=== mac_tx_arbiter ===
Figure 1. A small window of the routed layout (mac_tx_arbiter).
The bar under the picture is 20 um long. Window x 1 to 51, y 1 to 51 um. Cells in gray, sequential cells in the stronger gray; small squares are vias.
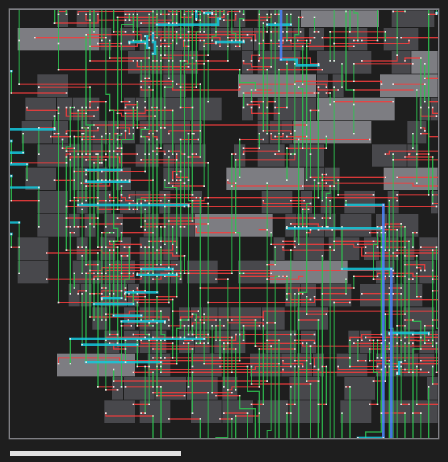

===== src/rtl/mac_tx_arbiter_pkg.sv =====
// Shared constants for the MAC transmit arbiter.
// FSM encoding, default timing constants and an index-width helper.
package mac_tx_arbiter_pkg;

  typedef logic [1:0] state_t;

  localparam state_t ST_IDLE = 2'd0;
  localparam state_t ST_XFER = 2'd1;
  localparam state_t ST_GAP  = 2'd2;

  localparam int IFG_DEFAULT     = 12;
  localparam int TIMEOUT_DEFAULT = 1024;

  function automatic int idx_w(input int n);
    return (n > 1) ? $clog2(n) : 1;
  endfunction

endpackage


===== src/rtl/mac_tx_arbiter_rr.sv =====
// Round-robin pick: first requester above the last winner.
// Purely combinational; the caller registers the result.
module rr_arbiter
  import mac_tx_arbiter_pkg::*;
#(
  parameter int NPORT = 4,
  parameter int IW    = idx_w(NPORT)
) (
  input  logic [NPORT-1:0] req,
  input  logic [IW-1:0]    last,
  output logic [NPORT-1:0] gnt,
  output logic [IW-1:0]    win,
  output logic             any
);

  logic [IW-1:0] cand [NPORT];

  // Search order: last+1, last+2, ... wrapping at NPORT.
  always_comb begin
    for (int k = 0; k < NPORT; k++) begin
      cand[k] = IW'((int'(last) + k + 1) % NPORT);
    end
  end

  // Take the first candidate that is requesting.
  always_comb begin
    gnt = '0;
    win = '0;
    any = 1'b0;
    for (int k = 0; k < NPORT; k++) begin
      if (!any && req[cand[k]]) begin
        any = 1'b1;
        gnt[cand[k]] = 1'b1;
        win = cand[k];
      end
    end
  end

endmodule


===== src/rtl/mac_tx_arbiter.sv =====
// Frame-level arbiter from NPORT byte sources onto mac_rgmii.
// Whole frames are granted round-robin, then an inter-frame gap.
module mac_tx_arbiter
  import mac_tx_arbiter_pkg::*;
#(
  parameter int NPORT      = 4,
  parameter int IFG_CYCLES = IFG_DEFAULT,
  parameter int TIMEOUT    = TIMEOUT_DEFAULT
) (
  input  logic               clk,
  input  logic               rst_n,
  input  logic [NPORT*8-1:0] src_data,
  input  logic [NPORT-1:0]   src_valid,
  input  logic [NPORT-1:0]   src_sof,
  input  logic [NPORT-1:0]   src_eof,
  output logic [NPORT-1:0]   src_ready,
  output logic [7:0]         mac_tx_data,
  output logic               mac_tx_valid,
  output logic               mac_tx_sof,
  output logic               mac_tx_eof,
  output logic [NPORT-1:0]   grant,
  output logic               err_timeout,
  output logic [15:0]        frame_cnt,
  output logic [15:0]        drop_cnt
);

  localparam int IW = idx_w(NPORT);
  localparam logic [15:0] TO_LAST = 16'(TIMEOUT - 1);
  localparam logic [7:0] GAP_LAST =
    8'((IFG_CYCLES == 0) ? 0 : IFG_CYCLES - 1);

  state_t           state;
  logic [IW-1:0]    last_winner;
  logic [15:0]      idle_cnt;
  logic [7:0]       gap_cnt;
  logic [NPORT-1:0] req;
  logic [NPORT-1:0] stray;
  logic [NPORT-1:0] arb_gnt;
  logic [IW-1:0]    arb_win;
  logic             arb_any;
  logic             beat;
  logic [7:0]       own_data;
  logic             own_sof;
  logic             own_eof;

  assign req   = src_valid & src_sof;
  assign stray = src_valid & ~src_sof;
  assign beat  = (state == ST_XFER) && |(src_valid & grant);

  rr_arbiter #(
    .NPORT (NPORT),
    .IW    (IW)
  ) u_rr (
    .req  (req),
    .last (last_winner),
    .gnt  (arb_gnt),
    .win  (arb_win),
    .any  (arb_any)
  );

  // Mux the owner's beat onto a single byte lane.
  always_comb begin
    own_data = '0;
    own_sof  = 1'b0;
    own_eof  = 1'b0;
    for (int i = 0; i < NPORT; i++) begin
      if (grant[i]) begin
        own_data = src_data[i*8 +: 8];
        own_sof  = src_sof[i];
        own_eof  = src_eof[i];
      end
    end
  end

  // Ready: drain strays in IDLE, owner only in XFER, none in GAP.
  always_comb begin
    src_ready = '0;
    if (rst_n) begin
      case (state)
        ST_IDLE: src_ready = stray;
        ST_XFER: src_ready = grant;
        default: src_ready = '0;
      endcase
    end
  end

  // Registered output stage, one cycle behind the accepted beat.
  always_ff @(posedge clk or negedge rst_n) begin
    if (!rst_n) begin
      mac_tx_valid <= 1'b0;
      mac_tx_data  <= '0;
      mac_tx_sof   <= 1'b0;
      mac_tx_eof   <= 1'b0;
    end else begin
      mac_tx_valid <= beat;
      mac_tx_data  <= beat ? own_data : '0;
      mac_tx_sof   <= beat & own_sof;
      mac_tx_eof   <= beat & own_eof;
    end
  end

  // Count cycles in which any stray beat was thrown away.
  always_ff @(posedge clk or negedge rst_n) begin
    if (!rst_n) begin
      drop_cnt <= '0;
    end else if (state == ST_IDLE && |stray) begin
      drop_cnt <= drop_cnt + 16'd1;
    end
  end

  // Frame FSM: arbitrate, transfer with stall watchdog, gap.
  always_ff @(posedge clk or negedge rst_n) begin
    if (!rst_n) begin
      state       <= ST_IDLE;
      last_winner <= IW'(NPORT - 1);
      grant       <= '0;
      idle_cnt    <= '0;
      gap_cnt     <= '0;
      err_timeout <= 1'b0;
      frame_cnt   <= '0;
    end else begin
      err_timeout <= 1'b0;
      case (state)
        ST_IDLE: begin
          if (arb_any) begin
            grant       <= arb_gnt;
            last_winner <= arb_win;
            idle_cnt    <= '0;
            state       <= ST_XFER;
          end
        end
        ST_XFER: begin
          if (beat) begin
            idle_cnt <= '0;
            if (own_eof) begin
              grant     <= '0;
              frame_cnt <= frame_cnt + 16'd1;
              gap_cnt   <= '0;
              state     <= ST_GAP;
            end
          end else if (idle_cnt == TO_LAST) begin
            grant       <= '0;
            err_timeout <= 1'b1;
            idle_cnt    <= '0;
            gap_cnt     <= '0;
            state       <= ST_GAP;
          end else begin
            idle_cnt <= idle_cnt + 16'd1;
          end
        end
        ST_GAP: begin
          if (gap_cnt == GAP_LAST) begin
            gap_cnt <= '0;
            state   <= ST_IDLE;
          end else begin
            gap_cnt <= gap_cnt + 8'd1;
          end
        end
        default: state <= ST_IDLE;
      endcase
    end
  end

endmodule


===== config.mk =====
export PLATFORM = sky130hd
export DESIGN_NAME = mac_tx_arbiter
export DESIGN_NICKNAME = d
export VERILOG_FILES = /design/src/rtl/mac_tx_arbiter_pkg.sv /design/src/rtl/mac_tx_arbiter_rr.sv /design/src/rtl/mac_tx_arbiter.sv
export SDC_FILE = /design/constraint.sdc
export NUM_CORES = 1
export LEC_CHECK = 0
export ABC_AREA = 1
export ABC_CLOCK_PERIOD_IN_PS = 5400
export CAP_MARGIN = 20
export CORE_MARGIN = 1.5
export CORE_UTILIZATION = 45
export CTS_CLUSTER_DIAMETER = 50
export DETAILED_ROUTE_END_ITERATION = 7
export PLACE_DENSITY_LB_ADDON = 0.3
export SYNTH_ARGS = -nofsm -noshare
export SYNTH_HDL_FRONTEND = slang
export SYNTH_SLANG_ARGS = --single-unit

===== constraint.sdc =====
create_clock -name clk -period 5.4 [get_ports clk]
set_clock_uncertainty 0.2 [all_clocks]
set_input_delay 1.08 -clock clk [delete_from_list [all_inputs] [get_ports clk]]
set_output_delay 1.08 -clock clk [all_outputs]
set_load 0.02 [all_outputs]

=== alu_mc_flat ===
File: config.mk
export PLATFORM = sky130hd
export DESIGN_NAME = alu_mc_flat
export DESIGN_NICKNAME = d
export VERILOG_FILES = /design/src/rtl/alu_mc_if.sv /design/src/rtl/alu_mc.sv /design/src/flat_wrapper.sv
export SDC_FILE = /design/constraint.sdc
export NUM_CORES = 1
export LEC_CHECK = 0
export CAP_MARGIN = 20
export CORE_UTILIZATION = 35
export CTS_CLUSTER_DIAMETER = 50
export DETAILED_ROUTE_END_ITERATION = 7
export PLACE_DENSITY_LB_ADDON = 0.2
export SETUP_SLACK_MARGIN = 0.5
export SLEW_MARGIN = 25
export SYNTH_ARGS = -nofsm -noshare
export SYNTH_HDL_FRONTEND = slang
export SYNTH_SLANG_ARGS = --single-unit
File: constraint.sdc
create_clock -name clk -period 7 [get_ports clk]
set_input_delay 1.4 -clock clk [delete_from_list [all_inputs] [get_ports clk]]
set_output_delay 1.4 -clock clk [all_outputs]
set_load 0.005 [all_outputs]
File: src/rtl/alu_mc_if.sv
// Operand/result handshake bundle between operand fetch, alu_mc and writeback.
// The master side issues operations and accepts results; the slave side is the ALU.
interface alu_mc_if #(
  parameter int WIDTH = 16
) ();
  logic [WIDTH-1:0] A;
  logic [WIDTH-1:0] B;
  logic [3:0]       Op;
  logic             in_valid;
  logic             in_ready;
  logic [WIDTH-1:0] Y;
  logic             C;
  logic             V;
  logic             N;
  logic             Z;
  logic             out_valid;
  logic             out_ready;

  modport master (
    output A, B, Op, in_valid, out_ready,
    input  in_ready, Y, C, V, N, Z, out_valid
  );

  modport slave (
    input  A, B, Op, in_valid, out_ready,
    output in_ready, Y, C, V, N, Z, out_valid
  );
endinterface

File: src/rtl/alu_mc.sv
// Handshaked multi-cycle ALU: one operation in flight, registered result and flags,
// carry-chained ADC/SBB via an internal carry flag, and a WIDTH-step shift-add multiplier.
module alu_mc #(
  parameter  int WIDTH = 16,
  localparam int SH_W  = $clog2(WIDTH)
) (
  input logic     clk,
  input logic     rst,
  alu_mc_if.slave bus
);

  localparam int CNT_W = SH_W + 1;

  localparam logic [3:0] OP_ADD = 4'd0;
  localparam logic [3:0] OP_SUB = 4'd1;
  localparam logic [3:0] OP_AND = 4'd2;
  localparam logic [3:0] OP_OR  = 4'd3;
  localparam logic [3:0] OP_XOR = 4'd4;
  localparam logic [3:0] OP_NOT = 4'd5;
  localparam logic [3:0] OP_SHL = 4'd6;
  localparam logic [3:0] OP_ASR = 4'd7;
  localparam logic [3:0] OP_LSR = 4'd8;
  localparam logic [3:0] OP_ADC = 4'd9;
  localparam logic [3:0] OP_SBB = 4'd10;
  localparam logic [3:0] OP_MUL = 4'd11;

  typedef enum logic [1:0] {IDLE, BUSY, DONE} state_t;

  typedef struct packed {
    logic [WIDTH-1:0] y;
    logic             c;
    logic             v;
  } res_t;

  // Single-cycle result for every op except MUL. Shifts pad one guard bit so the
  // last bit shifted out lands in a fixed position and becomes the carry.
  function automatic res_t alu_op(input logic [3:0]       op,
                                  input logic [WIDTH-1:0] a,
                                  input logic [WIDTH-1:0] b,
                                  input logic             cf_in);
    res_t                    r;
    logic [WIDTH:0]          wide;
    logic signed [WIDTH:0]   sw;
    logic [SH_W-1:0]         s;
    logic                    ci;
    r    = '0;
    wide = '0;
    sw   = '0;
    s    = b[SH_W-1:0];
    ci   = ((op == OP_ADC) || (op == OP_SBB)) ? cf_in : 1'b0;
    case (op)
      OP_ADD, OP_ADC: begin
        wide = {1'b0, a} + {1'b0, b} + {{WIDTH{1'b0}}, ci};
        r.y  = wide[WIDTH-1:0];
        r.c  = wide[WIDTH];
        r.v  = (a[WIDTH-1] == b[WIDTH-1]) && (r.y[WIDTH-1] != a[WIDTH-1]);
      end
      OP_SUB, OP_SBB: begin
        wide = {1'b0, a} - {1'b0, b} - {{WIDTH{1'b0}}, ci};
        r.y  = wide[WIDTH-1:0];
        r.c  = wide[WIDTH];
        r.v  = (a[WIDTH-1] != b[WIDTH-1]) && (r.y[WIDTH-1] != a[WIDTH-1]);
      end
      OP_AND: r.y = a & b;
      OP_OR:  r.y = a | b;
      OP_XOR: r.y = a ^ b;
      OP_NOT: r.y = ~a;
      OP_SHL: begin
        wide = {1'b0, a} << s;
        r.y  = wide[WIDTH-1:0];
        r.c  = wide[WIDTH];
      end
      OP_ASR: begin
        sw  = $signed({a, 1'b0}) >>> s;
        r.y = sw[WIDTH:1];
        r.c = sw[0];
      end
      OP_LSR: begin
        wide = {a, 1'b0} >> s;
        r.y  = wide[WIDTH:1];
        r.c  = wide[0];
      end
      default: ;
    endcase
    return r;
  endfunction

  state_t                  state, state_nxt;
  logic [CNT_W-1:0]        cnt;
  logic [CNT_W-1:0]        cnt_nxt;
  logic [WIDTH-1:0]        mcand_p0;
  logic [2*WIDTH-1:0]      prod_p0;
  logic [2*WIDTH-1:0]      prod_nxt;
  logic [WIDTH:0]          psum;
  logic                    cf;
  logic                    accept;
  logic                    is_mul;
  logic                    mul_last;
  logic                    load;
  res_t                    fin;
  logic [WIDTH-1:0]        y_q;
  logic                    c_q, v_q, n_q, z_q;

  assign accept   = bus.in_valid && bus.in_ready;
  assign is_mul   = (bus.Op == OP_MUL);
  assign cnt_nxt  = cnt + CNT_W'(1);
  assign mul_last = (state == BUSY) && (cnt_nxt == CNT_W'(WIDTH));

  // Multiplier step: prod holds {partial high half, remaining multiplier bits};
  // add the multiplicand when the current multiplier LSB is set, then shift right.
  assign psum     = {1'b0, prod_p0[2*WIDTH-1:WIDTH]} + (prod_p0[0] ? {1'b0, mcand_p0} : '0);
  assign prod_nxt = {psum, prod_p0[WIDTH-1:1]};

  always_ff @(posedge clk or posedge rst) begin
    if (rst) state <= IDLE;
    else     state <= state_nxt;
  end

  always_comb begin
    state_nxt = state;
    case (state)
      IDLE:    if (accept) state_nxt = is_mul ? BUSY : DONE;
      BUSY:    if (mul_last) state_nxt = DONE;
      DONE:    if (bus.out_ready) state_nxt = IDLE;
      default: state_nxt = IDLE;
    endcase
  end

  // Stage p0: operand capture at accept, multiplier iteration while BUSY
  always_ff @(posedge clk or posedge rst) begin
    if (rst)                cnt <= '0;
    else if (accept)        cnt <= '0;
    else if (state == BUSY) cnt <= cnt_nxt;
  end

  always_ff @(posedge clk) begin
    if (accept) begin
      mcand_p0 <= bus.A;
      prod_p0  <= {{WIDTH{1'b0}}, bus.B};
    end else if (state == BUSY) begin
      prod_p0  <= prod_nxt;
    end
  end

  always_comb begin
    load = (accept && !is_mul) || mul_last;
    fin  = alu_op(bus.Op, bus.A, bus.B, cf);
    if (state == BUSY) begin
      fin.y = prod_nxt[WIDTH-1:0];
      fin.c = |prod_nxt[2*WIDTH-1:WIDTH];
      fin.v = 1'b0;
    end
  end

  // Stage p1: result and flag registers, updated only on entry to DONE
  always_ff @(posedge clk or posedge rst) begin
    if (rst) begin
      y_q <= '0;
      c_q <= 1'b0;
      v_q <= 1'b0;
      n_q <= 1'b0;
      z_q <= 1'b0;
      cf  <= 1'b0;
    end else if (load) begin
      y_q <= fin.y;
      c_q <= fin.c;
      v_q <= fin.v;
      n_q <= fin.y[WIDTH-1];
      z_q <= (fin.y == '0);
      cf  <= fin.c;
    end
  end

  assign bus.Y         = y_q;
  assign bus.C         = c_q;
  assign bus.V         = v_q;
  assign bus.N         = n_q;
  assign bus.Z         = z_q;
  assign bus.out_valid = (state == DONE);
  assign bus.in_ready  = (state == IDLE) && !rst;

endmodule

File: src/flat_wrapper.sv
// flat-port wrapper written by rule: the top's interface ports become plain ports
module alu_mc_flat 
#(
  parameter  int WIDTH = 16,
  localparam int SH_W  = $clog2(WIDTH)
)
  (clk, rst, bus_A, bus_B, bus_Op, bus_in_valid, bus_out_ready, bus_in_ready, bus_Y, bus_C, bus_V, bus_N, bus_Z, bus_out_valid);
  alu_mc_if #(.WIDTH(WIDTH)) bus_i ();
  input logic clk;
  input logic rst;
  input wire logic [$bits(bus_i.A)-1:0] bus_A;
  input wire logic [$bits(bus_i.B)-1:0] bus_B;
  input wire logic [$bits(bus_i.Op)-1:0] bus_Op;
  input wire logic [$bits(bus_i.in_valid)-1:0] bus_in_valid;
  input wire logic [$bits(bus_i.out_ready)-1:0] bus_out_ready;
  output wire logic [$bits(bus_i.in_ready)-1:0] bus_in_ready;
  output wire logic [$bits(bus_i.Y)-1:0] bus_Y;
  output wire logic [$bits(bus_i.C)-1:0] bus_C;
  output wire logic [$bits(bus_i.V)-1:0] bus_V;
  output wire logic [$bits(bus_i.N)-1:0] bus_N;
  output wire logic [$bits(bus_i.Z)-1:0] bus_Z;
  output wire logic [$bits(bus_i.out_valid)-1:0] bus_out_valid;
  assign bus_i.A = bus_A;
  assign bus_i.B = bus_B;
  assign bus_i.Op = bus_Op;
  assign bus_i.in_valid = bus_in_valid;
  assign bus_i.out_ready = bus_out_ready;
  assign bus_in_ready = bus_i.in_ready;
  assign bus_Y = bus_i.Y;
  assign bus_C = bus_i.C;
  assign bus_V = bus_i.V;
  assign bus_N = bus_i.N;
  assign bus_Z = bus_i.Z;
  assign bus_out_valid = bus_i.out_valid;
  alu_mc #(.WIDTH(WIDTH)) u_core (.clk(clk), .rst(rst), .bus(bus_i));
endmodule
Figure 2. Register map, names as in the netlist (alu_mc_flat).
Other sequential cells in the stronger gray, the rest of the logic in the fainter gray.
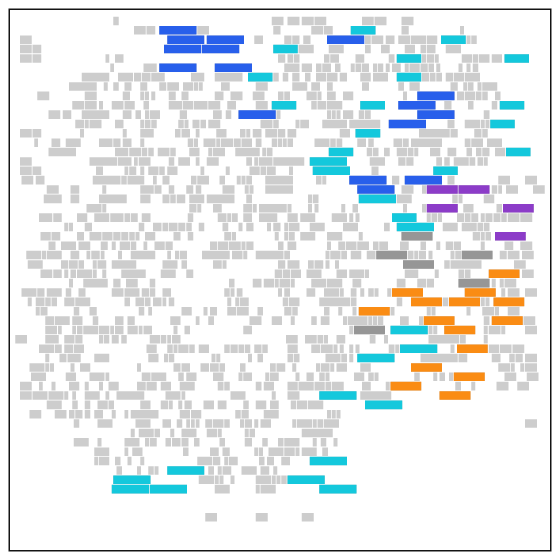
[u_core.mcand_p0] blue | sequential cells: 16
[u_core.bus.Y] orange | sequential cells: 15 | where: east
[u_core.prod_p0] cyan | sequential cells: 32
[u_core.cnt] purple | sequential cells: 5
not colored: 6

==> CHANGELOG.md, alu_mc_flat <==
### Changed

* Mux area share at 0.0887
* # IOs at 62
* Startpoint types: input pin
* Largest logic family: AND-OR/OR-AND gates
* Clkbuf count at 10
* Clk sinks at 74
* Logic area at 5960 um^2
* Root Driver: clkbuf_16
* GRT Util Overall at 0.256
* Comb pwr share at 0.395
* Synth-to-layout area growth at 14.7%
* GR Util met2 at 0.382
* Vias per cell at 5.96
* GPL Wtd Cong at 0.955
* Largest net degree at the start of global routing at 45
* Die span in y at 157 um
* GRT busiest layer: met2
* Top Layout Cells: nand2_1, o21ai_0, ha_1
* Row Count at 56
* CP peak stage delay at 0.69 ns
* Critical path arrival at 5.77 ns
* Logic share of the area at 0.619
* Yosys warnings at 0
* Max-area cell share at 0.121
* Port Buffers at 61
* DRT iter0 DRCs at 747
* Final nets at 1,198
* Nonclk inv count at 65
* Fin. max-slew vios at 0
* CP required at 7.24 ns
* Synth flops at 74
* Fmax at 181 MHz
* # Cells Yosys at 1,033
* Status: finished clean
* Post-synthesis average cell area at 8.13 um^2
* Hold Crit Class: flop to flop
* Complex Gates by Area at 0.259
* Post-Syn Area at 8390 um^2
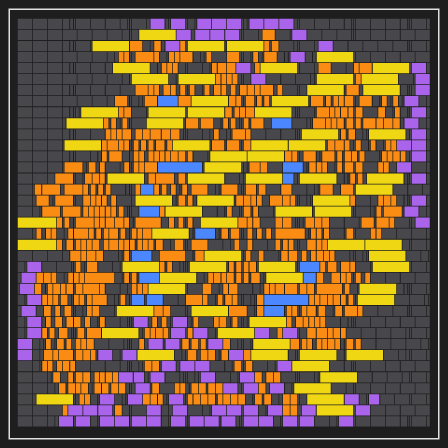
Figure 3: mac_tx_arbiter, cells colored by class.
Fill, decap, tap and diode cells in gray.
[combinational and other logic] orange | cells: 540
[clock drivers and dummy loads] blue | cells: 16
[flops] yellow | cells: 76
[other buffers and delay cells] purple | cells: 98
Layout Utilization: 0.590
core box area: 10,200 um^2
Row Count: 37
post-route cell area: 6030 um^2

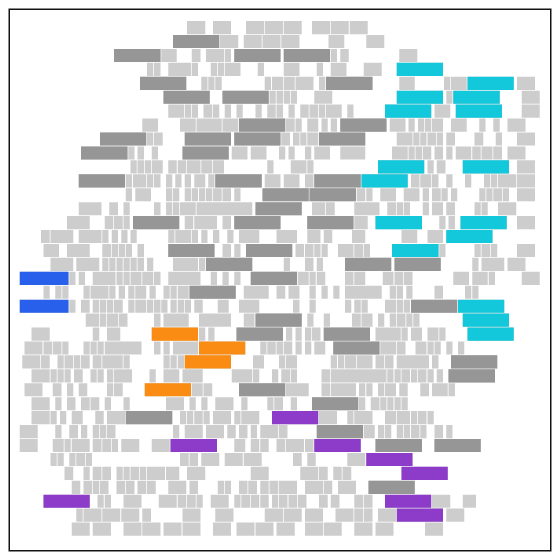
Figure 4: mac_tx_arbiter, register map, names as in the netlist.
Other sequential cells in the stronger gray, the rest of the logic in the fainter gray.
[mac_tx_data] purple | sequential cells: 8
[drop_cnt] cyan | sequential cells: 16
[grant] orange | sequential cells: 4
[last_winner] blue | sequential cells: 2
not colored: 46

## Picture notes: Figure 1
[metal 3] cyan
[metal 4] blue
[metal 2] green
[metal 1] red
sequential cells in the window: 11
netlist names of flops here include: grant (4), idle_cnt (2), mac_tx_data (2)
cells with their middle in the window: 219
most frequent: nand2_1 (57), clkdlybuf4s50_1 (42), nand3_1 (21)

==> CHANGELOG.md, mac_tx_arbiter <==
### Changed

* Yosys simple share at 0.351
* PostCTS Resize Cnt at 0
* Final HPWL DP at 8.50 mm
* Slowest stage cell, crit path: clkdlybuf4s50_1
* Sum of negative setup slack at 0 ns
* CP Buf/Inv Count at 3
* Post-place setup slack at 1.55 ns
* Fmax at 258 MHz
* DR WL met3 at 483 um
* Register Area at 1900 um^2
* Final nets at 783
* PwrDens at 394 nW/um^2
* Status: finished clean
* Ant. Diodes at 0
* Hold path cells at 1

=== sobel_window_gen ===
**src/rtl/sobel_window_gen.sv**
```systemverilog
// Raster-scan 3x3 window generator: two line buffers plus a shifting
// 3x3 register window; strobes each complete neighbourhood one cycle later.
// Ports: clk, rst_n (async low), start, pix_valid, pix_in[DW]
//        -> win_valid, win_p1..win_p9[DW], frame_done, row_cnt[RW]
module sobel_window_gen #(
  parameter int DW    = 12,
  parameter int IMG_W = 64,
  parameter int IMG_H = 64,
  parameter int CW    = 7,
  parameter int RW    = 7
) (
  input  logic          clk,
  input  logic          rst_n,
  input  logic          start,
  input  logic          pix_valid,
  input  logic [DW-1:0] pix_in,
  output logic          win_valid,
  output logic [DW-1:0] win_p1,
  output logic [DW-1:0] win_p2,
  output logic [DW-1:0] win_p3,
  output logic [DW-1:0] win_p4,
  output logic [DW-1:0] win_p5,
  output logic [DW-1:0] win_p6,
  output logic [DW-1:0] win_p7,
  output logic [DW-1:0] win_p8,
  output logic [DW-1:0] win_p9,
  output logic          frame_done,
  output logic [RW-1:0] row_cnt
);

  localparam int AW = (IMG_W > 1) ? $clog2(IMG_W) : 1;
  localparam logic [CW-1:0] LAST_C = CW'(IMG_W - 1);
  localparam logic [RW-1:0] LAST_R = RW'(IMG_H - 1);
  localparam logic [CW-1:0] TWO_C  = CW'(2);
  localparam logic [RW-1:0] TWO_R  = RW'(2);

  logic [CW-1:0] r_col;
  logic [RW-1:0] r_row;
  logic [CW-1:0] w_col;
  logic [RW-1:0] w_row;
  logic [CW-1:0] w_col_nx;
  logic [RW-1:0] w_row_nx;
  logic [AW-1:0] w_addr;
  logic          w_eol;
  logic          w_hit;
  logic          w_last;

  logic [DW-1:0] r_lb0 [IMG_W];
  logic [DW-1:0] r_lb1 [IMG_W];
  logic [DW-1:0] r_c1  [3];
  logic [DW-1:0] r_c2  [3];
  logic [DW-1:0] w_new [3];
  logic [DW-1:0] w_nxt [9];
  logic [DW-1:0] r_win [9];

  // start overrides the counters for the pixel arriving with it
  always_comb begin
    w_col    = start ? '0 : r_col;
    w_row    = start ? '0 : r_row;
    w_addr   = w_col[AW-1:0];
    w_eol    = (w_col == LAST_C);
    w_col_nx = w_eol ? '0 : w_col + CW'(1);
    w_row_nx = w_row;
    if (w_eol)
      w_row_nx = (w_row == LAST_R) ? '0 : w_row + RW'(1);
    // c>=2 gate drops windows holding columns of the previous line
    w_hit  = pix_valid && !start &&
             (w_row >= TWO_R) && (w_col >= TWO_C);
    w_last = w_hit && w_eol && (w_row == LAST_R);
    w_new[0] = r_lb1[w_addr];
    w_new[1] = r_lb0[w_addr];
    w_new[2] = pix_in;
    for (int k = 0; k < 3; k++) begin
      w_nxt[3*k]   = r_c1[k];
      w_nxt[3*k+1] = r_c2[k];
      w_nxt[3*k+2] = w_new[k];
    end
  end

  always_ff @(posedge clk or negedge rst_n) begin
    if (!rst_n) begin
      r_col <= '0;
      r_row <= '0;
    end else if (pix_valid) begin
      r_col <= w_col_nx;
      r_row <= w_row_nx;
    end else if (start) begin
      r_col <= '0;
      r_row <= '0;
    end
  end

  // line buffers hold no reset: every entry is rewritten before use
  always_ff @(posedge clk) begin
    if (pix_valid) begin
      r_lb1[w_addr] <= r_lb0[w_addr];
      r_lb0[w_addr] <= pix_in;
    end
  end

  always_ff @(posedge clk or negedge rst_n) begin
    if (!rst_n) begin
      win_valid  <= 1'b0;
      frame_done <= 1'b0;
      for (int k = 0; k < 3; k++) begin
        r_c1[k] <= '0;
        r_c2[k] <= '0;
      end
      for (int k = 0; k < 9; k++)
        r_win[k] <= '0;
    end else begin
      win_valid  <= w_hit;
      frame_done <= w_last;
      if (pix_valid) begin
        for (int k = 0; k < 3; k++) begin
          r_c1[k] <= r_c2[k];
          r_c2[k] <= w_new[k];
        end
      end
      if (w_hit) begin
        for (int k = 0; k < 9; k++)
          r_win[k] <= w_nxt[k];
      end
    end
  end

  assign win_p1  = r_win[0];
  assign win_p2  = r_win[1];
  assign win_p3  = r_win[2];
  assign win_p4  = r_win[3];
  assign win_p5  = r_win[4];
  assign win_p6  = r_win[5];
  assign win_p7  = r_win[6];
  assign win_p8  = r_win[7];
  assign win_p9  = r_win[8];
  assign row_cnt = r_row;

endmodule

```
**config.mk**
```make
export PLATFORM = sky130hd
export DESIGN_NAME = sobel_window_gen
export DESIGN_NICKNAME = d
export VERILOG_FILES = /design/src/rtl/sobel_window_gen.sv
export SDC_FILE = /design/constraint.sdc
export NUM_CORES = 2
export LEC_CHECK = 0
export CAP_MARGIN = 0
export CELL_PAD_IN_SITES_DETAIL_PLACEMENT = 1
export CELL_PAD_IN_SITES_GLOBAL_PLACEMENT = 2
export CORE_AREA = 2 2 378 380
export CTS_CLUSTER_DIAMETER = 40
export DETAILED_ROUTE_END_ITERATION = 8
export DIE_AREA = 0 0 380 382
export PLACE_DENSITY = 0.81
export SYNTH_ARGS = -nofsm -noshare
export SYNTH_HDL_FRONTEND = slang
export SYNTH_SLANG_ARGS = --single-unit
```
**constraint.sdc**
```tcl
create_clock -name clk -period 11.4 [get_ports clk]
set_input_delay 1.14 -clock clk [delete_from_list [all_inputs] [get_ports clk]]
set_output_delay 1.14 -clock clk [all_outputs]
set_load 0.05 [all_outputs]
```
=== control_sumador_serial ===
File: src/rtl/control_sumador_serial_pkg.sv
// Shared definitions for the bit-serial adder controller: state encoding
// and the counter-width helper.
package control_sumador_serial_pkg;

   typedef enum logic [1:0] {
      IDLE = 2'd0,
      SUMA = 2'd1,
      FIN  = 2'd2
   } estado_t;

   // Ceiling log2 with a floor of 1 so an N=1 counter still has one bit.
   function automatic int clog2_min1(input int n);
      int r;
      r = 0;
      while ((1 << r) < n) r++;
      return (r < 1) ? 1 : r;
   endfunction

endpackage

File: src/rtl/control_sumador_serial_fa.sv
// The team's 1-bit full-adder cell, shared by every bit of a serial addition.
module control_sumador_serial_fa (
   input  logic Bit1,
   input  logic Bit2,
   input  logic CarryIn,
   output logic Sum,
   output logic CarryOut
);

   assign Sum      = Bit1 ^ Bit2 ^ CarryIn;
   assign CarryOut = (Bit1 & Bit2) | (CarryIn & (Bit1 ^ Bit2));

endmodule

File: src/rtl/control_sumador_serial.sv
// Bit-serial N-bit adder: one full-adder cell walked LSB-first over N cycles,
// with the registered sum and carry published alongside a one-cycle Done pulse.
module control_sumador_serial
   import control_sumador_serial_pkg::*;
#(
   parameter int N = 8
) (
   input  logic         Clk,
   input  logic         Reset,
   input  logic         Start,
   input  logic [N-1:0] A,
   input  logic [N-1:0] B,
   input  logic         CarryIn,
   output logic         Ready,
   output logic         Done,
   output logic [N-1:0] Result,
   output logic         CarryOut,
   output logic [1:0]   estado
);

   localparam int            CW   = clog2_min1(N);
   localparam logic [CW-1:0] LAST = CW'(N - 1);

   estado_t       state, state_n;
   logic [N-1:0]  sha, shb, shs, shs_n;
   logic          carry;
   logic [CW-1:0] cnt;
   logic          fa_s, fa_co;
   logic          ultimo;

   control_sumador_serial_fa u_fa (
      .Bit1     (sha[0]),
      .Bit2     (shb[0]),
      .CarryIn  (carry),
      .Sum      (fa_s),
      .CarryOut (fa_co)
   );

   // Sum bits enter at the MSB so after N shifts bit 0 of the sum sits at bit 0.
   assign shs_n  = N'({fa_s, shs} >> 1);
   assign ultimo = (cnt == LAST);

   // Handshake: an operation is accepted on a rising edge where Start=1 and
   // Ready=1; Start while Ready=0 is dropped, never queued.
   assign Ready  = (state == IDLE);
   assign Done   = (state == FIN);
   assign estado = state;

   always_comb begin
      state_n = state;
      case (state)
         IDLE:    if (Start) state_n = SUMA;
         SUMA:    if (ultimo) state_n = FIN;
         FIN:     state_n = IDLE;
         default: state_n = IDLE;
      endcase
   end

   always_ff @(posedge Clk) begin
      if (Reset) begin
         state    <= IDLE;
         sha      <= '0;
         shb      <= '0;
         shs      <= '0;
         carry    <= 1'b0;
         cnt      <= '0;
         Result   <= '0;
         CarryOut <= 1'b0;
      end else begin
         state <= state_n;
         case (state)
            IDLE: begin
               if (Start) begin
                  sha   <= A;
                  shb   <= B;
                  carry <= CarryIn;
                  cnt   <= '0;
                  shs   <= '0;
               end
            end
            SUMA: begin
               sha   <= sha >> 1;
               shb   <= shb >> 1;
               shs   <= shs_n;
               carry <= fa_co;
               cnt   <= cnt + CW'(1);
               // Outputs move only here, so they are never seen half-updated.
               if (ultimo) begin
                  Result   <= shs_n;
                  CarryOut <= fa_co;
               end
            end
            default: ;
         endcase
      end
   end

endmodule

File: config.mk
export PLATFORM = sky130hd
export DESIGN_NAME = control_sumador_serial
export DESIGN_NICKNAME = d
export VERILOG_FILES = /design/src/rtl/control_sumador_serial_pkg.sv /design/src/rtl/control_sumador_serial_fa.sv /design/src/rtl/control_sumador_serial.sv
export SDC_FILE = /design/constraint.sdc
export NUM_CORES = 1
export LEC_CHECK = 0
export ABC_AREA = 1
export CAP_MARGIN = 20
export CORE_MARGIN = 4
export CORE_UTILIZATION = 54
export CTS_CLUSTER_DIAMETER = 100
export DETAILED_ROUTE_END_ITERATION = 8
export PLACE_DENSITY = 0.88
export SYNTH_ARGS = -nofsm -noshare
export SYNTH_HDL_FRONTEND = slang
export SYNTH_SLANG_ARGS = --single-unit
export TNS_END_PERCENT = 5
File: constraint.sdc
create_clock -name Clk -period 2.4 [get_ports Clk]
set_clock_uncertainty 0.05 [all_clocks]
set_input_delay 0.72 -clock Clk [delete_from_list [all_inputs] [get_ports Clk]]
set_output_delay 0.72 -clock Clk [all_outputs]
set_load 0.1 [all_outputs]
=== rv_stage_buffer ===
==> config.mk <==
export PLATFORM = sky130hd
export DESIGN_NAME = rv_stage_buffer
export DESIGN_NICKNAME = d
export VERILOG_FILES = /design/src/rtl/rv_stage_buffer.sv
export SDC_FILE = /design/constraint.sdc
export NUM_CORES = 1
export LEC_CHECK = 0
export CORE_MARGIN = 3
export CORE_UTILIZATION = 29
export CTS_BUF_LIST = sky130_fd_sc_hd__clkbuf_4 sky130_fd_sc_hd__clkbuf_8
export CTS_CLUSTER_DIAMETER = 100
export CTS_CLUSTER_SIZE = 20
export DETAILED_ROUTE_END_ITERATION = 7
export PLACE_DENSITY = 0.54
export SYNTH_ARGS = -nofsm -noshare
export SYNTH_HDL_FRONTEND = slang
export SYNTH_SLANG_ARGS = --single-unit
export TNS_END_PERCENT = 1
==> constraint.sdc <==
create_clock -name clk -period 9.3 [get_ports clk]
set_input_delay 1.86 -clock clk [delete_from_list [all_inputs] [get_ports clk]]
set_output_delay 1.86 -clock clk [all_outputs]
set_load 0.02 [all_outputs]
==> src/rtl/rv_stage_buffer.sv <==
// Elastic DEPTH-entry buffer between RV32I pipeline stages.
// Valid/ready on both sides, synchronous flush, occupancy count.
module rv_stage_buffer #(
    parameter int WIDTH = 32,
    parameter int DEPTH = 2
) (
    input  logic                     clk,
    input  logic                     rst,
    input  logic                     flush,
    input  logic                     in_valid,
    output logic                     in_ready,
    input  logic [WIDTH-1:0]         in_data,
    output logic                     out_valid,
    input  logic                     out_ready,
    output logic [WIDTH-1:0]         out_data,
    output logic [$clog2(DEPTH):0]   count
);
    localparam int AW = $clog2(DEPTH);
    localparam logic [AW:0]   FULL    = (AW+1)'(DEPTH);
    localparam logic [AW:0]   CNT_ONE = {{AW{1'b0}}, 1'b1};
    localparam logic [AW-1:0] PTR_ONE = {{(AW-1){1'b0}}, 1'b1};

    logic [WIDTH-1:0] mem [DEPTH];
    logic [AW-1:0]    rd_ptr;
    logic [AW-1:0]    wr_ptr;
    logic             push;
    logic             pop;

    // Ready/valid come from registered count only, never from out_ready.
    assign in_ready  = (count != FULL);
    assign out_valid = (count != '0);
    assign out_data  = mem[rd_ptr];
    assign push      = in_valid & in_ready;
    assign pop       = out_valid & out_ready;

    always_ff @(posedge clk) begin
        if (push && !flush && !rst) begin
            mem[wr_ptr] <= in_data;
        end
    end

    always_ff @(posedge clk) begin
        if (rst || flush) begin
            rd_ptr <= '0;
            wr_ptr <= '0;
            count  <= '0;
        end else begin
            if (push) begin
                wr_ptr <= wr_ptr + PTR_ONE;
            end
            if (pop) begin
                rd_ptr <= rd_ptr + PTR_ONE;
            end
            unique case ({push, pop})
                2'b10:   count <= count + CNT_ONE;
                2'b01:   count <= count - CNT_ONE;
                default: count <= count;
            endcase
        end
    end
endmodule

=== tick_sched_flat ===
## src/rtl/tick_sched_if.sv

```systemverilog
// Configuration port for tick_sched: a valid/ready offer of new fast/slow divisors.
// The master drives the offer and the slave (tick_sched) returns ready.
interface tick_sched_cfg_if #(
   parameter int unsigned DIV_W  = 20,
   parameter int unsigned SLOW_W = 8
);
   logic              i_cfg_valid;
   logic              o_cfg_ready;
   logic [DIV_W-1:0]  i_cfg_fast;
   logic [SLOW_W-1:0] i_cfg_slow;

   modport master (
      output i_cfg_valid,
      output i_cfg_fast,
      output i_cfg_slow,
      input  o_cfg_ready
   );

   modport slave (
      input  i_cfg_valid,
      input  i_cfg_fast,
      input  i_cfg_slow,
      output o_cfg_ready
   );
endinterface

```

## src/rtl/tick_sched.sv

```systemverilog
// 1 kHz / 50 Hz clock-enable scheduler with start/stop and deferred divisor reconfiguration.
// Optional square-wave outputs o_clk_1K / o_clk_50 are enabled by defining TICK_SCHED_SQUARE_EN.
module tick_sched #(
   parameter int unsigned DIV_W    = 20,
   parameter int unsigned SLOW_W   = 8,
   parameter int unsigned FAST_DEF = 49999,
   parameter int unsigned SLOW_DEF = 19
) (
   input  logic            i_clk_50M,
   input  logic            i_rst_n,
   input  logic            i_start,
   input  logic            i_stop,
   tick_sched_cfg_if.slave cfg,
   output logic            o_tick_1K,
   output logic            o_tick_50,
   output logic            o_running,
   output logic            o_cfg_pend
`ifdef TICK_SCHED_SQUARE_EN
   ,
   output logic            o_clk_1K,
   output logic            o_clk_50
`endif
);

   typedef enum logic [1:0] {
      IDLE = 2'd0,
      RUN  = 2'd1,
      PEND = 2'd2
   } state_t;

   state_t            state_q, state_d;
   logic [DIV_W-1:0]  fast_cnt_q, fast_cnt_d;
   logic [SLOW_W-1:0] slow_cnt_q, slow_cnt_d;
   logic [DIV_W-1:0]  fast_div_q, fast_div_d;
   logic [SLOW_W-1:0] slow_div_q, slow_div_d;
   logic [DIV_W-1:0]  sh_fast_q, sh_fast_d;
   logic [SLOW_W-1:0] sh_slow_q, sh_slow_d;
   logic              tick1k_q, tick1k_d;
   logic              tick50_q, tick50_d;
   logic              running_q, running_d;
   logic              pend_q, pend_d;
   logic              ready_q, ready_d;
`ifdef TICK_SCHED_SQUARE_EN
   logic              clk1k_q, clk1k_d;
   logic              clk50_q, clk50_d;
`endif

   logic              xfer;
   logic              fast_wrap;
   logic              slow_wrap;
   logic [DIV_W-1:0]  cfg_fast_cl;

   assign xfer        = cfg.i_cfg_valid && ready_q;
   assign fast_wrap   = (fast_cnt_q == fast_div_q);
   assign slow_wrap   = fast_wrap && (slow_cnt_q == slow_div_q);
   assign cfg_fast_cl = (cfg.i_cfg_fast == '0) ? DIV_W'(1) : cfg.i_cfg_fast;

   always_comb begin
      state_d    = state_q;
      fast_cnt_d = fast_cnt_q;
      slow_cnt_d = slow_cnt_q;
      fast_div_d = fast_div_q;
      slow_div_d = slow_div_q;
      sh_fast_d  = sh_fast_q;
      sh_slow_d  = sh_slow_q;
      tick1k_d   = 1'b0;
      tick50_d   = 1'b0;

      unique case (state_q)
         IDLE: begin
            fast_cnt_d = '0;
            slow_cnt_d = '0;
            if (xfer) begin
               fast_div_d = cfg_fast_cl;
               slow_div_d = cfg.i_cfg_slow;
            end
            if (i_start && !i_stop) begin
               state_d = RUN;
            end
         end

         RUN, PEND: begin
            if (i_stop) begin
               // Stop suppresses any strobe due on this edge; a waiting config
               // (shadowed, or offered on this very edge) becomes active now.
               state_d    = IDLE;
               fast_cnt_d = '0;
               slow_cnt_d = '0;
               if (state_q == PEND) begin
                  fast_div_d = sh_fast_q;
                  slow_div_d = sh_slow_q;
               end else if (xfer) begin
                  fast_div_d = cfg_fast_cl;
                  slow_div_d = cfg.i_cfg_slow;
               end
            end else begin
               if (fast_wrap) begin
                  fast_cnt_d = '0;
                  tick1k_d   = 1'b1;
                  if (slow_wrap) begin
                     slow_cnt_d = '0;
                     tick50_d   = 1'b1;
                  end else begin
                     slow_cnt_d = slow_cnt_q + SLOW_W'(1);
                  end
               end else begin
                  fast_cnt_d = fast_cnt_q + DIV_W'(1);
               end

               if (state_q == RUN) begin
                  if (xfer) begin
                     sh_fast_d = cfg_fast_cl;
                     sh_slow_d = cfg.i_cfg_slow;
                     state_d   = PEND;
                  end
               end else if (slow_wrap) begin
                  fast_div_d = sh_fast_q;
                  slow_div_d = sh_slow_q;
                  fast_cnt_d = '0;
                  slow_cnt_d = '0;
                  state_d    = RUN;
               end
            end
         end

         default: begin
            state_d    = IDLE;
            fast_cnt_d = '0;
            slow_cnt_d = '0;
         end
      endcase

      running_d = (state_d != IDLE);
      pend_d    = (state_d == PEND);
      ready_d   = (state_d != PEND);
`ifdef TICK_SCHED_SQUARE_EN
      clk1k_d   = clk1k_q ^ tick1k_d;
      clk50_d   = clk50_q ^ tick50_d;
`endif
   end

   always_ff @(posedge i_clk_50M or negedge i_rst_n) begin
      if (!i_rst_n) begin
         state_q    <= IDLE;
         fast_cnt_q <= '0;
         slow_cnt_q <= '0;
         fast_div_q <= DIV_W'(FAST_DEF);
         slow_div_q <= SLOW_W'(SLOW_DEF);
         sh_fast_q  <= DIV_W'(FAST_DEF);
         sh_slow_q  <= SLOW_W'(SLOW_DEF);
         tick1k_q   <= 1'b0;
         tick50_q   <= 1'b0;
         running_q  <= 1'b0;
         pend_q     <= 1'b0;
         ready_q    <= 1'b1;
`ifdef TICK_SCHED_SQUARE_EN
         clk1k_q    <= 1'b0;
         clk50_q    <= 1'b0;
`endif
      end else begin
         state_q    <= state_d;
         fast_cnt_q <= fast_cnt_d;
         slow_cnt_q <= slow_cnt_d;
         fast_div_q <= fast_div_d;
         slow_div_q <= slow_div_d;
         sh_fast_q  <= sh_fast_d;
         sh_slow_q  <= sh_slow_d;
         tick1k_q   <= tick1k_d;
         tick50_q   <= tick50_d;
         running_q  <= running_d;
         pend_q     <= pend_d;
         ready_q    <= ready_d;
`ifdef TICK_SCHED_SQUARE_EN
         clk1k_q    <= clk1k_d;
         clk50_q    <= clk50_d;
`endif
      end
   end

   assign o_tick_1K       = tick1k_q;
   assign o_tick_50       = tick50_q;
   assign o_running       = running_q;
   assign o_cfg_pend      = pend_q;
   assign cfg.o_cfg_ready = ready_q;
`ifdef TICK_SCHED_SQUARE_EN
   assign o_clk_1K        = clk1k_q;
   assign o_clk_50        = clk50_q;
`endif

endmodule

```

## src/flat_wrapper.sv

```systemverilog
// flat-port wrapper written by rule: the top's interface ports become plain ports
module tick_sched_flat 
#(
   parameter int unsigned DIV_W    = 20,
   parameter int unsigned SLOW_W   = 8,
   parameter int unsigned FAST_DEF = 49999,
   parameter int unsigned SLOW_DEF = 19
)
  (i_clk_50M, i_rst_n, i_start, i_stop, o_tick_1K, o_tick_50, o_running, o_cfg_pend, cfg_i_cfg_valid, cfg_i_cfg_fast, cfg_i_cfg_slow, cfg_o_cfg_ready);
  tick_sched_cfg_if #(.DIV_W(DIV_W), .SLOW_W(SLOW_W)) cfg_i ();
  input  logic i_clk_50M;
  input  logic i_rst_n;
  input  logic i_start;
  input  logic i_stop;
  output logic o_tick_1K;
  output logic o_tick_50;
  output logic o_running;
  output logic o_cfg_pend;
  input wire logic [$bits(cfg_i.i_cfg_valid)-1:0] cfg_i_cfg_valid;
  input wire logic [$bits(cfg_i.i_cfg_fast)-1:0] cfg_i_cfg_fast;
  input wire logic [$bits(cfg_i.i_cfg_slow)-1:0] cfg_i_cfg_slow;
  output wire logic [$bits(cfg_i.o_cfg_ready)-1:0] cfg_o_cfg_ready;
  assign cfg_i.i_cfg_valid = cfg_i_cfg_valid;
  assign cfg_i.i_cfg_fast = cfg_i_cfg_fast;
  assign cfg_i.i_cfg_slow = cfg_i_cfg_slow;
  assign cfg_o_cfg_ready = cfg_i.o_cfg_ready;
  tick_sched #(.DIV_W(DIV_W), .SLOW_W(SLOW_W), .FAST_DEF(FAST_DEF), .SLOW_DEF(SLOW_DEF)) u_core (.i_clk_50M(i_clk_50M), .i_rst_n(i_rst_n), .i_start(i_start), .i_stop(i_stop), .cfg(cfg_i), .o_tick_1K(o_tick_1K), .o_tick_50(o_tick_50), .o_running(o_running), .o_cfg_pend(o_cfg_pend));
endmodule
```

## config.mk

```make
export PLATFORM = sky130hd
export DESIGN_NAME = tick_sched_flat
export DESIGN_NICKNAME = d
export VERILOG_FILES = /design/src/rtl/tick_sched_if.sv /design/src/rtl/tick_sched.sv /design/src/flat_wrapper.sv
export SDC_FILE = /design/constraint.sdc
export NUM_CORES = 1
export LEC_CHECK = 0
export ABC_AREA = 1
export CAP_MARGIN = 10
export CORE_MARGIN = 1
export CORE_UTILIZATION = 37
export CTS_CLUSTER_SIZE = 14
export DETAILED_ROUTE_END_ITERATION = 16
export GPL_TIMING_DRIVEN = 0
export SYNTH_ARGS = -nofsm -noshare
export SYNTH_HDL_FRONTEND = slang
export SYNTH_SLANG_ARGS = --single-unit
export TNS_END_PERCENT = 30
```

## constraint.sdc

```tcl
create_clock -name i_clk_50M -period 4.5 [get_ports i_clk_50M]
set_input_delay 0.9 -clock i_clk_50M [delete_from_list [all_inputs] [get_ports i_clk_50M]]
set_output_delay 0.9 -clock i_clk_50M [all_outputs]
set_load 0.02 [all_outputs]
```

Figure 5. Register map, names as in the netlist (control_sumador_serial).
Other sequential cells in the stronger gray, the rest of the logic in the fainter gray.
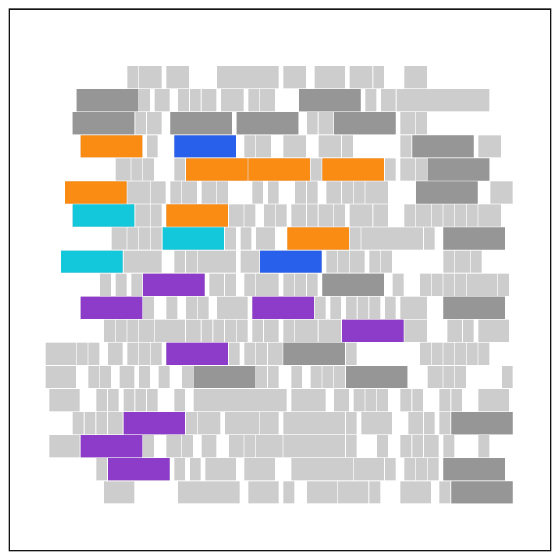
[shs] orange | sequential cells: 7
[estado] blue | sequential cells: 2
[cnt] cyan | sequential cells: 3
[sha] purple | sequential cells: 8
not colored: 18

==> CHANGELOG.md, control_sumador_serial <==
### Changed

* List of most frequent post-synthesis cells: nand2_1, dfxtp_1, inv_1, a21oi_1, nor2_1
* Layout cell share with drive strength beyond 1 at 0.128
* Hold Path Sink: shs[1]
* Startpoint types: flop
* DR WL met3 at 122 um
* P_sw at 0.356 mW
* Complex Gates by Area at 0.0919
* Status: finished clean
* Flop2flop setup slack at 0.77 ns
* Internal at 1.08 mW
* Vias at 1,554
* CP Buf/Inv Count at 1
* Setup crit end: Done
* Htree depth at 2
* Top class by area: registers
* Largest logic family: simple AND/OR/NAND/NOR gates
* Slew headroom at 0.609
* Clock network power at 0.547 mW
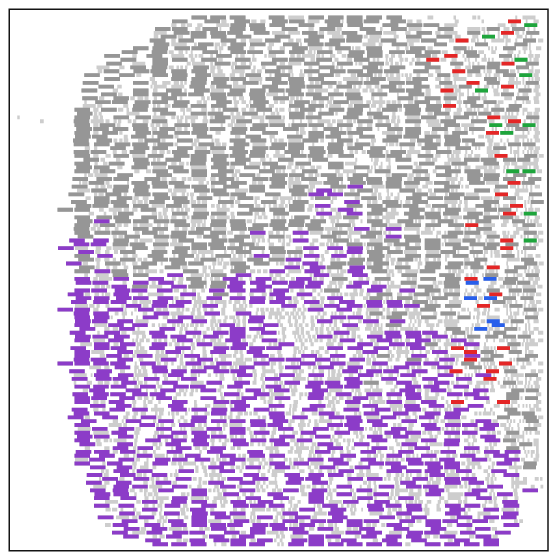
Figure 6: sobel_window_gen, register map, names as in the netlist.
Other sequential cells in the stronger gray, the rest of the logic in the fainter gray.
[r_c2] red | sequential cells: 36
[r_lb0] purple | sequential cells: 768
[win_p8] green | sequential cells: 12 | where: north-east
[row_cnt] blue | sequential cells: 7 | where: east
not colored: 909
Layout Utilization: 0.559
Seq area share: 0.648
Register Area: 51,000 um^2

==> CHANGELOG.md, sobel_window_gen <==
### Changed

* Die span in y at 382 um
* Top Layout Cells: edfxtp_1, nand2_1, mux2i_1
* Non-Filler Instances at 6,521
* DR WL met3 at 23.0 mm
* Hold Slack at 0.284 ns
* Max-Cap Viols at 0
* Top cells, area: edfxtp_1, dfrtp_1, mux2i_1
* CP Buf/Inv Count at 4
* Clkbuf count at 239
* Top class by area: registers
* GPL Wtd Cong at 0.887
* Fillers at 12,900
* Mux area share at 0.0799
* GRT Util Overall at 0.308
* Antenna Nets Post-Route at 0
* # IOs at 133
* CTS Hold Buffers Added at 0
* Hold Vio Cnt, Final at 0
* Status: finished clean
* Final worst setup slack at 5.53 ns
* CP required at 11.88 ns
* GR Util met2 at 0.483
* Clk pwr share at 0.436
* Die W at 380 um
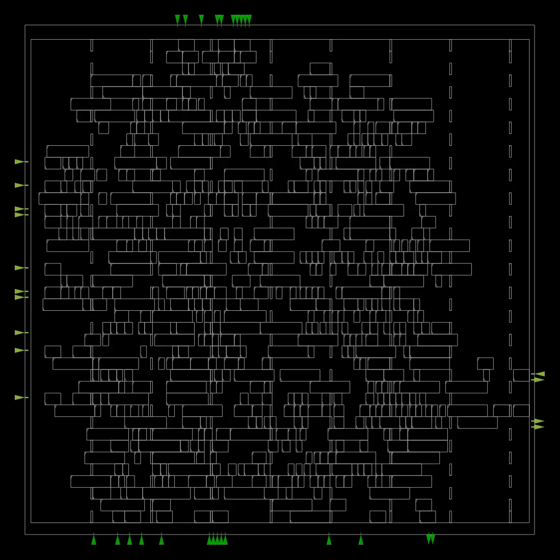
Figure 7: tick_sched_flat, placed standard cells.
Non-Filler Instances: 824
Layout Utilization: 0.458

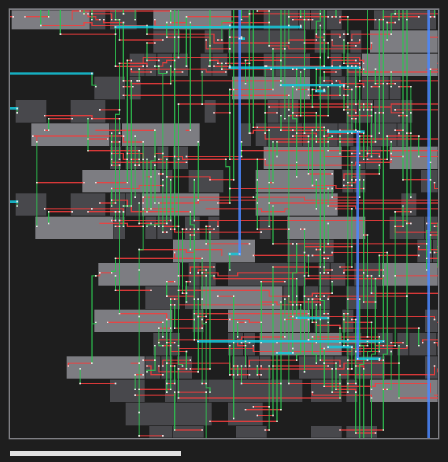
Figure 8: tick_sched_flat, a small window of the routed layout.
The bar under the picture is 20 um long. Window x 4 to 54, y 4 to 54 um. Cells in gray, sequential cells in the stronger gray; small squares are vias.
[metal 3] cyan
[metal 1] red
[metal 2] green
[metal 4] blue
netlist names of flops here include: u_core.sh_slow_q (8), u_core.slow_div_q (7), u_core.fast_div_q (4)
cells with their middle in the window: 146
most frequent: nor2_1 (21), o21ai_0 (17), dfrtp_1 (17)
sequential cells in the window: 24

==> CHANGELOG.md, tick_sched_flat <==
### Changed

* Register Area at 2310 um^2
* Uppermost layer routed: met4
* List of most frequent post-synthesis cells: nand2_1, nor2_1, dfrtp_1, inv_1, a21oi_1
* Sum of negative setup slack at 0 ns
* Grt met3 use at 0.0286
* YS chip area at 4940 um^2
* Yosys warnings at 0
* Critical Path Stages at 9
* Status: finished clean
* CTS Hold Buffers Added at 0
* GRT Residual Overflow at 0
* DP Area at 5550 um^2
* PostCTS Resize Cnt at 0
* Register-to-Register Path Depth at 8
* TritonCTS clock tree: done
* Clk pwr share at 0.241
* Clk tree area frac at 0.0551
* Tapcell Cnt at 172
* First-pass GRT wire length at 20.3 mm
* Seq group at 1.41 mW
* Met1 Usage GRT at 0.253
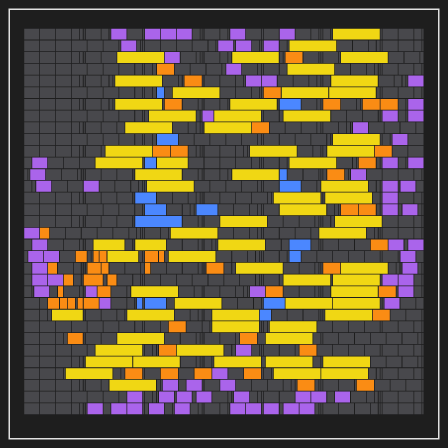
Figure 9: rv_stage_buffer, cells colored by class.
Fill, decap, tap and diode cells in gray.
[combinational and other logic] orange | cells: 53
[clock drivers and dummy loads] blue | cells: 16
[flops] yellow | cells: 69
[other buffers and delay cells] purple | cells: 75
Seq area share: 0.564
Row Count: 33
post-route cell area: 3580 um^2

==> CHANGELOG.md, rv_stage_buffer <==
### Changed

* Final nets at 246
* Flop2flop setup slack at 7.60 ns
* PwrDens at 177 nW/um^2
* Die span in y at 99.4 um
* Reg2reg end: count[1]
* CTS Hold Buffers Added at 0
* Sum of negative setup slack at 0 ns
* GRT Residual Overflow at 0
* Yosys warnings at 0
* Final period util at 0.438
* P_sw at 0.128 mW
* Clkbuf count at 11
* CP Cell Sequence: buf_4 > mux2_2 > clkdlybuf4s50_1
* Tot Pwr at 0.633 mW
* Worst Skew at 0.00879 ns
* Startpoint types: flop
* Status: finished clean
* CP peak stage delay at 0.55 ns
* Synth flops at 69
* Core box area at 8340 um^2
* Largest fanout on the critical path at 24
* Comb pwr share at 0.085
* Commonest Layout Cell: clkdlybuf4s50_1
* Internal at 0.505 mW
* Largest registers: mem (64), count (2)
* Tapcell Cnt at 105
* Clk tree area frac at 0.0531
* Post-Syn Area at 2530 um^2
* GRT Util Overall at 0.103
* Final worst setup slack at 5.22 ns
* Top pwr grp: sequential cells
* Hold path startpoint: rd_ptr
* Post-place setup slack at 5.53 ns
* List of most frequent post-synthesis cells: edfxtp_1, mux2_2, dfxtp_1, buf_2, nor2_1
* Clk sinks at 69
* # Cells Yosys at 127
* Hold path cells at 2
* Uppermost layer routed: met4
* PostCTS Resize Cnt at 0
* Setup CP Type: flop to output port
* Worst setup EP type: output port
* Slowest stage cell, crit path: dfxtp_1
* YS chip area at 2530 um^2
* Crit path max-delay family: buffers and inverters

=== booth_seq_ctrl ===
Figure 10. Register map, names as in the netlist (booth_seq_ctrl).
Other sequential cells in the stronger gray, the rest of the logic in the fainter gray.
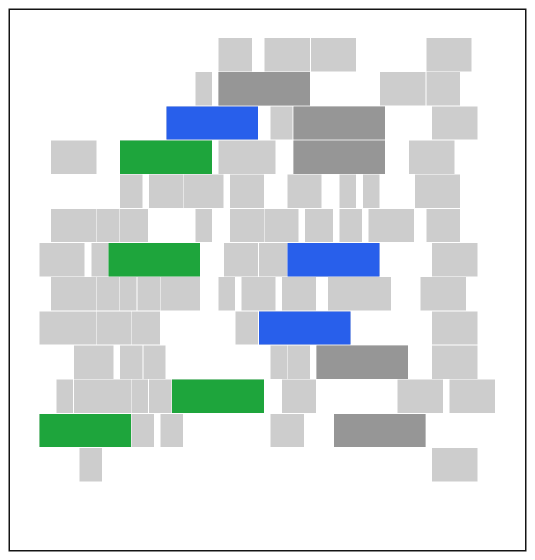

<file path="config.mk">
export PLATFORM = sky130hd
export DESIGN_NAME = booth_seq_ctrl
export DESIGN_NICKNAME = d
export VERILOG_FILES = /design/src/rtl/booth_seq_ctrl.sv
export SDC_FILE = /design/constraint.sdc
export NUM_CORES = 1
export LEC_CHECK = 0
export CORE_AREA = 2 2 39 41
export CTS_CLUSTER_SIZE = 28
export DETAILED_ROUTE_END_ITERATION = 10
export DIE_AREA = 0 0 41 43
export HOLD_SLACK_MARGIN = 0.05
export PLACE_DENSITY = 0.75
export SKIP_CTS_REPAIR_TIMING = 1
export SLEW_MARGIN = 0
export SYNTH_ARGS = -nofsm -noshare
export SYNTH_HDL_FRONTEND = slang
export SYNTH_SLANG_ARGS = --single-unit
</file>
<file path="constraint.sdc">
create_clock -name clk -period 4.05 [get_ports clk]
set_input_delay 0.405 -clock clk [delete_from_list [all_inputs] [get_ports clk]]
set_output_delay 0.405 -clock clk [all_outputs]
set_load 0.02 [all_outputs]
</file>
<file path="src/rtl/booth_seq_ctrl.sv">
// -----------------------------------------------------------------------------
// booth_seq_ctrl
// Sequencing controller for a radix-2 Booth multiplier datapath.
// One multiplication runs LOAD, then WIDTH pairs of EVAL/SHIFT, then DONE.
// In each EVAL the pair {Q[0],Q[-1]} selects add (01), subtract (10) or
// nothing (00/11). The internal step counter is cleared on load and advanced
// on every shift. Its step strobe (en_pp) is the shift strobe itself.
//
// Ports:
//   clk             clock
//   reset           synchronous, active-high reset
//   i_start_valid   request to start; operands already presented
//   o_start_ready   controller idle, start can be accepted
//   i_abort         synchronous cancel of an in-flight operation
//   i_q_lsb         datapath multiplier bit Q[0]
//   i_q_m1          datapath extra bit Q[-1]
//   o_load          strobe: load operands, clear A and Q[-1]
//   o_add           strobe: A <= A + M (EVAL only)
//   o_sub           strobe: A <= A - M (EVAL only)
//   o_shift         strobe: arithmetic right shift of {A,Q,Q[-1]}
//   o_en_pp         step strobe to partial-product counter (== o_shift)
//   o_step_cnt      completed iterations
//   o_busy          high in every state except IDLE
//   o_done_valid    product in datapath is final
//   i_done_ready    consumer accepts the product
// -----------------------------------------------------------------------------
module booth_seq_ctrl #(
    parameter int WIDTH = 8,
    parameter int CNT_W = $clog2(WIDTH + 1)
) (
    input  logic             clk,
    input  logic             reset,
    input  logic             i_start_valid,
    output logic             o_start_ready,
    input  logic             i_abort,
    input  logic             i_q_lsb,
    input  logic             i_q_m1,
    output logic             o_load,
    output logic             o_add,
    output logic             o_sub,
    output logic             o_shift,
    output logic             o_en_pp,
    output logic [CNT_W-1:0] o_step_cnt,
    output logic             o_busy,
    output logic             o_done_valid,
    input  logic             i_done_ready
);

    typedef enum logic [2:0] {
        S_IDLE  = 3'd0,
        S_LOAD  = 3'd1,
        S_EVAL  = 3'd2,
        S_SHIFT = 3'd3,
        S_DONE  = 3'd4
    } state_t;

    localparam logic [CNT_W-1:0] LAST_STEP = CNT_W'(WIDTH - 1);
    localparam logic [CNT_W-1:0] FULL_CNT  = CNT_W'(WIDTH);

    state_t           r_state;
    state_t           w_state_nxt;
    logic             r_start_ready;
    logic             r_load;
    logic             r_shift;
    logic             r_busy;
    logic             r_done_valid;
    logic [CNT_W-1:0] r_step_cnt;
    logic             w_abort;

    // Abort only has meaning while an operation is in flight.
    assign w_abort = i_abort && (r_state != S_IDLE);

    always_comb begin
        // NOTE: default assignment first keeps this purely combinational (no
        // latch) and also steers any illegal encoding back to IDLE.
        w_state_nxt = S_IDLE;
        if (w_abort) begin
            w_state_nxt = S_IDLE;
        end else begin
            case (r_state)
                S_IDLE:  w_state_nxt = (i_start_valid && r_start_ready) ? S_LOAD : S_IDLE;
                S_LOAD:  w_state_nxt = S_EVAL;
                S_EVAL:  w_state_nxt = S_SHIFT;
                S_SHIFT: w_state_nxt = (r_step_cnt == LAST_STEP) ? S_DONE : S_EVAL;
                S_DONE:  w_state_nxt = i_done_ready ? S_IDLE : S_DONE;
                default: w_state_nxt = S_IDLE;
            endcase
        end
    end

    // Moore strobes are registered from the next state so they are glitch-free
    // and line up exactly with the state they belong to.
    always_ff @(posedge clk) begin
        // NOTE: sequential state uses non-blocking assignments only, so every
        // register samples pre-edge values regardless of statement order.
        if (reset) begin
            r_state       <= S_IDLE;
            r_start_ready <= 1'b1;
            r_load        <= 1'b0;
            r_shift       <= 1'b0;
            r_busy        <= 1'b0;
            r_done_valid  <= 1'b0;
            r_step_cnt    <= '0;
        end else begin
            r_state       <= w_state_nxt;
            r_start_ready <= (w_state_nxt == S_IDLE);
            r_load        <= (w_state_nxt == S_LOAD);
            r_shift       <= (w_state_nxt == S_SHIFT);
            r_busy        <= (w_state_nxt != S_IDLE);
            r_done_valid  <= (w_state_nxt == S_DONE);

            // Counter is cleared by abort or load, advanced by each shift and
            // saturates at WIDTH; after a normal finish it keeps WIDTH in IDLE.
            if (w_abort || r_state == S_LOAD) begin
                r_step_cnt <= '0;
            end else if (r_state == S_SHIFT && r_step_cnt != FULL_CNT) begin
                r_step_cnt <= r_step_cnt + 1'b1;
            end
        end
    end

    // Booth decode: 01 -> add, 10 -> subtract; mutually exclusive by construction.
    assign o_add = (r_state == S_EVAL) && !i_q_lsb &&  i_q_m1;
    assign o_sub = (r_state == S_EVAL) &&  i_q_lsb && !i_q_m1;

    assign o_start_ready = r_start_ready;
    assign o_load        = r_load;
    assign o_shift       = r_shift;
    assign o_en_pp       = r_shift;
    assign o_busy        = r_busy;
    assign o_done_valid  = r_done_valid;
    assign o_step_cnt    = r_step_cnt;

endmodule

</file>
=== alu_issue_controller ===
## src/rtl/alu_pkg.sv

```systemverilog
// Shared definitions for the ALU issue controller: ALU control codes,
// R-type decode fields and the controller state type.
package alu_pkg;

  // ALU control codes driven to the datapath
  localparam logic [3:0] ALU_AND = 4'b0000;
  localparam logic [3:0] ALU_OR  = 4'b0001;
  localparam logic [3:0] ALU_ADD = 4'b0010;
  localparam logic [3:0] ALU_SUB = 4'b0110;
  localparam logic [3:0] ALU_SLT = 4'b0111;

  // Only R-type register/register operations are issued
  localparam logic [6:0] OPCODE_R = 7'b0110011;

  // funct3 selectors
  localparam logic [2:0] F3_ADDSUB = 3'b000;
  localparam logic [2:0] F3_SLT    = 3'b010;
  localparam logic [2:0] F3_OR     = 3'b110;
  localparam logic [2:0] F3_AND    = 3'b111;

  // funct7 selectors: base encoding and the SUB alternate
  localparam logic [6:0] F7_BASE = 7'b0000000;
  localparam logic [6:0] F7_ALT  = 7'b0100000;

  // Issue sequence states
  typedef enum logic [1:0] {
    ST_IDLE  = 2'd0,
    ST_EXEC  = 2'd1,
    ST_WRITE = 2'd2,
    ST_RESP  = 2'd3
  } state_t;

endpackage

```

## src/rtl/alu_ctl_decoder.sv

```systemverilog
// Combinational R-type decoder: maps opcode/funct3/funct7 onto an ALU
// control code and flags every encoding outside the supported set.
module alu_ctl_decoder
  import alu_pkg::*;
#(
  parameter logic [6:0] OPCODE = alu_pkg::OPCODE_R
) (
  input  logic [6:0] opcode,
  input  logic [2:0] funct3,
  input  logic [6:0] funct7,
  output logic [3:0] control,
  output logic       illegal
);

  // Decode table; control is a don't-care whenever illegal is set
  always_comb begin
    control = ALU_ADD;
    illegal = 1'b1;
    if (opcode == OPCODE) begin
      if (funct3 == F3_ADDSUB && funct7 == F7_BASE) begin
        control = ALU_ADD;
        illegal = 1'b0;
      end else if (funct3 == F3_ADDSUB && funct7 == F7_ALT) begin
        control = ALU_SUB;
        illegal = 1'b0;
      end else if (funct3 == F3_AND && funct7 == F7_BASE) begin
        control = ALU_AND;
        illegal = 1'b0;
      end else if (funct3 == F3_OR && funct7 == F7_BASE) begin
        control = ALU_OR;
        illegal = 1'b0;
      end else if (funct3 == F3_SLT && funct7 == F7_BASE) begin
        control = ALU_SLT;
        illegal = 1'b0;
      end
    end
  end

endmodule

```

## src/rtl/alu_issue_controller.sv

```systemverilog
// Issue controller for the register-file + ALU datapath. Accepts one R-type
// instruction at a time, holds operands/control for EXEC_CYCLES of ALU settle
// time, pulses the write enable, then reports completion with the Zero flag.
module alu_issue_controller
  import alu_pkg::*;
#(
  parameter int         EXEC_CYCLES = 1,
  parameter logic [6:0] OPCODE_R    = alu_pkg::OPCODE_R
) (
  input  logic        Clk,
  input  logic        Reset,
  input  logic        InstrValid,
  output logic        InstrReady,
  input  logic [31:0] Instr,
  input  logic        Zero,
  output logic [4:0]  ReadReg1,
  output logic [4:0]  ReadReg2,
  output logic [4:0]  WriteReg,
  output logic [3:0]  Control,
  output logic        RegWrite,
  output logic        DoneValid,
  output logic        DoneZero,
  output logic        Illegal
);

  localparam int            CW       = $clog2(EXEC_CYCLES + 1);
  localparam logic [CW-1:0] CNT_LOAD = CW'(EXEC_CYCLES - 1);

  state_t          state_reg;
  logic [CW-1:0]   cnt_reg;
  logic [4:0]      rs1_reg;
  logic [4:0]      rs2_reg;
  logic [4:0]      rd_reg;
  logic [3:0]      ctl_reg;
  logic            illegal_reg;
  logic            zero_reg;

  logic [3:0]      dec_control;
  logic            dec_illegal;

  alu_ctl_decoder #(
    .OPCODE (OPCODE_R)
  ) u_decoder (
    .opcode  (Instr[6:0]),
    .funct3  (Instr[14:12]),
    .funct7  (Instr[31:25]),
    .control (dec_control),
    .illegal (dec_illegal)
  );

  // Issue FSM, settle counter and latched instruction fields
  always_ff @(posedge Clk) begin
    if (Reset) begin
      state_reg   <= ST_IDLE;
      cnt_reg     <= '0;
      rs1_reg     <= '0;
      rs2_reg     <= '0;
      rd_reg      <= '0;
      ctl_reg     <= '0;
      illegal_reg <= 1'b0;
      zero_reg    <= 1'b0;
    end else begin
      case (state_reg)
        ST_IDLE: begin
          if (InstrValid) begin
            rs1_reg     <= Instr[19:15];
            rs2_reg     <= Instr[24:20];
            rd_reg      <= Instr[11:7];
            illegal_reg <= dec_illegal;
            zero_reg    <= 1'b0;
            cnt_reg     <= CNT_LOAD;
            if (dec_illegal) begin
              // Rejected words skip execution; Control keeps its old value
              state_reg <= ST_RESP;
            end else begin
              ctl_reg   <= dec_control;
              state_reg <= ST_EXEC;
            end
          end
        end
        ST_EXEC: begin
          if (cnt_reg == '0) begin
            state_reg <= ST_WRITE;
          end else begin
            cnt_reg <= cnt_reg - CW'(1);
          end
        end
        ST_WRITE: begin
          // Zero reflects the operands still presented during write-back
          zero_reg  <= Zero;
          state_reg <= ST_RESP;
        end
        ST_RESP: begin
          state_reg <= ST_IDLE;
        end
        default: begin
          state_reg <= ST_IDLE;
        end
      endcase
    end
  end

  // Handshake and pulse outputs decoded from the current state
  always_comb begin
    InstrReady = (state_reg == ST_IDLE);
    RegWrite   = (state_reg == ST_WRITE) && (rd_reg != 5'd0);
    DoneValid  = (state_reg == ST_RESP);
  end

  assign ReadReg1 = rs1_reg;
  assign ReadReg2 = rs2_reg;
  assign WriteReg = rd_reg;
  assign Control  = ctl_reg;
  assign DoneZero = zero_reg;
  assign Illegal  = illegal_reg;

endmodule

```

## config.mk

```make
export PLATFORM = sky130hd
export DESIGN_NAME = alu_issue_controller
export DESIGN_NICKNAME = d
export VERILOG_FILES = /design/src/rtl/alu_pkg.sv /design/src/rtl/alu_ctl_decoder.sv /design/src/rtl/alu_issue_controller.sv
export SDC_FILE = /design/constraint.sdc
export NUM_CORES = 1
export LEC_CHECK = 0
export ABC_AREA = 1
export CORE_MARGIN = 1.5
export CORE_UTILIZATION = 45
export CTS_BUF_LIST = sky130_fd_sc_hd__clkbuf_2
export CTS_CLUSTER_SIZE = 16
export DETAILED_ROUTE_END_ITERATION = 7
export DONT_BUFFER_PORTS = 1
export SYNTH_ARGS = -nofsm -noshare
export SYNTH_HDL_FRONTEND = slang
export SYNTH_SLANG_ARGS = --single-unit
```

## constraint.sdc

```tcl
create_clock -name Clk -period 1.8 [get_ports Clk]
set_input_delay 0.54 -clock Clk [delete_from_list [all_inputs] [get_ports Clk]]
set_output_delay 0.54 -clock Clk [all_outputs]
set_load 0.05 [all_outputs]
```


==> notes/layouts.md <==
Pictures saved along the way, in no particular order.

Signal metal coverage by tile.
shot_01.png
The bar under the picture is 20 um long. The die is cut into 10 by 10 equal tiles; black is low, pale yellow is high, scaled to the fullest tile. Values are wire area over tile area, all layers added.
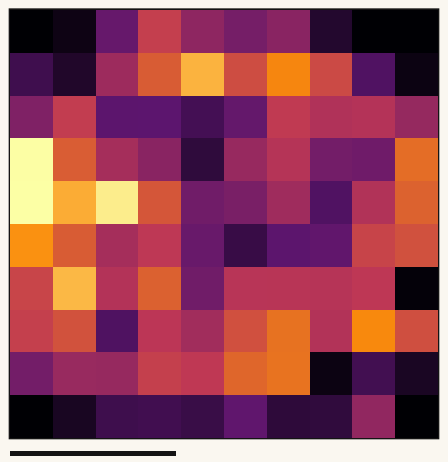
shot_02.png
The bar under the picture is 10 um long. The die is cut into 8 by 9 equal tiles; black is low, pale yellow is high, scaled to the fullest tile. Values are wire area over tile area, all layers added.
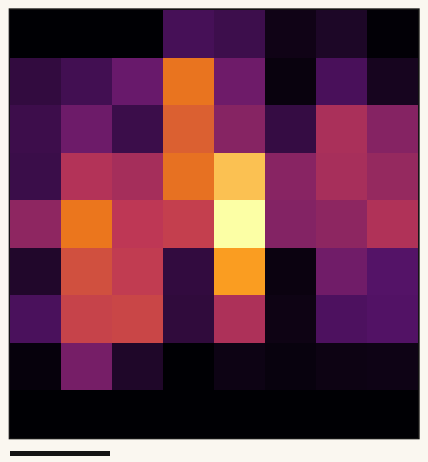
Of these, largest die: shot_01.png
shot_01.png comes from alu_issue_controller.
shot_02.png comes from booth_seq_ctrl.

Key to shot_02.png:
tiles over half the peak: 17%
fullest tile: 0.43
nearly empty tiles: 19%
emptiest ninth of the die: south-east

Figure 11. Register map, names as in the netlist (alu_issue_controller).
Other sequential cells in the stronger gray, the rest of the logic in the fainter gray.
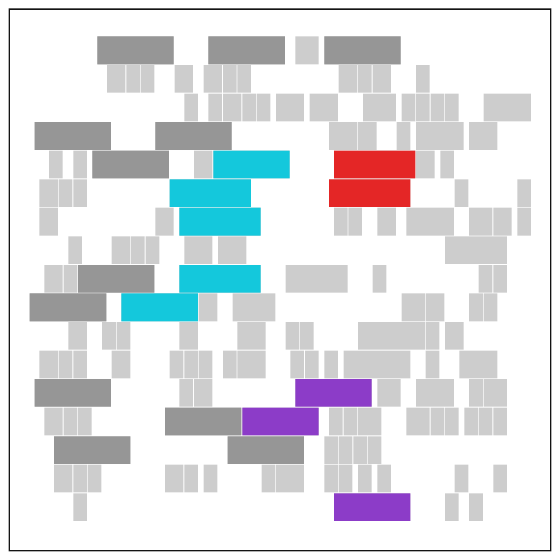
[WriteReg] cyan | sequential cells: 5 | where: center
[Control] purple | sequential cells: 3
[state_reg] red | sequential cells: 2
not colored: 12
Seq group: 0.720 mW
Layout Utilization: 0.527
Register Area: 447 um^2
Seq area share: 0.383

==> CHANGELOG.md, alu_issue_controller <==
### Changed

* Status: finished, violations left
* Failing checks: negative setup slack
* Grt met3 use at 0.0322
* Setup violations, final at 1
* Logic area at 531 um^2
* Final worst setup slack at -0.210 ns
* RSZ-0062 raised after global routing: true
* Met1 Usage GRT at 0.184
* Crit path max-delay family: simple AND/OR/NAND/NOR gates
* Vias at 882
* Max-area cell share at 0.417
* Asr flop ratio synth at 0
* Fillers at 235
* Synth Instances at 147
* Multi-input gates at 101
* Top Layout Cells: nor2_1, dfxtp_1, inv_1, nand2_1, o21ai_0
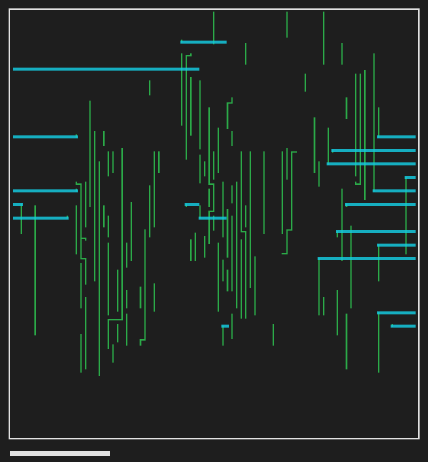
Figure 12: booth_seq_ctrl, routed metal, one color a layer.
The bar under the picture is 10 um long. Two of the layers only.
[metal 3] cyan | wire length: 104 um
[metal 2] green | wire length: 522 um

About Figure 10:
[o_step_cnt] green | sequential cells: 4
[r_state] blue | sequential cells: 3
not colored: 5
Register Area: 240 um^2
Layout Utilization: 0.553
Seq group: 0.125 mW

==> CHANGELOG.md, booth_seq_ctrl <==
### Changed

* Status: finished clean
* Final worst setup slack at 1.92 ns
* Flop2flop setup slack at 2.60 ns
* Register-to-Register Path Depth at 3
* PwrDens at 298 nW/um^2
* Max-area cell share at 0.425
* Clock Tree Buf Depth at 2
* Critical Path Stages at 4
* Tot Pwr at 0.228 mW
* Crit. Startpoint: r_state[0]
* Logic share of the area at 0.386
* Row Count at 14
* Sum of negative setup slack at 0 ns
* # DRC at 0
* Pleak at 0.264 nW
* DP Area at 743 um^2
* Fmax at 470 MHz
* Complex Gates by Area at 0.177
* Tool Warnings at 27
* # IOs at 19
* Reg2reg end: o_load
* DR WL met3 at 103 um
* Commonest Layout Cell: clkdlybuf4s50_1
* Mux area share at 0
* Vias per cell at 5.36
* First-pass GRT wire length at 1.93 mm
* Top cells, area: dfxtp_1, ha_1, a21oi_1
* Top class by area: logic gates
* Slowest stage cell, crit path: clkdlybuf4s50_1
* Hold path cells at 2
* Post-Syn Area at 566 um^2
* Placed insts at 93
* Largest logic family: simple AND/OR/NAND/NOR gates
* Floorplan Nets at 71
* Worst Max-Slew Pin Slew at 0.414 ns
* Flop Count at 12
* Top pwr grp: sequential cells
* P_comb at 0.0308 mW
* Clk Latency, worst-skew pair at 0.27 ns

=== rs_issue_arbiter ===
Figure 13. Placed standard cells (rs_issue_arbiter).
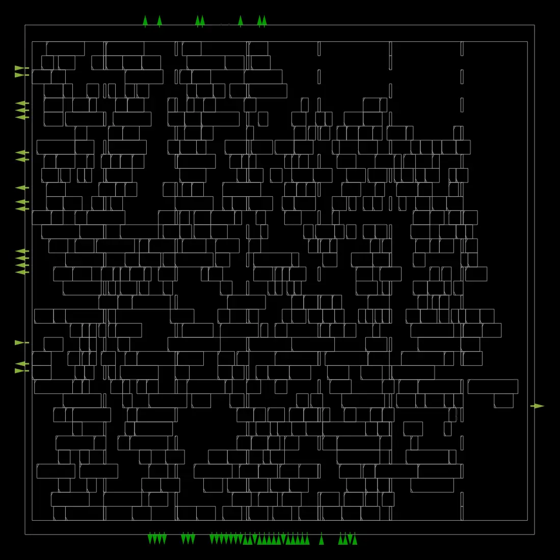

$ cat src/rtl/rs_sched_pkg.sv
// rs_sched_pkg: shared sizes and state encoding for the reservation-station issue arbiter
package rs_sched_pkg;
    localparam int NUM_REQ = 16;
    localparam int IDX_W = 4;
    typedef enum logic {IDLE, GRANT} state_t;
endpackage

$ cat src/rtl/orGate16.sv
// orGate16: 16-input OR reduction
module orGate16 (
    input  logic [15:0] a,
    output logic        y
);
    assign y = |a;
endmodule

$ cat src/rtl/rr_pick16.sv
// rr_pick16: round-robin pick of the first set request at or above ptr, wrapping 15 to 0
module rr_pick16 import rs_sched_pkg::*; (
    input  logic [NUM_REQ-1:0] req,
    input  logic [IDX_W-1:0]   ptr,
    output logic               found,
    output logic [IDX_W-1:0]   idx
);
    logic [NUM_REQ-1:0] rot;
    logic [IDX_W-1:0]   off;
    always_comb begin
        rot = NUM_REQ'({req, req} >> ptr);
        off = '0;
        for (int i = NUM_REQ - 1; i >= 0; i--) if (rot[i]) off = IDX_W'(i);
        found = |req;
        idx = ptr + off;
    end
endmodule

$ cat src/rtl/rs_issue_arbiter.sv
// rs_issue_arbiter: round-robin issue arbiter with valid/ready handshake to a functional unit
module rs_issue_arbiter import rs_sched_pkg::*; (
    input  logic               clk,
    input  logic               reset_n,
    input  logic [NUM_REQ-1:0] req,
    input  logic               flush,
    input  logic               fu_ready,
    output logic               any_req,
    output logic               issue_valid,
    output logic [IDX_W-1:0]   issue_idx,
    output logic [NUM_REQ-1:0] grant,
    output logic [15:0]        issue_cnt
);
    state_t             state_q, state_d;
    logic [IDX_W-1:0]   ptr_q, ptr_d, idx_q, idx_d, sel_ptr, pick_idx;
    logic [NUM_REQ-1:0] grant_q, grant_d, sel_req;
    logic [15:0]        cnt_q, cnt_d;
    logic               acc, load, found;

    orGate16 u_or (.a(req), .y(any_req));
    rr_pick16 u_pick (.req(sel_req), .ptr(sel_ptr), .found(found), .idx(pick_idx));

    // the accepted requester still shows req this cycle, so it is masked from the next pick
    always_comb begin
        acc = state_q == GRANT && fu_ready && !flush;
        load = (state_q == IDLE || acc) && !flush;
        sel_ptr = acc ? idx_q + 4'd1 : ptr_q;
        sel_req = acc ? req & ~grant_q : req;
        ptr_d = sel_ptr;
        cnt_d = cnt_q + {15'd0, acc};
        state_d = flush ? IDLE : load ? (found ? GRANT : IDLE) : state_q;
        idx_d = load && found ? pick_idx : idx_q;
        grant_d = state_d == GRANT ? NUM_REQ'(1) << idx_d : '0;
    end

    always_ff @(posedge clk) begin
        if (!reset_n) begin
            state_q <= IDLE;
            ptr_q <= '0;
            idx_q <= '0;
            grant_q <= '0;
            cnt_q <= '0;
        end else begin
            state_q <= state_d;
            ptr_q <= ptr_d;
            idx_q <= idx_d;
            grant_q <= grant_d;
            cnt_q <= cnt_d;
        end
    end

    assign issue_valid = state_q == GRANT;
    assign issue_idx = idx_q;
    assign grant = grant_q;
    assign issue_cnt = cnt_q;
endmodule

$ cat config.mk
export PLATFORM = sky130hd
export DESIGN_NAME = rs_issue_arbiter
export DESIGN_NICKNAME = d
export VERILOG_FILES = /design/src/rtl/rs_sched_pkg.sv /design/src/rtl/orGate16.sv /design/src/rtl/rr_pick16.sv /design/src/rtl/rs_issue_arbiter.sv
export SDC_FILE = /design/constraint.sdc
export NUM_CORES = 1
export LEC_CHECK = 0
export ABC_AREA = 0
export CORE_UTILIZATION = 40
export DETAILED_ROUTE_END_ITERATION = 12
export PLACE_DENSITY_LB_ADDON = 0.12
export REMOVE_ABC_BUFFERS = 1
export SETUP_SLACK_MARGIN = 0.3
export SYNTH_ARGS = -nofsm -noshare
export SYNTH_HDL_FRONTEND = slang
export SYNTH_SLANG_ARGS = --single-unit
$ cat constraint.sdc
create_clock -name clk -period 9.3 [get_ports clk]
set_input_delay 1.395 -clock clk [delete_from_list [all_inputs] [get_ports clk]]
set_output_delay 1.395 -clock clk [all_outputs]
set_load 0.05 [all_outputs]
=== mem_arbiter ===
[src/rtl/mem_arb_pkg.sv]
// mem_arb_pkg: shared types and defaults for the memory arbiter.
// Defines the arbiter FSM states, the response tag carried into the
// cycle after a grant, and the default fetch-starvation threshold.
package mem_arb_pkg;

  typedef enum logic {
    READY   = 1'b0,
    RECOVER = 1'b1
  } arb_state_t;

  typedef enum logic [1:0] {
    NONE  = 2'd0,
    FETCH = 2'd1,
    DATA  = 2'd2
  } arb_tag_t;

  localparam int STARVE_MAX_DEF = 4;

endpackage

[src/rtl/arb_starve_ctr.sv]
// arb_starve_ctr: counts consecutive READY cycles in which a fetch
// request was denied, saturating at STARVE_MAX. forceFetch is raised
// once the count reaches STARVE_MAX so the next grant goes to fetch.
module arb_starve_ctr
  import mem_arb_pkg::*;
#(
  parameter int STARVE_MAX = STARVE_MAX_DEF
) (
  input  logic Clock,
  input  logic Reset,
  input  logic inc,
  input  logic clr,
  output logic forceFetch
);

  localparam int CNT_W = $clog2(STARVE_MAX + 1);
  localparam logic [CNT_W-1:0] CNT_MAX = CNT_W'(STARVE_MAX);

  logic [CNT_W-1:0] count;

  // Saturating denial counter, cleared whenever fetch is granted.
  always_ff @(posedge Clock or posedge Reset) begin
    if (Reset) begin
      count <= '0;
    end else if (clr) begin
      count <= '0;
    end else if (inc && (count != CNT_MAX)) begin
      count <= count + 1'b1;
    end
  end

  assign forceFetch = (count == CNT_MAX);

endmodule

[src/rtl/mem_arbiter.sv]
// mem_arbiter: shares one single-port synchronous RAM (one-cycle read
// latency) between the instruction fetch port and the load/store port.
// At most one access is granted per cycle, combinationally; the response
// (read data or write acknowledge) returns one cycle after the grant.
// A granted write is followed by one RECOVER cycle with no grant.
// Build option: define ARB_STARVE_GUARD_EN to enable the fetch starvation
// guard (fetch wins the next grant after STARVE_MAX consecutive denials).
// Without it, data strictly has priority over fetch.
module mem_arbiter
  import mem_arb_pkg::*;
#(
  parameter int ADDR_W     = 5,
  parameter int DATA_W     = 16,
  parameter int STARVE_MAX = STARVE_MAX_DEF
) (
  input  logic              Clock,
  input  logic              Reset,
  input  logic              fReq,
  input  logic [ADDR_W-1:0] fAddr,
  output logic              fGnt,
  output logic              fValid,
  output logic [DATA_W-1:0] fData,
  input  logic              dReq,
  input  logic              dWe,
  input  logic [ADDR_W-1:0] dAddr,
  input  logic [DATA_W-1:0] dWData,
  output logic              dGnt,
  output logic              dValid,
  output logic [DATA_W-1:0] dRData,
  output logic [ADDR_W-1:0] memAddr,
  output logic [DATA_W-1:0] memDin,
  output logic              memWe,
  input  logic [DATA_W-1:0] memDout
);

  // A threshold below one would force fetch permanently.
  if (STARVE_MAX < 1) begin : g_bad_starve_max
    $error("mem_arbiter: STARVE_MAX must be at least 1");
  end

  arb_state_t state_p0, stateNext;
  arb_tag_t   tag_p1,   tagNext;
  logic       isWrite_p1, isWriteNext;
  logic       forceFetch;

`ifdef ARB_STARVE_GUARD_EN
  arb_starve_ctr #(
    .STARVE_MAX (STARVE_MAX)
  ) u_starve_ctr (
    .Clock      (Clock),
    .Reset      (Reset),
    .inc        ((state_p0 == READY) && fReq && !fGnt),
    .clr        (fGnt),
    .forceFetch (forceFetch)
  );
`else
  assign forceFetch = 1'b0;
`endif

  // Grant selection, RAM port steering and next-state decode.
  always_comb begin
    stateNext   = state_p0;
    tagNext     = NONE;
    isWriteNext = 1'b0;
    fGnt        = 1'b0;
    dGnt        = 1'b0;
    memAddr     = '0;
    memDin      = '0;
    memWe       = 1'b0;
    if (state_p0 == RECOVER) begin
      stateNext = READY;
    end else if (!Reset) begin
      if (dReq && !(forceFetch && fReq)) begin
        dGnt        = 1'b1;
        memAddr     = dAddr;
        memDin      = dWData;
        memWe       = dWe;
        tagNext     = DATA;
        isWriteNext = dWe;
        if (dWe) begin
          stateNext = RECOVER;
        end
      end else if (fReq) begin
        fGnt    = 1'b1;
        memAddr = fAddr;
        tagNext = FETCH;
      end
    end
  end

  // State register and response tag for the cycle after a grant.
  always_ff @(posedge Clock or posedge Reset) begin
    if (Reset) begin
      state_p0   <= READY;
      tag_p1     <= NONE;
      isWrite_p1 <= 1'b0;
    end else begin
      state_p0   <= stateNext;
      tag_p1     <= tagNext;
      isWrite_p1 <= isWriteNext;
    end
  end

  // Response stage: RAM output is routed to whichever port was granted.
  assign fValid = (tag_p1 == FETCH);
  assign fData  = fValid ? memDout : '0;
  assign dValid = (tag_p1 == DATA);
  assign dRData = (dValid && !isWrite_p1) ? memDout : '0;

endmodule

[config.mk]
export PLATFORM = sky130hd
export DESIGN_NAME = mem_arbiter
export DESIGN_NICKNAME = d
export VERILOG_FILES = /design/src/rtl/mem_arb_pkg.sv /design/src/rtl/arb_starve_ctr.sv /design/src/rtl/mem_arbiter.sv
export SDC_FILE = /design/constraint.sdc
export NUM_CORES = 1
export LEC_CHECK = 0
export CAP_MARGIN = 25
export CORE_ASPECT_RATIO = 1.5
export CORE_MARGIN = 1
export CORE_UTILIZATION = 23
export CTS_BUF_LIST = sky130_fd_sc_hd__clkbuf_4 sky130_fd_sc_hd__clkbuf_8
export DETAILED_ROUTE_END_ITERATION = 10
export GPL_TIMING_DRIVEN = 0
export PLACE_DENSITY_LB_ADDON = 0.25
export SLEW_MARGIN = 0
export SYNTH_ARGS = -nofsm -noshare
export SYNTH_HDL_FRONTEND = slang
export SYNTH_HIERARCHICAL = 1
export SYNTH_SLANG_ARGS = --single-unit
[constraint.sdc]
create_clock -name Clock -period 1.8 [get_ports Clock]
set_input_delay 0.27 -clock Clock [delete_from_list [all_inputs] [get_ports Clock]]
set_output_delay 0.27 -clock Clock [all_outputs]
set_load 0.005 [all_outputs]
=== systolic_skew_feeder ===
`src/rtl/systolic_skew_feeder_pkg.sv`:
```
// Shared constants for the systolic array front end.
// Purpose : array geometry constants, feeder FSM state encodings and a small
//           helper used to size the flush counter.
// Contents: ARR_HEIGHT/SYS_HEIGHT (array geometry), ST_IDLE/ST_STREAM/ST_FLUSH
//           (feeder state encodings), state_t, flush_w().
package systolic_skew_feeder_pkg;

  // Downstream array geometry: row lanes = ARR_HEIGHT * SYS_HEIGHT.
  localparam int ARR_HEIGHT = 2;
  localparam int SYS_HEIGHT = 2;
  localparam int ARR_LANES  = ARR_HEIGHT * SYS_HEIGHT;

  // Feeder FSM state encodings.
  typedef logic [1:0] state_t;
  localparam logic [1:0] ST_IDLE   = 2'd0;
  localparam logic [1:0] ST_STREAM = 2'd1;
  localparam logic [1:0] ST_FLUSH  = 2'd2;

  // Width of a counter that must reach lanes-2 (at least 1 bit).
  function automatic int flush_w(input int lanes);
    return (lanes > 2) ? $clog2(lanes - 1) : 1;
  endfunction

endpackage

```
`src/rtl/systolic_skew_feeder_delay_line.sv`:
```
// skew_delay_line
// Purpose : fixed-depth shift register carrying a data word and its valid bit.
//           Data entering without valid is forced to zero, so the output is
//           zero whenever o_valid is low.
// Ports   : i_clk, i_reset (sync, active-high), i_valid/i_data (input word),
//           o_valid/o_data (word delayed by DEPTH rising edges).
module skew_delay_line
  import systolic_skew_feeder_pkg::*;
#(
  parameter int DEPTH = 1,
  parameter int WIDTH = 16
) (
  input  logic             i_clk,
  input  logic             i_reset,
  input  logic             i_valid,
  input  logic [WIDTH-1:0] i_data,
  output logic             o_valid,
  output logic [WIDTH-1:0] o_data
);

  logic [WIDTH-1:0] r_data [DEPTH];
  logic [DEPTH-1:0] r_valid;

  always_ff @(posedge i_clk) begin
    if (i_reset) begin
      for (int i = 0; i < DEPTH; i++) r_data[i] <= '0;
      r_valid <= '0;
    end else begin
      r_data[0]  <= i_valid ? i_data : '0;
      r_valid[0] <= i_valid;
      for (int i = 1; i < DEPTH; i++) begin
        r_data[i]  <= r_data[i-1];
        r_valid[i] <= r_valid[i-1];
      end
    end
  end

  assign o_valid = r_valid[DEPTH-1];
  assign o_data  = r_data[DEPTH-1];

endmodule

```
`src/rtl/systolic_skew_feeder.sv`:
```
// systolic_skew_feeder
// Purpose : accepts a tile of k_len column vectors and emits them skewed in
//           time, lane k delayed by 1+k cycles, ready to drive the in_a edge
//           of a systolic array. After the last vector it flushes LANES-1
//           cycles of zeros and pulses done.
// Ports   : clk, reset (sync, active-high); start/k_len (tile command);
//           in_valid/in_ready/in_data (vector input); out_a/out_lane_valid/
//           out_valid (skewed stream); busy, done (status); o_dbg_state (FSM).
// Handshake: a vector transfers on a rising edge where in_valid && in_ready.
//           in_ready depends only on registered state, never on in_valid;
//           the source must hold in_data stable while in_valid is high.
module systolic_skew_feeder
  import systolic_skew_feeder_pkg::*;
#(
  parameter int LANES = 4,
  parameter int WIDTH = 16,
  parameter int CNT_W = 8
) (
  input  logic                   clk,
  input  logic                   reset,
  input  logic                   start,
  input  logic [CNT_W-1:0]       k_len,
  input  logic                   in_valid,
  output logic                   in_ready,
  input  logic [LANES*WIDTH-1:0] in_data,
  output logic [LANES*WIDTH-1:0] out_a,
  output logic [LANES-1:0]       out_lane_valid,
  output logic                   out_valid,
  output logic                   busy,
  output logic                   done,
  output logic [1:0]             o_dbg_state
);

  localparam int FW = flush_w(LANES);

  state_t           r_state;
  logic [CNT_W-1:0] r_klen;
  logic [CNT_W-1:0] r_cnt;
  logic [FW-1:0]    r_flush;
  logic             r_done;

  logic             w_accept;
  logic [CNT_W-1:0] w_cnt_nxt;

  assign w_accept  = in_valid && (r_state == ST_STREAM);
  assign w_cnt_nxt = r_cnt + CNT_W'(1);

  always_ff @(posedge clk) begin
    if (reset) begin
      r_state <= ST_IDLE;
      r_klen  <= '0;
      r_cnt   <= '0;
      r_flush <= '0;
      r_done  <= 1'b0;
    end else begin
      r_done <= 1'b0;
      case (r_state)
        ST_IDLE: begin
          // Being IDLE during a done cycle is what makes back-to-back starts work.
          if (start) begin
            if (k_len == '0) begin
              r_done <= 1'b1;
            end else begin
              r_klen  <= k_len;
              r_cnt   <= '0;
              r_state <= ST_STREAM;
            end
          end
        end
        ST_STREAM: begin
          if (w_accept) begin
            r_cnt <= w_cnt_nxt;
            if (w_cnt_nxt == r_klen) begin
              if (LANES == 1) begin
                r_state <= ST_IDLE;
                r_done  <= 1'b1;
              end else begin
                r_state <= ST_FLUSH;
                r_flush <= '0;
              end
            end
          end
        end
        ST_FLUSH: begin
          // LANES-1 flush cycles: done lands with the last lane of the last vector.
          if (r_flush == FW'(LANES - 2)) begin
            r_state <= ST_IDLE;
            r_done  <= 1'b1;
          end else begin
            r_flush <= r_flush + FW'(1);
          end
        end
        default: r_state <= ST_IDLE;
      endcase
    end
  end

  // Lane k is delayed k+1 edges; bubbles enter as zero words with valid low.
  for (genvar k = 0; k < LANES; k++) begin : g_lane
    skew_delay_line #(
      .DEPTH(k + 1),
      .WIDTH(WIDTH)
    ) u_delay (
      .i_clk   (clk),
      .i_reset (reset),
      .i_valid (w_accept),
      .i_data  (in_data[k*WIDTH +: WIDTH]),
      .o_valid (out_lane_valid[k]),
      .o_data  (out_a[k*WIDTH +: WIDTH])
    );
  end

  assign in_ready    = (r_state == ST_STREAM);
  assign busy        = (r_state != ST_IDLE);
  assign done        = r_done;
  assign out_valid   = |out_lane_valid;
  assign o_dbg_state = r_state;

endmodule

```
`config.mk`:
```
export PLATFORM = sky130hd
export DESIGN_NAME = systolic_skew_feeder
export DESIGN_NICKNAME = d
export VERILOG_FILES = /design/src/rtl/systolic_skew_feeder_pkg.sv /design/src/rtl/systolic_skew_feeder_delay_line.sv /design/src/rtl/systolic_skew_feeder.sv
export SDC_FILE = /design/constraint.sdc
export NUM_CORES = 1
export LEC_CHECK = 0
export ABC_CLOCK_PERIOD_IN_PS = 2610
export CAP_MARGIN = 20
export CELL_PAD_IN_SITES_DETAIL_PLACEMENT = 0
export CELL_PAD_IN_SITES_GLOBAL_PLACEMENT = 2
export CORE_MARGIN = 5
export CORE_UTILIZATION = 30
export CTS_CLUSTER_SIZE = 14
export DETAILED_ROUTE_END_ITERATION = 16
export HOLD_SLACK_MARGIN = 0.15
export MAX_ROUTING_LAYER = met4
export PLACE_DENSITY = 0.89
export REMOVE_ABC_BUFFERS = 1
export SYNTH_ARGS = -nofsm -noshare
export SYNTH_HDL_FRONTEND = slang
export SYNTH_SLANG_ARGS = --single-unit
```
`constraint.sdc`:
```
create_clock -name clk -period 2.61 [get_ports clk]
set_input_delay 0.522 -clock clk [delete_from_list [all_inputs] [get_ports clk]]
set_output_delay 0.522 -clock clk [all_outputs]
set_load 0.02 [all_outputs]
```
=== serial_8_deserializer ===
File: src/rtl/serial_8_deserializer.sv
// Serial-to-parallel word assembler with held valid/ready output and sticky overrun/framing flags.
// Word visible the cycle after its last bit is sampled; a word completing while the output is stalled is dropped.
module serial_8_deserializer #(
  parameter int WIDTH      = 8,
  parameter bit MSB_FIRST  = 1'b1,
  parameter bit CONTINUOUS = 1'b1
) (
  input  logic             clock,
  input  logic             reset_n,
  input  logic             serial_in,
  input  logic             en,
  input  logic             frame_start,
  input  logic             out_ready,
  input  logic             clear_flags,
  output logic [WIDTH-1:0] parallel_out,
  output logic             out_valid,
  output logic             overrun,
  output logic             frame_err
);

  localparam int CW = (WIDTH > 2) ? $clog2(WIDTH) : 1;
  localparam logic [CW-1:0] LAST = CW'(WIDTH - 1);

  typedef enum logic {IDLE, SHIFT} state_t;

  state_t           state, state_nx;
  logic [WIDTH-1:0] shreg, shreg_nx, first_word, shifted;
  logic [CW-1:0]    bit_cnt, cnt_nx;
  logic             word_done, frame_evt, load;

  always_comb begin
    if (MSB_FIRST) begin
      first_word = {{(WIDTH-1){1'b0}}, serial_in};
      shifted    = {shreg[WIDTH-2:0], serial_in};
    end else begin
      first_word = {serial_in, {(WIDTH-1){1'b0}}};
      shifted    = {serial_in, shreg[WIDTH-1:1]};
    end
  end

  // A frame_start mid-word realigns immediately, even on what would have been the last bit.
  always_comb begin
    state_nx  = state;
    shreg_nx  = shreg;
    cnt_nx    = bit_cnt;
    word_done = 1'b0;
    frame_evt = 1'b0;
    if (en) begin
      unique case (state)
        IDLE: begin
          if (frame_start) begin
            shreg_nx = first_word;
            cnt_nx   = CW'(1);
            state_nx = SHIFT;
          end
        end
        SHIFT: begin
          if (frame_start) begin
            frame_evt = (bit_cnt != '0);
            shreg_nx  = first_word;
            cnt_nx    = CW'(1);
          end else if (bit_cnt == LAST) begin
            shreg_nx  = shifted;
            word_done = 1'b1;
            cnt_nx    = '0;
            if (!CONTINUOUS) state_nx = IDLE;
          end else begin
            shreg_nx = shifted;
            cnt_nx   = bit_cnt + CW'(1);
          end
        end
        default: ;
      endcase
    end
  end

  assign load = word_done && (!out_valid || out_ready);

  always_ff @(posedge clock or negedge reset_n) begin
    if (!reset_n) begin
      state   <= IDLE;
      shreg   <= '0;
      bit_cnt <= '0;
    end else begin
      state   <= state_nx;
      shreg   <= shreg_nx;
      bit_cnt <= cnt_nx;
    end
  end

  always_ff @(posedge clock or negedge reset_n) begin
    if (!reset_n) begin
      parallel_out <= '0;
      out_valid    <= 1'b0;
      overrun      <= 1'b0;
      frame_err    <= 1'b0;
    end else begin
      if (load) begin
        parallel_out <= shreg_nx;
        out_valid    <= 1'b1;
      end else if (out_valid && out_ready) begin
        out_valid <= 1'b0;
      end
      if (word_done && !load) overrun <= 1'b1;
      else if (clear_flags)   overrun <= 1'b0;
      if (frame_evt)          frame_err <= 1'b1;
      else if (clear_flags)   frame_err <= 1'b0;
    end
  end

endmodule

File: config.mk
export PLATFORM = sky130hd
export DESIGN_NAME = serial_8_deserializer
export DESIGN_NICKNAME = d
export VERILOG_FILES = /design/src/rtl/serial_8_deserializer.sv
export SDC_FILE = /design/constraint.sdc
export NUM_CORES = 1
export LEC_CHECK = 0
export CAP_MARGIN = 20
export CORE_UTILIZATION = 45
export DETAILED_ROUTE_END_ITERATION = 7
export GPL_ROUTABILITY_DRIVEN = 0
export PLACE_DENSITY = 0.74
export SLEW_MARGIN = 20
export SYNTH_ARGS = -nofsm -noshare
export SYNTH_HDL_FRONTEND = slang
export SYNTH_SLANG_ARGS = --single-unit
File: constraint.sdc
create_clock -name clock -period 2.1 [get_ports clock]
set_input_delay 0.42 -clock clock [delete_from_list [all_inputs] [get_ports clock]]
set_output_delay 0.42 -clock clock [all_outputs]
set_load 0.03 [all_outputs]
Figure 14. A small window of the routed layout (rs_issue_arbiter).
The bar under the picture is 20 um long. Window x 0 to 50, y 0 to 50 um. Cells in gray, sequential cells in the stronger gray; small squares are vias.
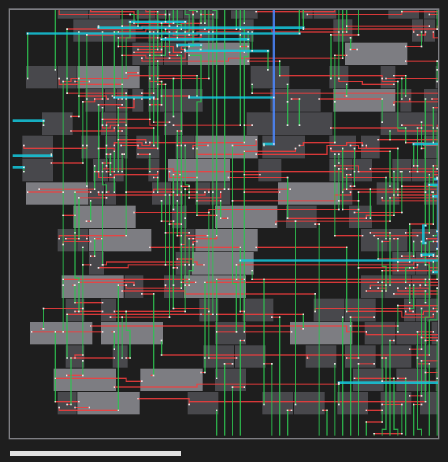
[metal 3] cyan
[metal 2] green
[metal 1] red
[metal 4] blue
sequential cells in the window: 21
netlist names of flops here include: grant (16), issue_idx (2), ptr_q (2)
most frequent: clkdlybuf4s50_1 (26), dfxtp_1 (21), nand2_1 (12)
cells with their middle in the window: 126

## Picture notes: Figure 13
core box area: 8850 um^2
Row Count: 34
Seq area share: 0.186

==> CHANGELOG.md, rs_issue_arbiter <==
### Changed

* Vias at 3,589
* Pre-antenna DRT Iters at 7
* Adder-cell share of the synthesized area at 0.0256
* Largest logic family: simple AND/OR/NAND/NOR gates
* Sum of negative setup slack at 0 ns
* Status: finished clean
* Placed insts at 579
* Top pwr grp: sequential cells
* Chip area at 9690 um^2
* Hold Slack at 0.529 ns
* Worst setup EP type: flop
* Hold Crit Class: flop to flop
* GR Util met2 at 0.362
* Hold path startpoint: issue_cnt[13]
* Multi-input gates at 362
* Die span in y at 98.4 um
* GPL Wtd Cong at 0.900
* Grt met3 use at 0.0227
* Root Driver: clkbuf_8
* Uppermost layer routed: met4
* Complex Gates by Area at 0.211
* Reg2reg end: grant[14]
* Initial antenna violation count at 0
* Largest net degree at the start of global routing at 40
* Flop pwr share at 0.420
* Setup crit end: grant[14]
* Vias per cell at 6.11
* CP Buf/Inv Count at 2
* Crit path max-delay family: AND-OR/OR-AND gates
* Reg2reg start: issue_idx[0]
* Largest fanout on the critical path at 39
* Post-synthesis average cell area at 8.51 um^2
* Synth Instances at 437
* Non-Filler Instances at 587
* Htree depth at 2
* Antenna Nets Post-Route at 0
* Clk Latency, worst-skew pair at 0.29 ns
* Max-area cell share at 0.221
* Tot Pwr at 0.445 mW
* Logic share of the area at 0.623
* Slowest stage cell, crit path: inv_1
* Yosys simple share at 0.256
* DR WL met3 at 649 um
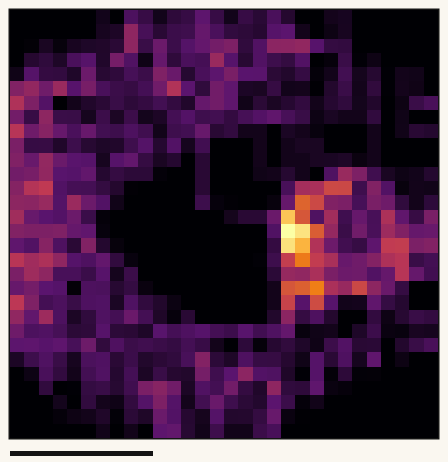
Figure 15: systolic_skew_feeder, signal metal coverage by tile.
The bar under the picture is 50 um long. The die is cut into 30 by 30 equal tiles; black is low, pale yellow is high, scaled to the fullest tile. Values are wire area over tile area, all layers added.
nearly empty tiles: 29%
fullest tile: 0.53
mean over tiles: 0.077
densest ninth of the die: east
Vias: 3,654
wire length per cell: 11.5 um
routed wire length: 10.5 mm
GRT Util Overall: 0.101

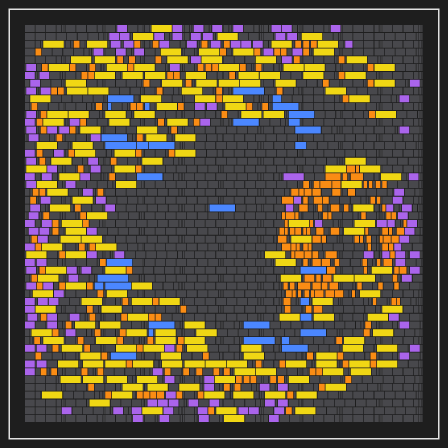
Figure 16: systolic_skew_feeder, cells colored by class.
Fill, decap, tap and diode cells in gray.
[flops] yellow | cells: 185
[other buffers and delay cells] purple | cells: 157
[combinational and other logic] orange | cells: 280
[clock drivers and dummy loads] blue | cells: 32

==> CHANGELOG.md, systolic_skew_feeder <==
### Changed

* Crit. Startpoint: g_lane[3].u_delay.r_valid[1]
* Clk slew on worst S/H paths at 0.07 ns
* Leading register cell type out of synthesis: dfxtp_1
* Tapcell Cnt at 265
* Post-Syn Area at 5820 um^2
* Setup crit end: out_valid
* Final nets at 719
* Comb pwr share at 0.055
* Fillers at 1,894
* Reg2reg end: r_flush[1]
* Slew headroom at 0.494
* Tool Warnings at 25
* Flop Count at 185
* CP Cell Sequence: or4_1 > clkdlybuf4s50_1
* GRT Residual Overflow at 0
* Layout Utilization at 0.414
* Setup violations, final at 0
* Initial core utilization at 0.302
* Met1 Usage GRT at 0.110
* Seq group at 2.89 mW
* P_sw at 1.27 mW
* Buffering overhead at 0.196
* Port Buffers at 149
* Hold Slack at 0.430 ns
* Critical path arrival at 1.81 ns
* CP peak stage delay at 0.56 ns
* Root Driver: clkbuf_16
* Yosys top cell by area: dfxtp_1
* Logic share of the area at 0.217
* Post-CTS Setup Inserts at 0
* Internal at 4.70 mW
* Status: finished clean
* CTS Hold Buffers Added at 0
* Number of enable flip-flop cells at 0
* Top Layout Cells: dfxtp_1, clkdlybuf4s50_1, nor2b_1
* Xor/xnor share at 0.0166
* Worst setup EP type: output port
* Hold Vio Cnt, Final at 0
* Sum of negative setup slack at 0 ns
* Hold Path Sink: g_lane[3].u_delay.r_data[1][9]
* Initial antenna violation count at 0
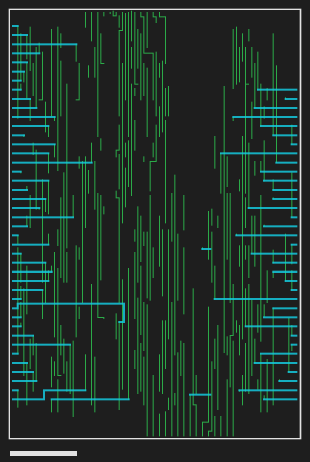
Figure 17: mem_arbiter, routed metal, one color a layer.
The bar under the picture is 10 um long. Two of the layers only.
[metal 2] green | wire length: 1,790 um
[metal 3] cyan | wire length: 353 um

==> CHANGELOG.md, mem_arbiter <==
### Changed

* Comb pwr share at 0.583
* Clock network power at 0.141 mW
* Fin. max-slew vios at 0
* CP most frequent cell: buf_6
* Crit path time final at 1.80 ns
* Critical path arrival at 1.53 ns
* Pleak at 0.953 nW
* Setup crit end: memDin[12]
* Yosys simple share at 0.768
* Initial antenna violation count at 0
* GPL Wtd Cong at 0.724
* Reg2reg start: isWrite_p1
* Final worst setup slack at -0.00261 ns
* Layout cell share with drive strength beyond 1 at 0.376
* Most flops, register: tag_p1
* Worst Max-Slew Pin Slew at 0.338 ns
* Switching Share at 0.264
* Setup violations, final at 1
* Pre-antenna DRT Iters at 4
* Failing checks: negative setup slack
* Slew headroom at 0.775
* Synth-to-layout area growth at 200%
* Largest net degree at the start of global routing at 11
* Grt met3 use at 0.0508
* Status: finished, violations left
* TritonCTS clock tree: done
* Register Area at 76.3 um^2
* CTS Hold Buffers Added at 0
* DP Area at 1660 um^2
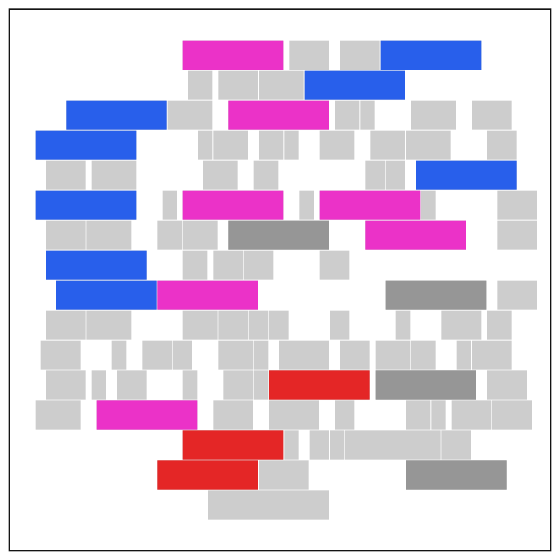
Figure 18: serial_8_deserializer, register map, names as in the netlist.
Other sequential cells in the stronger gray, the rest of the logic in the fainter gray.
[parallel_out] blue | sequential cells: 8
[bit_cnt] red | sequential cells: 3
[shreg] magenta | sequential cells: 7
not colored: 4
Seq area share: 0.441
Seq group: 0.475 mW
Layout Utilization: 0.617
Register Area: 551 um^2

==> CHANGELOG.md, serial_8_deserializer <==
### Changed

* Clkbuf count at 3
* Most common cell in the synthesized netlist: dfrtp_1
* GRT Util Overall at 0.172
* P_sw at 0.227 mW
* Non-CTS buffers at 21
* Flop Count at 22
* Clock network power at 0.316 mW
* Flop2flop setup slack at 0.27 ns
* Met1 Usage GRT at 0.242
* Hold Vio Cnt, Final at 0
* DR WL met3 at 91 um
* First-pass GRT wire length at 3.17 mm
* Most flops, register: parallel_out
* Pre-antenna DRT Iters at 4
* Synth-to-layout area growth at 25.6%
* CP required at 2.30 ns
* Chip area at 2400 um^2
* Pleak at 0.588 nW
* Register-to-Register Path Depth at 5
* Leading register cell type out of synthesis: dfrtp_1
* Number of enable flip-flop cells at 0
* Clk tree area frac at 0.0421
* # IOs at 18
* CP peak stage delay at 0.42 ns
* Die span in y at 49.0 um
* Status: finished clean
* # DRC at 0
* Hold Crit Class: input pin to asynchronous set/reset pin
* Buffering overhead at 0.160
* DP Area at 1190 um^2
* Clk sinks at 22
* Switching Share at 0.240

=== ineq_window_filter ===
Figure 19. Cells colored by class (ineq_window_filter).
Fill, decap, tap and diode cells in gray.
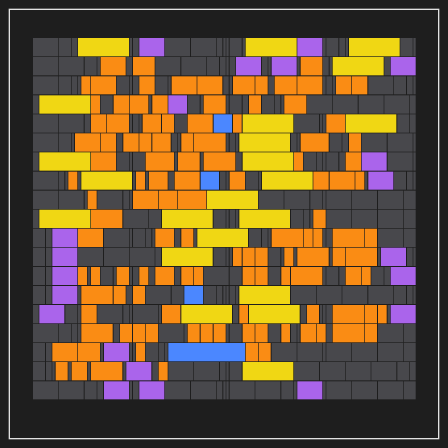

### config.mk
export PLATFORM = sky130hd
export DESIGN_NAME = ineq_window_filter
export DESIGN_NICKNAME = d
export VERILOG_FILES = /design/src/rtl/ineq_pkg.sv /design/src/rtl/ineq_persist.sv /design/src/rtl/ineq_window_filter.sv
export SDC_FILE = /design/constraint.sdc
export NUM_CORES = 1
export LEC_CHECK = 0
export CELL_PAD_IN_SITES_DETAIL_PLACEMENT = 0
export CELL_PAD_IN_SITES_GLOBAL_PLACEMENT = 1
export CORE_MARGIN = 3
export CORE_UTILIZATION = 42
export DETAILED_ROUTE_END_ITERATION = 7
export GPL_ROUTABILITY_DRIVEN = 0
export PLACE_DENSITY_LB_ADDON = 0.1
export SYNTH_ARGS = -nofsm -noshare
export SYNTH_HDL_FRONTEND = slang
export SYNTH_SLANG_ARGS = --single-unit
export TNS_END_PERCENT = 30
### constraint.sdc
create_clock -name clk -period 3.59 [get_ports clk]
set_clock_uncertainty 0.15 [all_clocks]
set_input_delay 0.718 -clock clk [delete_from_list [all_inputs] [get_ports clk]]
set_output_delay 0.718 -clock clk [all_outputs]
set_load 0.03 [all_outputs]
### src/rtl/ineq_pkg.sv
// ineq_pkg: shared definitions for the inequality window filter.
//   class_t      - one-hot class: [2]=above, [1]=inside, [0]=below
//   CLASS_*      - the three legal class codes
//   classify()   - unsigned window compare against inclusive lo/hi bounds
package ineq_pkg;

    typedef logic [2:0] class_t;

    localparam class_t CLASS_BELOW  = 3'b001;
    localparam class_t CLASS_INSIDE = 3'b010;
    localparam class_t CLASS_ABOVE  = 3'b100;

    // Widest operand classify() accepts. Callers zero-extend their WIDTH-bit
    // values to this width; for unsigned operands zero-extension preserves
    // ordering, so the result is exactly the WIDTH-bit comparison.
    localparam int CLS_MAX_W = 64;

    function automatic class_t classify(input logic [CLS_MAX_W-1:0] num,
                                        input logic [CLS_MAX_W-1:0] lo,
                                        input logic [CLS_MAX_W-1:0] hi);
        if (num < lo)
            return CLASS_BELOW;
        else if (num > hi)
            return CLASS_ABOVE;
        else
            return CLASS_INSIDE;
    endfunction

endpackage

### src/rtl/ineq_persist.sv
// ineq_persist: persistence filter for one-hot classes.
// A new class replaces the committed one only after FILTER consecutive
// valid samples agree on it.
// Ports:
//   clk, reset   - clock, synchronous active-high reset
//   clear        - drop candidate and count (committed class is kept)
//   raw_valid    - raw carries a valid class this cycle
//   raw          - one-hot raw class
//   committed    - registered committed class
//   commit_evt   - combinational: committed changes at the coming edge
//   commit_cls   - combinational: class being committed when commit_evt=1
module ineq_persist
    import ineq_pkg::*;
#(
    parameter int FILTER = 3,
    parameter int CNT_W  = $clog2(FILTER + 1)
) (
    input  logic       clk,
    input  logic       reset,
    input  logic       clear,
    input  logic       raw_valid,
    input  logic [2:0] raw,
    output logic [2:0] committed,
    output logic       commit_evt,
    output logic [2:0] commit_cls
);

    localparam logic [CNT_W-1:0] FILT_C = CNT_W'(FILTER);
    localparam logic [CNT_W-1:0] ONE_C  = CNT_W'(1);

    class_t           comm_q, cand_q, comm_n, cand_n, cand_eff;
    logic [CNT_W-1:0] cnt_q, cnt_n, cnt_eff;

    always_comb begin
        // A clear in the same cycle as a valid raw class acts first, so the
        // sample updates a freshly cleared filter.
        cand_eff   = clear ? CLASS_INSIDE : cand_q;
        cnt_eff    = clear ? '0 : cnt_q;
        cand_n     = cand_eff;
        cnt_n      = cnt_eff;
        comm_n     = comm_q;
        commit_evt = 1'b0;
        if (raw_valid) begin
            if (raw == comm_q) begin
                cnt_n = '0;
            end else if (raw == cand_eff) begin
                cnt_n = (cnt_eff == FILT_C) ? cnt_eff : cnt_eff + ONE_C;
            end else begin
                cand_n = raw;
                cnt_n  = ONE_C;
            end
            if (cnt_n == FILT_C) begin
                comm_n     = cand_n;
                cnt_n      = '0;
                commit_evt = 1'b1;
            end
        end
    end

    always_ff @(posedge clk) begin
        if (reset) begin
            comm_q <= CLASS_INSIDE;
            cand_q <= CLASS_INSIDE;
            cnt_q  <= '0;
        end else begin
            comm_q <= comm_n;
            cand_q <= cand_n;
            cnt_q  <= cnt_n;
        end
    end

    assign committed  = comm_q;
    assign commit_cls = comm_n;

endmodule

### src/rtl/ineq_window_filter.sv
// ineq_window_filter: clocked window classifier with persistence filter.
// Each valid sample is classified below/inside/above a programmable
// [lo_q, hi_q] window (inclusive), then filtered so a new class commits
// only after FILTER consecutive agreeing samples. Latency: a sample
// sampled at edge t gives out_valid at edge t+1 (two register stages).
// Optional feature macro: INEQ_STICKY_EN adds sticky_clr / sticky.
// Ports:
//   clk, reset  - clock, synchronous active-high reset
//   in_valid    - num is a valid sample
//   num         - sample value (unsigned, WIDTH bits)
//   cfg_load    - load lo/hi (rejected when lo > hi)
//   lo, hi      - threshold inputs, inclusive inside bounds
//   out_valid   - one-cycle pulse per accepted sample
//   out         - committed one-hot class
//   cfg_err     - last cfg_load was rejected
//   sticky_clr  - (INEQ_STICKY_EN) clear sticky flags
//   sticky      - (INEQ_STICKY_EN) classes committed since last clear
module ineq_window_filter
    import ineq_pkg::*;
#(
    parameter  int WIDTH  = 4,
    parameter  int FILTER = 3,
    localparam int CNT_W  = $clog2(FILTER + 1)
) (
    input  logic             clk,
    input  logic             reset,
    input  logic             in_valid,
    input  logic [WIDTH-1:0] num,
    input  logic             cfg_load,
    input  logic [WIDTH-1:0] lo,
    input  logic [WIDTH-1:0] hi,
`ifdef INEQ_STICKY_EN
    input  logic             sticky_clr,
    output logic [2:0]       sticky,
`endif
    output logic             out_valid,
    output logic [2:0]       out,
    output logic             cfg_err
);

    logic [WIDTH-1:0]     lo_q, hi_q;
    logic                 v1;
    class_t               raw1;
    logic                 commit_evt;
    class_t               commit_cls;
    logic [CLS_MAX_W-1:0] num_x, lo_x, hi_x;

    assign num_x = CLS_MAX_W'(num);
    assign lo_x  = CLS_MAX_W'(lo_q);
    assign hi_x  = CLS_MAX_W'(hi_q);

    // Stage 1 samples against lo_q/hi_q as they stand before this edge, so a
    // simultaneous cfg_load only affects later samples.
    always_ff @(posedge clk) begin
        if (reset) begin
            lo_q      <= '0;
            hi_q      <= '1;
            cfg_err   <= 1'b0;
            v1        <= 1'b0;
            raw1      <= CLASS_INSIDE;
            out_valid <= 1'b0;
        end else begin
            v1        <= in_valid;
            out_valid <= v1;
            if (in_valid)
                raw1 <= classify(num_x, lo_x, hi_x);
            if (cfg_load) begin
                if (lo <= hi) begin
                    lo_q    <= lo;
                    hi_q    <= hi;
                    cfg_err <= 1'b0;
                end else begin
                    cfg_err <= 1'b1;
                end
            end
        end
    end

    ineq_persist #(
        .FILTER (FILTER),
        .CNT_W  (CNT_W)
    ) u_persist (
        .clk        (clk),
        .reset      (reset),
        .clear      (cfg_load),
        .raw_valid  (v1),
        .raw        (raw1),
        .committed  (out),
        .commit_evt (commit_evt),
        .commit_cls (commit_cls)
    );

`ifdef INEQ_STICKY_EN
    // Set beats clear per bit so a commit coinciding with sticky_clr is kept.
    always_ff @(posedge clk) begin
        if (reset)
            sticky <= 3'b000;
        else
            sticky <= (sticky_clr ? 3'b000 : sticky) |
                      (commit_evt ? commit_cls : 3'b000);
    end
`else
    logic unused_commit;
    assign unused_commit = commit_evt ^ (^commit_cls);
`endif

endmodule

=== reshape_out_framer ===
===== src/rtl/reshape_out_framer.sv =====
// reshape_out_framer: frames the reshape output stream for the DMA S2MM channel.
//   Computes the layer's beat count from the output geometry and passes the
//   stream through a 2-entry registered buffer. It asserts M_Last on the final
//   beat and pulses Write_Complete once that beat has been accepted.
// Ports:
//   clk, rst                  clock, synchronous active-high reset
//   Start                     one-cycle pulse: latch geometry, arm a transfer
//   Row/Col_Num_Out_REG       output feature-map rows / columns
//   Channel_Out_Num_REG       channel groups (one beat per group per pixel)
//   S_Data/S_Valid/S_Ready    upstream stream from the reshape output
//   M_Data/M_Valid/M_Ready    downstream stream to the DMA
//   M_Last                    final beat of the transfer
//   Busy                      transfer in progress
//   Write_Complete            one-cycle layer-done pulse
//   Beat_Total                latched beat count
module reshape_out_framer #(
    parameter int DATA_WIDTH            = 128,
    parameter int WIDTH_FEATURE_SIZE    = 11,
    parameter int WIDTH_CHANNEL_NUM_REG = 10
) (
    input  logic                             clk,
    input  logic                             rst,
    input  logic                             Start,
    input  logic [WIDTH_FEATURE_SIZE-1:0]    Row_Num_Out_REG,
    input  logic [WIDTH_FEATURE_SIZE-1:0]    Col_Num_Out_REG,
    input  logic [WIDTH_CHANNEL_NUM_REG-1:0] Channel_Out_Num_REG,
    input  logic [DATA_WIDTH-1:0]            S_Data,
    input  logic                             S_Valid,
    output logic                             S_Ready,
    output logic [DATA_WIDTH-1:0]            M_Data,
    output logic                             M_Valid,
    input  logic                             M_Ready,
    output logic                             M_Last,
    output logic                             Busy,
    output logic                             Write_Complete,
    output logic [31:0]                      Beat_Total
);
    localparam int PW = 2 * WIDTH_FEATURE_SIZE;
    localparam logic [2:0] IDLE  = 3'd0;
    localparam logic [2:0] CALC1 = 3'd1;
    localparam logic [2:0] CALC2 = 3'd2;
    localparam logic [2:0] RUN   = 3'd3;
    localparam logic [2:0] DONE  = 3'd4;

    logic [2:0]                       state_q, state_d;
    logic [WIDTH_FEATURE_SIZE-1:0]    rows_q, cols_q;
    logic [WIDTH_CHANNEL_NUM_REG-1:0] grp_q;
    logic [PW-1:0]                    prod_q;
    logic [31:0]                      total_q, in_cnt_q, out_cnt_q, beats;
    logic [DATA_WIDTH-1:0]            d0_q, d1_q;
    logic [1:0]                       cnt_q;
    logic                             push, pop;

    assign beats          = 32'(prod_q) * 32'(grp_q);
    assign S_Ready        = (state_q == RUN) && (in_cnt_q < total_q) && (cnt_q < 2'd2);
    assign M_Valid        = cnt_q != 2'd0;
    assign M_Data         = d0_q;
    // out_cnt only moves on a handshake, so M_Last is stable while stalled
    assign M_Last         = M_Valid && (out_cnt_q == total_q - 32'd1);
    assign push           = S_Valid && S_Ready;
    assign pop            = M_Valid && M_Ready;
    assign Busy           = (state_q == CALC1) || (state_q == CALC2) || (state_q == RUN);
    assign Write_Complete = state_q == DONE;
    assign Beat_Total     = total_q;

    always_comb begin
        state_d = state_q;
        case (state_q)
            IDLE:    state_d = Start ? CALC1 : IDLE;
            CALC1:   state_d = CALC2;
            CALC2:   state_d = (beats == 32'd0) ? DONE : RUN;
            RUN:     state_d = (pop && M_Last) ? DONE : RUN;
            default: state_d = IDLE;
        endcase
    end

    always_ff @(posedge clk) begin
        if (rst) begin
            state_q   <= IDLE;
            rows_q    <= '0;
            cols_q    <= '0;
            grp_q     <= '0;
            prod_q    <= '0;
            total_q   <= '0;
            in_cnt_q  <= '0;
            out_cnt_q <= '0;
            d0_q      <= '0;
            d1_q      <= '0;
            cnt_q     <= '0;
        end else begin
            state_q <= state_d;
            if (state_q == IDLE && Start) begin
                rows_q    <= Row_Num_Out_REG;
                cols_q    <= Col_Num_Out_REG;
                grp_q     <= Channel_Out_Num_REG;
                in_cnt_q  <= '0;
                out_cnt_q <= '0;
            end else begin
                if (push) in_cnt_q <= in_cnt_q + 32'd1;
                if (pop) out_cnt_q <= out_cnt_q + 32'd1;
            end
            if (state_q == CALC1) prod_q <= PW'(rows_q) * PW'(cols_q);
            if (state_q == CALC2) total_q <= beats;
            cnt_q <= cnt_q + {1'b0, push} - {1'b0, pop};
            // d0 is always the head; a push lands in d0 when it will be the head
            if (pop && cnt_q == 2'd2) d0_q <= d1_q;
            else if (push && (cnt_q == 2'd0 || pop)) d0_q <= S_Data;
            else if (push) d1_q <= S_Data;
        end
    end
endmodule


===== config.mk =====
export PLATFORM = sky130hd
export DESIGN_NAME = reshape_out_framer
export DESIGN_NICKNAME = d
export VERILOG_FILES = /design/src/rtl/reshape_out_framer.sv
export SDC_FILE = /design/constraint.sdc
export NUM_CORES = 2
export LEC_CHECK = 0
export CORE_ASPECT_RATIO = 1.5
export CORE_MARGIN = 5
export CORE_UTILIZATION = 35
export CTS_CLUSTER_SIZE = 40
export DETAILED_ROUTE_END_ITERATION = 7
export SLEW_MARGIN = 15
export SYNTH_ARGS = -nofsm -noshare
export SYNTH_HDL_FRONTEND = slang
export SYNTH_SLANG_ARGS = --single-unit
export TNS_END_PERCENT = 1

===== constraint.sdc =====
create_clock -name clk -period 5.8 [get_ports clk]
set_clock_uncertainty 0.15 [all_clocks]
set_input_delay 1.45 -clock clk [delete_from_list [all_inputs] [get_ports clk]]
set_output_delay 1.45 -clock clk [all_outputs]
set_load 0.03 [all_outputs]

=== board_streamer ===
--- src/rtl/board_streamer.sv ---
// Snapshots a flat sudoku board on start and streams it one cell per
// valid/ready beat with row/column tags, zero-cell count and BCD error flag.
module board_streamer #(
  parameter int GRID_SIZE = 9,
  parameter int CELL_W    = 4
) (
  input  logic                                  clk_in,
  input  logic                                  reset_in,
  input  logic [CELL_W*GRID_SIZE*GRID_SIZE-1:0] board_in,
  input  logic                                  start_in,
  output logic                                  busy_out,
  output logic                                  cell_valid_out,
  input  logic                                  cell_ready_in,
  output logic [CELL_W-1:0]                     cell_value_out,
  output logic [3:0]                            cell_row_out,
  output logic [3:0]                            cell_col_out,
  output logic                                  cell_last_out,
  output logic                                  done_out,
  output logic [6:0]                            empty_count_out,
  output logic                                  error_out
);

  localparam int BW = CELL_W * GRID_SIZE * GRID_SIZE;
  localparam logic [3:0] MAXI = 4'(GRID_SIZE - 1);

  typedef enum logic [1:0] {
    IDLE,
    STREAM,
    DONE
  } state_e;

  state_e            state_q, state_d;
  logic [BW-1:0]     snap_q, snap_d;
  logic [3:0]        row_q, row_d;
  logic [3:0]        col_q, col_d;
  logic [6:0]        cnt_q, cnt_d;
  logic              err_q, err_d;

  logic [CELL_W-1:0] cur;
  logic              at_last;
  logic              xfer;

  // The snapshot shifts left per transfer, so the head nibble is always
  // the current cell in row-major order.
  assign cur     = snap_q[BW-1 -: CELL_W];
  assign at_last = (row_q == MAXI) && (col_q == MAXI);
  assign xfer    = (state_q == STREAM) && cell_ready_in;

  always_comb begin
    state_d = state_q;
    snap_d  = snap_q;
    row_d   = row_q;
    col_d   = col_q;
    cnt_d   = cnt_q;
    err_d   = err_q;
    unique case (state_q)
      IDLE: begin
        if (start_in) begin
          snap_d  = board_in;
          row_d   = '0;
          col_d   = '0;
          cnt_d   = '0;
          err_d   = 1'b0;
          state_d = STREAM;
        end
      end
      STREAM: begin
        if (xfer) begin
          snap_d = {snap_q[BW-CELL_W-1:0], {CELL_W{1'b0}}};
          if (cur == '0) begin
            cnt_d = cnt_q + 7'd1;
          end
          if (cur > CELL_W'(9)) begin
            err_d = 1'b1;
          end
          if (at_last) begin
            row_d   = '0;
            col_d   = '0;
            state_d = DONE;
          end else if (col_q == MAXI) begin
            col_d = '0;
            row_d = row_q + 4'd1;
          end else begin
            col_d = col_q + 4'd1;
          end
        end
      end
      DONE: begin
        state_d = IDLE;
      end
      default: begin
        state_d = IDLE;
      end
    endcase
  end

  always_ff @(posedge clk_in) begin
    if (!reset_in) begin
      state_q <= IDLE;
      snap_q  <= '0;
      row_q   <= '0;
      col_q   <= '0;
      cnt_q   <= '0;
      err_q   <= 1'b0;
    end else begin
      state_q <= state_d;
      snap_q  <= snap_d;
      row_q   <= row_d;
      col_q   <= col_d;
      cnt_q   <= cnt_d;
      err_q   <= err_d;
    end
  end

  assign cell_valid_out  = (state_q == STREAM);
  assign busy_out        = (state_q == STREAM);
  assign done_out        = (state_q == DONE);
  assign cell_value_out  = cur;
  assign cell_row_out    = row_q;
  assign cell_col_out    = col_q;
  assign cell_last_out   = cell_valid_out && at_last;
  assign empty_count_out = cnt_q;
  assign error_out       = err_q;

endmodule
--- config.mk ---
export PLATFORM = sky130hd
export DESIGN_NAME = board_streamer
export DESIGN_NICKNAME = d
export VERILOG_FILES = /design/src/rtl/board_streamer.sv
export SDC_FILE = /design/constraint.sdc
export NUM_CORES = 1
export LEC_CHECK = 0
export ABC_AREA = 1
export CORE_MARGIN = 2
export CORE_UTILIZATION = 46
export CTS_BUF_LIST = sky130_fd_sc_hd__clkbuf_16
export CTS_CLUSTER_DIAMETER = 100
export CTS_CLUSTER_SIZE = 12
export DETAILED_ROUTE_END_ITERATION = 16
export GPL_TIMING_DRIVEN = 0
export PLACE_DENSITY = 0.8
export REMOVE_ABC_BUFFERS = 1
export SLEW_MARGIN = 5
export SYNTH_ARGS = -nofsm -noshare
export SYNTH_HDL_FRONTEND = slang
export SYNTH_SLANG_ARGS = --single-unit
--- constraint.sdc ---
create_clock -name clk_in -period 1.2 [get_ports clk_in]
set_input_delay 0.24 -clock clk_in [delete_from_list [all_inputs] [get_ports clk_in]]
set_output_delay 0.24 -clock clk_in [all_outputs]
set_load 0.05 [all_outputs]
Figure 20. Register map, names as in the netlist (ineq_window_filter).
Other sequential cells in the stronger gray, the rest of the logic in the fainter gray.
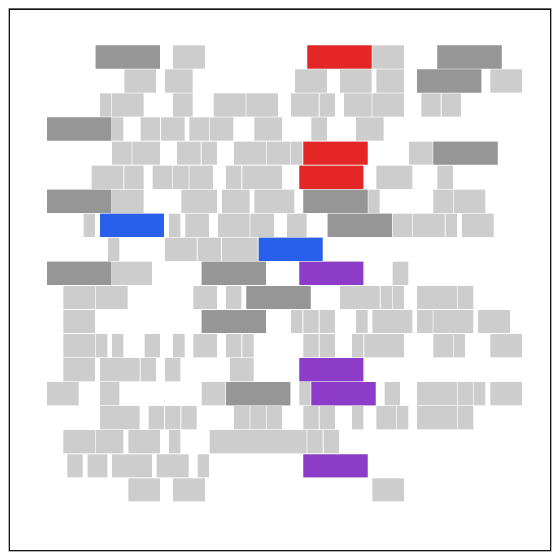
[u_persist.committed] red | sequential cells: 3
[u_persist.cnt_q] blue | sequential cells: 2
[lo_q] purple | sequential cells: 4
not colored: 13

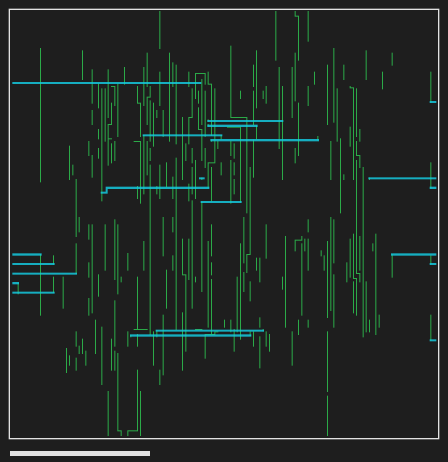
Figure 21: ineq_window_filter, routed metal, one color a layer.
The bar under the picture is 20 um long. Two of the layers only.
[metal 2] green | wire length: 1,190 um
[metal 3] cyan | wire length: 167 um
GRT Util Overall: 0.169
Vias: 1,080
routed wire length: 2.74 mm

Notes on Figure 19 above:
[combinational and other logic] orange | cells: 118
[other buffers and delay cells] purple | cells: 21
[flops] yellow | cells: 22
[clock drivers and dummy loads] blue | cells: 4
post-route cell area: 1560 um^2
Row Count: 19
core box area: 2830 um^2
Layout Utilization: 0.550
Seq area share: 0.283

==> CHANGELOG.md, ineq_window_filter <==
### Changed

* Status: finished clean
* Seq group at 0.269 mW
* DP Area at 1500 um^2
* Reg2reg start: raw1[1]
* Tool Warnings at 26
* DR WL met3 at 167 um
* Reg2reg end: u_persist.cnt_q[1]
* Critical path arrival at 2.70 ns
* Tapcell Cnt at 31
* Yosys simple share at 0.191
* Top class by area: logic gates
* Clkbuf count at 3
* Clk pwr share at 0.326
* GRT Residual Overflow at 0
* DRT iter0 DRCs at 65
* Post-CTS Setup Inserts at 0
* Non-Filler Instances at 196
* Buffering overhead at 0.133
* Cell Type Count at 38
* Critical Path Stages at 6
* Hold Crit Class: flop to flop
* Ant. Diodes at 0
* Register-to-Register Path Depth at 5
* Post-Syn Area at 1270 um^2
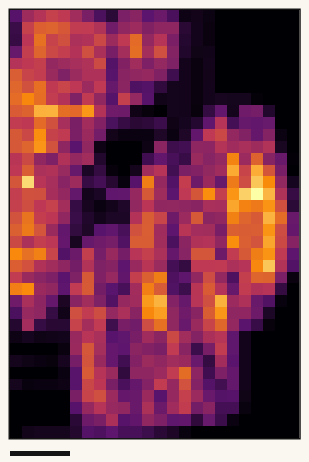
Figure 22: reshape_out_framer, signal metal coverage by tile.
The bar under the picture is 50 um long. The die is cut into 24 by 36 equal tiles; black is low, pale yellow is high, scaled to the fullest tile. Values are wire area over tile area, all layers added.
emptiest ninth of the die: north-east
fullest tile: 0.52
mean over tiles: 0.16

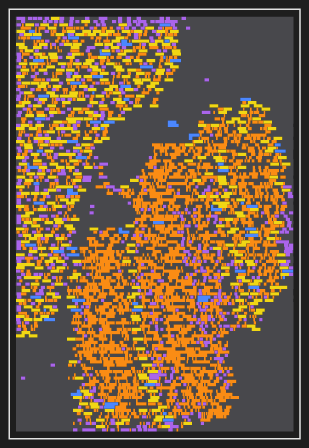
Figure 23: reshape_out_framer, cells colored by class.
Fill, decap, tap and diode cells in gray.
[combinational and other logic] orange | cells: 2,703
[flops] yellow | cells: 411
[clock drivers and dummy loads] blue | cells: 78
[other buffers and delay cells] purple | cells: 598
Layout Utilization: 0.448
post-route cell area: 36,300 um^2

==> CHANGELOG.md, reshape_out_framer <==
### Changed

* Register Area at 8270 um^2
* GPL Wtd Cong at 0.866
* Multi-input gates at 2,411
* Final HPWL DP at 66.5 mm
* Number of enable flip-flop cells at 0
* Seq group at 3.02 mW
* Final nets at 4,325
* Vias at 24,300
* Critical path arrival at 6.60 ns
* Final worst setup slack at -0.445 ns
* Core box area at 81,000 um^2
* Initial core utilization at 0.351
* CP peak stage delay at 0.59 ns
* Crit. Startpoint: grp_q[4]
* Hold Slack at 0.297 ns
* Clkbuf count at 61
* Internal at 5.44 mW
* Failing checks: negative setup slack
* Setup violations, final at 3
* Fillers at 7,943
* Mux area share at 0.00435
* Yosys simple share at 0.193
* CTS Buf Count at 45
* Post-CTS Setup Inserts at 5
* Pre-antenna DRT Iters at 6
* DRT iter0 DRCs at 954
* # IOs at 330
* Largest fanout on the critical path at 7
* Layout cell share with drive strength beyond 1 at 0.121
* Status: finished, violations left
* Root Driver: clkbuf_16
* Placed insts at 4,744
* Commonest Layout Cell: nand2_1
* Yosys top cell by area: dfxtp_1
* Final period util at 1.08
* Hold path startpoint: M_Data[41]
* Floorplan Nets at 3,887
* Seq area share at 0.228
* Comb pwr share at 0.254
* Port Buffers at 329
* Tot Pwr at 8.03 mW
* GRT Residual Overflow at 0
* Grt met3 use at 0.0500
* Worst setup EP type: flop
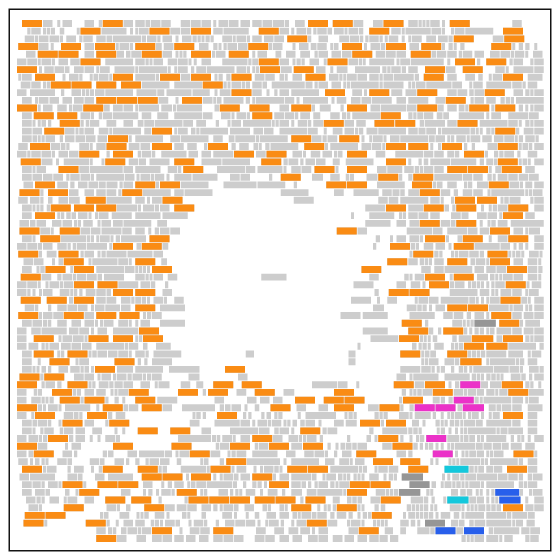
Figure 24: board_streamer, register map, names as in the netlist.
Other sequential cells in the stronger gray, the rest of the logic in the fainter gray.
[snap_q] orange | sequential cells: 324 | where: widely spread
[empty_count_out] magenta | sequential cells: 7 | where: south-east
[cell_col_out] blue | sequential cells: 4 | where: south-east
[state_q] cyan | sequential cells: 2
not colored: 5
Register Area: 6870 um^2
Layout Utilization: 0.710
Seq group: 13.4 mW
Seq area share: 0.280

==> CHANGELOG.md, board_streamer <==
### Changed

* Htree depth at 2
* Register share after synthesis at 0.425
* Slew headroom at 0.492
* Max-Cap Viols at 0
* Grt met3 use at 0.0845
* Pleak at 12.7 nW
* Sum of negative setup slack at -231.60 ns
* # Cells Yosys at 1,980
* CTS Buf Count at 34
* Critical Path Stages at 11
* Crit path max-delay family: buffers and inverters
* Clock network power at 9.88 mW
* Status: finished, violations left
* Complex Gates by Area at 0.207
* Vias at 17,400
* Synth flops at 342
* Max FFs per register at 324
* RSZ-0062 raised after global routing: true
* Setup violations, final at 366
* Post-place setup slack at -2.60 ns
* Multi-input gates at 1,425
* # DRC at 0
* Final nets at 2,707
* Final worst setup slack at -0.803 ns
* Final HPWL DP at 26.4 mm
* Initial core utilization at 0.466
* Hold Vio Cnt, Final at 0
* Comb pwr share at 0.299
* Clk sinks at 342
* Tapcell Cnt at 455
* Crit. Startpoint: state_q[1]
* Hold Path Sink: snap_q[273]
* Met1 Usage GRT at 0.368
* CTS Hold Buffers Added at 0
* Largest logic family: simple AND/OR/NAND/NOR gates
* Non-Filler Instances at 2,833
* Final period util at 1.67
* Failing checks: negative setup slack
* Vias per cell at 6.16
* Initial antenna violation count at 5

=== decode_unit ===
Figure 25. Cells colored by class (decode_unit).
Fill, decap, tap and diode cells in gray.
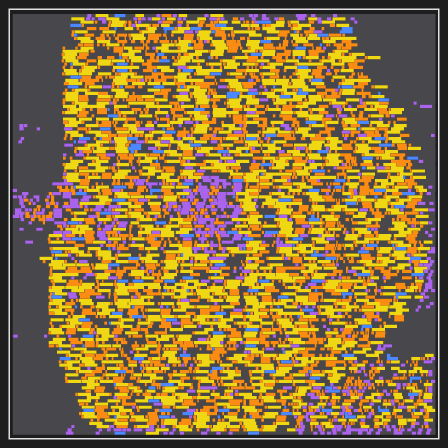

### src/rtl/decode_unit.sv
// Decode stage of the multi-cycle Pillar core: registers instruction fields, immediate and operands.
// Optional feature: define DECODE_RVE_EN for a 16-entry register file with index-range checking.
module decode_unit #(
    parameter int unsigned XLEN  = 32,
    parameter int unsigned NREGS = 32
) (
    input  logic            clk,
    input  logic            reset,
    input  logic [2:0]      stage_i,
    input  logic [31:0]     ir_i,
    input  logic            wb_en_i,
    input  logic [4:0]      wb_rd_i,
    input  logic [XLEN-1:0] wb_data_i,
    output logic            valid_o,
    output logic [6:0]      opcode_o,
    output logic [4:0]      rd_o,
    output logic [2:0]      funct3_o,
    output logic [6:0]      funct7_o,
    output logic [4:0]      rs1_idx_o,
    output logic [4:0]      rs2_idx_o,
    output logic [XLEN-1:0] rs1_data_o,
    output logic [XLEN-1:0] rs2_data_o,
    output logic [XLEN-1:0] imm_o,
    output logic            illegal_o
);

`ifdef DECODE_RVE_EN
    localparam int unsigned NR  = (NREGS > 16) ? 16 : NREGS;
    localparam bit          RVE = 1'b1;
`else
    localparam int unsigned NR  = NREGS;
    localparam bit          RVE = 1'b0;
`endif
    localparam int unsigned AW   = $clog2(NR);
    localparam logic [5:0]  NR_W = 6'(NR);

    localparam logic [2:0] STAGE_FETCH  = 3'd1;
    localparam logic [2:0] STAGE_DECODE = 3'd2;

    logic [XLEN-1:0] r_rf [NR];

    logic [6:0]  w_opcode;
    logic [4:0]  w_rd;
    logic [4:0]  w_rs1;
    logic [4:0]  w_rs2;
    logic        w_we;
    logic        w_rs1_ok;
    logic        w_rs2_ok;
    logic [XLEN-1:0] w_rs1_data;
    logic [XLEN-1:0] w_rs2_data;
    logic [31:0] w_imm32;
    logic        w_legal_op;
    logic        w_use_rd;
    logic        w_use_rs1;
    logic        w_use_rs2;
    logic        w_range_bad;
    logic        w_illegal;

    assign w_opcode = ir_i[6:0];
    assign w_rd     = ir_i[11:7];
    assign w_rs1    = ir_i[19:15];
    assign w_rs2    = ir_i[24:20];

    // Index 0 and out-of-range indices are never stored and always read as zero.
    assign w_we     = wb_en_i && (wb_rd_i != '0) && ({1'b0, wb_rd_i} < NR_W);
    assign w_rs1_ok = (w_rs1 != '0) && ({1'b0, w_rs1} < NR_W);
    assign w_rs2_ok = (w_rs2 != '0) && ({1'b0, w_rs2} < NR_W);

    // Write-first: a same-edge write to a source register is forwarded to the operand.
    always_comb begin
        w_rs1_data = '0;
        w_rs2_data = '0;
        if (w_rs1_ok) w_rs1_data = r_rf[w_rs1[AW-1:0]];
        if (w_rs2_ok) w_rs2_data = r_rf[w_rs2[AW-1:0]];
        if (w_we && (wb_rd_i == w_rs1)) w_rs1_data = wb_data_i;
        if (w_we && (wb_rd_i == w_rs2)) w_rs2_data = wb_data_i;
    end

    always_comb begin
        w_imm32    = '0;
        w_legal_op = 1'b1;
        w_use_rd   = 1'b0;
        w_use_rs1  = 1'b0;
        w_use_rs2  = 1'b0;
        case (w_opcode)
            7'h03, 7'h13, 7'h67, 7'h73: begin
                w_imm32   = {{20{ir_i[31]}}, ir_i[31:20]};
                w_use_rd  = 1'b1;
                w_use_rs1 = 1'b1;
            end
            7'h23: begin
                w_imm32   = {{20{ir_i[31]}}, ir_i[31:25], ir_i[11:7]};
                w_use_rs1 = 1'b1;
                w_use_rs2 = 1'b1;
            end
            7'h63: begin
                w_imm32   = {{19{ir_i[31]}}, ir_i[31], ir_i[7], ir_i[30:25], ir_i[11:8], 1'b0};
                w_use_rs1 = 1'b1;
                w_use_rs2 = 1'b1;
            end
            7'h37, 7'h17: begin
                w_imm32  = {ir_i[31:12], 12'b0};
                w_use_rd = 1'b1;
            end
            7'h6F: begin
                w_imm32  = {{11{ir_i[31]}}, ir_i[31], ir_i[19:12], ir_i[20], ir_i[30:21], 1'b0};
                w_use_rd = 1'b1;
            end
            7'h33: begin
                w_use_rd  = 1'b1;
                w_use_rs1 = 1'b1;
                w_use_rs2 = 1'b1;
            end
            default: w_legal_op = 1'b0;
        endcase
    end

    assign w_range_bad = RVE && ((w_use_rd && w_rd[4]) || (w_use_rs1 && w_rs1[4])
                                 || (w_use_rs2 && w_rs2[4]));
    assign w_illegal   = !w_legal_op || (ir_i[1:0] != 2'b11) || w_range_bad;

    always_ff @(posedge clk) begin
        if (reset) begin
            for (int unsigned i = 0; i < NR; i++) r_rf[i] <= '0;
        end else if (w_we) begin
            r_rf[wb_rd_i[AW-1:0]] <= wb_data_i;
        end
    end

    always_ff @(posedge clk) begin
        if (reset) begin
            valid_o    <= 1'b0;
            opcode_o   <= '0;
            rd_o       <= '0;
            funct3_o   <= '0;
            funct7_o   <= '0;
            rs1_idx_o  <= '0;
            rs2_idx_o  <= '0;
            rs1_data_o <= '0;
            rs2_data_o <= '0;
            imm_o      <= '0;
            illegal_o  <= 1'b0;
        end else if (stage_i == STAGE_DECODE) begin
            valid_o    <= 1'b1;
            opcode_o   <= w_opcode;
            rd_o       <= w_rd;
            funct3_o   <= ir_i[14:12];
            funct7_o   <= ir_i[31:25];
            rs1_idx_o  <= w_rs1;
            rs2_idx_o  <= w_rs2;
            rs1_data_o <= w_rs1_data;
            rs2_data_o <= w_rs2_data;
            imm_o      <= XLEN'(signed'(w_imm32));
            illegal_o  <= w_illegal;
        end else if (stage_i == STAGE_FETCH) begin
            valid_o    <= 1'b0;
        end
    end

endmodule

### config.mk
export PLATFORM = sky130hd
export DESIGN_NAME = decode_unit
export DESIGN_NICKNAME = d
export VERILOG_FILES = /design/src/rtl/decode_unit.sv
export SDC_FILE = /design/constraint.sdc
export NUM_CORES = 2
export LEC_CHECK = 0
export CELL_PAD_IN_SITES_DETAIL_PLACEMENT = 0
export CELL_PAD_IN_SITES_GLOBAL_PLACEMENT = 1
export CORE_MARGIN = 2
export CORE_UTILIZATION = 47
export CTS_BUF_LIST = sky130_fd_sc_hd__clkbuf_16
export DETAILED_ROUTE_END_ITERATION = 8
export PLACE_DENSITY = 0.76
export SLEW_MARGIN = 20
export SYNTH_ARGS = -nofsm -noshare
export SYNTH_HDL_FRONTEND = slang
export SYNTH_SLANG_ARGS = --single-unit
### constraint.sdc
create_clock -name clk -period 2.9 [get_ports clk]
set_clock_uncertainty 0.2 [all_clocks]
set_input_delay 0.87 -clock clk [delete_from_list [all_inputs] [get_ports clk]]
set_output_delay 0.87 -clock clk [all_outputs]
set_load 0.02 [all_outputs]
=== uart_tx_core_flat ===
`config.mk`:
```
export PLATFORM = sky130hd
export DESIGN_NAME = uart_tx_core_flat
export DESIGN_NICKNAME = d
export VERILOG_FILES = /design/src/rtl/uart_tx_core_if.sv /design/src/rtl/uart_tx_core.sv /design/src/flat_wrapper.sv
export SDC_FILE = /design/constraint.sdc
export NUM_CORES = 1
export LEC_CHECK = 0
export CORE_AREA = 2 2 57 59
export DETAILED_ROUTE_END_ITERATION = 16
export DIE_AREA = 0 0 59 61
export PLACE_DENSITY = 0.63
export SLEW_MARGIN = 30
export SYNTH_ARGS = -nofsm -noshare
export SYNTH_HDL_FRONTEND = slang
export SYNTH_SLANG_ARGS = --single-unit
```
`constraint.sdc`:
```
create_clock -name clk_i -period 3.69 [get_ports clk_i]
set_input_delay 0.369 -clock clk_i [delete_from_list [all_inputs] [get_ports clk_i]]
set_output_delay 0.369 -clock clk_i [all_outputs]
set_load 0.01 [all_outputs]
```
`src/rtl/uart_tx_core_if.sv`:
```
// Parallel-load request and serial-line status bundle for the UART transmitter.
interface uart_tx_core_if #(
  parameter int P_DATA_WIDTH = 8
);
  logic [P_DATA_WIDTH-1:0] p_data;
  logic                    data_valid;
  logic                    par_en;
  logic                    par_typ;
  logic                    s_data;
  logic                    busy;

  modport master (
    output p_data, data_valid, par_en, par_typ,
    input  s_data, busy
  );

  modport slave (
    input  p_data, data_valid, par_en, par_typ,
    output s_data, busy
  );
endinterface

```
`src/rtl/uart_tx_core.sv`:
```
// UART frame serializer: start bit, LSB-first data, optional parity, stop bit.
// state  | meaning
// IDLE   | line high, waiting for data_valid
// START  | start bit (0)
// DATA   | data bits, bit_cnt selects the bit
// PARITY | parity bit (even or odd per latched par_typ)
// STOP   | stop bit (1); data_valid here chains straight into START
module uart_tx_core #(
  parameter int P_DATA_WIDTH = 8
) (
  input  logic          clk_i,
  input  logic          rst_i,
  uart_tx_core_if.slave tx
);

  localparam int CW = (P_DATA_WIDTH > 1) ? $clog2(P_DATA_WIDTH) : 1;
  localparam logic [CW-1:0] LAST_BIT = CW'(P_DATA_WIDTH - 1);

  typedef enum logic [2:0] {
    S_IDLE,
    S_START,
    S_DATA,
    S_PARITY,
    S_STOP
  } state_e;

  state_e                  state_q, state_d;
  logic [P_DATA_WIDTH-1:0] data_q, data_d;
  logic                    par_en_q, par_en_d;
  logic                    par_typ_q, par_typ_d;
  logic [CW-1:0]           cnt_q, cnt_d;
  logic                    s_data_q, s_data_d;
  logic                    busy_q, busy_d;

  always_ff @(posedge clk_i or posedge rst_i) begin
    if (rst_i) begin
      state_q   <= S_IDLE;
      data_q    <= '0;
      par_en_q  <= 1'b0;
      par_typ_q <= 1'b0;
      cnt_q     <= '0;
      s_data_q  <= 1'b1;
      busy_q    <= 1'b0;
    end else begin
      state_q   <= state_d;
      data_q    <= data_d;
      par_en_q  <= par_en_d;
      par_typ_q <= par_typ_d;
      cnt_q     <= cnt_d;
      s_data_q  <= s_data_d;
      busy_q    <= busy_d;
    end
  end

  always_comb begin
    state_d   = state_q;
    data_d    = data_q;
    par_en_d  = par_en_q;
    par_typ_d = par_typ_q;
    cnt_d     = cnt_q;

    case (state_q)
      S_IDLE, S_STOP: begin
        if (tx.data_valid) begin
          data_d    = tx.p_data;
          par_en_d  = tx.par_en;
          par_typ_d = tx.par_typ;
          state_d   = S_START;
        end else begin
          state_d   = S_IDLE;
        end
      end
      S_START: begin
        cnt_d   = '0;
        state_d = S_DATA;
      end
      S_DATA: begin
        if (cnt_q == LAST_BIT) begin
          cnt_d   = '0;
          state_d = par_en_q ? S_PARITY : S_STOP;
        end else begin
          cnt_d   = cnt_q + CW'(1);
        end
      end
      S_PARITY: state_d = S_STOP;
      default:  state_d = S_IDLE;
    endcase

    // Outputs are computed from next state and registered, so the line never glitches.
    s_data_d = 1'b1;
    busy_d   = (state_d != S_IDLE);
    case (state_d)
      S_START:  s_data_d = 1'b0;
      S_DATA:   s_data_d = data_d[cnt_d];
      S_PARITY: s_data_d = (^data_d) ^ par_typ_d;
      default:  s_data_d = 1'b1;
    endcase
  end

  assign tx.s_data = s_data_q;
  assign tx.busy   = busy_q;

endmodule

```
`src/flat_wrapper.sv`:
```
// flat-port wrapper written by rule: the top's interface ports become plain ports
module uart_tx_core_flat 
#(
  parameter int P_DATA_WIDTH = 8
)
  (clk_i, rst_i, tx_p_data, tx_data_valid, tx_par_en, tx_par_typ, tx_s_data, tx_busy);
  uart_tx_core_if #(.P_DATA_WIDTH(P_DATA_WIDTH)) tx_i ();
  input  logic clk_i;
  input  logic rst_i;
  input wire logic [$bits(tx_i.p_data)-1:0] tx_p_data;
  input wire logic [$bits(tx_i.data_valid)-1:0] tx_data_valid;
  input wire logic [$bits(tx_i.par_en)-1:0] tx_par_en;
  input wire logic [$bits(tx_i.par_typ)-1:0] tx_par_typ;
  output wire logic [$bits(tx_i.s_data)-1:0] tx_s_data;
  output wire logic [$bits(tx_i.busy)-1:0] tx_busy;
  assign tx_i.p_data = tx_p_data;
  assign tx_i.data_valid = tx_data_valid;
  assign tx_i.par_en = tx_par_en;
  assign tx_i.par_typ = tx_par_typ;
  assign tx_s_data = tx_i.s_data;
  assign tx_busy = tx_i.busy;
  uart_tx_core #(.P_DATA_WIDTH(P_DATA_WIDTH)) u_core (.clk_i(clk_i), .rst_i(rst_i), .tx(tx_i));
endmodule
```
=== sec_key_reader ===
File: config.mk
export PLATFORM = sky130hd
export DESIGN_NAME = sec_key_reader
export DESIGN_NICKNAME = d
export VERILOG_FILES = /design/src/rtl/sec_key_pkg.sv /design/src/rtl/sec_key_strobe_timer.sv /design/src/rtl/sec_key_reader.sv
export SDC_FILE = /design/constraint.sdc
export NUM_CORES = 1
export LEC_CHECK = 0
export CELL_PAD_IN_SITES_DETAIL_PLACEMENT = 0
export CELL_PAD_IN_SITES_GLOBAL_PLACEMENT = 1
export CORE_ASPECT_RATIO = 1.5
export CORE_MARGIN = 10
export CORE_UTILIZATION = 39
export CTS_CLUSTER_DIAMETER = 80
export DETAILED_ROUTE_END_ITERATION = 7
export PLACE_DENSITY = 0.82
export SLEW_MARGIN = 10
export SYNTH_ARGS = -nofsm -noshare
export SYNTH_HDL_FRONTEND = slang
export SYNTH_SLANG_ARGS = --single-unit
File: constraint.sdc
create_clock -name clk -period 2.9 [get_ports clk]
set_clock_uncertainty 0.15 [all_clocks]
set_input_delay 0.87 -clock clk [delete_from_list [all_inputs] [get_ports clk]]
set_output_delay 0.87 -clock clk [all_outputs]
set_load 0.02 [all_outputs]
File: src/rtl/sec_key_pkg.sv
// Shared constants for the security-key reader: FSM encodings, key-window address
// constants and the BA[7:4] steering table that walks the key PAL state machine.
package sec_key_pkg;

   localparam int unsigned KEY_NIB_DEPTH = 16;

   localparam logic KEY_WIN_BA13 = 1'b0;
   localparam logic KEY_WIN_BA12 = 1'b1;

   localparam logic [2:0] StIdle    = 3'd0;
   localparam logic [2:0] StReq     = 3'd1;
   localparam logic [2:0] StSetup   = 3'd2;
   localparam logic [2:0] StStrobe  = 3'd3;
   localparam logic [2:0] StRecover = 3'd4;
   localparam logic [2:0] StCheck   = 3'd5;

   function automatic logic [3:0] key_nib(input logic [3:0] i);
      logic [3:0] n;
      case (i)
         4'd0:    n = 4'h2;
         4'd1:    n = 4'h9;
         4'd2:    n = 4'hA;
         4'd3:    n = 4'h9;
         4'd4:    n = 4'hA;
         4'd5:    n = 4'h2;
         4'd6:    n = 4'h1;
         4'd7:    n = 4'hA;
         4'd8:    n = 4'h2;
         4'd9:    n = 4'h9;
         4'd10:   n = 4'hA;
         4'd11:   n = 4'h2;
         4'd12:   n = 4'h9;
         4'd13:   n = 4'h1;
         4'd14:   n = 4'hA;
         default: n = 4'h2;
      endcase
      return n;
   endfunction

endpackage

File: src/rtl/sec_key_strobe_timer.sv
// Loadable down-counter timing the STROBE and RECOVER phases; tc is high while the
// count sits at zero, i.e. on the last cycle of the loaded interval.
module sec_key_strobe_timer #(
   parameter int unsigned WIDTH = 8
) (
   input  logic             clk,
   input  logic             rst,
   input  logic             load,
   input  logic [WIDTH-1:0] load_val,
   output logic             tc
);

   logic [WIDTH-1:0] cnt_q;

   always_ff @(posedge clk) begin
      if (rst) begin
         cnt_q <= '0;
      end else if (load) begin
         cnt_q <= load_val;
      end else if (cnt_q != '0) begin
         cnt_q <= cnt_q - 1'b1;
      end
   end

   assign tc = (cnt_q == '0);

endmodule

File: src/rtl/sec_key_reader.sv
// Host-side initiator that strobes the key PAL window and checks the returned signature.
// Build option SEC_KEY_RETRY_EN: one full re-run on mismatch before reporting.
module sec_key_reader
   import sec_key_pkg::*;
#(
   parameter int unsigned          NUM_BITS    = 16,
   parameter int unsigned          STROBE_CYC  = 3,
   parameter int unsigned          RECOVER_CYC = 1,
   parameter logic [NUM_BITS-1:0]  EXPECTED    = 16'hA5C3
) (
   input  logic                clk,
   input  logic                rst,
   input  logic                start,
   output logic                bus_req,
   input  logic                bus_gnt,
   output logic                sser_n,
   output logic                ba13,
   output logic                ba12,
   output logic [3:0]          ba_nib,
   output logic                br_w,
   input  logic                sdrd,
   output logic                busy,
   output logic                done,
   output logic                pass,
   output logic [NUM_BITS-1:0] resp
);

`ifdef SEC_KEY_RETRY_EN
   localparam bit RETRY_EN = 1'b1;
`else
   localparam bit RETRY_EN = 1'b0;
`endif

   localparam int unsigned IDX_W = (NUM_BITS > 1) ? $clog2(NUM_BITS) : 1;
   localparam int unsigned TMR_W = 8;
   localparam logic [IDX_W-1:0] LAST_IDX = IDX_W'(NUM_BITS - 1);

   logic [2:0]          state_q, state_d;
   logic [IDX_W-1:0]    idx_q, idx_d;
   logic [NUM_BITS-1:0] resp_q, resp_d;
   logic                pass_q, pass_d;
   logic                busy_q, busy_d;
   logic                done_q, done_d;
   logic                retry_q, retry_d;
   logic                tmr_load, tmr_tc;
   logic [TMR_W-1:0]    tmr_val;
   logic                owned, req;
   logic [3:0]          nib_idx;

   sec_key_strobe_timer #(
      .WIDTH (TMR_W)
   ) u_timer (
      .clk      (clk),
      .rst      (rst),
      .load     (tmr_load),
      .load_val (tmr_val),
      .tc       (tmr_tc)
   );

   always_comb begin
      state_d  = state_q;
      idx_d    = idx_q;
      resp_d   = resp_q;
      pass_d   = pass_q;
      busy_d   = busy_q;
      done_d   = 1'b0;
      retry_d  = retry_q;
      tmr_load = 1'b0;
      tmr_val  = '0;
      case (state_q)
         StIdle: begin
            // done_q high means a start coincided with the done pulse; drop it.
            if (start && !done_q) begin
               state_d = StReq;
               busy_d  = 1'b1;
               resp_d  = '0;
               pass_d  = 1'b0;
               idx_d   = '0;
               retry_d = 1'b0;
            end
         end
         StReq: begin
            if (bus_gnt) state_d = StSetup;
         end
         StSetup: begin
            state_d  = StStrobe;
            tmr_load = 1'b1;
            tmr_val  = TMR_W'(STROBE_CYC - 1);
         end
         StStrobe: begin
            if (tmr_tc) begin
               resp_d[idx_q] = sdrd;
               state_d       = StRecover;
               tmr_load      = 1'b1;
               tmr_val       = TMR_W'(RECOVER_CYC - 1);
            end
         end
         StRecover: begin
            if (tmr_tc) begin
               if (idx_q == LAST_IDX) begin
                  // Retry goes straight back to SETUP so the bus is never released.
                  if (RETRY_EN && !retry_q && (resp_q != EXPECTED)) begin
                     state_d = StSetup;
                     idx_d   = '0;
                     resp_d  = '0;
                     retry_d = 1'b1;
                  end else begin
                     state_d = StCheck;
                  end
               end else begin
                  idx_d   = idx_q + 1'b1;
                  state_d = StSetup;
               end
            end
         end
         StCheck: begin
            state_d = StIdle;
            pass_d  = (resp_q == EXPECTED);
            done_d  = 1'b1;
            busy_d  = 1'b0;
         end
         default: state_d = StIdle;
      endcase
   end

   // Bus-side outputs are registered from the next state so they align with the state.
   always_comb begin
      owned   = (state_d == StSetup) || (state_d == StStrobe) || (state_d == StRecover);
      req     = owned || (state_d == StReq);
      nib_idx = 4'(32'(idx_d) % KEY_NIB_DEPTH);
   end

   always_ff @(posedge clk) begin
      if (rst) begin
         state_q <= StIdle;
         idx_q   <= '0;
         resp_q  <= '0;
         pass_q  <= 1'b0;
         busy_q  <= 1'b0;
         done_q  <= 1'b0;
         retry_q <= 1'b0;
         bus_req <= 1'b0;
         sser_n  <= 1'b1;
         ba13    <= 1'b0;
         ba12    <= 1'b0;
         ba_nib  <= 4'h0;
         br_w    <= 1'b0;
      end else begin
         state_q <= state_d;
         idx_q   <= idx_d;
         resp_q  <= resp_d;
         pass_q  <= pass_d;
         busy_q  <= busy_d;
         done_q  <= done_d;
         retry_q <= retry_d;
         bus_req <= req;
         sser_n  <= (state_d != StStrobe);
         ba13    <= owned ? KEY_WIN_BA13 : 1'b0;
         ba12    <= owned ? KEY_WIN_BA12 : 1'b0;
         ba_nib  <= owned ? key_nib(nib_idx) : 4'h0;
         br_w    <= owned;
      end
   end

   assign resp = resp_q;
   assign pass = pass_q;
   assign busy = busy_q;
   assign done = done_q;

endmodule

=== wb_trace_buffer ===
===== src/rtl/wb_trace_buffer.sv =====
// Writeback trace FIFO: captures GPR writes from the pipeline writeback stage
// and presents them first-word-fall-through to a consumer, counting dropped events.
module wb_trace_buffer #(
  parameter int unsigned DEPTH = 8,
  parameter int unsigned CNTW  = 4
) (
  input  logic            clk,
  input  logic            reset,
  input  logic            wb_en,
  input  logic [31:0]     wb_pc,
  input  logic [4:0]      wb_addr,
  input  logic [31:0]     wb_data,
  output logic            out_valid,
  input  logic            out_ready,
  output logic [31:0]     out_pc,
  output logic [4:0]      out_addr,
  output logic [31:0]     out_data,
  output logic [CNTW-1:0] count,
  output logic            full,
  output logic [15:0]     ovf_cnt
);

  localparam int unsigned PtrW = (DEPTH > 1) ? $clog2(DEPTH) : 1;

  logic [31:0] pc_mem   [DEPTH];
  logic [4:0]  addr_mem [DEPTH];
  logic [31:0] data_mem [DEPTH];

  logic [PtrW-1:0] wr_ptr_q, wr_ptr_d;
  logic [PtrW-1:0] rd_ptr_q, rd_ptr_d;
  logic [CNTW-1:0] count_q, count_d;
  logic [15:0]     ovf_q, ovf_d;

  logic push_req, push, pop, drop;

  assign out_valid = (count_q != '0);
  assign full      = (count_q == CNTW'(DEPTH));
  assign pop       = out_valid & out_ready;
  // Writes to x0 are architectural no-ops and are never traced.
  assign push_req  = wb_en & (wb_addr != 5'd0);
  assign push      = push_req & (~full | pop);
  assign drop      = push_req & full & ~pop;

  always_comb begin
    wr_ptr_d = wr_ptr_q;
    rd_ptr_d = rd_ptr_q;
    count_d  = count_q;
    ovf_d    = ovf_q;
    if (push) wr_ptr_d = wr_ptr_q + PtrW'(1);
    if (pop)  rd_ptr_d = rd_ptr_q + PtrW'(1);
    if (push && !pop)      count_d = count_q + CNTW'(1);
    else if (pop && !push) count_d = count_q - CNTW'(1);
    if (drop && ovf_q != 16'hFFFF) ovf_d = ovf_q + 16'd1;
  end

  always_ff @(posedge clk or negedge reset) begin
    if (!reset) begin
      wr_ptr_q <= '0;
      rd_ptr_q <= '0;
      count_q  <= '0;
      ovf_q    <= '0;
    end else begin
      wr_ptr_q <= wr_ptr_d;
      rd_ptr_q <= rd_ptr_d;
      count_q  <= count_d;
      ovf_q    <= ovf_d;
    end
  end

  // Storage is deliberately unreset; slots are only visible once counted.
  always_ff @(posedge clk) begin
    if (push) begin
      pc_mem[wr_ptr_q]   <= wb_pc;
      addr_mem[wr_ptr_q] <= wb_addr;
      data_mem[wr_ptr_q] <= wb_data;
    end
  end

  always_comb begin
    out_pc   = '0;
    out_addr = '0;
    out_data = '0;
    if (out_valid) begin
      out_pc   = pc_mem[rd_ptr_q];
      out_addr = addr_mem[rd_ptr_q];
      out_data = data_mem[rd_ptr_q];
    end
  end

  assign count   = count_q;
  assign ovf_cnt = ovf_q;

endmodule


===== config.mk =====
export PLATFORM = sky130hd
export DESIGN_NAME = wb_trace_buffer
export DESIGN_NICKNAME = d
export VERILOG_FILES = /design/src/rtl/wb_trace_buffer.sv
export SDC_FILE = /design/constraint.sdc
export NUM_CORES = 1
export LEC_CHECK = 0
export ABC_AREA = 1
export CORE_AREA = 2 2 248 250
export CTS_CLUSTER_DIAMETER = 100
export DETAILED_ROUTE_END_ITERATION = 8
export DIE_AREA = 0 0 250 252
export GPL_ROUTABILITY_DRIVEN = 0
export SYNTH_ARGS = -nofsm -noshare
export SYNTH_HDL_FRONTEND = slang
export SYNTH_SLANG_ARGS = --single-unit

===== constraint.sdc =====
create_clock -name clk -period 8.27 [get_ports clk]
set_input_delay 0.827 -clock clk [delete_from_list [all_inputs] [get_ports clk]]
set_output_delay 0.827 -clock clk [all_outputs]
set_load 0.05 [all_outputs]


==> gallery <==
Register map, names as in the netlist.
Other sequential cells in the stronger gray, the rest of the logic in the fainter gray.
Plate I
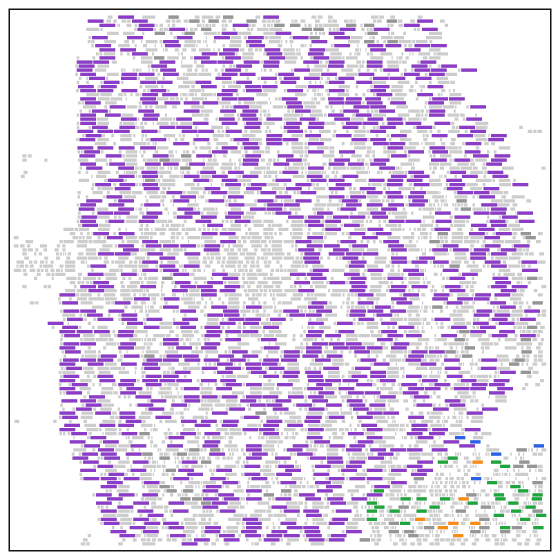
Plate II
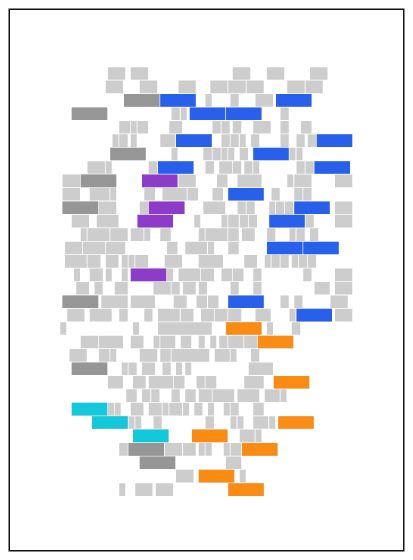
Plate III
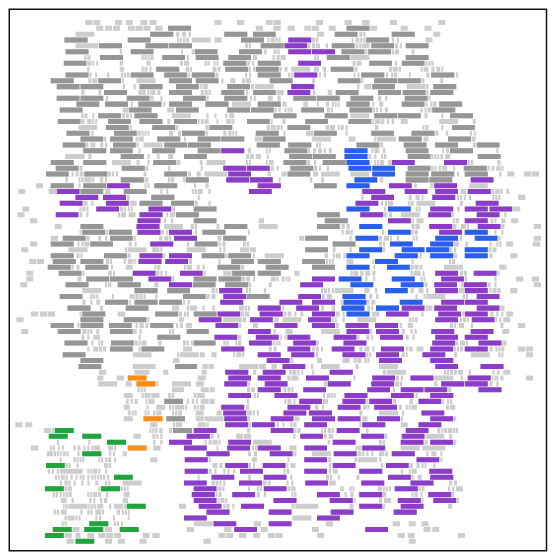
Plate IV
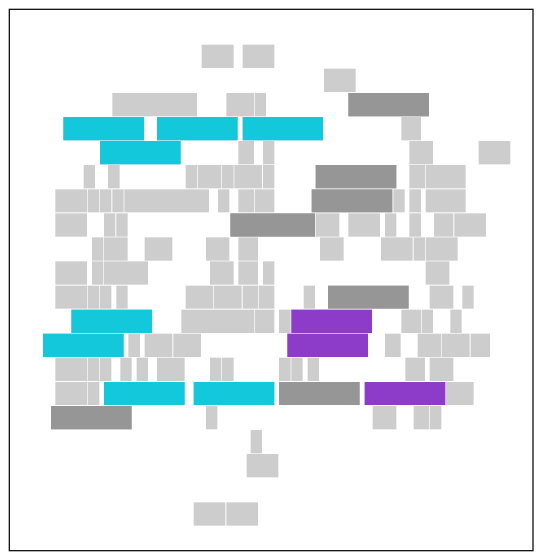
- uart_tx_core_flat = Plate IV
- sec_key_reader = Plate II
- wb_trace_buffer = Plate III
- decode_unit = Plate I

Key to Plate II:
[u_timer.cnt_q] orange | sequential cells: 8
[state_q] cyan | sequential cells: 3
[idx_q] purple | sequential cells: 4
[resp] blue | sequential cells: 16
not colored: 9

Figure 26. Signal metal coverage by tile (decode_unit).
The bar under the picture is 100 um long. The die is cut into 36 by 36 equal tiles; black is low, pale yellow is high, scaled to the fullest tile. Values are wire area over tile area, all layers added.
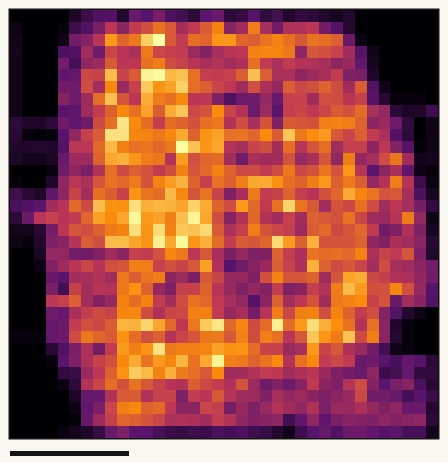
fullest tile: 0.62
nearly empty tiles: 11%
mean over tiles: 0.27

About Figure 25:
[clock drivers and dummy loads] blue | cells: 226
[combinational and other logic] orange | cells: 2,588
[other buffers and delay cells] purple | cells: 662
[flops] yellow | cells: 1,154

==> CHANGELOG.md, decode_unit <==
### Changed

* Status: finished clean
* Adder-cell share of the synthesized area at 0
* Critical Path Stages at 1
* Final worst setup slack at 0.0201 ns
* Yosys simple share at 0.136
* Seq group at 19.4 mW
* Die span in y at 360 um
* Final nets at 4,601
* GR Util met2 at 0.479
* Hold Vio Cnt, Final at 0
* Reg2reg end: rs2_data_o[14]
* Non-Filler Instances at 6,281
* Most common cell in the synthesized netlist: edfxtp_1
* Final HPWL DP at 135 mm
* CTS Hold Buffers Added at 0
* P_comb at 5.20 mW
* DP Area at 67,500 um^2
* Xor/xnor share at 0.00162
* Max FFs per register at 1,024
* Buffering overhead at 0.105
* Final period util at 0.993
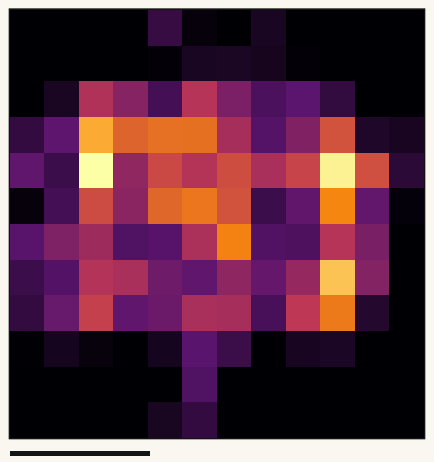
Figure 27: uart_tx_core_flat, signal metal coverage by tile.
The bar under the picture is 20 um long. The die is cut into 12 by 12 equal tiles; black is low, pale yellow is high, scaled to the fullest tile. Values are wire area over tile area, all layers added.
emptiest ninth of the die: south-west
nearly empty tiles: 37%
tiles over half the peak: 15%
Vias: 784
GRT Util Overall: 0.128
routed wire length: 2.01 mm
wire length per cell: 13.0 um

==> CHANGELOG.md, uart_tx_core_flat <==
### Changed

* Status: finished clean
* Non-CTS buffers at 15
* Largest fanout on the critical path at 6
* Clk slew on worst S/H paths at 0.10 ns
* Slew headroom at 0.548
* Register share after synthesis at 0.451
* Seq group at 0.376 mW
* Max-Cap Viols at 0
* CP Buf/Inv Count at 0
* Clkbuf count at 4
* Number of enable flip-flop cells at 0
* List of most frequent post-synthesis cells: nand2_1, dfrtp_1, xnor2_1, nor2b_1, inv_1
* Post-CTS Setup Inserts at 0
* Crit path max-delay family: AND-OR/OR-AND gates
* Max-area cell share at 0.424
* Floorplan Nets at 121
* Hold Crit Class: input pin to asynchronous set/reset pin
* CTS Hold Buffers Added at 0
* Root Driver: clkbuf_4
* Register-to-Register Path Depth at 8
* Final HPWL DP at 1.56 mm
* Clk tree area frac at 0.0301
* Chip area at 3600 um^2
* RSZ-0062 raised after global routing: false
* YS chip area at 1000 um^2
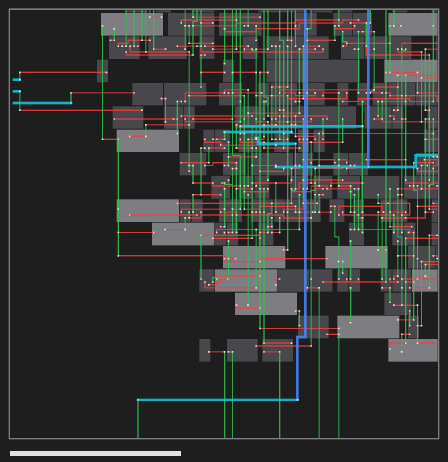
Figure 28: sec_key_reader, a small window of the routed layout.
The bar under the picture is 20 um long. Window x 0 to 50, y 2 to 52 um. Cells in gray, sequential cells in the stronger gray; small squares are vias.
[metal 1] red
[metal 4] blue
[metal 2] green
[metal 3] cyan
sequential cells in the window: 12
cells with their middle in the window: 101
most frequent: nor2_1 (15), dfxtp_1 (12), buf_4 (7)
netlist names of flops here include: u_timer.cnt_q (4), state_q (3)

==> CHANGELOG.md, sec_key_reader <==
### Changed

* GR Util met2 at 0.238
* Ant. Diodes at 0
* Status: finished clean
* Die W at 79.6 um
* Met1 Usage GRT at 0.129
* GRT Util Overall at 0.127
* Post-route cell area at 2660 um^2
* Placed insts at 356
* Worst setup EP type: flop
* GRT Residual Overflow at 0
* Clk tree area frac at 0.0419
* Yosys warnings at 0
* GPL Wtd Cong at 0.788
* Buffering overhead at 0.164
* Root Driver: clkbuf_8
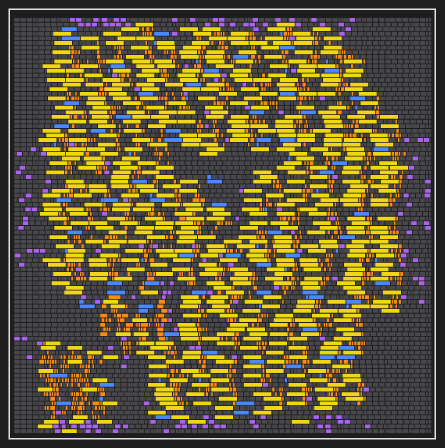
Figure 29: wb_trace_buffer, cells colored by class.
Fill, decap, tap and diode cells in gray.
[combinational and other logic] orange | cells: 1,168
[clock drivers and dummy loads] blue | cells: 98
[other buffers and delay cells] purple | cells: 186
[flops] yellow | cells: 578

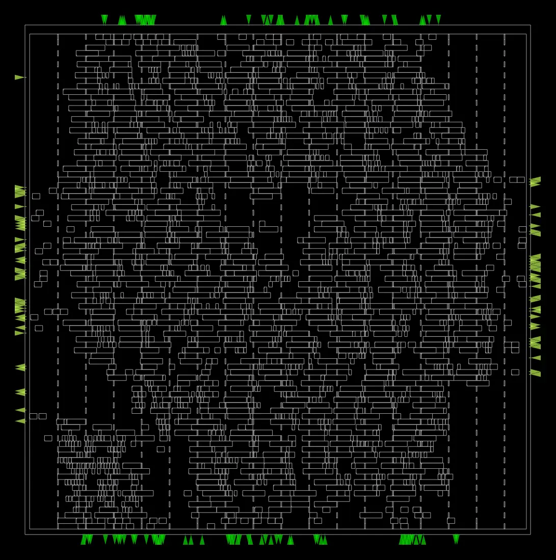
Figure 30: wb_trace_buffer, placed standard cells.
Fillers: 5,455
Seq area share: 0.633
Tapcell Cnt: 782
Non-Filler Instances: 2,813

==> CHANGELOG.md, wb_trace_buffer <==
### Changed

* Status: finished clean
* Met2 WL at 27.3 mm
* Synth Instances at 1,860
* Setup violations, final at 0
* Tot Pwr at 11.1 mW
* Root Driver: clkbuf_16
* List of most frequent post-synthesis cells: edfxtp_1, nor2_1, o21ai_0, nand2_1
* Uppermost layer routed: met5
* Largest fanout on the critical path at 207
* Hold path cells at 2
* CP Buf/Inv Count at 3
* Worst Max-Slew Pin Slew at 1.20 ns
* Crit path time final at 5.65 ns
* CP most frequent cell: nor2_1
* Slew headroom at 0.202
* Non-CTS buffers at 186
* CTS Buf Count at 57
* Worst Skew at 0.0144 ns
* Register share after synthesis at 0.741
* Final HPWL DP at 28.7 mm
* Top Layout Cells: edfxtp_1, nor2_1, o21ai_0
* Top cells, area: edfxtp_1, nor2_1, o21ai_0
* Hold path startpoint: wr_ptr_q[0]
* Max-Cap Viols at 0
* Port Buffers at 163
* Crit path max-delay family: buffers and inverters
* Yosys warnings at 0
* Synth flops at 578
* First-pass GRT wire length at 85.8 mm
* Clk tree area frac at 0.0658
* Post-CTS Setup Inserts at 0
* Row Count at 90
* Antenna Nets Post-Route at 0
* CP required at 7.44 ns
* CTS Hold Buffers Added at 0
* Clkbuf count at 69
* Xor/xnor share at 0.00528
* Critical path arrival at 4.82 ns
* Post-place setup slack at 3.20 ns
* Worst IR Drop VDD at 0.304 mV
* P_sw at 4.65 mW

=== axi4_lite_master_seq_flat ===
Figure 31. Cells colored by class (axi4_lite_master_seq_flat).
Fill, decap, tap and diode cells in gray.
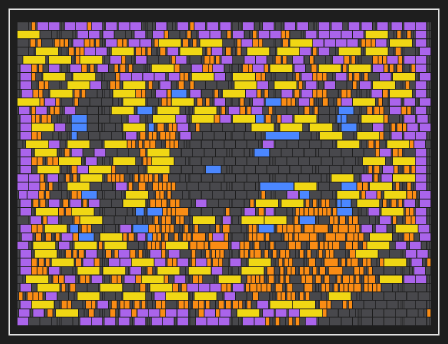

===== src/rtl/axi4_lite_pkg.sv =====
// Shared AXI4-Lite definitions: initiator state encoding, response codes and
// the LSTM register map used by sequencers and benches.
package axi4_lite_pkg;

  typedef enum logic [2:0] {
    StIdle,
    StWaddrData,
    StWresp,
    StRaddr,
    StRdata,
    StResp
  } state_e;

  localparam logic [1:0] RESP_OKAY   = 2'b00;
  localparam logic [1:0] RESP_EXOKAY = 2'b01;
  localparam logic [1:0] RESP_SLVERR = 2'b10;
  localparam logic [1:0] RESP_DECERR = 2'b11;

  localparam logic [2:0] DEFAULT_PROT = 3'b000;
  localparam logic [3:0] FULL_STRB    = 4'hF;

  // LSTM register slave byte offsets
  localparam logic [31:0] LSTM_WEIGHT_BASE = 32'h0000_0000;
  localparam logic [31:0] LSTM_BIAS_BASE   = 32'h0000_0100;
  localparam logic [31:0] LSTM_C_IN_BASE   = 32'h0000_0200;
  localparam logic [31:0] LSTM_H_IN_BASE   = 32'h0000_0280;
  localparam logic [31:0] LSTM_X_IN_BASE   = 32'h0000_0300;
  localparam logic [31:0] LSTM_Y_OUT       = 32'h0000_0400;
  localparam logic [31:0] LSTM_C_OUT       = 32'h0000_0404;
  localparam logic [31:0] LSTM_VERSION     = 32'h0000_04FC;

endpackage


===== src/rtl/axi4_lite_master_seq_if.sv =====
// AXI4-Lite bus bundle with master and slave views.
interface axi4_lite_master_seq_if #(
  parameter int unsigned ADDR_WIDTH = 32,
  parameter int unsigned DATA_WIDTH = 32
);
  logic [ADDR_WIDTH-1:0]   awaddr;
  logic [2:0]              awprot;
  logic                    awvalid;
  logic                    awready;
  logic [DATA_WIDTH-1:0]   wdata;
  logic [DATA_WIDTH/8-1:0] wstrb;
  logic                    wvalid;
  logic                    wready;
  logic [1:0]              bresp;
  logic                    bvalid;
  logic                    bready;
  logic [ADDR_WIDTH-1:0]   araddr;
  logic [2:0]              arprot;
  logic                    arvalid;
  logic                    arready;
  logic [DATA_WIDTH-1:0]   rdata;
  logic [1:0]              rresp;
  logic                    rvalid;
  logic                    rready;

  modport master (
    output awaddr, awprot, awvalid, wdata, wstrb, wvalid, bready,
    output araddr, arprot, arvalid, rready,
    input  awready, wready, bresp, bvalid, arready, rdata, rresp, rvalid
  );

  modport slave (
    input  awaddr, awprot, awvalid, wdata, wstrb, wvalid, bready,
    input  araddr, arprot, arvalid, rready,
    output awready, wready, bresp, bvalid, arready, rdata, rresp, rvalid
  );
endinterface


===== src/rtl/axi4_lite_master_seq.sv =====
// Command/response to AXI4-Lite initiator, one transaction outstanding, with a
// saturating count of non-OKAY responses.
module axi4_lite_master_seq
  import axi4_lite_pkg::*;
#(
  parameter int unsigned ADDR_WIDTH    = 32,
  parameter int unsigned DATA_WIDTH    = 32,
  parameter int unsigned ERR_CNT_WIDTH = 16
) (
  input  logic                     clk,
  input  logic                     rst,
  input  logic                     cmd_valid,
  output logic                     cmd_ready,
  input  logic                     cmd_write,
  input  logic [ADDR_WIDTH-1:0]    cmd_addr,
  input  logic [DATA_WIDTH-1:0]    cmd_wdata,
  output logic                     rsp_valid,
  input  logic                     rsp_ready,
  output logic                     rsp_write,
  output logic [DATA_WIDTH-1:0]    rsp_data,
  output logic [1:0]               rsp_resp,
  output logic [ERR_CNT_WIDTH-1:0] err_count,
  output logic                     busy,
  axi4_lite_master_seq_if.master   axi
);

  state_e                   state_q, state_d;
  logic [ADDR_WIDTH-1:0]    addr_q, addr_d;
  logic [DATA_WIDTH-1:0]    wdata_q, wdata_d;
  logic                     aw_done_q, aw_done_d;
  logic                     w_done_q, w_done_d;
  logic                     awvalid_q, awvalid_d;
  logic                     wvalid_q, wvalid_d;
  logic                     bready_q, bready_d;
  logic                     arvalid_q, arvalid_d;
  logic                     rready_q, rready_d;
  logic                     rsp_valid_q, rsp_valid_d;
  logic                     rsp_write_q, rsp_write_d;
  logic [DATA_WIDTH-1:0]    rsp_data_q, rsp_data_d;
  logic [1:0]               rsp_resp_q, rsp_resp_d;
  logic [ERR_CNT_WIDTH-1:0] err_cnt_q, err_cnt_d;
  logic                     resp_capture;

  always_comb begin
    state_d      = state_q;
    addr_d       = addr_q;
    wdata_d      = wdata_q;
    aw_done_d    = aw_done_q;
    w_done_d     = w_done_q;
    rsp_write_d  = rsp_write_q;
    rsp_data_d   = rsp_data_q;
    rsp_resp_d   = rsp_resp_q;
    err_cnt_d    = err_cnt_q;
    resp_capture = 1'b0;

    unique case (state_q)
      StIdle: begin
        if (cmd_valid) begin
          addr_d    = cmd_addr;
          wdata_d   = cmd_wdata;
          aw_done_d = 1'b0;
          w_done_d  = 1'b0;
          state_d   = cmd_write ? StWaddrData : StRaddr;
        end
      end
      StWaddrData: begin
        if (awvalid_q && axi.awready) aw_done_d = 1'b1;
        if (wvalid_q && axi.wready)   w_done_d  = 1'b1;
        if (aw_done_d && w_done_d)    state_d   = StWresp;
      end
      StWresp: begin
        if (axi.bvalid) begin
          rsp_write_d  = 1'b1;
          rsp_data_d   = '0;
          rsp_resp_d   = axi.bresp;
          resp_capture = 1'b1;
          state_d      = StResp;
        end
      end
      StRaddr: begin
        if (axi.arready) state_d = StRdata;
      end
      StRdata: begin
        if (axi.rvalid) begin
          rsp_write_d  = 1'b0;
          rsp_data_d   = axi.rdata;
          rsp_resp_d   = axi.rresp;
          resp_capture = 1'b1;
          state_d      = StResp;
        end
      end
      StResp: begin
        if (rsp_ready) state_d = StIdle;
      end
      default: state_d = StIdle;
    endcase

    if (resp_capture && (rsp_resp_d != RESP_OKAY) && (err_cnt_q != '1)) begin
      err_cnt_d = err_cnt_q + ERR_CNT_WIDTH'(1);
    end

    // Valids/readies are decoded from the next state so every AXI output is a flop.
    awvalid_d   = (state_d == StWaddrData) && !aw_done_d;
    wvalid_d    = (state_d == StWaddrData) && !w_done_d;
    bready_d    = (state_d == StWresp);
    arvalid_d   = (state_d == StRaddr);
    rready_d    = (state_d == StRdata);
    rsp_valid_d = (state_d == StResp);
  end

  always_ff @(posedge clk) begin
    if (rst) begin
      state_q     <= StIdle;
      addr_q      <= '0;
      wdata_q     <= '0;
      aw_done_q   <= 1'b0;
      w_done_q    <= 1'b0;
      awvalid_q   <= 1'b0;
      wvalid_q    <= 1'b0;
      bready_q    <= 1'b0;
      arvalid_q   <= 1'b0;
      rready_q    <= 1'b0;
      rsp_valid_q <= 1'b0;
      rsp_write_q <= 1'b0;
      rsp_data_q  <= '0;
      rsp_resp_q  <= '0;
      err_cnt_q   <= '0;
    end else begin
      state_q     <= state_d;
      addr_q      <= addr_d;
      wdata_q     <= wdata_d;
      aw_done_q   <= aw_done_d;
      w_done_q    <= w_done_d;
      awvalid_q   <= awvalid_d;
      wvalid_q    <= wvalid_d;
      bready_q    <= bready_d;
      arvalid_q   <= arvalid_d;
      rready_q    <= rready_d;
      rsp_valid_q <= rsp_valid_d;
      rsp_write_q <= rsp_write_d;
      rsp_data_q  <= rsp_data_d;
      rsp_resp_q  <= rsp_resp_d;
      err_cnt_q   <= err_cnt_d;
    end
  end

  // Gated by rst so the command port stays closed while reset is held.
  assign cmd_ready = (state_q == StIdle) && !rst;
  assign busy      = (state_q != StIdle);
  assign rsp_valid = rsp_valid_q;
  assign rsp_write = rsp_write_q;
  assign rsp_data  = rsp_data_q;
  assign rsp_resp  = rsp_resp_q;
  assign err_count = err_cnt_q;

  assign axi.awaddr  = addr_q;
  assign axi.awprot  = DEFAULT_PROT;
  assign axi.awvalid = awvalid_q;
  assign axi.wdata   = wdata_q;
  assign axi.wstrb   = FULL_STRB;
  assign axi.wvalid  = wvalid_q;
  assign axi.bready  = bready_q;
  assign axi.araddr  = addr_q;
  assign axi.arprot  = DEFAULT_PROT;
  assign axi.arvalid = arvalid_q;
  assign axi.rready  = rready_q;

endmodule


===== src/flat_wrapper.sv =====
// flat-port wrapper written by rule: the top's interface ports become plain ports
module axi4_lite_master_seq_flat import axi4_lite_pkg::*;
#(
  parameter int unsigned ADDR_WIDTH    = 32,
  parameter int unsigned DATA_WIDTH    = 32,
  parameter int unsigned ERR_CNT_WIDTH = 16
)
  (clk, rst, cmd_valid, cmd_ready, cmd_write, cmd_addr, cmd_wdata, rsp_valid, rsp_ready, rsp_write, rsp_data, rsp_resp, err_count, busy, axi_awaddr, axi_awprot, axi_awvalid, axi_wdata, axi_wstrb, axi_wvalid, axi_bready, axi_araddr, axi_arprot, axi_arvalid, axi_rready, axi_awready, axi_wready, axi_bresp, axi_bvalid, axi_arready, axi_rdata, axi_rresp, axi_rvalid);
  axi4_lite_master_seq_if #(.ADDR_WIDTH(ADDR_WIDTH), .DATA_WIDTH(DATA_WIDTH)) axi_i ();
  input  logic clk;
  input  logic rst;
  input  logic cmd_valid;
  output logic cmd_ready;
  input  logic cmd_write;
  input  logic [ADDR_WIDTH-1:0] cmd_addr;
  input  logic [DATA_WIDTH-1:0] cmd_wdata;
  output logic rsp_valid;
  input  logic rsp_ready;
  output logic rsp_write;
  output logic [DATA_WIDTH-1:0] rsp_data;
  output logic [1:0] rsp_resp;
  output logic [ERR_CNT_WIDTH-1:0] err_count;
  output logic busy;
  output wire logic [$bits(axi_i.awaddr)-1:0] axi_awaddr;
  output wire logic [$bits(axi_i.awprot)-1:0] axi_awprot;
  output wire logic [$bits(axi_i.awvalid)-1:0] axi_awvalid;
  output wire logic [$bits(axi_i.wdata)-1:0] axi_wdata;
  output wire logic [$bits(axi_i.wstrb)-1:0] axi_wstrb;
  output wire logic [$bits(axi_i.wvalid)-1:0] axi_wvalid;
  output wire logic [$bits(axi_i.bready)-1:0] axi_bready;
  output wire logic [$bits(axi_i.araddr)-1:0] axi_araddr;
  output wire logic [$bits(axi_i.arprot)-1:0] axi_arprot;
  output wire logic [$bits(axi_i.arvalid)-1:0] axi_arvalid;
  output wire logic [$bits(axi_i.rready)-1:0] axi_rready;
  input wire logic [$bits(axi_i.awready)-1:0] axi_awready;
  input wire logic [$bits(axi_i.wready)-1:0] axi_wready;
  input wire logic [$bits(axi_i.bresp)-1:0] axi_bresp;
  input wire logic [$bits(axi_i.bvalid)-1:0] axi_bvalid;
  input wire logic [$bits(axi_i.arready)-1:0] axi_arready;
  input wire logic [$bits(axi_i.rdata)-1:0] axi_rdata;
  input wire logic [$bits(axi_i.rresp)-1:0] axi_rresp;
  input wire logic [$bits(axi_i.rvalid)-1:0] axi_rvalid;
  assign axi_awaddr = axi_i.awaddr;
  assign axi_awprot = axi_i.awprot;
  assign axi_awvalid = axi_i.awvalid;
  assign axi_wdata = axi_i.wdata;
  assign axi_wstrb = axi_i.wstrb;
  assign axi_wvalid = axi_i.wvalid;
  assign axi_bready = axi_i.bready;
  assign axi_araddr = axi_i.araddr;
  assign axi_arprot = axi_i.arprot;
  assign axi_arvalid = axi_i.arvalid;
  assign axi_rready = axi_i.rready;
  assign axi_i.awready = axi_awready;
  assign axi_i.wready = axi_wready;
  assign axi_i.bresp = axi_bresp;
  assign axi_i.bvalid = axi_bvalid;
  assign axi_i.arready = axi_arready;
  assign axi_i.rdata = axi_rdata;
  assign axi_i.rresp = axi_rresp;
  assign axi_i.rvalid = axi_rvalid;
  axi4_lite_master_seq #(.ADDR_WIDTH(ADDR_WIDTH), .DATA_WIDTH(DATA_WIDTH), .ERR_CNT_WIDTH(ERR_CNT_WIDTH)) u_core (.clk(clk), .rst(rst), .cmd_valid(cmd_valid), .cmd_ready(cmd_ready), .cmd_write(cmd_write), .cmd_addr(cmd_addr), .cmd_wdata(cmd_wdata), .rsp_valid(rsp_valid), .rsp_ready(rsp_ready), .rsp_write(rsp_write), .rsp_data(rsp_data), .rsp_resp(rsp_resp), .err_count(err_count), .busy(busy), .axi(axi_i));
endmodule

===== config.mk =====
export PLATFORM = sky130hd
export DESIGN_NAME = axi4_lite_master_seq_flat
export DESIGN_NICKNAME = d
export VERILOG_FILES = /design/src/rtl/axi4_lite_pkg.sv /design/src/rtl/axi4_lite_master_seq_if.sv /design/src/rtl/axi4_lite_master_seq.sv /design/src/flat_wrapper.sv
export SDC_FILE = /design/constraint.sdc
export NUM_CORES = 1
export LEC_CHECK = 0
export ABC_AREA = 1
export CORE_ASPECT_RATIO = 0.75
export CORE_MARGIN = 2
export CORE_UTILIZATION = 40
export CTS_BUF_LIST = sky130_fd_sc_hd__clkbuf_8
export DETAILED_ROUTE_END_ITERATION = 7
export PLACE_DENSITY = 0.81
export SLEW_MARGIN = 20
export SYNTH_ARGS = -nofsm -noshare
export SYNTH_HDL_FRONTEND = slang
export SYNTH_SLANG_ARGS = --single-unit

===== constraint.sdc =====
create_clock -name clk -period 4.7 [get_ports clk]
set_input_delay 0.94 -clock clk [delete_from_list [all_inputs] [get_ports clk]]
set_output_delay 0.94 -clock clk [all_outputs]
set_load 0.02 [all_outputs]

=== mem_req_queue ===
### config.mk
export PLATFORM = sky130hd
export DESIGN_NAME = mem_req_queue
export DESIGN_NICKNAME = d
export VERILOG_FILES = /design/src/rtl/mem_req_queue.sv
export SDC_FILE = /design/constraint.sdc
export NUM_CORES = 1
export LEC_CHECK = 0
export CAP_MARGIN = 10
export CORE_MARGIN = 5
export CORE_UTILIZATION = 53
export CTS_BUF_LIST = sky130_fd_sc_hd__clkbuf_4 sky130_fd_sc_hd__clkbuf_8 sky130_fd_sc_hd__clkbuf_16
export DETAILED_ROUTE_END_ITERATION = 10
export GPL_ROUTABILITY_DRIVEN = 0
export PLACE_DENSITY = 0.81
export SYNTH_ARGS = -nofsm -noshare
export SYNTH_HDL_FRONTEND = slang
export SYNTH_SLANG_ARGS = --single-unit
### constraint.sdc
create_clock -name clk -period 3.8 [get_ports clk]
set_input_delay 0.76 -clock clk [delete_from_list [all_inputs] [get_ports clk]]
set_output_delay 0.76 -clock clk [all_outputs]
set_load 0.02 [all_outputs]
### src/rtl/mem_req_queue.sv
`default_nettype none
// ============================================================================
// Module      : mem_req_queue
// Description : Request FIFO feeding a single-outstanding IDLE/ISSUE/WAIT
//               issue FSM with response forwarding and wait timeout.
// Revision    : 1.0 - initial release
// ============================================================================
module mem_req_queue #(
    parameter int DEPTH   = 4,
    parameter int TIMEOUT = 16
) (
    input  logic                       clk,
    input  logic                       rst,
    input  logic                       req_valid,
    output logic                       req_ready,
    input  logic [31:0]                req_address,
    input  logic [31:0]                req_data,
    input  logic                       req_mode,
    output logic                       mem_valid,
    output logic [31:0]                mem_address,
    output logic [31:0]                mem_data,
    output logic                       mem_mode,
    input  logic                       mem_response,
    input  logic [31:0]                mem_rdata,
    output logic                       resp_valid,
    output logic [31:0]                resp_data,
    output logic                       timeout,
    output logic [$clog2(DEPTH):0]     count
);

    localparam int AW = $clog2(DEPTH);
    localparam int CW = AW + 1;
    localparam int WW = $clog2(TIMEOUT);
    localparam logic [CW-1:0] C_FULL      = CW'(DEPTH);
    localparam logic [WW-1:0] C_WAIT_LAST = WW'(TIMEOUT - 1);

    typedef enum logic [1:0] {
        S_IDLE  = 2'd0,
        S_ISSUE = 2'd1,
        S_WAIT  = 2'd2
    } state_t;

    state_t          r_state;
    logic [AW-1:0]   r_wptr;
    logic [AW-1:0]   r_rptr;
    logic [CW-1:0]   r_count;
    logic [WW-1:0]   r_wait;
    logic [31:0]     r_addr_q [DEPTH];
    logic [31:0]     r_data_q [DEPTH];
    logic            r_mode_q [DEPTH];

    logic            w_push;
    logic            w_pop;

    assign req_ready = (r_count != C_FULL);
    assign count     = r_count;
    assign w_push    = req_valid && req_ready;
    assign w_pop     = (r_state == S_IDLE) && (r_count != '0);

    // Storage needs no reset: only entries between the pointers are ever read.
    always_ff @(posedge clk) begin
        if (!rst && w_push) begin
            r_addr_q[r_wptr] <= req_address;
            r_data_q[r_wptr] <= req_data;
            r_mode_q[r_wptr] <= req_mode;
        end
    end

    always_ff @(posedge clk) begin
        if (rst) begin
            r_state     <= S_IDLE;
            r_wptr      <= '0;
            r_rptr      <= '0;
            r_count     <= '0;
            r_wait      <= '0;
            mem_valid   <= 1'b0;
            mem_address <= '0;
            mem_data    <= '0;
            mem_mode    <= 1'b0;
            resp_valid  <= 1'b0;
            resp_data   <= '0;
            timeout     <= 1'b0;
        end else begin
            mem_valid  <= 1'b0;
            resp_valid <= 1'b0;
            timeout    <= 1'b0;

            if (w_push) begin
                r_wptr <= r_wptr + 1'b1;
            end
            if (w_pop) begin
                r_rptr <= r_rptr + 1'b1;
            end
            if (w_push && !w_pop) begin
                r_count <= r_count + 1'b1;
            end else if (!w_push && w_pop) begin
                r_count <= r_count - 1'b1;
            end

            case (r_state)
                S_IDLE: begin
                    if (w_pop) begin
                        mem_address <= r_addr_q[r_rptr];
                        mem_data    <= r_data_q[r_rptr];
                        mem_mode    <= r_mode_q[r_rptr];
                        mem_valid   <= 1'b1;
                        r_state     <= S_ISSUE;
                    end
                end
                S_ISSUE: begin
                    r_wait  <= '0;
                    r_state <= S_WAIT;
                end
                S_WAIT: begin
                    // A response on the final wait cycle still wins over timeout.
                    if (mem_response) begin
                        resp_valid <= 1'b1;
                        resp_data  <= mem_mode ? 32'd0 : mem_rdata;
                        r_state    <= S_IDLE;
                    end else if (r_wait == C_WAIT_LAST) begin
                        timeout <= 1'b1;
                        r_state <= S_IDLE;
                    end else begin
                        r_wait <= r_wait + 1'b1;
                    end
                end
                default: r_state <= S_IDLE;
            endcase
        end
    end

endmodule
`default_nettype wire

=== muldiv_ctrl ===
File: config.mk
export PLATFORM = sky130hd
export DESIGN_NAME = muldiv_ctrl
export DESIGN_NICKNAME = d
export VERILOG_FILES = /design/src/rtl/muldiv_ctrl.sv
export SDC_FILE = /design/constraint.sdc
export NUM_CORES = 1
export LEC_CHECK = 0
export CAP_MARGIN = 20
export CORE_AREA = 2 2 144 174
export DETAILED_ROUTE_END_ITERATION = 12
export DIE_AREA = 0 0 146 176
export PLACE_DENSITY = 0.74
export RECOVER_POWER = 100
export SLEW_MARGIN = 15
export SYNTH_ARGS = -nofsm -noshare
export SYNTH_HDL_FRONTEND = slang
export SYNTH_SLANG_ARGS = --single-unit
File: constraint.sdc
create_clock -name sys_clock_i -period 6.9 [get_ports sys_clock_i]
set_input_delay 1.38 -clock sys_clock_i [delete_from_list [all_inputs] [get_ports sys_clock_i]]
set_output_delay 1.38 -clock sys_clock_i [all_outputs]
set_load 0.02 [all_outputs]
File: src/rtl/muldiv_ctrl.sv
// Sequencer between the execute stage and the shared multiplier/divider units.
// Owns HI/LO and drives both units over a toggle-request / level-compare-ack handshake.
module muldiv_ctrl (
    input  logic        sys_clock_i,
    input  logic        sys_reset_i,
    input  logic        op_valid_i,
    input  logic [2:0]  op_i,
    input  logic [31:0] a_i,
    input  logic [31:0] b_i,
    input  logic        flush_i,
    output logic        busy_o,
    output logic        done_o,
    output logic [31:0] hi_o,
    output logic [31:0] lo_o,
    output logic [31:0] mul_a_o,
    output logic [31:0] mul_b_o,
    output logic        mul_signed_o,
    output logic        mul_req_o,
    input  logic        mul_ack_i,
    input  logic [63:0] mul_product_i,
    output logic [31:0] div_a_o,
    output logic [31:0] div_b_o,
    output logic        div_signed_o,
    output logic        div_req_o,
    input  logic        div_ack_i,
    input  logic [31:0] div_quotient_i,
    input  logic [31:0] div_remainder_i
);

    localparam logic [2:0] OpMult  = 3'd0;
    localparam logic [2:0] OpMultu = 3'd1;
    localparam logic [2:0] OpDiv   = 3'd2;
    localparam logic [2:0] OpDivu  = 3'd3;
    localparam logic [2:0] OpMthi  = 3'd4;
    localparam logic [2:0] OpMtlo  = 3'd5;

    typedef enum logic [1:0] {StIdle, StMulWait, StDivWait, StDrain} state_e;

    state_e      state_q, state_d;
    logic        drain_div_q, drain_div_d;
    logic [31:0] hi_q, hi_d;
    logic [31:0] lo_q, lo_d;
    logic        done_q, done_d;
    logic [31:0] mul_a_q, mul_a_d;
    logic [31:0] mul_b_q, mul_b_d;
    logic        mul_signed_q, mul_signed_d;
    logic        mul_req_q, mul_req_d;
    logic [31:0] div_a_q, div_a_d;
    logic [31:0] div_b_q, div_b_d;
    logic        div_signed_q, div_signed_d;
    logic        div_req_q, div_req_d;

    logic mul_match;
    logic div_match;
    logic accept;

    // A unit is finished whenever its ack level has caught up with our request level.
    assign mul_match = (mul_ack_i == mul_req_q);
    assign div_match = (div_ack_i == div_req_q);
    assign accept    = op_valid_i && !flush_i;

    always_comb begin
        state_d      = state_q;
        drain_div_d  = drain_div_q;
        hi_d         = hi_q;
        lo_d         = lo_q;
        done_d       = 1'b0;
        mul_a_d      = mul_a_q;
        mul_b_d      = mul_b_q;
        mul_signed_d = mul_signed_q;
        mul_req_d    = mul_req_q;
        div_a_d      = div_a_q;
        div_b_d      = div_b_q;
        div_signed_d = div_signed_q;
        div_req_d    = div_req_q;

        unique case (state_q)
            StIdle: begin
                if (accept) begin
                    case (op_i)
                        OpMult, OpMultu: begin
                            mul_a_d      = a_i;
                            mul_b_d      = b_i;
                            mul_signed_d = (op_i == OpMult);
                            mul_req_d    = ~mul_req_q;
                            state_d      = StMulWait;
                        end
                        OpDiv, OpDivu: begin
                            if (b_i != 32'd0) begin
                                div_a_d      = a_i;
                                div_b_d      = b_i;
                                div_signed_d = (op_i == OpDiv);
                                div_req_d    = ~div_req_q;
                                state_d      = StDivWait;
                            end else begin
                                // Divide by zero never reaches the divider.
                                hi_d   = a_i;
                                lo_d   = 32'hFFFF_FFFF;
                                done_d = 1'b1;
                            end
                        end
                        OpMthi:  hi_d = a_i;
                        OpMtlo:  lo_d = a_i;
                        default: ;
                    endcase
                end
            end
            StMulWait: begin
                if (mul_match) begin
                    hi_d    = mul_product_i[63:32];
                    lo_d    = mul_product_i[31:0];
                    done_d  = 1'b1;
                    state_d = StIdle;
                end else if (flush_i) begin
                    drain_div_d = 1'b0;
                    state_d     = StDrain;
                end
            end
            StDivWait: begin
                if (div_match) begin
                    hi_d    = div_remainder_i;
                    lo_d    = div_quotient_i;
                    done_d  = 1'b1;
                    state_d = StIdle;
                end else if (flush_i) begin
                    drain_div_d = 1'b1;
                    state_d     = StDrain;
                end
            end
            StDrain: begin
                // Units cannot be aborted; wait out the flushed operation silently.
                if (drain_div_q ? div_match : mul_match) begin
                    state_d = StIdle;
                end
            end
            default: state_d = StIdle;
        endcase
    end

    always_ff @(posedge sys_clock_i or posedge sys_reset_i) begin
        if (sys_reset_i) begin
            state_q      <= StIdle;
            drain_div_q  <= 1'b0;
            hi_q         <= 32'd0;
            lo_q         <= 32'd0;
            done_q       <= 1'b0;
            mul_a_q      <= 32'd0;
            mul_b_q      <= 32'd0;
            mul_signed_q <= 1'b0;
            mul_req_q    <= 1'b0;
            div_a_q      <= 32'd0;
            div_b_q      <= 32'd0;
            div_signed_q <= 1'b0;
            div_req_q    <= 1'b0;
        end else begin
            state_q      <= state_d;
            drain_div_q  <= drain_div_d;
            hi_q         <= hi_d;
            lo_q         <= lo_d;
            done_q       <= done_d;
            mul_a_q      <= mul_a_d;
            mul_b_q      <= mul_b_d;
            mul_signed_q <= mul_signed_d;
            mul_req_q    <= mul_req_d;
            div_a_q      <= div_a_d;
            div_b_q      <= div_b_d;
            div_signed_q <= div_signed_d;
            div_req_q    <= div_req_d;
        end
    end

    assign busy_o       = (state_q != StIdle);
    assign done_o       = done_q;
    assign hi_o         = hi_q;
    assign lo_o         = lo_q;
    assign mul_a_o      = mul_a_q;
    assign mul_b_o      = mul_b_q;
    assign mul_signed_o = mul_signed_q;
    assign mul_req_o    = mul_req_q;
    assign div_a_o      = div_a_q;
    assign div_b_o      = div_b_q;
    assign div_signed_o = div_signed_q;
    assign div_req_o    = div_req_q;

endmodule

=== ncl_alu_hs_flat ===
$ cat src/rtl/ncl_alu_hs_if.sv
// Dual-rail operand/result bundle between producer, ALU shell and consumer.
interface ncl_alu_hs_if #(
  parameter int WIDTH = 5
);
  logic [2*WIDTH-1:0] a_dr;
  logic [2*WIDTH-1:0] b_dr;
  logic [5:0]         op_dr;
  logic [1:0]         cin_dr;
  logic               ki;
  logic               ko;
  logic [2*WIDTH-1:0] out_dr;
  logic [1:0]         ovf_dr;
  logic [1:0]         neg_dr;
  logic [1:0]         zero_dr;
  logic               err;

  // Environment side: drives operands and the consumer acknowledge.
  modport master (
    output a_dr, b_dr, op_dr, cin_dr, ki,
    input  ko, out_dr, ovf_dr, neg_dr, zero_dr, err
  );

  // ALU side.
  modport slave (
    input  a_dr, b_dr, op_dr, cin_dr, ki,
    output ko, out_dr, ovf_dr, neg_dr, zero_dr, err
  );
endinterface

$ cat src/rtl/ncl_alu_hs.sv
// Dual-rail ALU with a clocked four-phase DATA/NULL handshake shell.
//
//  state     | meaning
//  ----------+------------------------------------------------------
//  WAIT_DATA | ko=1, outputs NULL, waiting for complete DATA and ki=1
//  HOLD_DATA | ko=0, result frozen as DATA until ki=0 and inputs NULL
//  HOLD_NULL | ko=0, outputs NULL, waiting for consumer ki=1
//  ERROR     | ko=0, outputs NULL, err=1; left only by reset
module ncl_alu_hs #(
  parameter int WIDTH = 5
) (
  input logic         clk,
  input logic         rst,
  ncl_alu_hs_if.slave bus
);

  typedef enum logic [1:0] {
    WAIT_DATA = 2'd0,
    HOLD_DATA = 2'd1,
    HOLD_NULL = 2'd2,
    ERROR     = 2'd3
  } state_t;

  state_t             r_state;
  logic               r_ko;
  logic               r_err;
  logic [2*WIDTH-1:0] r_out_dr;
  logic [1:0]         r_ovf_dr;
  logic [1:0]         r_neg_dr;
  logic [1:0]         r_zero_dr;

  logic [WIDTH-1:0] w_a1, w_a0, w_b1, w_b0;
  logic [2:0]       w_op1, w_op0;
  logic             w_c1, w_c0;
  logic             w_illegal, w_in_data, w_in_null;
  logic [WIDTH-1:0] w_cin_ext;
  logic [WIDTH-1:0] w_res;
  logic             w_ovf;

  // Split each bus into its rail-1 and rail-0 vectors.
  always_comb begin
    w_a1  = '0;
    w_a0  = '0;
    w_b1  = '0;
    w_b0  = '0;
    w_op1 = '0;
    w_op0 = '0;
    for (int i = 0; i < WIDTH; i++) begin
      w_a1[i] = bus.a_dr[2*i+1];
      w_a0[i] = bus.a_dr[2*i];
      w_b1[i] = bus.b_dr[2*i+1];
      w_b0[i] = bus.b_dr[2*i];
    end
    for (int j = 0; j < 3; j++) begin
      w_op1[j] = bus.op_dr[2*j+1];
      w_op0[j] = bus.op_dr[2*j];
    end
  end

  assign w_c1 = bus.cin_dr[1];
  assign w_c0 = bus.cin_dr[0];

  assign w_illegal = (|(w_a1 & w_a0)) | (|(w_b1 & w_b0)) |
                     (|(w_op1 & w_op0)) | (w_c1 & w_c0);
  assign w_in_data = (&(w_a1 ^ w_a0)) & (&(w_b1 ^ w_b0)) &
                     (&(w_op1 ^ w_op0)) & (w_c1 ^ w_c0);
  assign w_in_null = ~(|{w_a1, w_a0, w_b1, w_b0, w_op1, w_op0, w_c1, w_c0});

  assign w_cin_ext = {{(WIDTH-1){1'b0}}, w_c1};

  // Single-rail ALU on the rail-1 values; only meaningful when w_in_data.
  always_comb begin
    w_res = '0;
    w_ovf = 1'b0;
    case (w_op1)
      3'b000: begin
        w_res = w_a1 + w_b1 + w_cin_ext;
        w_ovf = (w_a1[WIDTH-1] == w_b1[WIDTH-1]) && (w_res[WIDTH-1] != w_a1[WIDTH-1]);
      end
      3'b001: begin
        w_res = w_a1 - w_b1 - w_cin_ext;
        w_ovf = (w_a1[WIDTH-1] != w_b1[WIDTH-1]) && (w_res[WIDTH-1] != w_a1[WIDTH-1]);
      end
      3'b010:  w_res = w_a1 ^ w_b1;
      3'b011:  w_res = w_a1 & w_b1;
      3'b100:  w_res = w_a1 | w_b1;
      3'b101:  w_res = w_a1;
      default: w_res = '0;
    endcase
  end

  function automatic logic [2*WIDTH-1:0] enc_word(input logic [WIDTH-1:0] v);
    logic [2*WIDTH-1:0] r;
    r = '0;
    for (int i = 0; i < WIDTH; i++) r[2*i +: 2] = {v[i], ~v[i]};
    return r;
  endfunction

  function automatic logic [1:0] enc_bit(input logic v);
    return {v, ~v};
  endfunction

  // Handshake FSM; every output pair is registered and updated on the same edge.
  always_ff @(posedge clk or posedge rst) begin
    if (rst) begin
      r_state   <= WAIT_DATA;
      r_ko      <= 1'b1;
      r_err     <= 1'b0;
      r_out_dr  <= '0;
      r_ovf_dr  <= 2'b00;
      r_neg_dr  <= 2'b00;
      r_zero_dr <= 2'b00;
    end else if (w_illegal) begin
      r_state   <= ERROR;
      r_ko      <= 1'b0;
      r_err     <= 1'b1;
      r_out_dr  <= '0;
      r_ovf_dr  <= 2'b00;
      r_neg_dr  <= 2'b00;
      r_zero_dr <= 2'b00;
    end else begin
      case (r_state)
        WAIT_DATA: begin
          if (w_in_data && bus.ki) begin
            r_state   <= HOLD_DATA;
            r_ko      <= 1'b0;
            r_out_dr  <= enc_word(w_res);
            r_ovf_dr  <= enc_bit(w_ovf);
            r_neg_dr  <= enc_bit(w_res[WIDTH-1]);
            r_zero_dr <= enc_bit(w_res == '0);
          end
        end
        HOLD_DATA: begin
          if (!bus.ki && w_in_null) begin
            r_state   <= HOLD_NULL;
            r_out_dr  <= '0;
            r_ovf_dr  <= 2'b00;
            r_neg_dr  <= 2'b00;
            r_zero_dr <= 2'b00;
          end
        end
        HOLD_NULL: begin
          if (bus.ki) begin
            r_state <= WAIT_DATA;
            r_ko    <= 1'b1;
          end
        end
        default: begin
          r_state <= ERROR;
          r_ko    <= 1'b0;
          r_err   <= 1'b1;
        end
      endcase
    end
  end

  assign bus.ko      = r_ko;
  assign bus.err     = r_err;
  assign bus.out_dr  = r_out_dr;
  assign bus.ovf_dr  = r_ovf_dr;
  assign bus.neg_dr  = r_neg_dr;
  assign bus.zero_dr = r_zero_dr;

endmodule

$ cat src/flat_wrapper.sv
// flat-port wrapper written by rule: the top's interface ports become plain ports
module ncl_alu_hs_flat 
#(
  parameter int WIDTH = 5
)
  (clk, rst, bus_a_dr, bus_b_dr, bus_op_dr, bus_cin_dr, bus_ki, bus_ko, bus_out_dr, bus_ovf_dr, bus_neg_dr, bus_zero_dr, bus_err);
  ncl_alu_hs_if #(.WIDTH(WIDTH)) bus_i ();
  input logic clk;
  input logic rst;
  input wire logic [$bits(bus_i.a_dr)-1:0] bus_a_dr;
  input wire logic [$bits(bus_i.b_dr)-1:0] bus_b_dr;
  input wire logic [$bits(bus_i.op_dr)-1:0] bus_op_dr;
  input wire logic [$bits(bus_i.cin_dr)-1:0] bus_cin_dr;
  input wire logic [$bits(bus_i.ki)-1:0] bus_ki;
  output wire logic [$bits(bus_i.ko)-1:0] bus_ko;
  output wire logic [$bits(bus_i.out_dr)-1:0] bus_out_dr;
  output wire logic [$bits(bus_i.ovf_dr)-1:0] bus_ovf_dr;
  output wire logic [$bits(bus_i.neg_dr)-1:0] bus_neg_dr;
  output wire logic [$bits(bus_i.zero_dr)-1:0] bus_zero_dr;
  output wire logic [$bits(bus_i.err)-1:0] bus_err;
  assign bus_i.a_dr = bus_a_dr;
  assign bus_i.b_dr = bus_b_dr;
  assign bus_i.op_dr = bus_op_dr;
  assign bus_i.cin_dr = bus_cin_dr;
  assign bus_i.ki = bus_ki;
  assign bus_ko = bus_i.ko;
  assign bus_out_dr = bus_i.out_dr;
  assign bus_ovf_dr = bus_i.ovf_dr;
  assign bus_neg_dr = bus_i.neg_dr;
  assign bus_zero_dr = bus_i.zero_dr;
  assign bus_err = bus_i.err;
  ncl_alu_hs #(.WIDTH(WIDTH)) u_core (.clk(clk), .rst(rst), .bus(bus_i));
endmodule
$ cat config.mk
export PLATFORM = sky130hd
export DESIGN_NAME = ncl_alu_hs_flat
export DESIGN_NICKNAME = d
export VERILOG_FILES = /design/src/rtl/ncl_alu_hs_if.sv /design/src/rtl/ncl_alu_hs.sv /design/src/flat_wrapper.sv
export SDC_FILE = /design/constraint.sdc
export NUM_CORES = 1
export LEC_CHECK = 0
export CAP_MARGIN = 10
export CORE_MARGIN = 2
export CORE_UTILIZATION = 55
export DETAILED_ROUTE_END_ITERATION = 8
export GPL_ROUTABILITY_DRIVEN = 0
export GPL_TIMING_DRIVEN = 0
export PLACE_DENSITY = 0.85
export SLEW_MARGIN = 20
export SYNTH_ARGS = -nofsm -noshare
export SYNTH_HDL_FRONTEND = slang
export SYNTH_SLANG_ARGS = --single-unit
$ cat constraint.sdc
create_clock -name clk -period 5.2 [get_ports clk]
set_input_delay 0.52 -clock clk [delete_from_list [all_inputs] [get_ports clk]]
set_output_delay 0.52 -clock clk [all_outputs]
set_load 0.02 [all_outputs]
Figure 32. Register map, names as in the netlist (ncl_alu_hs_flat).
Other sequential cells in the stronger gray, the rest of the logic in the fainter gray.
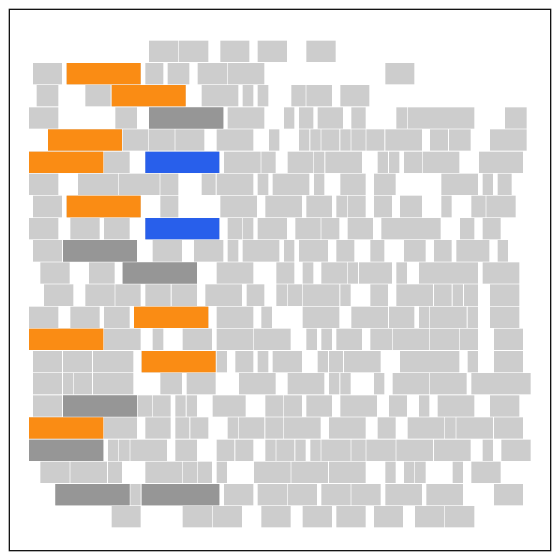
[u_core.bus.zero_dr] blue | sequential cells: 2
[u_core.bus.out_dr] orange | sequential cells: 9
not colored: 7
Seq area share: 0.166
Register Area: 452 um^2
Layout Utilization: 0.740
Seq group: 0.140 mW

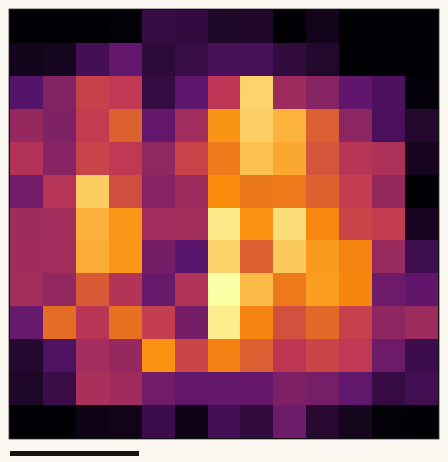
Figure 33: ncl_alu_hs_flat, signal metal coverage by tile.
The bar under the picture is 20 um long. The die is cut into 13 by 13 equal tiles; black is low, pale yellow is high, scaled to the fullest tile. Values are wire area over tile area, all layers added.
nearly empty tiles: 10%
tiles over half the peak: 34%
emptiest ninth of the die: north-east
mean over tiles: 0.19
densest ninth of the die: center
fullest tile: 0.48
wire length per cell: 16.0 um
routed wire length: 5.28 mm
GRT Util Overall: 0.252
Vias: 1,901

==> CHANGELOG.md, ncl_alu_hs_flat <==
### Changed

* Status: finished clean
* Worst setup EP type: flop
* Yosys simple share at 0.157
* GRT busiest layer: met2
* CTS Buf Count at 3
* Root Driver: clkbuf_8
* Clk slew on worst S/H paths at 0.07 ns
* Final HPWL DP at 4.31 mm
* PwrDens at 146 nW/um^2
* Largest net degree at the start of global routing at 19
* Tot Pwr at 0.399 mW
* Register share after synthesis at 0.212
* TritonCTS clock tree: done
* Tapcell Cnt at 48
* GR Util met2 at 0.455
* Final period util at 0.746
* Slew headroom at 0.562
* Internal at 0.275 mW
* Synth Instances at 230
* Clk tree area frac at 0.0202
* Fin. max-slew vios at 0
* M1 WL at 2.38 mm
* GRT Residual Overflow at 0
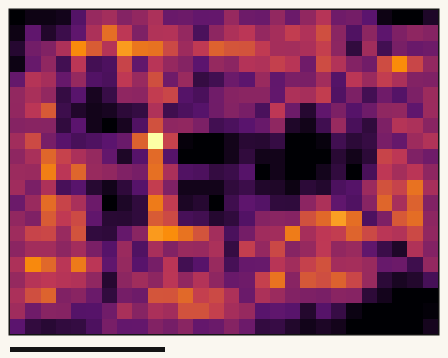
Figure 34: axi4_lite_master_seq_flat, signal metal coverage by tile.
The bar under the picture is 50 um long. The die is cut into 28 by 21 equal tiles; black is low, pale yellow is high, scaled to the fullest tile. Values are wire area over tile area, all layers added.
nearly empty tiles: 5.8%
tiles over half the peak: 17%
emptiest ninth of the die: center
fullest tile: 0.54
mean over tiles: 0.18
GRT Util Overall: 0.213
routed wire length: 15.6 mm
Vias: 5,366
wire length per cell: 13.8 um

## Picture notes: Figure 31
[other buffers and delay cells] purple | cells: 268
[combinational and other logic] orange | cells: 537
[flops] yellow | cells: 126
[clock drivers and dummy loads] blue | cells: 30

==> CHANGELOG.md, axi4_lite_master_seq_flat <==
### Changed

* Status: finished clean
* CP peak stage delay at 0.61 ns
* Yosys simple share at 0.282
* Logic area at 2210 um^2
* Vias in the first global route at 4,799
* GRT busiest layer: met2
* Top Layout Cells: clkdlybuf4s50_1, nand2_1, dfxtp_1
* Clk Latency, worst-skew pair at 0.43 ns
* Post-route cell area at 8140 um^2
* Xor/xnor share at 0.00651
* CP Cell Sequence: buf_4 > nor2_1 > clkdlybuf4s50_1
* Cell Type Count at 29
* Row Count at 36
* Pleak at 3.04 nW
* First-pass GRT wire length at 24.4 mm
* Comb pwr share at 0.250
* Leading register cell type out of synthesis: dfxtp_1
* P_comb at 0.689 mW
* Met1 Usage GRT at 0.261
* Layout cell share with drive strength beyond 1 at 0.0541
* Setup violations, final at 0
* Sum of negative setup slack at 0 ns
* Setup crit end: cmd_ready
* Post-Syn Area at 5380 um^2
* Hold Vio Cnt, Final at 0
* Largest net degree at the start of global routing at 82
* GR Util met2 at 0.347
* GRT Residual Overflow at 0
* Clk slew on worst S/H paths at 0.06 ns
* Clkbuf count at 17
* Setup CP Type: input pin to output port
* DRT iter0 DRCs at 357
* Initial core utilization at 0.412
* Flop pwr share at 0.430
* TritonCTS clock tree: done
* CTS Hold Buffers Added at 0
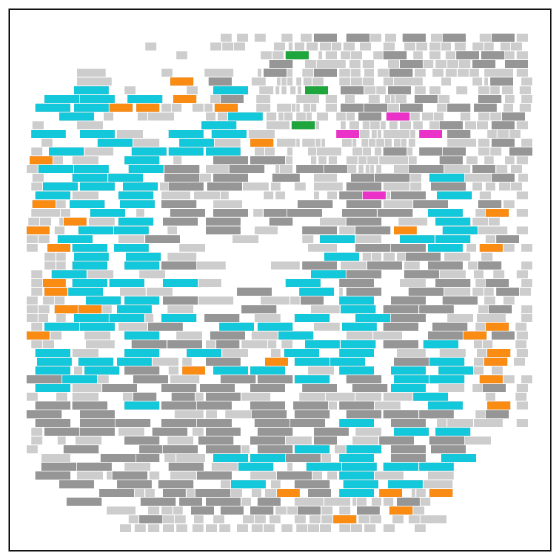
Figure 35: mem_req_queue, register map, names as in the netlist.
Other sequential cells in the stronger gray, the rest of the logic in the fainter gray.
[r_wait] magenta | sequential cells: 4
[r_addr_q] cyan | sequential cells: 128
[mem_address] orange | sequential cells: 32 | where: widely spread
[count] green | sequential cells: 3
not colored: 206
Layout Utilization: 0.689
Register Area: 10,100 um^2

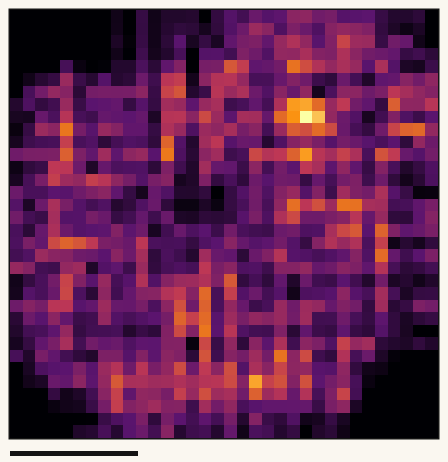
Figure 36: mem_req_queue, signal metal coverage by tile.
The bar under the picture is 50 um long. The die is cut into 34 by 34 equal tiles; black is low, pale yellow is high, scaled to the fullest tile. Values are wire area over tile area, all layers added.
nearly empty tiles: 9.8%
mean over tiles: 0.15
fullest tile: 0.58
tiles over half the peak: 7.4%

==> CHANGELOG.md, mem_req_queue <==
### Changed

* Status: finished clean
* Ant. Diodes at 1
* Setup violations, final at 0
* Hold path startpoint: resp_data[0]
* Top pwr grp: sequential cells
* Die W at 168 um
* Htree depth at 2
* GR Util met2 at 0.303
* Commonest Layout Cell: edfxtp_1
* Comb pwr share at 0.244
* Worst Max-Slew Pin Slew at 1.02 ns
* Clk slew on worst S/H paths at 0.06 ns
* Clk tree area frac at 0.0730
* Clk pwr share at 0.303
* Internal at 8.56 mW
* Floorplan Nets at 763
* Critical path arrival at 2.09 ns
* Initial antenna violation count at 1
* Synth flops at 373
* Clk Latency, worst-skew pair at 0.51 ns
* Largest net degree at the start of global routing at 68
* Die span in y at 168 um
* CTS Hold Buffers Added at 0
* Synth-to-layout area growth at 27.4%
* Core box area at 24,400 um^2
* Vias per cell at 5.58
* Synth Instances at 655
* Logic area at 2860 um^2
* Uppermost layer routed: met4
* YS chip area at 13,200 um^2
* Reg2reg start: count[0]
* PostCTS Resize Cnt at 0
* Clock network power at 3.56 mW
* Initial core utilization at 0.541
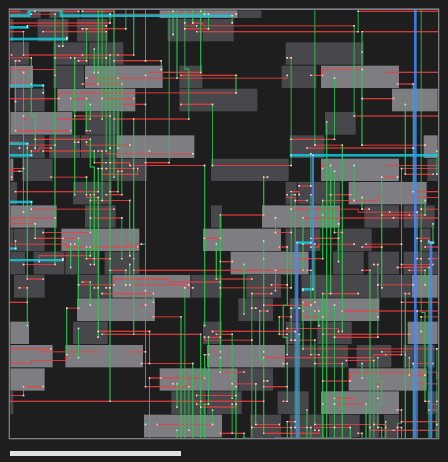
Figure 37: muldiv_ctrl, a small window of the routed layout.
The bar under the picture is 20 um long. Window x 12 to 62, y 19 to 69 um. Cells in gray, sequential cells in the stronger gray; small squares are vias.
[metal 3] cyan
[metal 4] blue
[metal 2] green
[metal 1] red
sequential cells in the window: 23
cells with their middle in the window: 90
netlist names of flops here include: div_b_o (9), mul_b_o (6), hi_o (3)
most frequent: dfrtp_1 (23), mux2_2 (21), dlygate4sd3_1 (16)

==> CHANGELOG.md, muldiv_ctrl <==
### Changed

* Status: finished, violations left
* Failing checks: max-capacitance violations, max-slew violations
* Nonclk inv count at 8
* Largest net degree at the start of global routing at 99
* M1 WL at 11.2 mm
* Switching Share at 0.408
* Fin. max-slew vios at 229
* # IOs at 399
* Crit path time final at 4.88 ns
* Mux area share at 0.251
* Comb pwr share at 0.560
* Setup CP Type: input pin to flop
* Ant. Diodes at 2
* Post-CTS Setup Inserts at 0
* Post-Syn Area at 9220 um^2
* Asr flop ratio synth at 1.00
* Flop2flop setup slack at 3.09 ns
* CP required at 7.20 ns
* RSZ-0062 raised after global routing: false
* YS chip area at 9220 um^2
* Flop pwr share at 0.300
* Hold path startpoint: hi_o[17]
* Slew headroom at -1.79
* Met2 WL at 14.9 mm
* Layout Utilization at 0.578
* Critical path arrival at 5.18 ns
* Synth Instances at 698
* GRT Util Overall at 0.225
* Complex Gates by Area at 0.103
* Die W at 146 um
* Logic area at 3770 um^2
* List of most frequent post-synthesis cells: dfrtp_1, mux2_2, a21oi_1, a22oi_1, nor2_1
* Root Driver: clkbuf_16
* Vias in the first global route at 7,503
* Fmax at 205 MHz
* Max-Cap Viols at 5
* Wire length per cell at 20.4 um
* Number of enable flip-flop cells at 0
* Crit. Startpoint: b_i[27]
* Core box area at 23,900 um^2
* # DRC at 0

==> notes/layouts.md <==
Pictures saved along the way, in no particular order.

Placed standard cells.
panel A
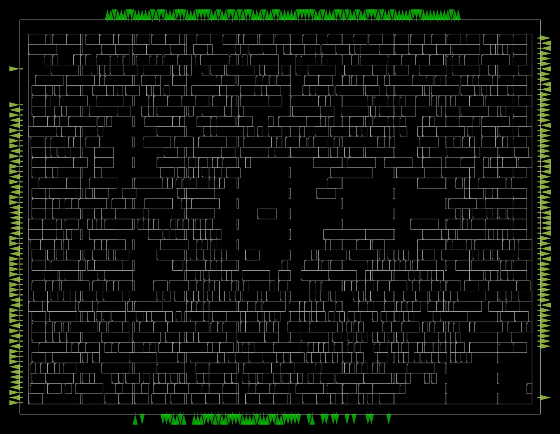
panel B
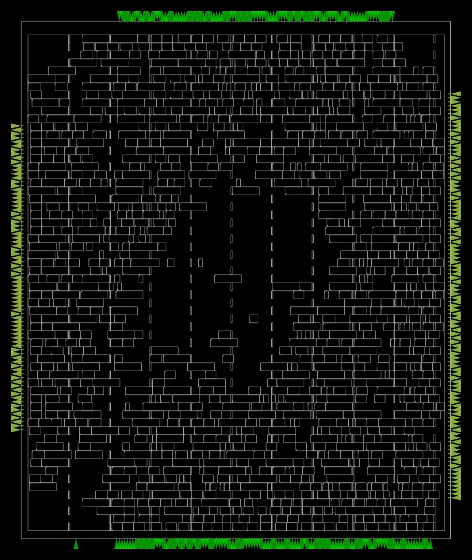
panel C
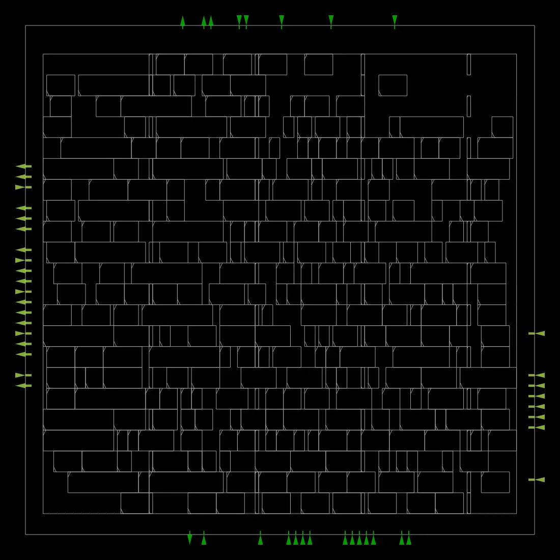
panel D
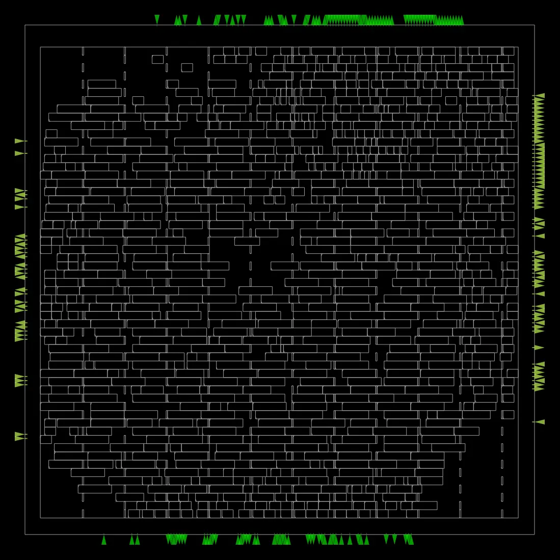
Panel B comes from muldiv_ctrl.
Panel C comes from ncl_alu_hs_flat.
Panel A comes from axi4_lite_master_seq_flat.
Panel D comes from mem_req_queue.
Of these, fewest cells: panel C
Of these, most cells: panel B


=== imem_loader ===
Figure 38. Cells colored by class (imem_loader).
Fill, decap, tap and diode cells in gray.
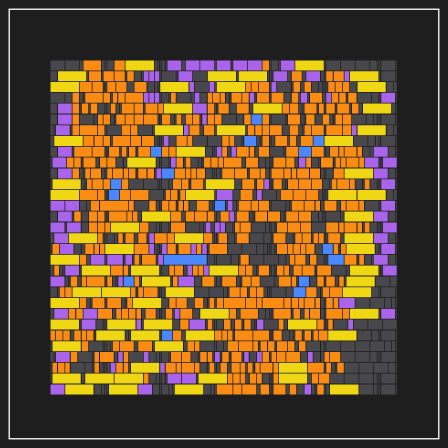

===== config.mk =====
export PLATFORM = sky130hd
export DESIGN_NAME = imem_loader
export DESIGN_NICKNAME = d
export VERILOG_FILES = /design/src/rtl/imem_loader.sv
export SDC_FILE = /design/constraint.sdc
export NUM_CORES = 1
export LEC_CHECK = 0
export ABC_CLOCK_PERIOD_IN_PS = 3500
export CAP_MARGIN = 30
export CORE_MARGIN = 10
export CORE_UTILIZATION = 59
export CTS_BUF_LIST = sky130_fd_sc_hd__clkbuf_4
export DETAILED_ROUTE_END_ITERATION = 7
export GPL_TIMING_DRIVEN = 0
export HOLD_SLACK_MARGIN = 0.02
export PLACE_DENSITY_LB_ADDON = 0.3
export SYNTH_ARGS = -nofsm -noshare
export SYNTH_HDL_FRONTEND = slang
export SYNTH_SLANG_ARGS = --single-unit
export TNS_END_PERCENT = 1

===== constraint.sdc =====
create_clock -name clk -period 3.5 [get_ports clk]
set_input_delay 0.7 -clock clk [delete_from_list [all_inputs] [get_ports clk]]
set_output_delay 0.7 -clock clk [all_outputs]
set_load 0.01 [all_outputs]

===== src/rtl/imem_loader.sv =====
// rtl/imem_loader.sv - instruction memory loader: header/payload/checksum stream into RAM, HALT padding, CPU hold
module imem_loader #(
    parameter int                    DATA_WIDTH = 10,
    parameter int                    ADDR_WIDTH = 10,
    parameter int                    DEPTH      = 1024,
    parameter int                    FILL_HALT  = 1,
    parameter logic [DATA_WIDTH-1:0] HALT_WORD  = 10'b0010000010
) (
    input  logic                  clk,
    input  logic                  reset,
    input  logic                  start,
    input  logic                  in_valid,
    input  logic [DATA_WIDTH-1:0] in_data,
    output logic                  in_ready,
    output logic                  mem_we,
    output logic [ADDR_WIDTH-1:0] mem_addr,
    output logic [DATA_WIDTH-1:0] mem_wdata,
    output logic                  busy,
    output logic                  done,
    output logic                  error,
    output logic                  cpu_hold,
    output logic [ADDR_WIDTH:0]   word_count
);

    typedef enum logic [2:0] {
        S_IDLE, S_HEADER, S_LOAD, S_CHECK, S_FILL, S_DONE
    } state_t;

    localparam logic [ADDR_WIDTH:0] ONE     = (ADDR_WIDTH+1)'(1);
    localparam logic [ADDR_WIDTH:0] DEPTH_C = (ADDR_WIDTH+1)'(DEPTH);

    state_t                  state_q;
    logic                    in_ready_q;
    logic                    mem_we_q;
    logic [ADDR_WIDTH-1:0]   mem_addr_q;
    logic [DATA_WIDTH-1:0]   mem_wdata_q;
    logic                    busy_q;
    logic                    done_q;
    logic                    error_q;
    logic                    cpu_hold_q;
    logic [ADDR_WIDTH:0]     word_count_q;
    logic [ADDR_WIDTH:0]     n_q;
    logic [ADDR_WIDTH:0]     fill_q;
    logic [DATA_WIDTH-1:0]   acc_q;
    logic                    accept;

    // in_ready_q is only ever high in HEADER/LOAD/CHECK, so it doubles as the state gate
    assign accept = in_valid & in_ready_q;

    always_ff @(posedge clk) begin
        if (reset) begin
            state_q      <= S_IDLE;
            in_ready_q   <= 1'b0;
            mem_we_q     <= 1'b0;
            mem_addr_q   <= '0;
            mem_wdata_q  <= '0;
            busy_q       <= 1'b0;
            done_q       <= 1'b0;
            error_q      <= 1'b0;
            cpu_hold_q   <= 1'b1;
            word_count_q <= '0;
            n_q          <= '0;
            fill_q       <= '0;
            acc_q        <= '0;
        end else begin
            mem_we_q <= 1'b0;
            done_q   <= 1'b0;
            case (state_q)
                S_IDLE: begin
                    if (start) begin
                        state_q      <= S_HEADER;
                        in_ready_q   <= 1'b1;
                        busy_q       <= 1'b1;
                        cpu_hold_q   <= 1'b1;
                        error_q      <= 1'b0;
                        word_count_q <= '0;
                        acc_q        <= '0;
                    end
                end
                S_HEADER: begin
                    if (accept) begin
                        n_q     <= (ADDR_WIDTH+1)'(in_data);
                        state_q <= (in_data == '0) ? S_CHECK : S_LOAD;
                    end
                end
                S_LOAD: begin
                    if (accept) begin
                        mem_we_q     <= 1'b1;
                        mem_addr_q   <= word_count_q[ADDR_WIDTH-1:0];
                        mem_wdata_q  <= in_data;
                        acc_q        <= acc_q + in_data;
                        word_count_q <= word_count_q + ONE;
                        if (word_count_q + ONE == n_q) begin
                            state_q <= S_CHECK;
                        end
                    end
                end
                S_CHECK: begin
                    if (accept) begin
                        in_ready_q <= 1'b0;
                        if (in_data != acc_q) begin
                            state_q <= S_IDLE;
                            error_q <= 1'b1;
                            busy_q  <= 1'b0;
                        end else if (FILL_HALT == 1 && n_q < DEPTH_C) begin
                            // first pad write goes out with the FILL entry so the last one lands just before DONE
                            state_q     <= S_FILL;
                            mem_we_q    <= 1'b1;
                            mem_addr_q  <= n_q[ADDR_WIDTH-1:0];
                            mem_wdata_q <= HALT_WORD;
                            fill_q      <= n_q + ONE;
                        end else begin
                            state_q    <= S_DONE;
                            done_q     <= 1'b1;
                            cpu_hold_q <= 1'b0;
                        end
                    end
                end
                S_FILL: begin
                    if (fill_q == DEPTH_C) begin
                        state_q    <= S_DONE;
                        done_q     <= 1'b1;
                        cpu_hold_q <= 1'b0;
                    end else begin
                        mem_we_q    <= 1'b1;
                        mem_addr_q  <= fill_q[ADDR_WIDTH-1:0];
                        mem_wdata_q <= HALT_WORD;
                        fill_q      <= fill_q + ONE;
                    end
                end
                S_DONE: begin
                    state_q <= S_IDLE;
                    busy_q  <= 1'b0;
                end
                default: begin
                    state_q    <= S_IDLE;
                    in_ready_q <= 1'b0;
                    busy_q     <= 1'b0;
                end
            endcase
        end
    end

    assign in_ready   = in_ready_q;
    assign mem_we     = mem_we_q;
    assign mem_addr   = mem_addr_q;
    assign mem_wdata  = mem_wdata_q;
    assign busy       = busy_q;
    assign done       = done_q;
    assign error      = error_q;
    assign cpu_hold   = cpu_hold_q;
    assign word_count = word_count_q;

endmodule


=== regbank16_rd ===
--- config.mk ---
export PLATFORM = sky130hd
export DESIGN_NAME = regbank16_rd
export DESIGN_NICKNAME = d
export VERILOG_FILES = /design/src/rtl/regbank16_rd.sv
export SDC_FILE = /design/constraint.sdc
export NUM_CORES = 1
export LEC_CHECK = 0
export CAP_MARGIN = 30
export CORE_MARGIN = 2
export CORE_UTILIZATION = 43
export DETAILED_ROUTE_END_ITERATION = 6
export PLACE_DENSITY = 0.84
export SYNTH_ARGS = -nofsm -noshare
export SYNTH_HDL_FRONTEND = slang
export SYNTH_SLANG_ARGS = --single-unit
--- constraint.sdc ---
create_clock -name clk -period 0.8 [get_ports clk]
set_input_delay 0.16 -clock clk [delete_from_list [all_inputs] [get_ports clk]]
set_output_delay 0.16 -clock clk [all_outputs]
set_load 0.005 [all_outputs]
--- src/rtl/regbank16_rd.sv ---
// 16 x WIDTH register bank feeding a 16:1 output mux: parallel register outputs,
// registered mux select/enable, one write port with optional hardwired-zero R0.
module regbank16_rd #(
  parameter int WIDTH   = 16,
  parameter int ZERO_R0 = 1
) (
  input  logic                clk,
  input  logic                rst_n,
  input  logic                wr_en,
  input  logic [3:0]          wr_addr,
  input  logic [WIDTH-1:0]    wr_data,
  input  logic                rd_req,
  input  logic [3:0]          rd_addr,
  output logic [16*WIDTH-1:0] q_all,
  output logic [3:0]          mux_sel,
  output logic                mux_en,
  output logic                wr_ack,
  output logic                wr_drop
);

  logic [WIDTH-1:0] regs [16];
  logic             wr_is_r0_drop;

  assign wr_is_r0_drop = (ZERO_R0 != 0) && (wr_addr == 4'd0);

  // Handshake: wr_en and rd_req are single-cycle valids with no ready; every
  // asserted strobe is accepted on the edge it is sampled. The read result is
  // valid (mux_en) exactly one cycle later; writes are confirmed by wr_ack or
  // rejected by wr_drop in the cycle after the edge.
  always_ff @(posedge clk or negedge rst_n) begin
    if (!rst_n) begin
      for (int i = 0; i < 16; i++) begin
        regs[i] <= '0;
      end
      mux_sel <= 4'h0;
      mux_en  <= 1'b0;
      wr_ack  <= 1'b0;
      wr_drop <= 1'b0;
    end else begin
      wr_ack  <= 1'b0;
      wr_drop <= 1'b0;
      if (wr_en) begin
        if (wr_is_r0_drop) begin
          wr_drop <= 1'b1;
        end else begin
          regs[wr_addr] <= wr_data;
          wr_ack        <= 1'b1;
        end
      end
      // Write-first falls out naturally: the mux reads q_all after this edge.
      if (rd_req) begin
        mux_sel <= rd_addr;
        mux_en  <= 1'b1;
      end else begin
        mux_en  <= 1'b0;
      end
    end
  end

  for (genvar g = 0; g < 16; g++) begin : g_flat
    assign q_all[WIDTH*g +: WIDTH] = regs[g];
  end

endmodule
Figure 39. Cells colored by class (regbank16_rd).
Fill, decap, tap and diode cells in gray.
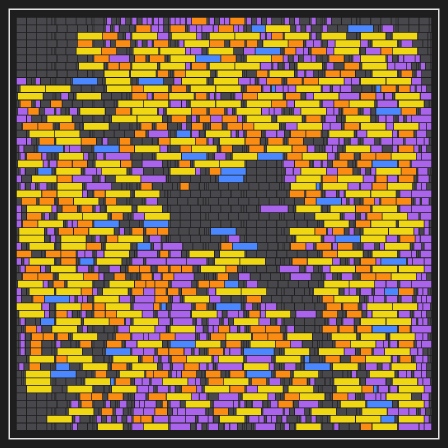
[flops] yellow | cells: 263
[clock drivers and dummy loads] blue | cells: 47
[other buffers and delay cells] purple | cells: 533
[combinational and other logic] orange | cells: 269

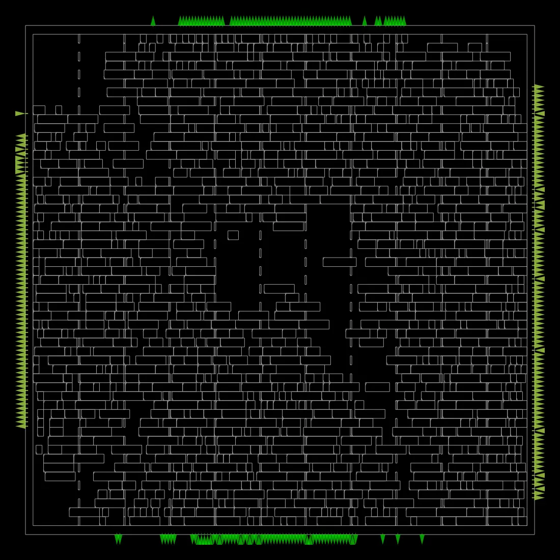
Figure 40: regbank16_rd, placed standard cells.
core box area: 22,500 um^2
Seq area share: 0.414
Non-Filler Instances: 1,397

==> CHANGELOG.md, regbank16_rd <==
### Changed

* Adder-cell share of the synthesized area at 0
* Pre-antenna DRT Iters at 4
* Hold Vio Cnt, Final at 2
* Fillers at 1,477
* Floorplan Nets at 611
* GRT busiest layer: met2
* RSZ-0062 raised after global routing: true
* DRT iter0 DRCs at 291
* Switching Share at 0.259
* Final worst setup slack at -0.461 ns
* Logic share of the area at 0.227
* # DRC at 0
* Seq group at 18.0 mW
* Clk pwr share at 0.297
* Failing checks: negative hold slack, negative setup slack
* Worst Max-Slew Pin Slew at 0.318 ns
* CTS Buf Count at 28
* Mux area share at 0.288
* GR Util met2 at 0.435
* Clk sinks at 263
* PwrDens at 2740 nW/um^2
* GPL Wtd Cong at 0.780
* Reg2reg end: q_all[167]
* GRT Util Overall at 0.257
* P_comb at 12.7 mW
* Clkbuf count at 43
* Root Driver: clkbuf_16
* Tot Pwr at 43.6 mW
* Setup CP Type: flop to output port
* Status: finished, violations left
* DR WL met3 at 2.32 mm
* Hold Slack at -0.150 ns
* Complex Gates by Area at 0.00128
* CP required at 0.64 ns
* Initial core utilization at 0.436
* Flop Count at 263
* Met2 WL at 15.9 mm
* Setup violations, final at 488
* Worst Skew at 0 ns
* Wire length per cell at 23.0 um
* # Cells Yosys at 583
* Non-CTS buffers at 533
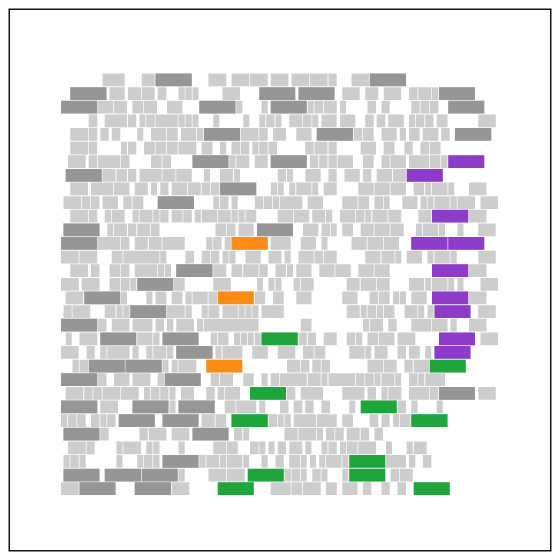
Figure 41: imem_loader, register map, names as in the netlist.
Other sequential cells in the stronger gray, the rest of the logic in the fainter gray.
[state_q] orange | sequential cells: 3
[mem_addr] purple | sequential cells: 10 | where: east
[fill_q] green | sequential cells: 11
Register Area: 1420 um^2
Seq group: 0.828 mW

## Picture notes: Figure 38
[flops] yellow | cells: 71
[other buffers and delay cells] purple | cells: 107
[clock drivers and dummy loads] blue | cells: 16
[combinational and other logic] orange | cells: 461

==> CHANGELOG.md, imem_loader <==
### Changed

* Status: finished clean
* Final nets at 676
* Grt met3 use at 0.0737
* Vias per cell at 6.50
* Final period util at 0.898
* # Cells Yosys at 590
* RSZ-0062 raised after global routing: false
* Tapcell Cnt at 99
* Non-CTS buffers at 107
* Setup crit end: mem_addr[4]
* Fmax at 318 MHz
* Worst setup EP type: flop
* CTS Buf Count at 9
* Register-to-Register Path Depth at 12
* Ant. Diodes at 0
* P_sw at 0.492 mW
* Setup CP Type: input pin to flop
* Final worst setup slack at 0.356 ns
* Hold path cells at 2
* Non-Filler Instances at 754
* GRT Util Overall at 0.249
* Pleak at 1.92 nW
* List of most frequent post-synthesis cells: dfxtp_1, nor2_1, a21oi_1, nand2_1, clkbuf_1
* YS chip area at 4550 um^2
* GRT busiest layer: met2
* Slowest stage cell, crit path: clkdlybuf4s50_1
* Setup violations, final at 0
* Tot Pwr at 1.61 mW
* Die W at 108 um
* Crit path time final at 3.14 ns
* Largest net degree at the start of global routing at 16
* P_comb at 0.205 mW
* Logic area at 2830 um^2
* Initial antenna violation count at 0
* Worst IR Drop VDD at 0.264 mV
* Synth flops at 71
* Complex Gates by Area at 0.257
* Core box area at 7370 um^2
* CP peak stage delay at 0.54 ns
* Nonclk inv count at 9
* PwrDens at 304 nW/um^2
* Hold Vio Cnt, Final at 0
* Initial core utilization at 0.617

=== fc_layer_serializer_flat ===
Figure 42. Routed metal, one color a layer (fc_layer_serializer_flat).
The bar under the picture is 20 um long. Two of the layers only.
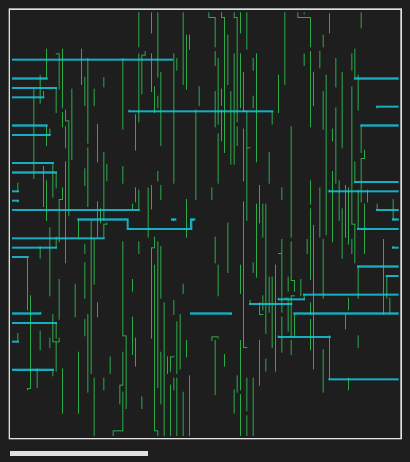

<file path="src/rtl/fc_layer_serializer_pkg.sv">
// rtl/fc_layer_serializer_pkg.sv - shared state encoding for fc-layer control FSMs
package fc_layer_serializer_pkg;

  typedef enum logic {
    eIDLE = 1'b0,
    eSEND = 1'b1
  } ser_state_t;

endpackage

</file>
<file path="src/rtl/fc_layer_serializer_if.sv">
// rtl/fc_layer_serializer_if.sv - vector-in / word-out handshake bundle of the serializer
interface fc_layer_serializer_if #(
  parameter int WORD_SIZE    = 16,
  parameter int LAYER_HEIGHT = 2
);

  logic                                    valid_i;
  logic [LAYER_HEIGHT-1:0][WORD_SIZE-1:0]  data_i;
  logic                                    yumi_o;
  logic                                    full_i;
  logic                                    wen_o;
  logic signed [WORD_SIZE-1:0]             data_o;
  logic                                    last_o;
  logic                                    busy_o;

  modport slave (
    input  valid_i, data_i, full_i,
    output yumi_o, wen_o, data_o, last_o, busy_o
  );

  modport master (
    output valid_i, data_i, full_i,
    input  yumi_o, wen_o, data_o, last_o, busy_o
  );

endinterface

</file>
<file path="src/rtl/fc_layer_serializer_index_counter.sv">
// rtl/fc_layer_serializer_index_counter.sv - word index counter wrapping at LAYER_HEIGHT-1
module serializer_index_counter #(
  parameter int LAYER_HEIGHT = 2,
  parameter int IW           = $clog2(LAYER_HEIGHT + 1)
) (
  input  logic          clk_i,
  input  logic          reset_n_i,
  input  logic          en,
  input  logic          clr,
  output logic [IW-1:0] count,
  output logic          tc
);

  localparam logic [IW-1:0] LAST = IW'(LAYER_HEIGHT - 1);

  assign tc = (count == LAST);

  always_ff @(posedge clk_i or negedge reset_n_i) begin
    if (!reset_n_i) begin
      count <= '0;
    end else if (clr) begin
      count <= '0;
    end else if (en) begin
      count <= tc ? '0 : count + IW'(1);
    end
  end

endmodule

</file>
<file path="src/rtl/fc_layer_serializer.sv">
// rtl/fc_layer_serializer.sv - takes one activation vector, writes it word-by-word
// into the next layer's FIFO with optional ReLU.
module fc_layer_serializer
  import fc_layer_serializer_pkg::*;
#(
  parameter int WORD_SIZE    = 16,
  parameter int LAYER_HEIGHT = 2,
  parameter int RELU_EN      = 1
) (
  input  logic                  clk_i,
  input  logic                  reset_n_i,
  fc_layer_serializer_if.slave  bus
);

  localparam int IW = $clog2(LAYER_HEIGHT + 1);

  ser_state_t                             ps, ns;
  logic [LAYER_HEIGHT-1:0][WORD_SIZE-1:0] buffer;
  logic [IW-1:0]                          index;
  logic                                   tc;
  logic                                   cnt_en, cnt_clr, load;
  logic [WORD_SIZE-1:0]                   word, word_out;
  logic                                   yumi, wen, last, busy;

  serializer_index_counter #(
    .LAYER_HEIGHT (LAYER_HEIGHT),
    .IW           (IW)
  ) u_index (
    .clk_i     (clk_i),
    .reset_n_i (reset_n_i),
    .en        (cnt_en),
    .clr       (cnt_clr),
    .count     (index),
    .tc        (tc)
  );

  always_ff @(posedge clk_i or negedge reset_n_i) begin
    if (!reset_n_i) begin
      ps     <= eIDLE;
      buffer <= '0;
    end else begin
      ps <= ns;
      if (load) begin
        buffer <= bus.data_i;
      end
    end
  end

  always_comb begin
    word = '0;
    for (int i = 0; i < LAYER_HEIGHT; i++) begin
      if (index == IW'(i)) begin
        word = buffer[i];
      end
    end
  end

  // ReLU looks at the sign bit only; positive words pass untouched.
  assign word_out = ((RELU_EN != 0) && word[WORD_SIZE-1]) ? '0 : word;

  // Outputs are gated by reset so nothing handshakes while reset is held.
  always_comb begin
    ns      = ps;
    yumi    = 1'b0;
    wen     = 1'b0;
    last    = 1'b0;
    busy    = 1'b0;
    load    = 1'b0;
    cnt_en  = 1'b0;
    cnt_clr = 1'b0;
    if (reset_n_i) begin
      case (ps)
        eIDLE: begin
          yumi = bus.valid_i;
          if (bus.valid_i) begin
            load    = 1'b1;
            cnt_clr = 1'b1;
            ns      = eSEND;
          end
        end
        eSEND: begin
          busy   = 1'b1;
          wen    = !bus.full_i;
          last   = tc;
          cnt_en = wen;
          if (wen && tc) begin
            if (bus.valid_i) begin
              yumi = 1'b1;
              load = 1'b1;
            end else begin
              ns = eIDLE;
            end
          end
        end
        default: ns = eIDLE;
      endcase
    end
  end

  assign bus.yumi_o = yumi;
  assign bus.wen_o  = wen;
  assign bus.last_o = last;
  assign bus.busy_o = busy;
  assign bus.data_o = busy ? word_out : '0;

endmodule
</file>
<file path="src/flat_wrapper.sv">
// flat-port wrapper written by rule: the top's interface ports become plain ports
module fc_layer_serializer_flat import fc_layer_serializer_pkg::*;
#(
  parameter int WORD_SIZE    = 16,
  parameter int LAYER_HEIGHT = 2,
  parameter int RELU_EN      = 1
)
  (clk_i, reset_n_i, bus_valid_i, bus_data_i, bus_full_i, bus_yumi_o, bus_wen_o, bus_data_o, bus_last_o, bus_busy_o);
  fc_layer_serializer_if #(.WORD_SIZE(WORD_SIZE), .LAYER_HEIGHT(LAYER_HEIGHT)) bus_i ();
  input  logic clk_i;
  input  logic reset_n_i;
  input wire logic [$bits(bus_i.valid_i)-1:0] bus_valid_i;
  input wire logic [$bits(bus_i.data_i)-1:0] bus_data_i;
  input wire logic [$bits(bus_i.full_i)-1:0] bus_full_i;
  output wire logic [$bits(bus_i.yumi_o)-1:0] bus_yumi_o;
  output wire logic [$bits(bus_i.wen_o)-1:0] bus_wen_o;
  output wire logic [$bits(bus_i.data_o)-1:0] bus_data_o;
  output wire logic [$bits(bus_i.last_o)-1:0] bus_last_o;
  output wire logic [$bits(bus_i.busy_o)-1:0] bus_busy_o;
  assign bus_i.valid_i = bus_valid_i;
  assign bus_i.data_i = bus_data_i;
  assign bus_i.full_i = bus_full_i;
  assign bus_yumi_o = bus_i.yumi_o;
  assign bus_wen_o = bus_i.wen_o;
  assign bus_data_o = bus_i.data_o;
  assign bus_last_o = bus_i.last_o;
  assign bus_busy_o = bus_i.busy_o;
  fc_layer_serializer #(.WORD_SIZE(WORD_SIZE), .LAYER_HEIGHT(LAYER_HEIGHT), .RELU_EN(RELU_EN)) u_core (.clk_i(clk_i), .reset_n_i(reset_n_i), .bus(bus_i));
endmodule
</file>
<file path="config.mk">
export PLATFORM = sky130hd
export DESIGN_NAME = fc_layer_serializer_flat
export DESIGN_NICKNAME = d
export VERILOG_FILES = /design/src/rtl/fc_layer_serializer_pkg.sv /design/src/rtl/fc_layer_serializer_if.sv /design/src/rtl/fc_layer_serializer_index_counter.sv /design/src/rtl/fc_layer_serializer.sv /design/src/flat_wrapper.sv
export SDC_FILE = /design/constraint.sdc
export NUM_CORES = 1
export LEC_CHECK = 0
export ABC_CLOCK_PERIOD_IN_PS = 2000
export CORE_ASPECT_RATIO = 1.1
export CORE_UTILIZATION = 50
export CTS_CLUSTER_DIAMETER = 150
export DETAILED_ROUTE_END_ITERATION = 10
export DONT_BUFFER_PORTS = 1
export PLACE_DENSITY = 0.62
export SYNTH_ARGS = -nofsm -noshare
export SYNTH_HDL_FRONTEND = slang
export SYNTH_SLANG_ARGS = --single-unit
</file>
<file path="constraint.sdc">
create_clock -name clk_i -period 2 [get_ports clk_i]
set_input_delay 0.4 -clock clk_i [delete_from_list [all_inputs] [get_ports clk_i]]
set_output_delay 0.4 -clock clk_i [all_outputs]
set_load 0.02 [all_outputs]
</file>
=== gnn_result_collector ===
$ cat src/rtl/gnn_collect_pkg.sv
// Shared types and constants for the GNN result collector: FSM states, node/slot geometry
// and the slot-index helper used to locate a node's class score in the packed bus.
package gnn_collect_pkg;

   typedef enum logic [1:0] {
      IDLE    = 2'd0,
      SETTLE  = 2'd1,
      COLLECT = 2'd2,
      SEND    = 2'd3
   } state_e;

   localparam int unsigned NUM_NODES   = 4;
   localparam int unsigned NUM_CLASSES = 2;
   localparam int unsigned NUM_SLOTS   = NUM_NODES * NUM_CLASSES;

   function automatic int unsigned slot(input int unsigned node, input int unsigned k);
      return node * NUM_CLASSES + k;
   endfunction

endpackage

$ cat src/rtl/gnn_argmax2.sv
// Two-class argmax: picks the larger signed score (ties go to class 0) and reports the
// winning score plus the non-negative winner-minus-loser margin at one extra bit of width.
module gnn_argmax2 #(
   parameter int unsigned W = 21
) (
   input  logic signed [W-1:0] score0_i,
   input  logic signed [W-1:0] score1_i,
   output logic                class_o,
   output logic        [W-1:0] win_o,
   output logic        [W:0]   margin_o
);

   logic [W-1:0] lose;

   always_comb begin
      class_o  = (score1_i > score0_i);
      win_o    = class_o ? score1_i : score0_i;
      lose     = class_o ? score0_i : score1_i;
      // Sign-extend both operands so the full signed range cannot overflow.
      margin_o = {win_o[W-1], win_o} - {lose[W-1], lose};
   end

endmodule

$ cat src/rtl/gnn_result_collector.sv
// Collects the eight per-node output scores after a settle window, computes per-node
// argmax/margin and streams four result beats over valid/ready, with frame and error status.
module gnn_result_collector
   import gnn_collect_pkg::*;
#(
   parameter int unsigned W              = 21,
   parameter int unsigned SETTLE_CYCLES  = 6,
   parameter int unsigned TIMEOUT_CYCLES = 64,
   parameter int unsigned FCW            = 8
) (
   input  logic                   clk,
   input  logic                   rst_n,
   input  logic                   arm,
   input  logic [8*W-1:0]         score_in,
   input  logic [7:0]             score_rdy,
   output logic                   res_valid,
   input  logic                   res_ready,
   output logic [1:0]             res_node,
   output logic                   res_class,
   output logic [W-1:0]           res_score,
   output logic [W:0]             res_margin,
   output logic                   res_last,
   output logic                   busy,
   output logic [FCW-1:0]         frame_cnt,
   output logic                   err_timeout,
   output logic                   err_arm_busy
);

   localparam int unsigned SCW = (SETTLE_CYCLES > 1) ? $clog2(SETTLE_CYCLES) : 1;
   localparam int unsigned TCW = (TIMEOUT_CYCLES > 1) ? $clog2(TIMEOUT_CYCLES) : 1;
   localparam logic [SCW-1:0] SETTLE_LOAD =
      SCW'(SETTLE_CYCLES - ((SETTLE_CYCLES > 0) ? 1 : 0));
   localparam logic [TCW-1:0] TMO_LOAD =
      TCW'(TIMEOUT_CYCLES - ((TIMEOUT_CYCLES > 0) ? 1 : 0));

   state_e                     state_q, state_d;
   logic [SCW-1:0]             set_q, set_d;
   logic [TCW-1:0]             tmo_q, tmo_d;
   logic [NUM_SLOTS-1:0]       cap_q, cap_d;
   logic [NUM_SLOTS*W-1:0]     sc_q, sc_d;
   logic [1:0]                 idx_q, idx_d;
   logic                       valid_q, valid_d;
   logic [1:0]                 node_q, node_d;
   logic                       cls_q, cls_d;
   logic [W-1:0]               rsc_q, rsc_d;
   logic [W:0]                 mg_q, mg_d;
   logic [FCW-1:0]             fc_q, fc_d;
   logic                       etmo_q, etmo_d;
   logic                       earm_q, earm_d;

   logic [NUM_SLOTS-1:0]       new_cap;
   logic [1:0]                 beat_sel;
   logic                       load_beat;

   logic                       am_cls [NUM_NODES];
   logic [W-1:0]               am_win [NUM_NODES];
   logic [W:0]                 am_mg  [NUM_NODES];

   for (genvar n = 0; n < NUM_NODES; n++) begin : g_argmax
      gnn_argmax2 #(.W(W)) u_argmax (
         .score0_i (sc_q[slot(n, 0)*W +: W]),
         .score1_i (sc_q[slot(n, 1)*W +: W]),
         .class_o  (am_cls[n]),
         .win_o    (am_win[n]),
         .margin_o (am_mg[n])
      );
   end

   always_comb begin
      state_d   = state_q;
      set_d     = set_q;
      tmo_d     = tmo_q;
      cap_d     = cap_q;
      sc_d      = sc_q;
      idx_d     = idx_q;
      valid_d   = valid_q;
      node_d    = node_q;
      cls_d     = cls_q;
      rsc_d     = rsc_q;
      mg_d      = mg_q;
      fc_d      = fc_q;
      etmo_d    = etmo_q;
      earm_d    = earm_q;
      new_cap   = score_rdy & ~cap_q;
      beat_sel  = idx_q;
      load_beat = 1'b0;

      case (state_q)
         IDLE: begin
            if (arm) begin
               etmo_d = 1'b0;
               earm_d = 1'b0;
               cap_d  = '0;
               if (SETTLE_CYCLES == 0) begin
                  tmo_d   = TMO_LOAD;
                  state_d = COLLECT;
               end else begin
                  set_d   = SETTLE_LOAD;
                  state_d = SETTLE;
               end
            end
         end

         SETTLE: begin
            if (set_q == '0) begin
               tmo_d   = TMO_LOAD;
               state_d = COLLECT;
            end else begin
               set_d = set_q - 1'b1;
            end
         end

         COLLECT: begin
            cap_d = cap_q | new_cap;
            for (int unsigned s = 0; s < NUM_SLOTS; s++) begin
               if (new_cap[s]) sc_d[s*W +: W] = score_in[s*W +: W];
            end
            // Completion this cycle wins over an expiring timeout.
            if (&(cap_q | new_cap)) begin
               idx_d   = '0;
               state_d = SEND;
            end else if (tmo_q == '0) begin
               etmo_d  = 1'b1;
               state_d = IDLE;
            end else begin
               tmo_d = tmo_q - 1'b1;
            end
         end

         SEND: begin
            if (!valid_q) begin
               load_beat = 1'b1;
               valid_d   = 1'b1;
            end else if (res_ready) begin
               if (idx_q == 2'd3) begin
                  valid_d = 1'b0;
                  fc_d    = fc_q + 1'b1;
                  state_d = IDLE;
               end else begin
                  idx_d     = idx_q + 2'd1;
                  beat_sel  = idx_q + 2'd1;
                  load_beat = 1'b1;
               end
            end
         end

         default: state_d = IDLE;
      endcase

      if (load_beat) begin
         node_d = beat_sel;
         cls_d  = am_cls[beat_sel];
         rsc_d  = am_win[beat_sel];
         mg_d   = am_mg[beat_sel];
      end

      if (arm && (state_q != IDLE)) earm_d = 1'b1;
   end

   always_ff @(posedge clk or negedge rst_n) begin
      if (!rst_n) begin
         state_q <= IDLE;
         set_q   <= '0;
         tmo_q   <= '0;
         cap_q   <= '0;
         sc_q    <= '0;
         idx_q   <= '0;
         valid_q <= 1'b0;
         node_q  <= '0;
         cls_q   <= 1'b0;
         rsc_q   <= '0;
         mg_q    <= '0;
         fc_q    <= '0;
         etmo_q  <= 1'b0;
         earm_q  <= 1'b0;
      end else begin
         state_q <= state_d;
         set_q   <= set_d;
         tmo_q   <= tmo_d;
         cap_q   <= cap_d;
         sc_q    <= sc_d;
         idx_q   <= idx_d;
         valid_q <= valid_d;
         node_q  <= node_d;
         cls_q   <= cls_d;
         rsc_q   <= rsc_d;
         mg_q    <= mg_d;
         fc_q    <= fc_d;
         etmo_q  <= etmo_d;
         earm_q  <= earm_d;
      end
   end

   assign res_valid    = valid_q;
   assign res_node     = node_q;
   assign res_class    = cls_q;
   assign res_score    = rsc_q;
   assign res_margin   = mg_q;
   assign res_last     = valid_q && (node_q == 2'd3);
   assign busy         = (state_q != IDLE);
   assign frame_cnt    = fc_q;
   assign err_timeout  = etmo_q;
   assign err_arm_busy = earm_q;

endmodule

$ cat config.mk
export PLATFORM = sky130hd
export DESIGN_NAME = gnn_result_collector
export DESIGN_NICKNAME = d
export VERILOG_FILES = /design/src/rtl/gnn_collect_pkg.sv /design/src/rtl/gnn_argmax2.sv /design/src/rtl/gnn_result_collector.sv
export SDC_FILE = /design/constraint.sdc
export NUM_CORES = 1
export LEC_CHECK = 0
export CAP_MARGIN = 20
export CORE_MARGIN = 5
export CORE_UTILIZATION = 49
export CTS_BUF_LIST = sky130_fd_sc_hd__clkbuf_16
export CTS_CLUSTER_DIAMETER = 30
export DETAILED_ROUTE_END_ITERATION = 12
export PLACE_DENSITY = 0.8
export SYNTH_ARGS = -nofsm -noshare
export SYNTH_HDL_FRONTEND = slang
export SYNTH_SLANG_ARGS = --single-unit
export TNS_END_PERCENT = 100
$ cat constraint.sdc
create_clock -name clk -period 6.1 [get_ports clk]
set_clock_uncertainty 0.2 [all_clocks]
set_input_delay 1.83 -clock clk [delete_from_list [all_inputs] [get_ports clk]]
set_output_delay 1.83 -clock clk [all_outputs]
set_load 0.1 [all_outputs]
Figure 43. A small window of the routed layout (gnn_result_collector).
The bar under the picture is 20 um long. Window x 26 to 76, y 26 to 76 um. Cells in gray, sequential cells in the stronger gray; small squares are vias.
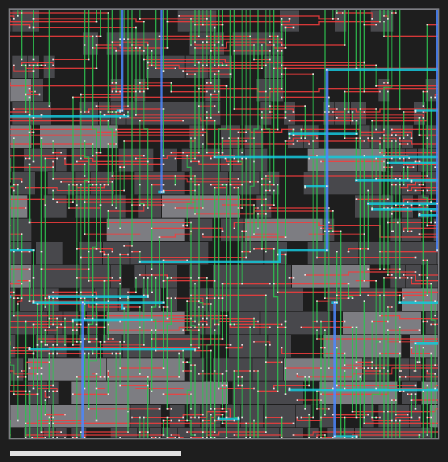
[metal 1] red
[metal 4] blue
[metal 2] green
[metal 3] cyan
cells with their middle in the window: 166
most frequent: nand2_1 (23), dfrtp_1 (17), buf_4 (14)
netlist names of flops here include: sc_q (5), res_score (4), cap_q (3)
sequential cells in the window: 17

==> CHANGELOG.md, gnn_result_collector <==
### Changed

* Max-Cap Viols at 0
* Non-Filler Instances at 3,005
* Register share after synthesis at 0.335
* Final worst setup slack at 0.408 ns
* Slew headroom at 0.265
* GRT Residual Overflow at 0
* Core box area at 37,300 um^2
* Non-CTS buffers at 275
* TritonCTS clock tree: done
* Buffering overhead at 0.114
* Nonclk inv count at 123
* Status: finished clean
* Critical path arrival at 5.96 ns
* CP Buf/Inv Count at 0
* Tool Warnings at 29
* Post-route cell area at 23,800 um^2
* GRT Util Overall at 0.351
* First-pass GRT wire length at 113 mm
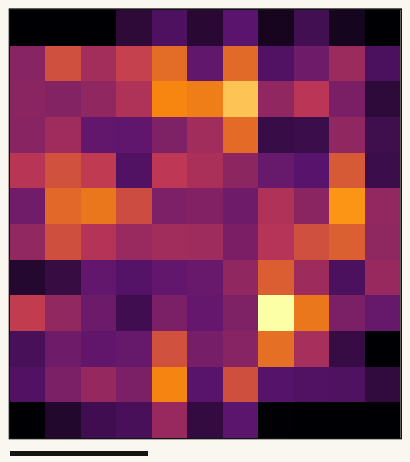
Figure 44: fc_layer_serializer_flat, signal metal coverage by tile.
The bar under the picture is 20 um long. The die is cut into 11 by 12 equal tiles; black is low, pale yellow is high, scaled to the fullest tile. Values are wire area over tile area, all layers added.
fullest tile: 0.41
tiles over half the peak: 21%
nearly empty tiles: 7.6%
mean over tiles: 0.14

About Figure 42:
[metal 3] cyan | wire length: 267 um
[metal 2] green | wire length: 1,420 um

==> CHANGELOG.md, fc_layer_serializer_flat <==
### Changed

* Status: finished, violations left
* Failing checks: negative setup slack
* Nonclk inv count at 2
* Tapcell Cnt at 34
* Hold Path Sink: u_core.u_index.count[1]
* Final HPWL DP at 2.01 mm
* Fin. max-slew vios at 0
* Hold path startpoint: reset_n_i
* Initial antenna violation count at 0
* Largest fanout on the critical path at 9
* Htree depth at 2
* Clk sinks at 35
* Vias in the first global route at 1,089
* Setup violations, final at 16
* Layout cell share with drive strength beyond 1 at 0.500
* Hold Vio Cnt, Final at 0
* Crit path time final at 2.20 ns
* Sum of negative setup slack at -2.77 ns
* Final worst setup slack at -0.198 ns

=== lb_rr_dispatcher ===
--- src/rtl/lb_rr_dispatcher.sv ---
// rtl/lb_rr_dispatcher.sv - round-robin dispatch stage with per-offer stall timeout
// Holds one request and offers it to one backend at a time; a stalled backend is blocked and skipped.
module lb_rr_dispatcher #(
  parameter int N_OUT        = 4,
  parameter int DATA_W       = 64,
  parameter int TIMEOUT_BITS = 4
) (
  input  logic                     clk,
  input  logic                     reset,
  input  logic                     in_valid,
  input  logic [DATA_W-1:0]        in_data,
  output logic                     in_ready,
  output logic [N_OUT-1:0]         out_valid,
  output logic [DATA_W-1:0]        out_data,
  input  logic [N_OUT-1:0]         out_ready,
  output logic [$clog2(N_OUT)-1:0] sel,
  output logic [N_OUT-1:0]         blocked,
  output logic                     timeout_pulse
);
  localparam int PTR_W = $clog2(N_OUT);
  localparam logic [PTR_W-1:0] LAST_IDX = PTR_W'(N_OUT - 1);
  localparam logic [TIMEOUT_BITS-1:0] CNT_MAX = '1;

  logic                    held;
  logic [PTR_W-1:0]        ptr;
  logic [TIMEOUT_BITS-1:0] cnt;
  logic [DATA_W-1:0]       data_q;

  logic             hs, load, stall, timeout;
  logic [N_OUT-1:0] ptr_onehot, blk_set;
  logic [PTR_W-1:0] rot_ptr, cand;
  logic             found;

  assign ptr_onehot    = N_OUT'(1) << ptr;
  assign hs            = held && out_ready[ptr];
  assign stall         = held && !out_ready[ptr];
  assign timeout       = stall && (cnt == CNT_MAX);
  assign in_ready      = !reset && (!held || hs);
  assign load          = in_valid && in_ready;
  assign blk_set       = blocked | (timeout ? ptr_onehot : '0);

  assign out_valid     = held ? ptr_onehot : '0;
  assign out_data      = data_q;
  assign sel           = ptr;
  assign timeout_pulse = timeout;

  // Scan forward from ptr (ptr itself last) for the first channel not blocked after this cycle's set.
  always_comb begin
    rot_ptr = (ptr == LAST_IDX) ? '0 : ptr + PTR_W'(1);
    cand    = ptr;
    found   = 1'b0;
    for (int k = 0; k < N_OUT; k++) begin
      cand = (cand == LAST_IDX) ? '0 : cand + PTR_W'(1);
      if (!found && !blk_set[cand]) begin
        found   = 1'b1;
        rot_ptr = cand;
      end
    end
  end

  always_ff @(posedge clk or posedge reset) begin
    if (reset) begin
      held    <= 1'b0;
      ptr     <= '0;
      cnt     <= '0;
      blocked <= '0;
    end else begin
      if (load) begin
        held <= 1'b1;
      end else if (hs) begin
        held <= 1'b0;
      end

      if (hs || timeout) begin
        ptr <= rot_ptr;
      end

      if (load || hs || timeout) begin
        cnt <= '0;
      end else if (stall) begin
        cnt <= cnt + TIMEOUT_BITS'(1);
      end

      // A set needs out_ready[ptr]=0, so it never collides with a clear of the same bit.
      blocked <= blk_set & ~out_ready;
    end
  end

  always_ff @(posedge clk) begin
    if (load) begin
      data_q <= in_data;
    end
  end
endmodule

--- config.mk ---
export PLATFORM = sky130hd
export DESIGN_NAME = lb_rr_dispatcher
export DESIGN_NICKNAME = d
export VERILOG_FILES = /design/src/rtl/lb_rr_dispatcher.sv
export SDC_FILE = /design/constraint.sdc
export NUM_CORES = 1
export LEC_CHECK = 0
export CORE_MARGIN = 8
export CORE_UTILIZATION = 39
export DETAILED_ROUTE_END_ITERATION = 8
export MAX_ROUTING_LAYER = met4
export PLACE_DENSITY = 0.77
export SETUP_SLACK_MARGIN = 0.15
export SLEW_MARGIN = 20
export SYNTH_ARGS = -nofsm -noshare
export SYNTH_HDL_FRONTEND = slang
export SYNTH_SLANG_ARGS = --single-unit
--- constraint.sdc ---
create_clock -name clk -period 6.1 [get_ports clk]
set_clock_uncertainty 0.15 [all_clocks]
set_input_delay 0.915 -clock clk [delete_from_list [all_inputs] [get_ports clk]]
set_output_delay 0.915 -clock clk [all_outputs]
set_load 0.01 [all_outputs]
==> CHANGELOG.md <==
### Changed

* Slowest stage cell, crit path: mux4_2
* First-pass GRT wire length at 12.0 mm
* Synth Instances at 172
* Clk tree area frac at 0.0465
* Logic share of the area at 0.126
* Row Count at 31
* Chip area at 10,300 um^2
* Htree depth at 3
* Crit. Startpoint: out_ready[3]
* Crit path max-delay family: buffers and inverters
* Hold Crit Class: flop to flop
* List of most frequent post-synthesis cells: edfxtp_1, nand2_1, nor2_1, dfrtp_1, inv_1
* Max-Cap Viols at 0
* Initial core utilization at 0.397
* Placed insts at 413
* Top cells, area: edfxtp_1, dfrtp_1, ha_1
* Tapcell Cnt at 99
* Number of enable flip-flop cells at 64
* M1 WL at 3.32 mm
* YS chip area at 2840 um^2
* Post-route cell area at 4620 um^2
* Status: finished clean
* Most common cell in the synthesized netlist: edfxtp_1
* Hold Slack at 0.430 ns
* CP most frequent cell: clkdlybuf4s50_1
* GRT Residual Overflow at 0
* Max FFs per register at 64
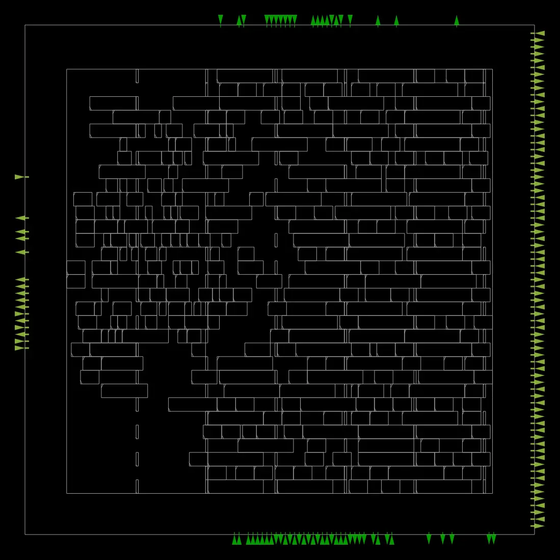
Figure 45: lb_rr_dispatcher, placed standard cells.
Flop Count: 75
core box area: 7140 um^2

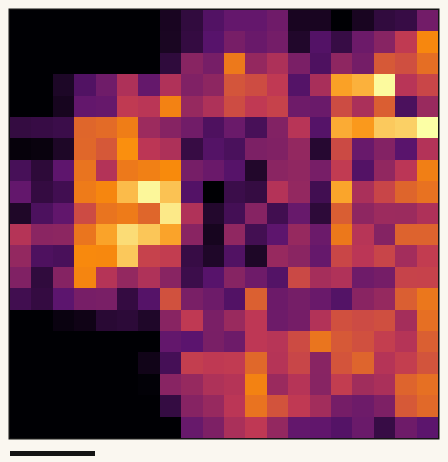
Figure 46: lb_rr_dispatcher, signal metal coverage by tile.
The bar under the picture is 20 um long. The die is cut into 20 by 20 equal tiles; black is low, pale yellow is high, scaled to the fullest tile. Values are wire area over tile area, all layers added.
emptiest ninth of the die: south-west
fullest tile: 0.39
tiles over half the peak: 27%
nearly empty tiles: 16%
GRT Util Overall: 0.165
Vias: 2,005
wire length per cell: 19.5 um
routed wire length: 8.37 mm



==> notes/layouts.md <==
Pictures saved along the way, in no particular order.

Routed metal, one color a layer.
(a)
The bar under the picture is 20 um long. Two of the layers only.
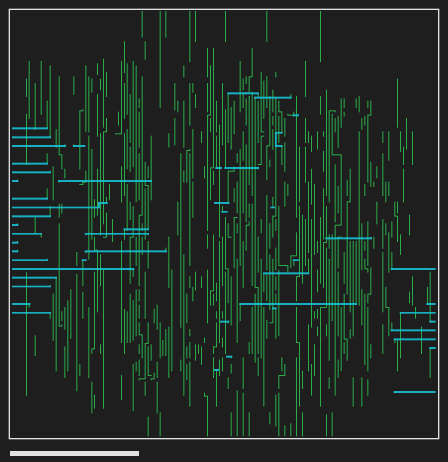
(b)
The bar under the picture is 20 um long. Two of the layers only.
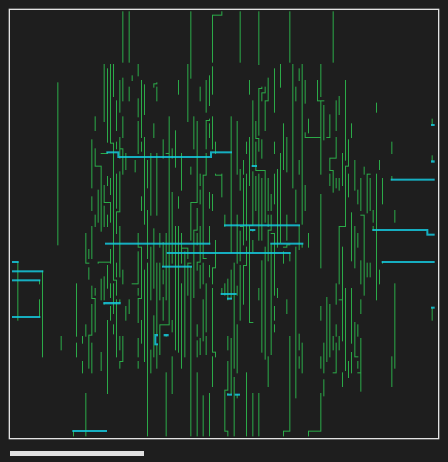
(c)
The bar under the picture is 10 um long. Two of the layers only.
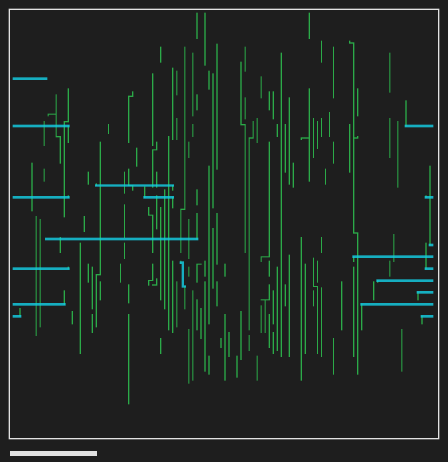
(d)
The bar under the picture is 50 um long. Two of the layers only.
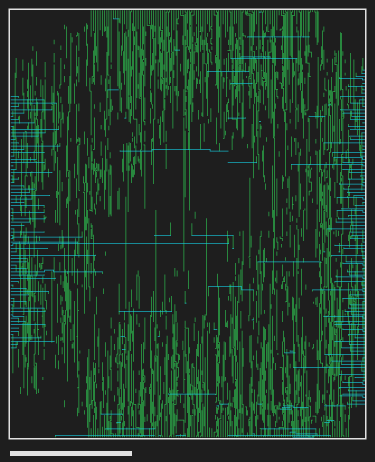
(e)
The bar under the picture is 20 um long. Two of the layers only.
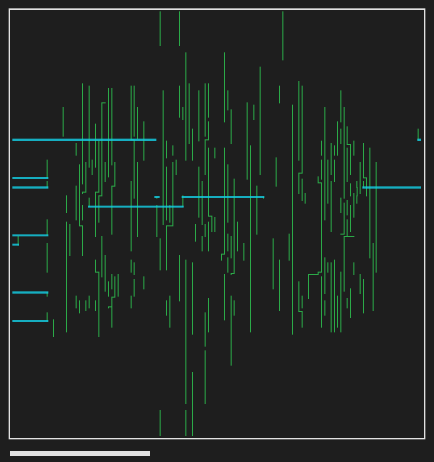
(f)
The bar under the picture is 20 um long. Two of the layers only.
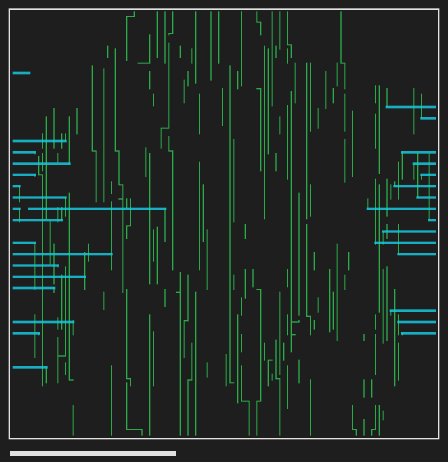
(b) -> control_sumador_serial
(c) -> serial_8_deserializer
(f) -> alu_issue_controller
(a) -> ncl_alu_hs_flat
(e) -> uart_tx_core_flat
(d) -> muldiv_ctrl
The one with the largest die is (d).
The one with the most wire is (d).

Key to (c):
[metal 3] cyan | wire length: 91.7 um
[metal 2] green | wire length: 826 um


==> screenshots <==
Cells colored by class.
Fill, decap, tap and diode cells in gray.
image #1
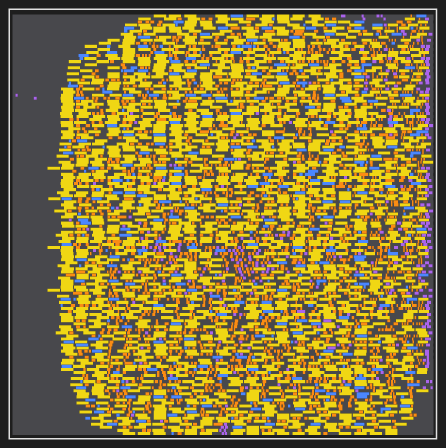
image #2
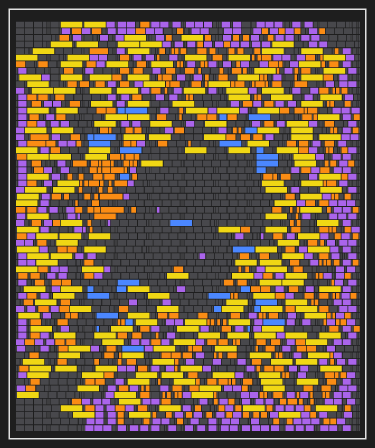
image #3
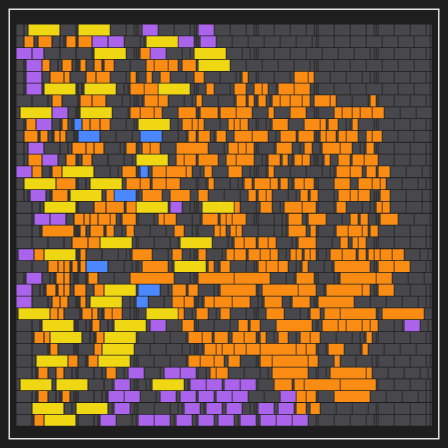
image #4
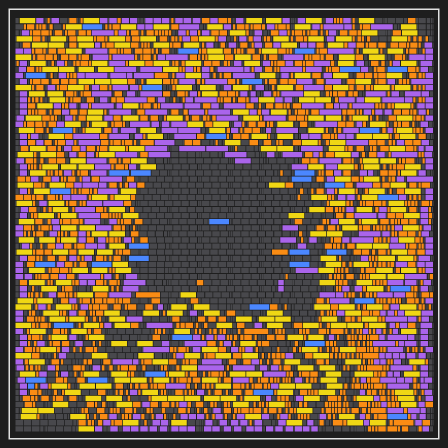
image #5
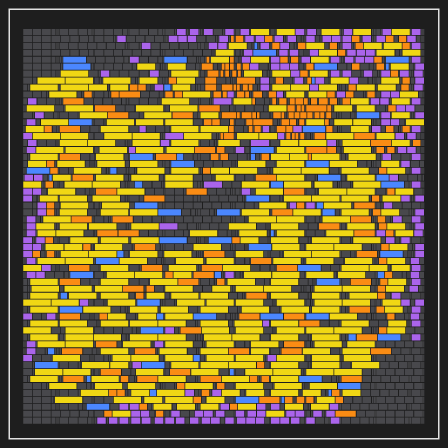
image #6
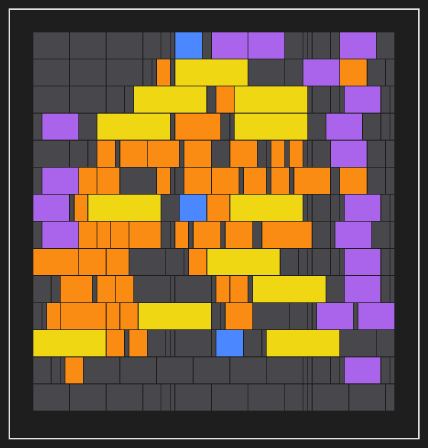
board_streamer is image #4.
mem_req_queue is image #5.
rs_issue_arbiter is image #3.
sobel_window_gen is image #1.
booth_seq_ctrl is image #6.
muldiv_ctrl is image #2.
Of these, fewest sequential cells: image #6

Key to image #3:
[flops] yellow | cells: 41
[clock drivers and dummy loads] blue | cells: 8
[other buffers and delay cells] purple | cells: 59
[combinational and other logic] orange | cells: 371

No activity file was given, so power comes from the tool's default toggle rates.
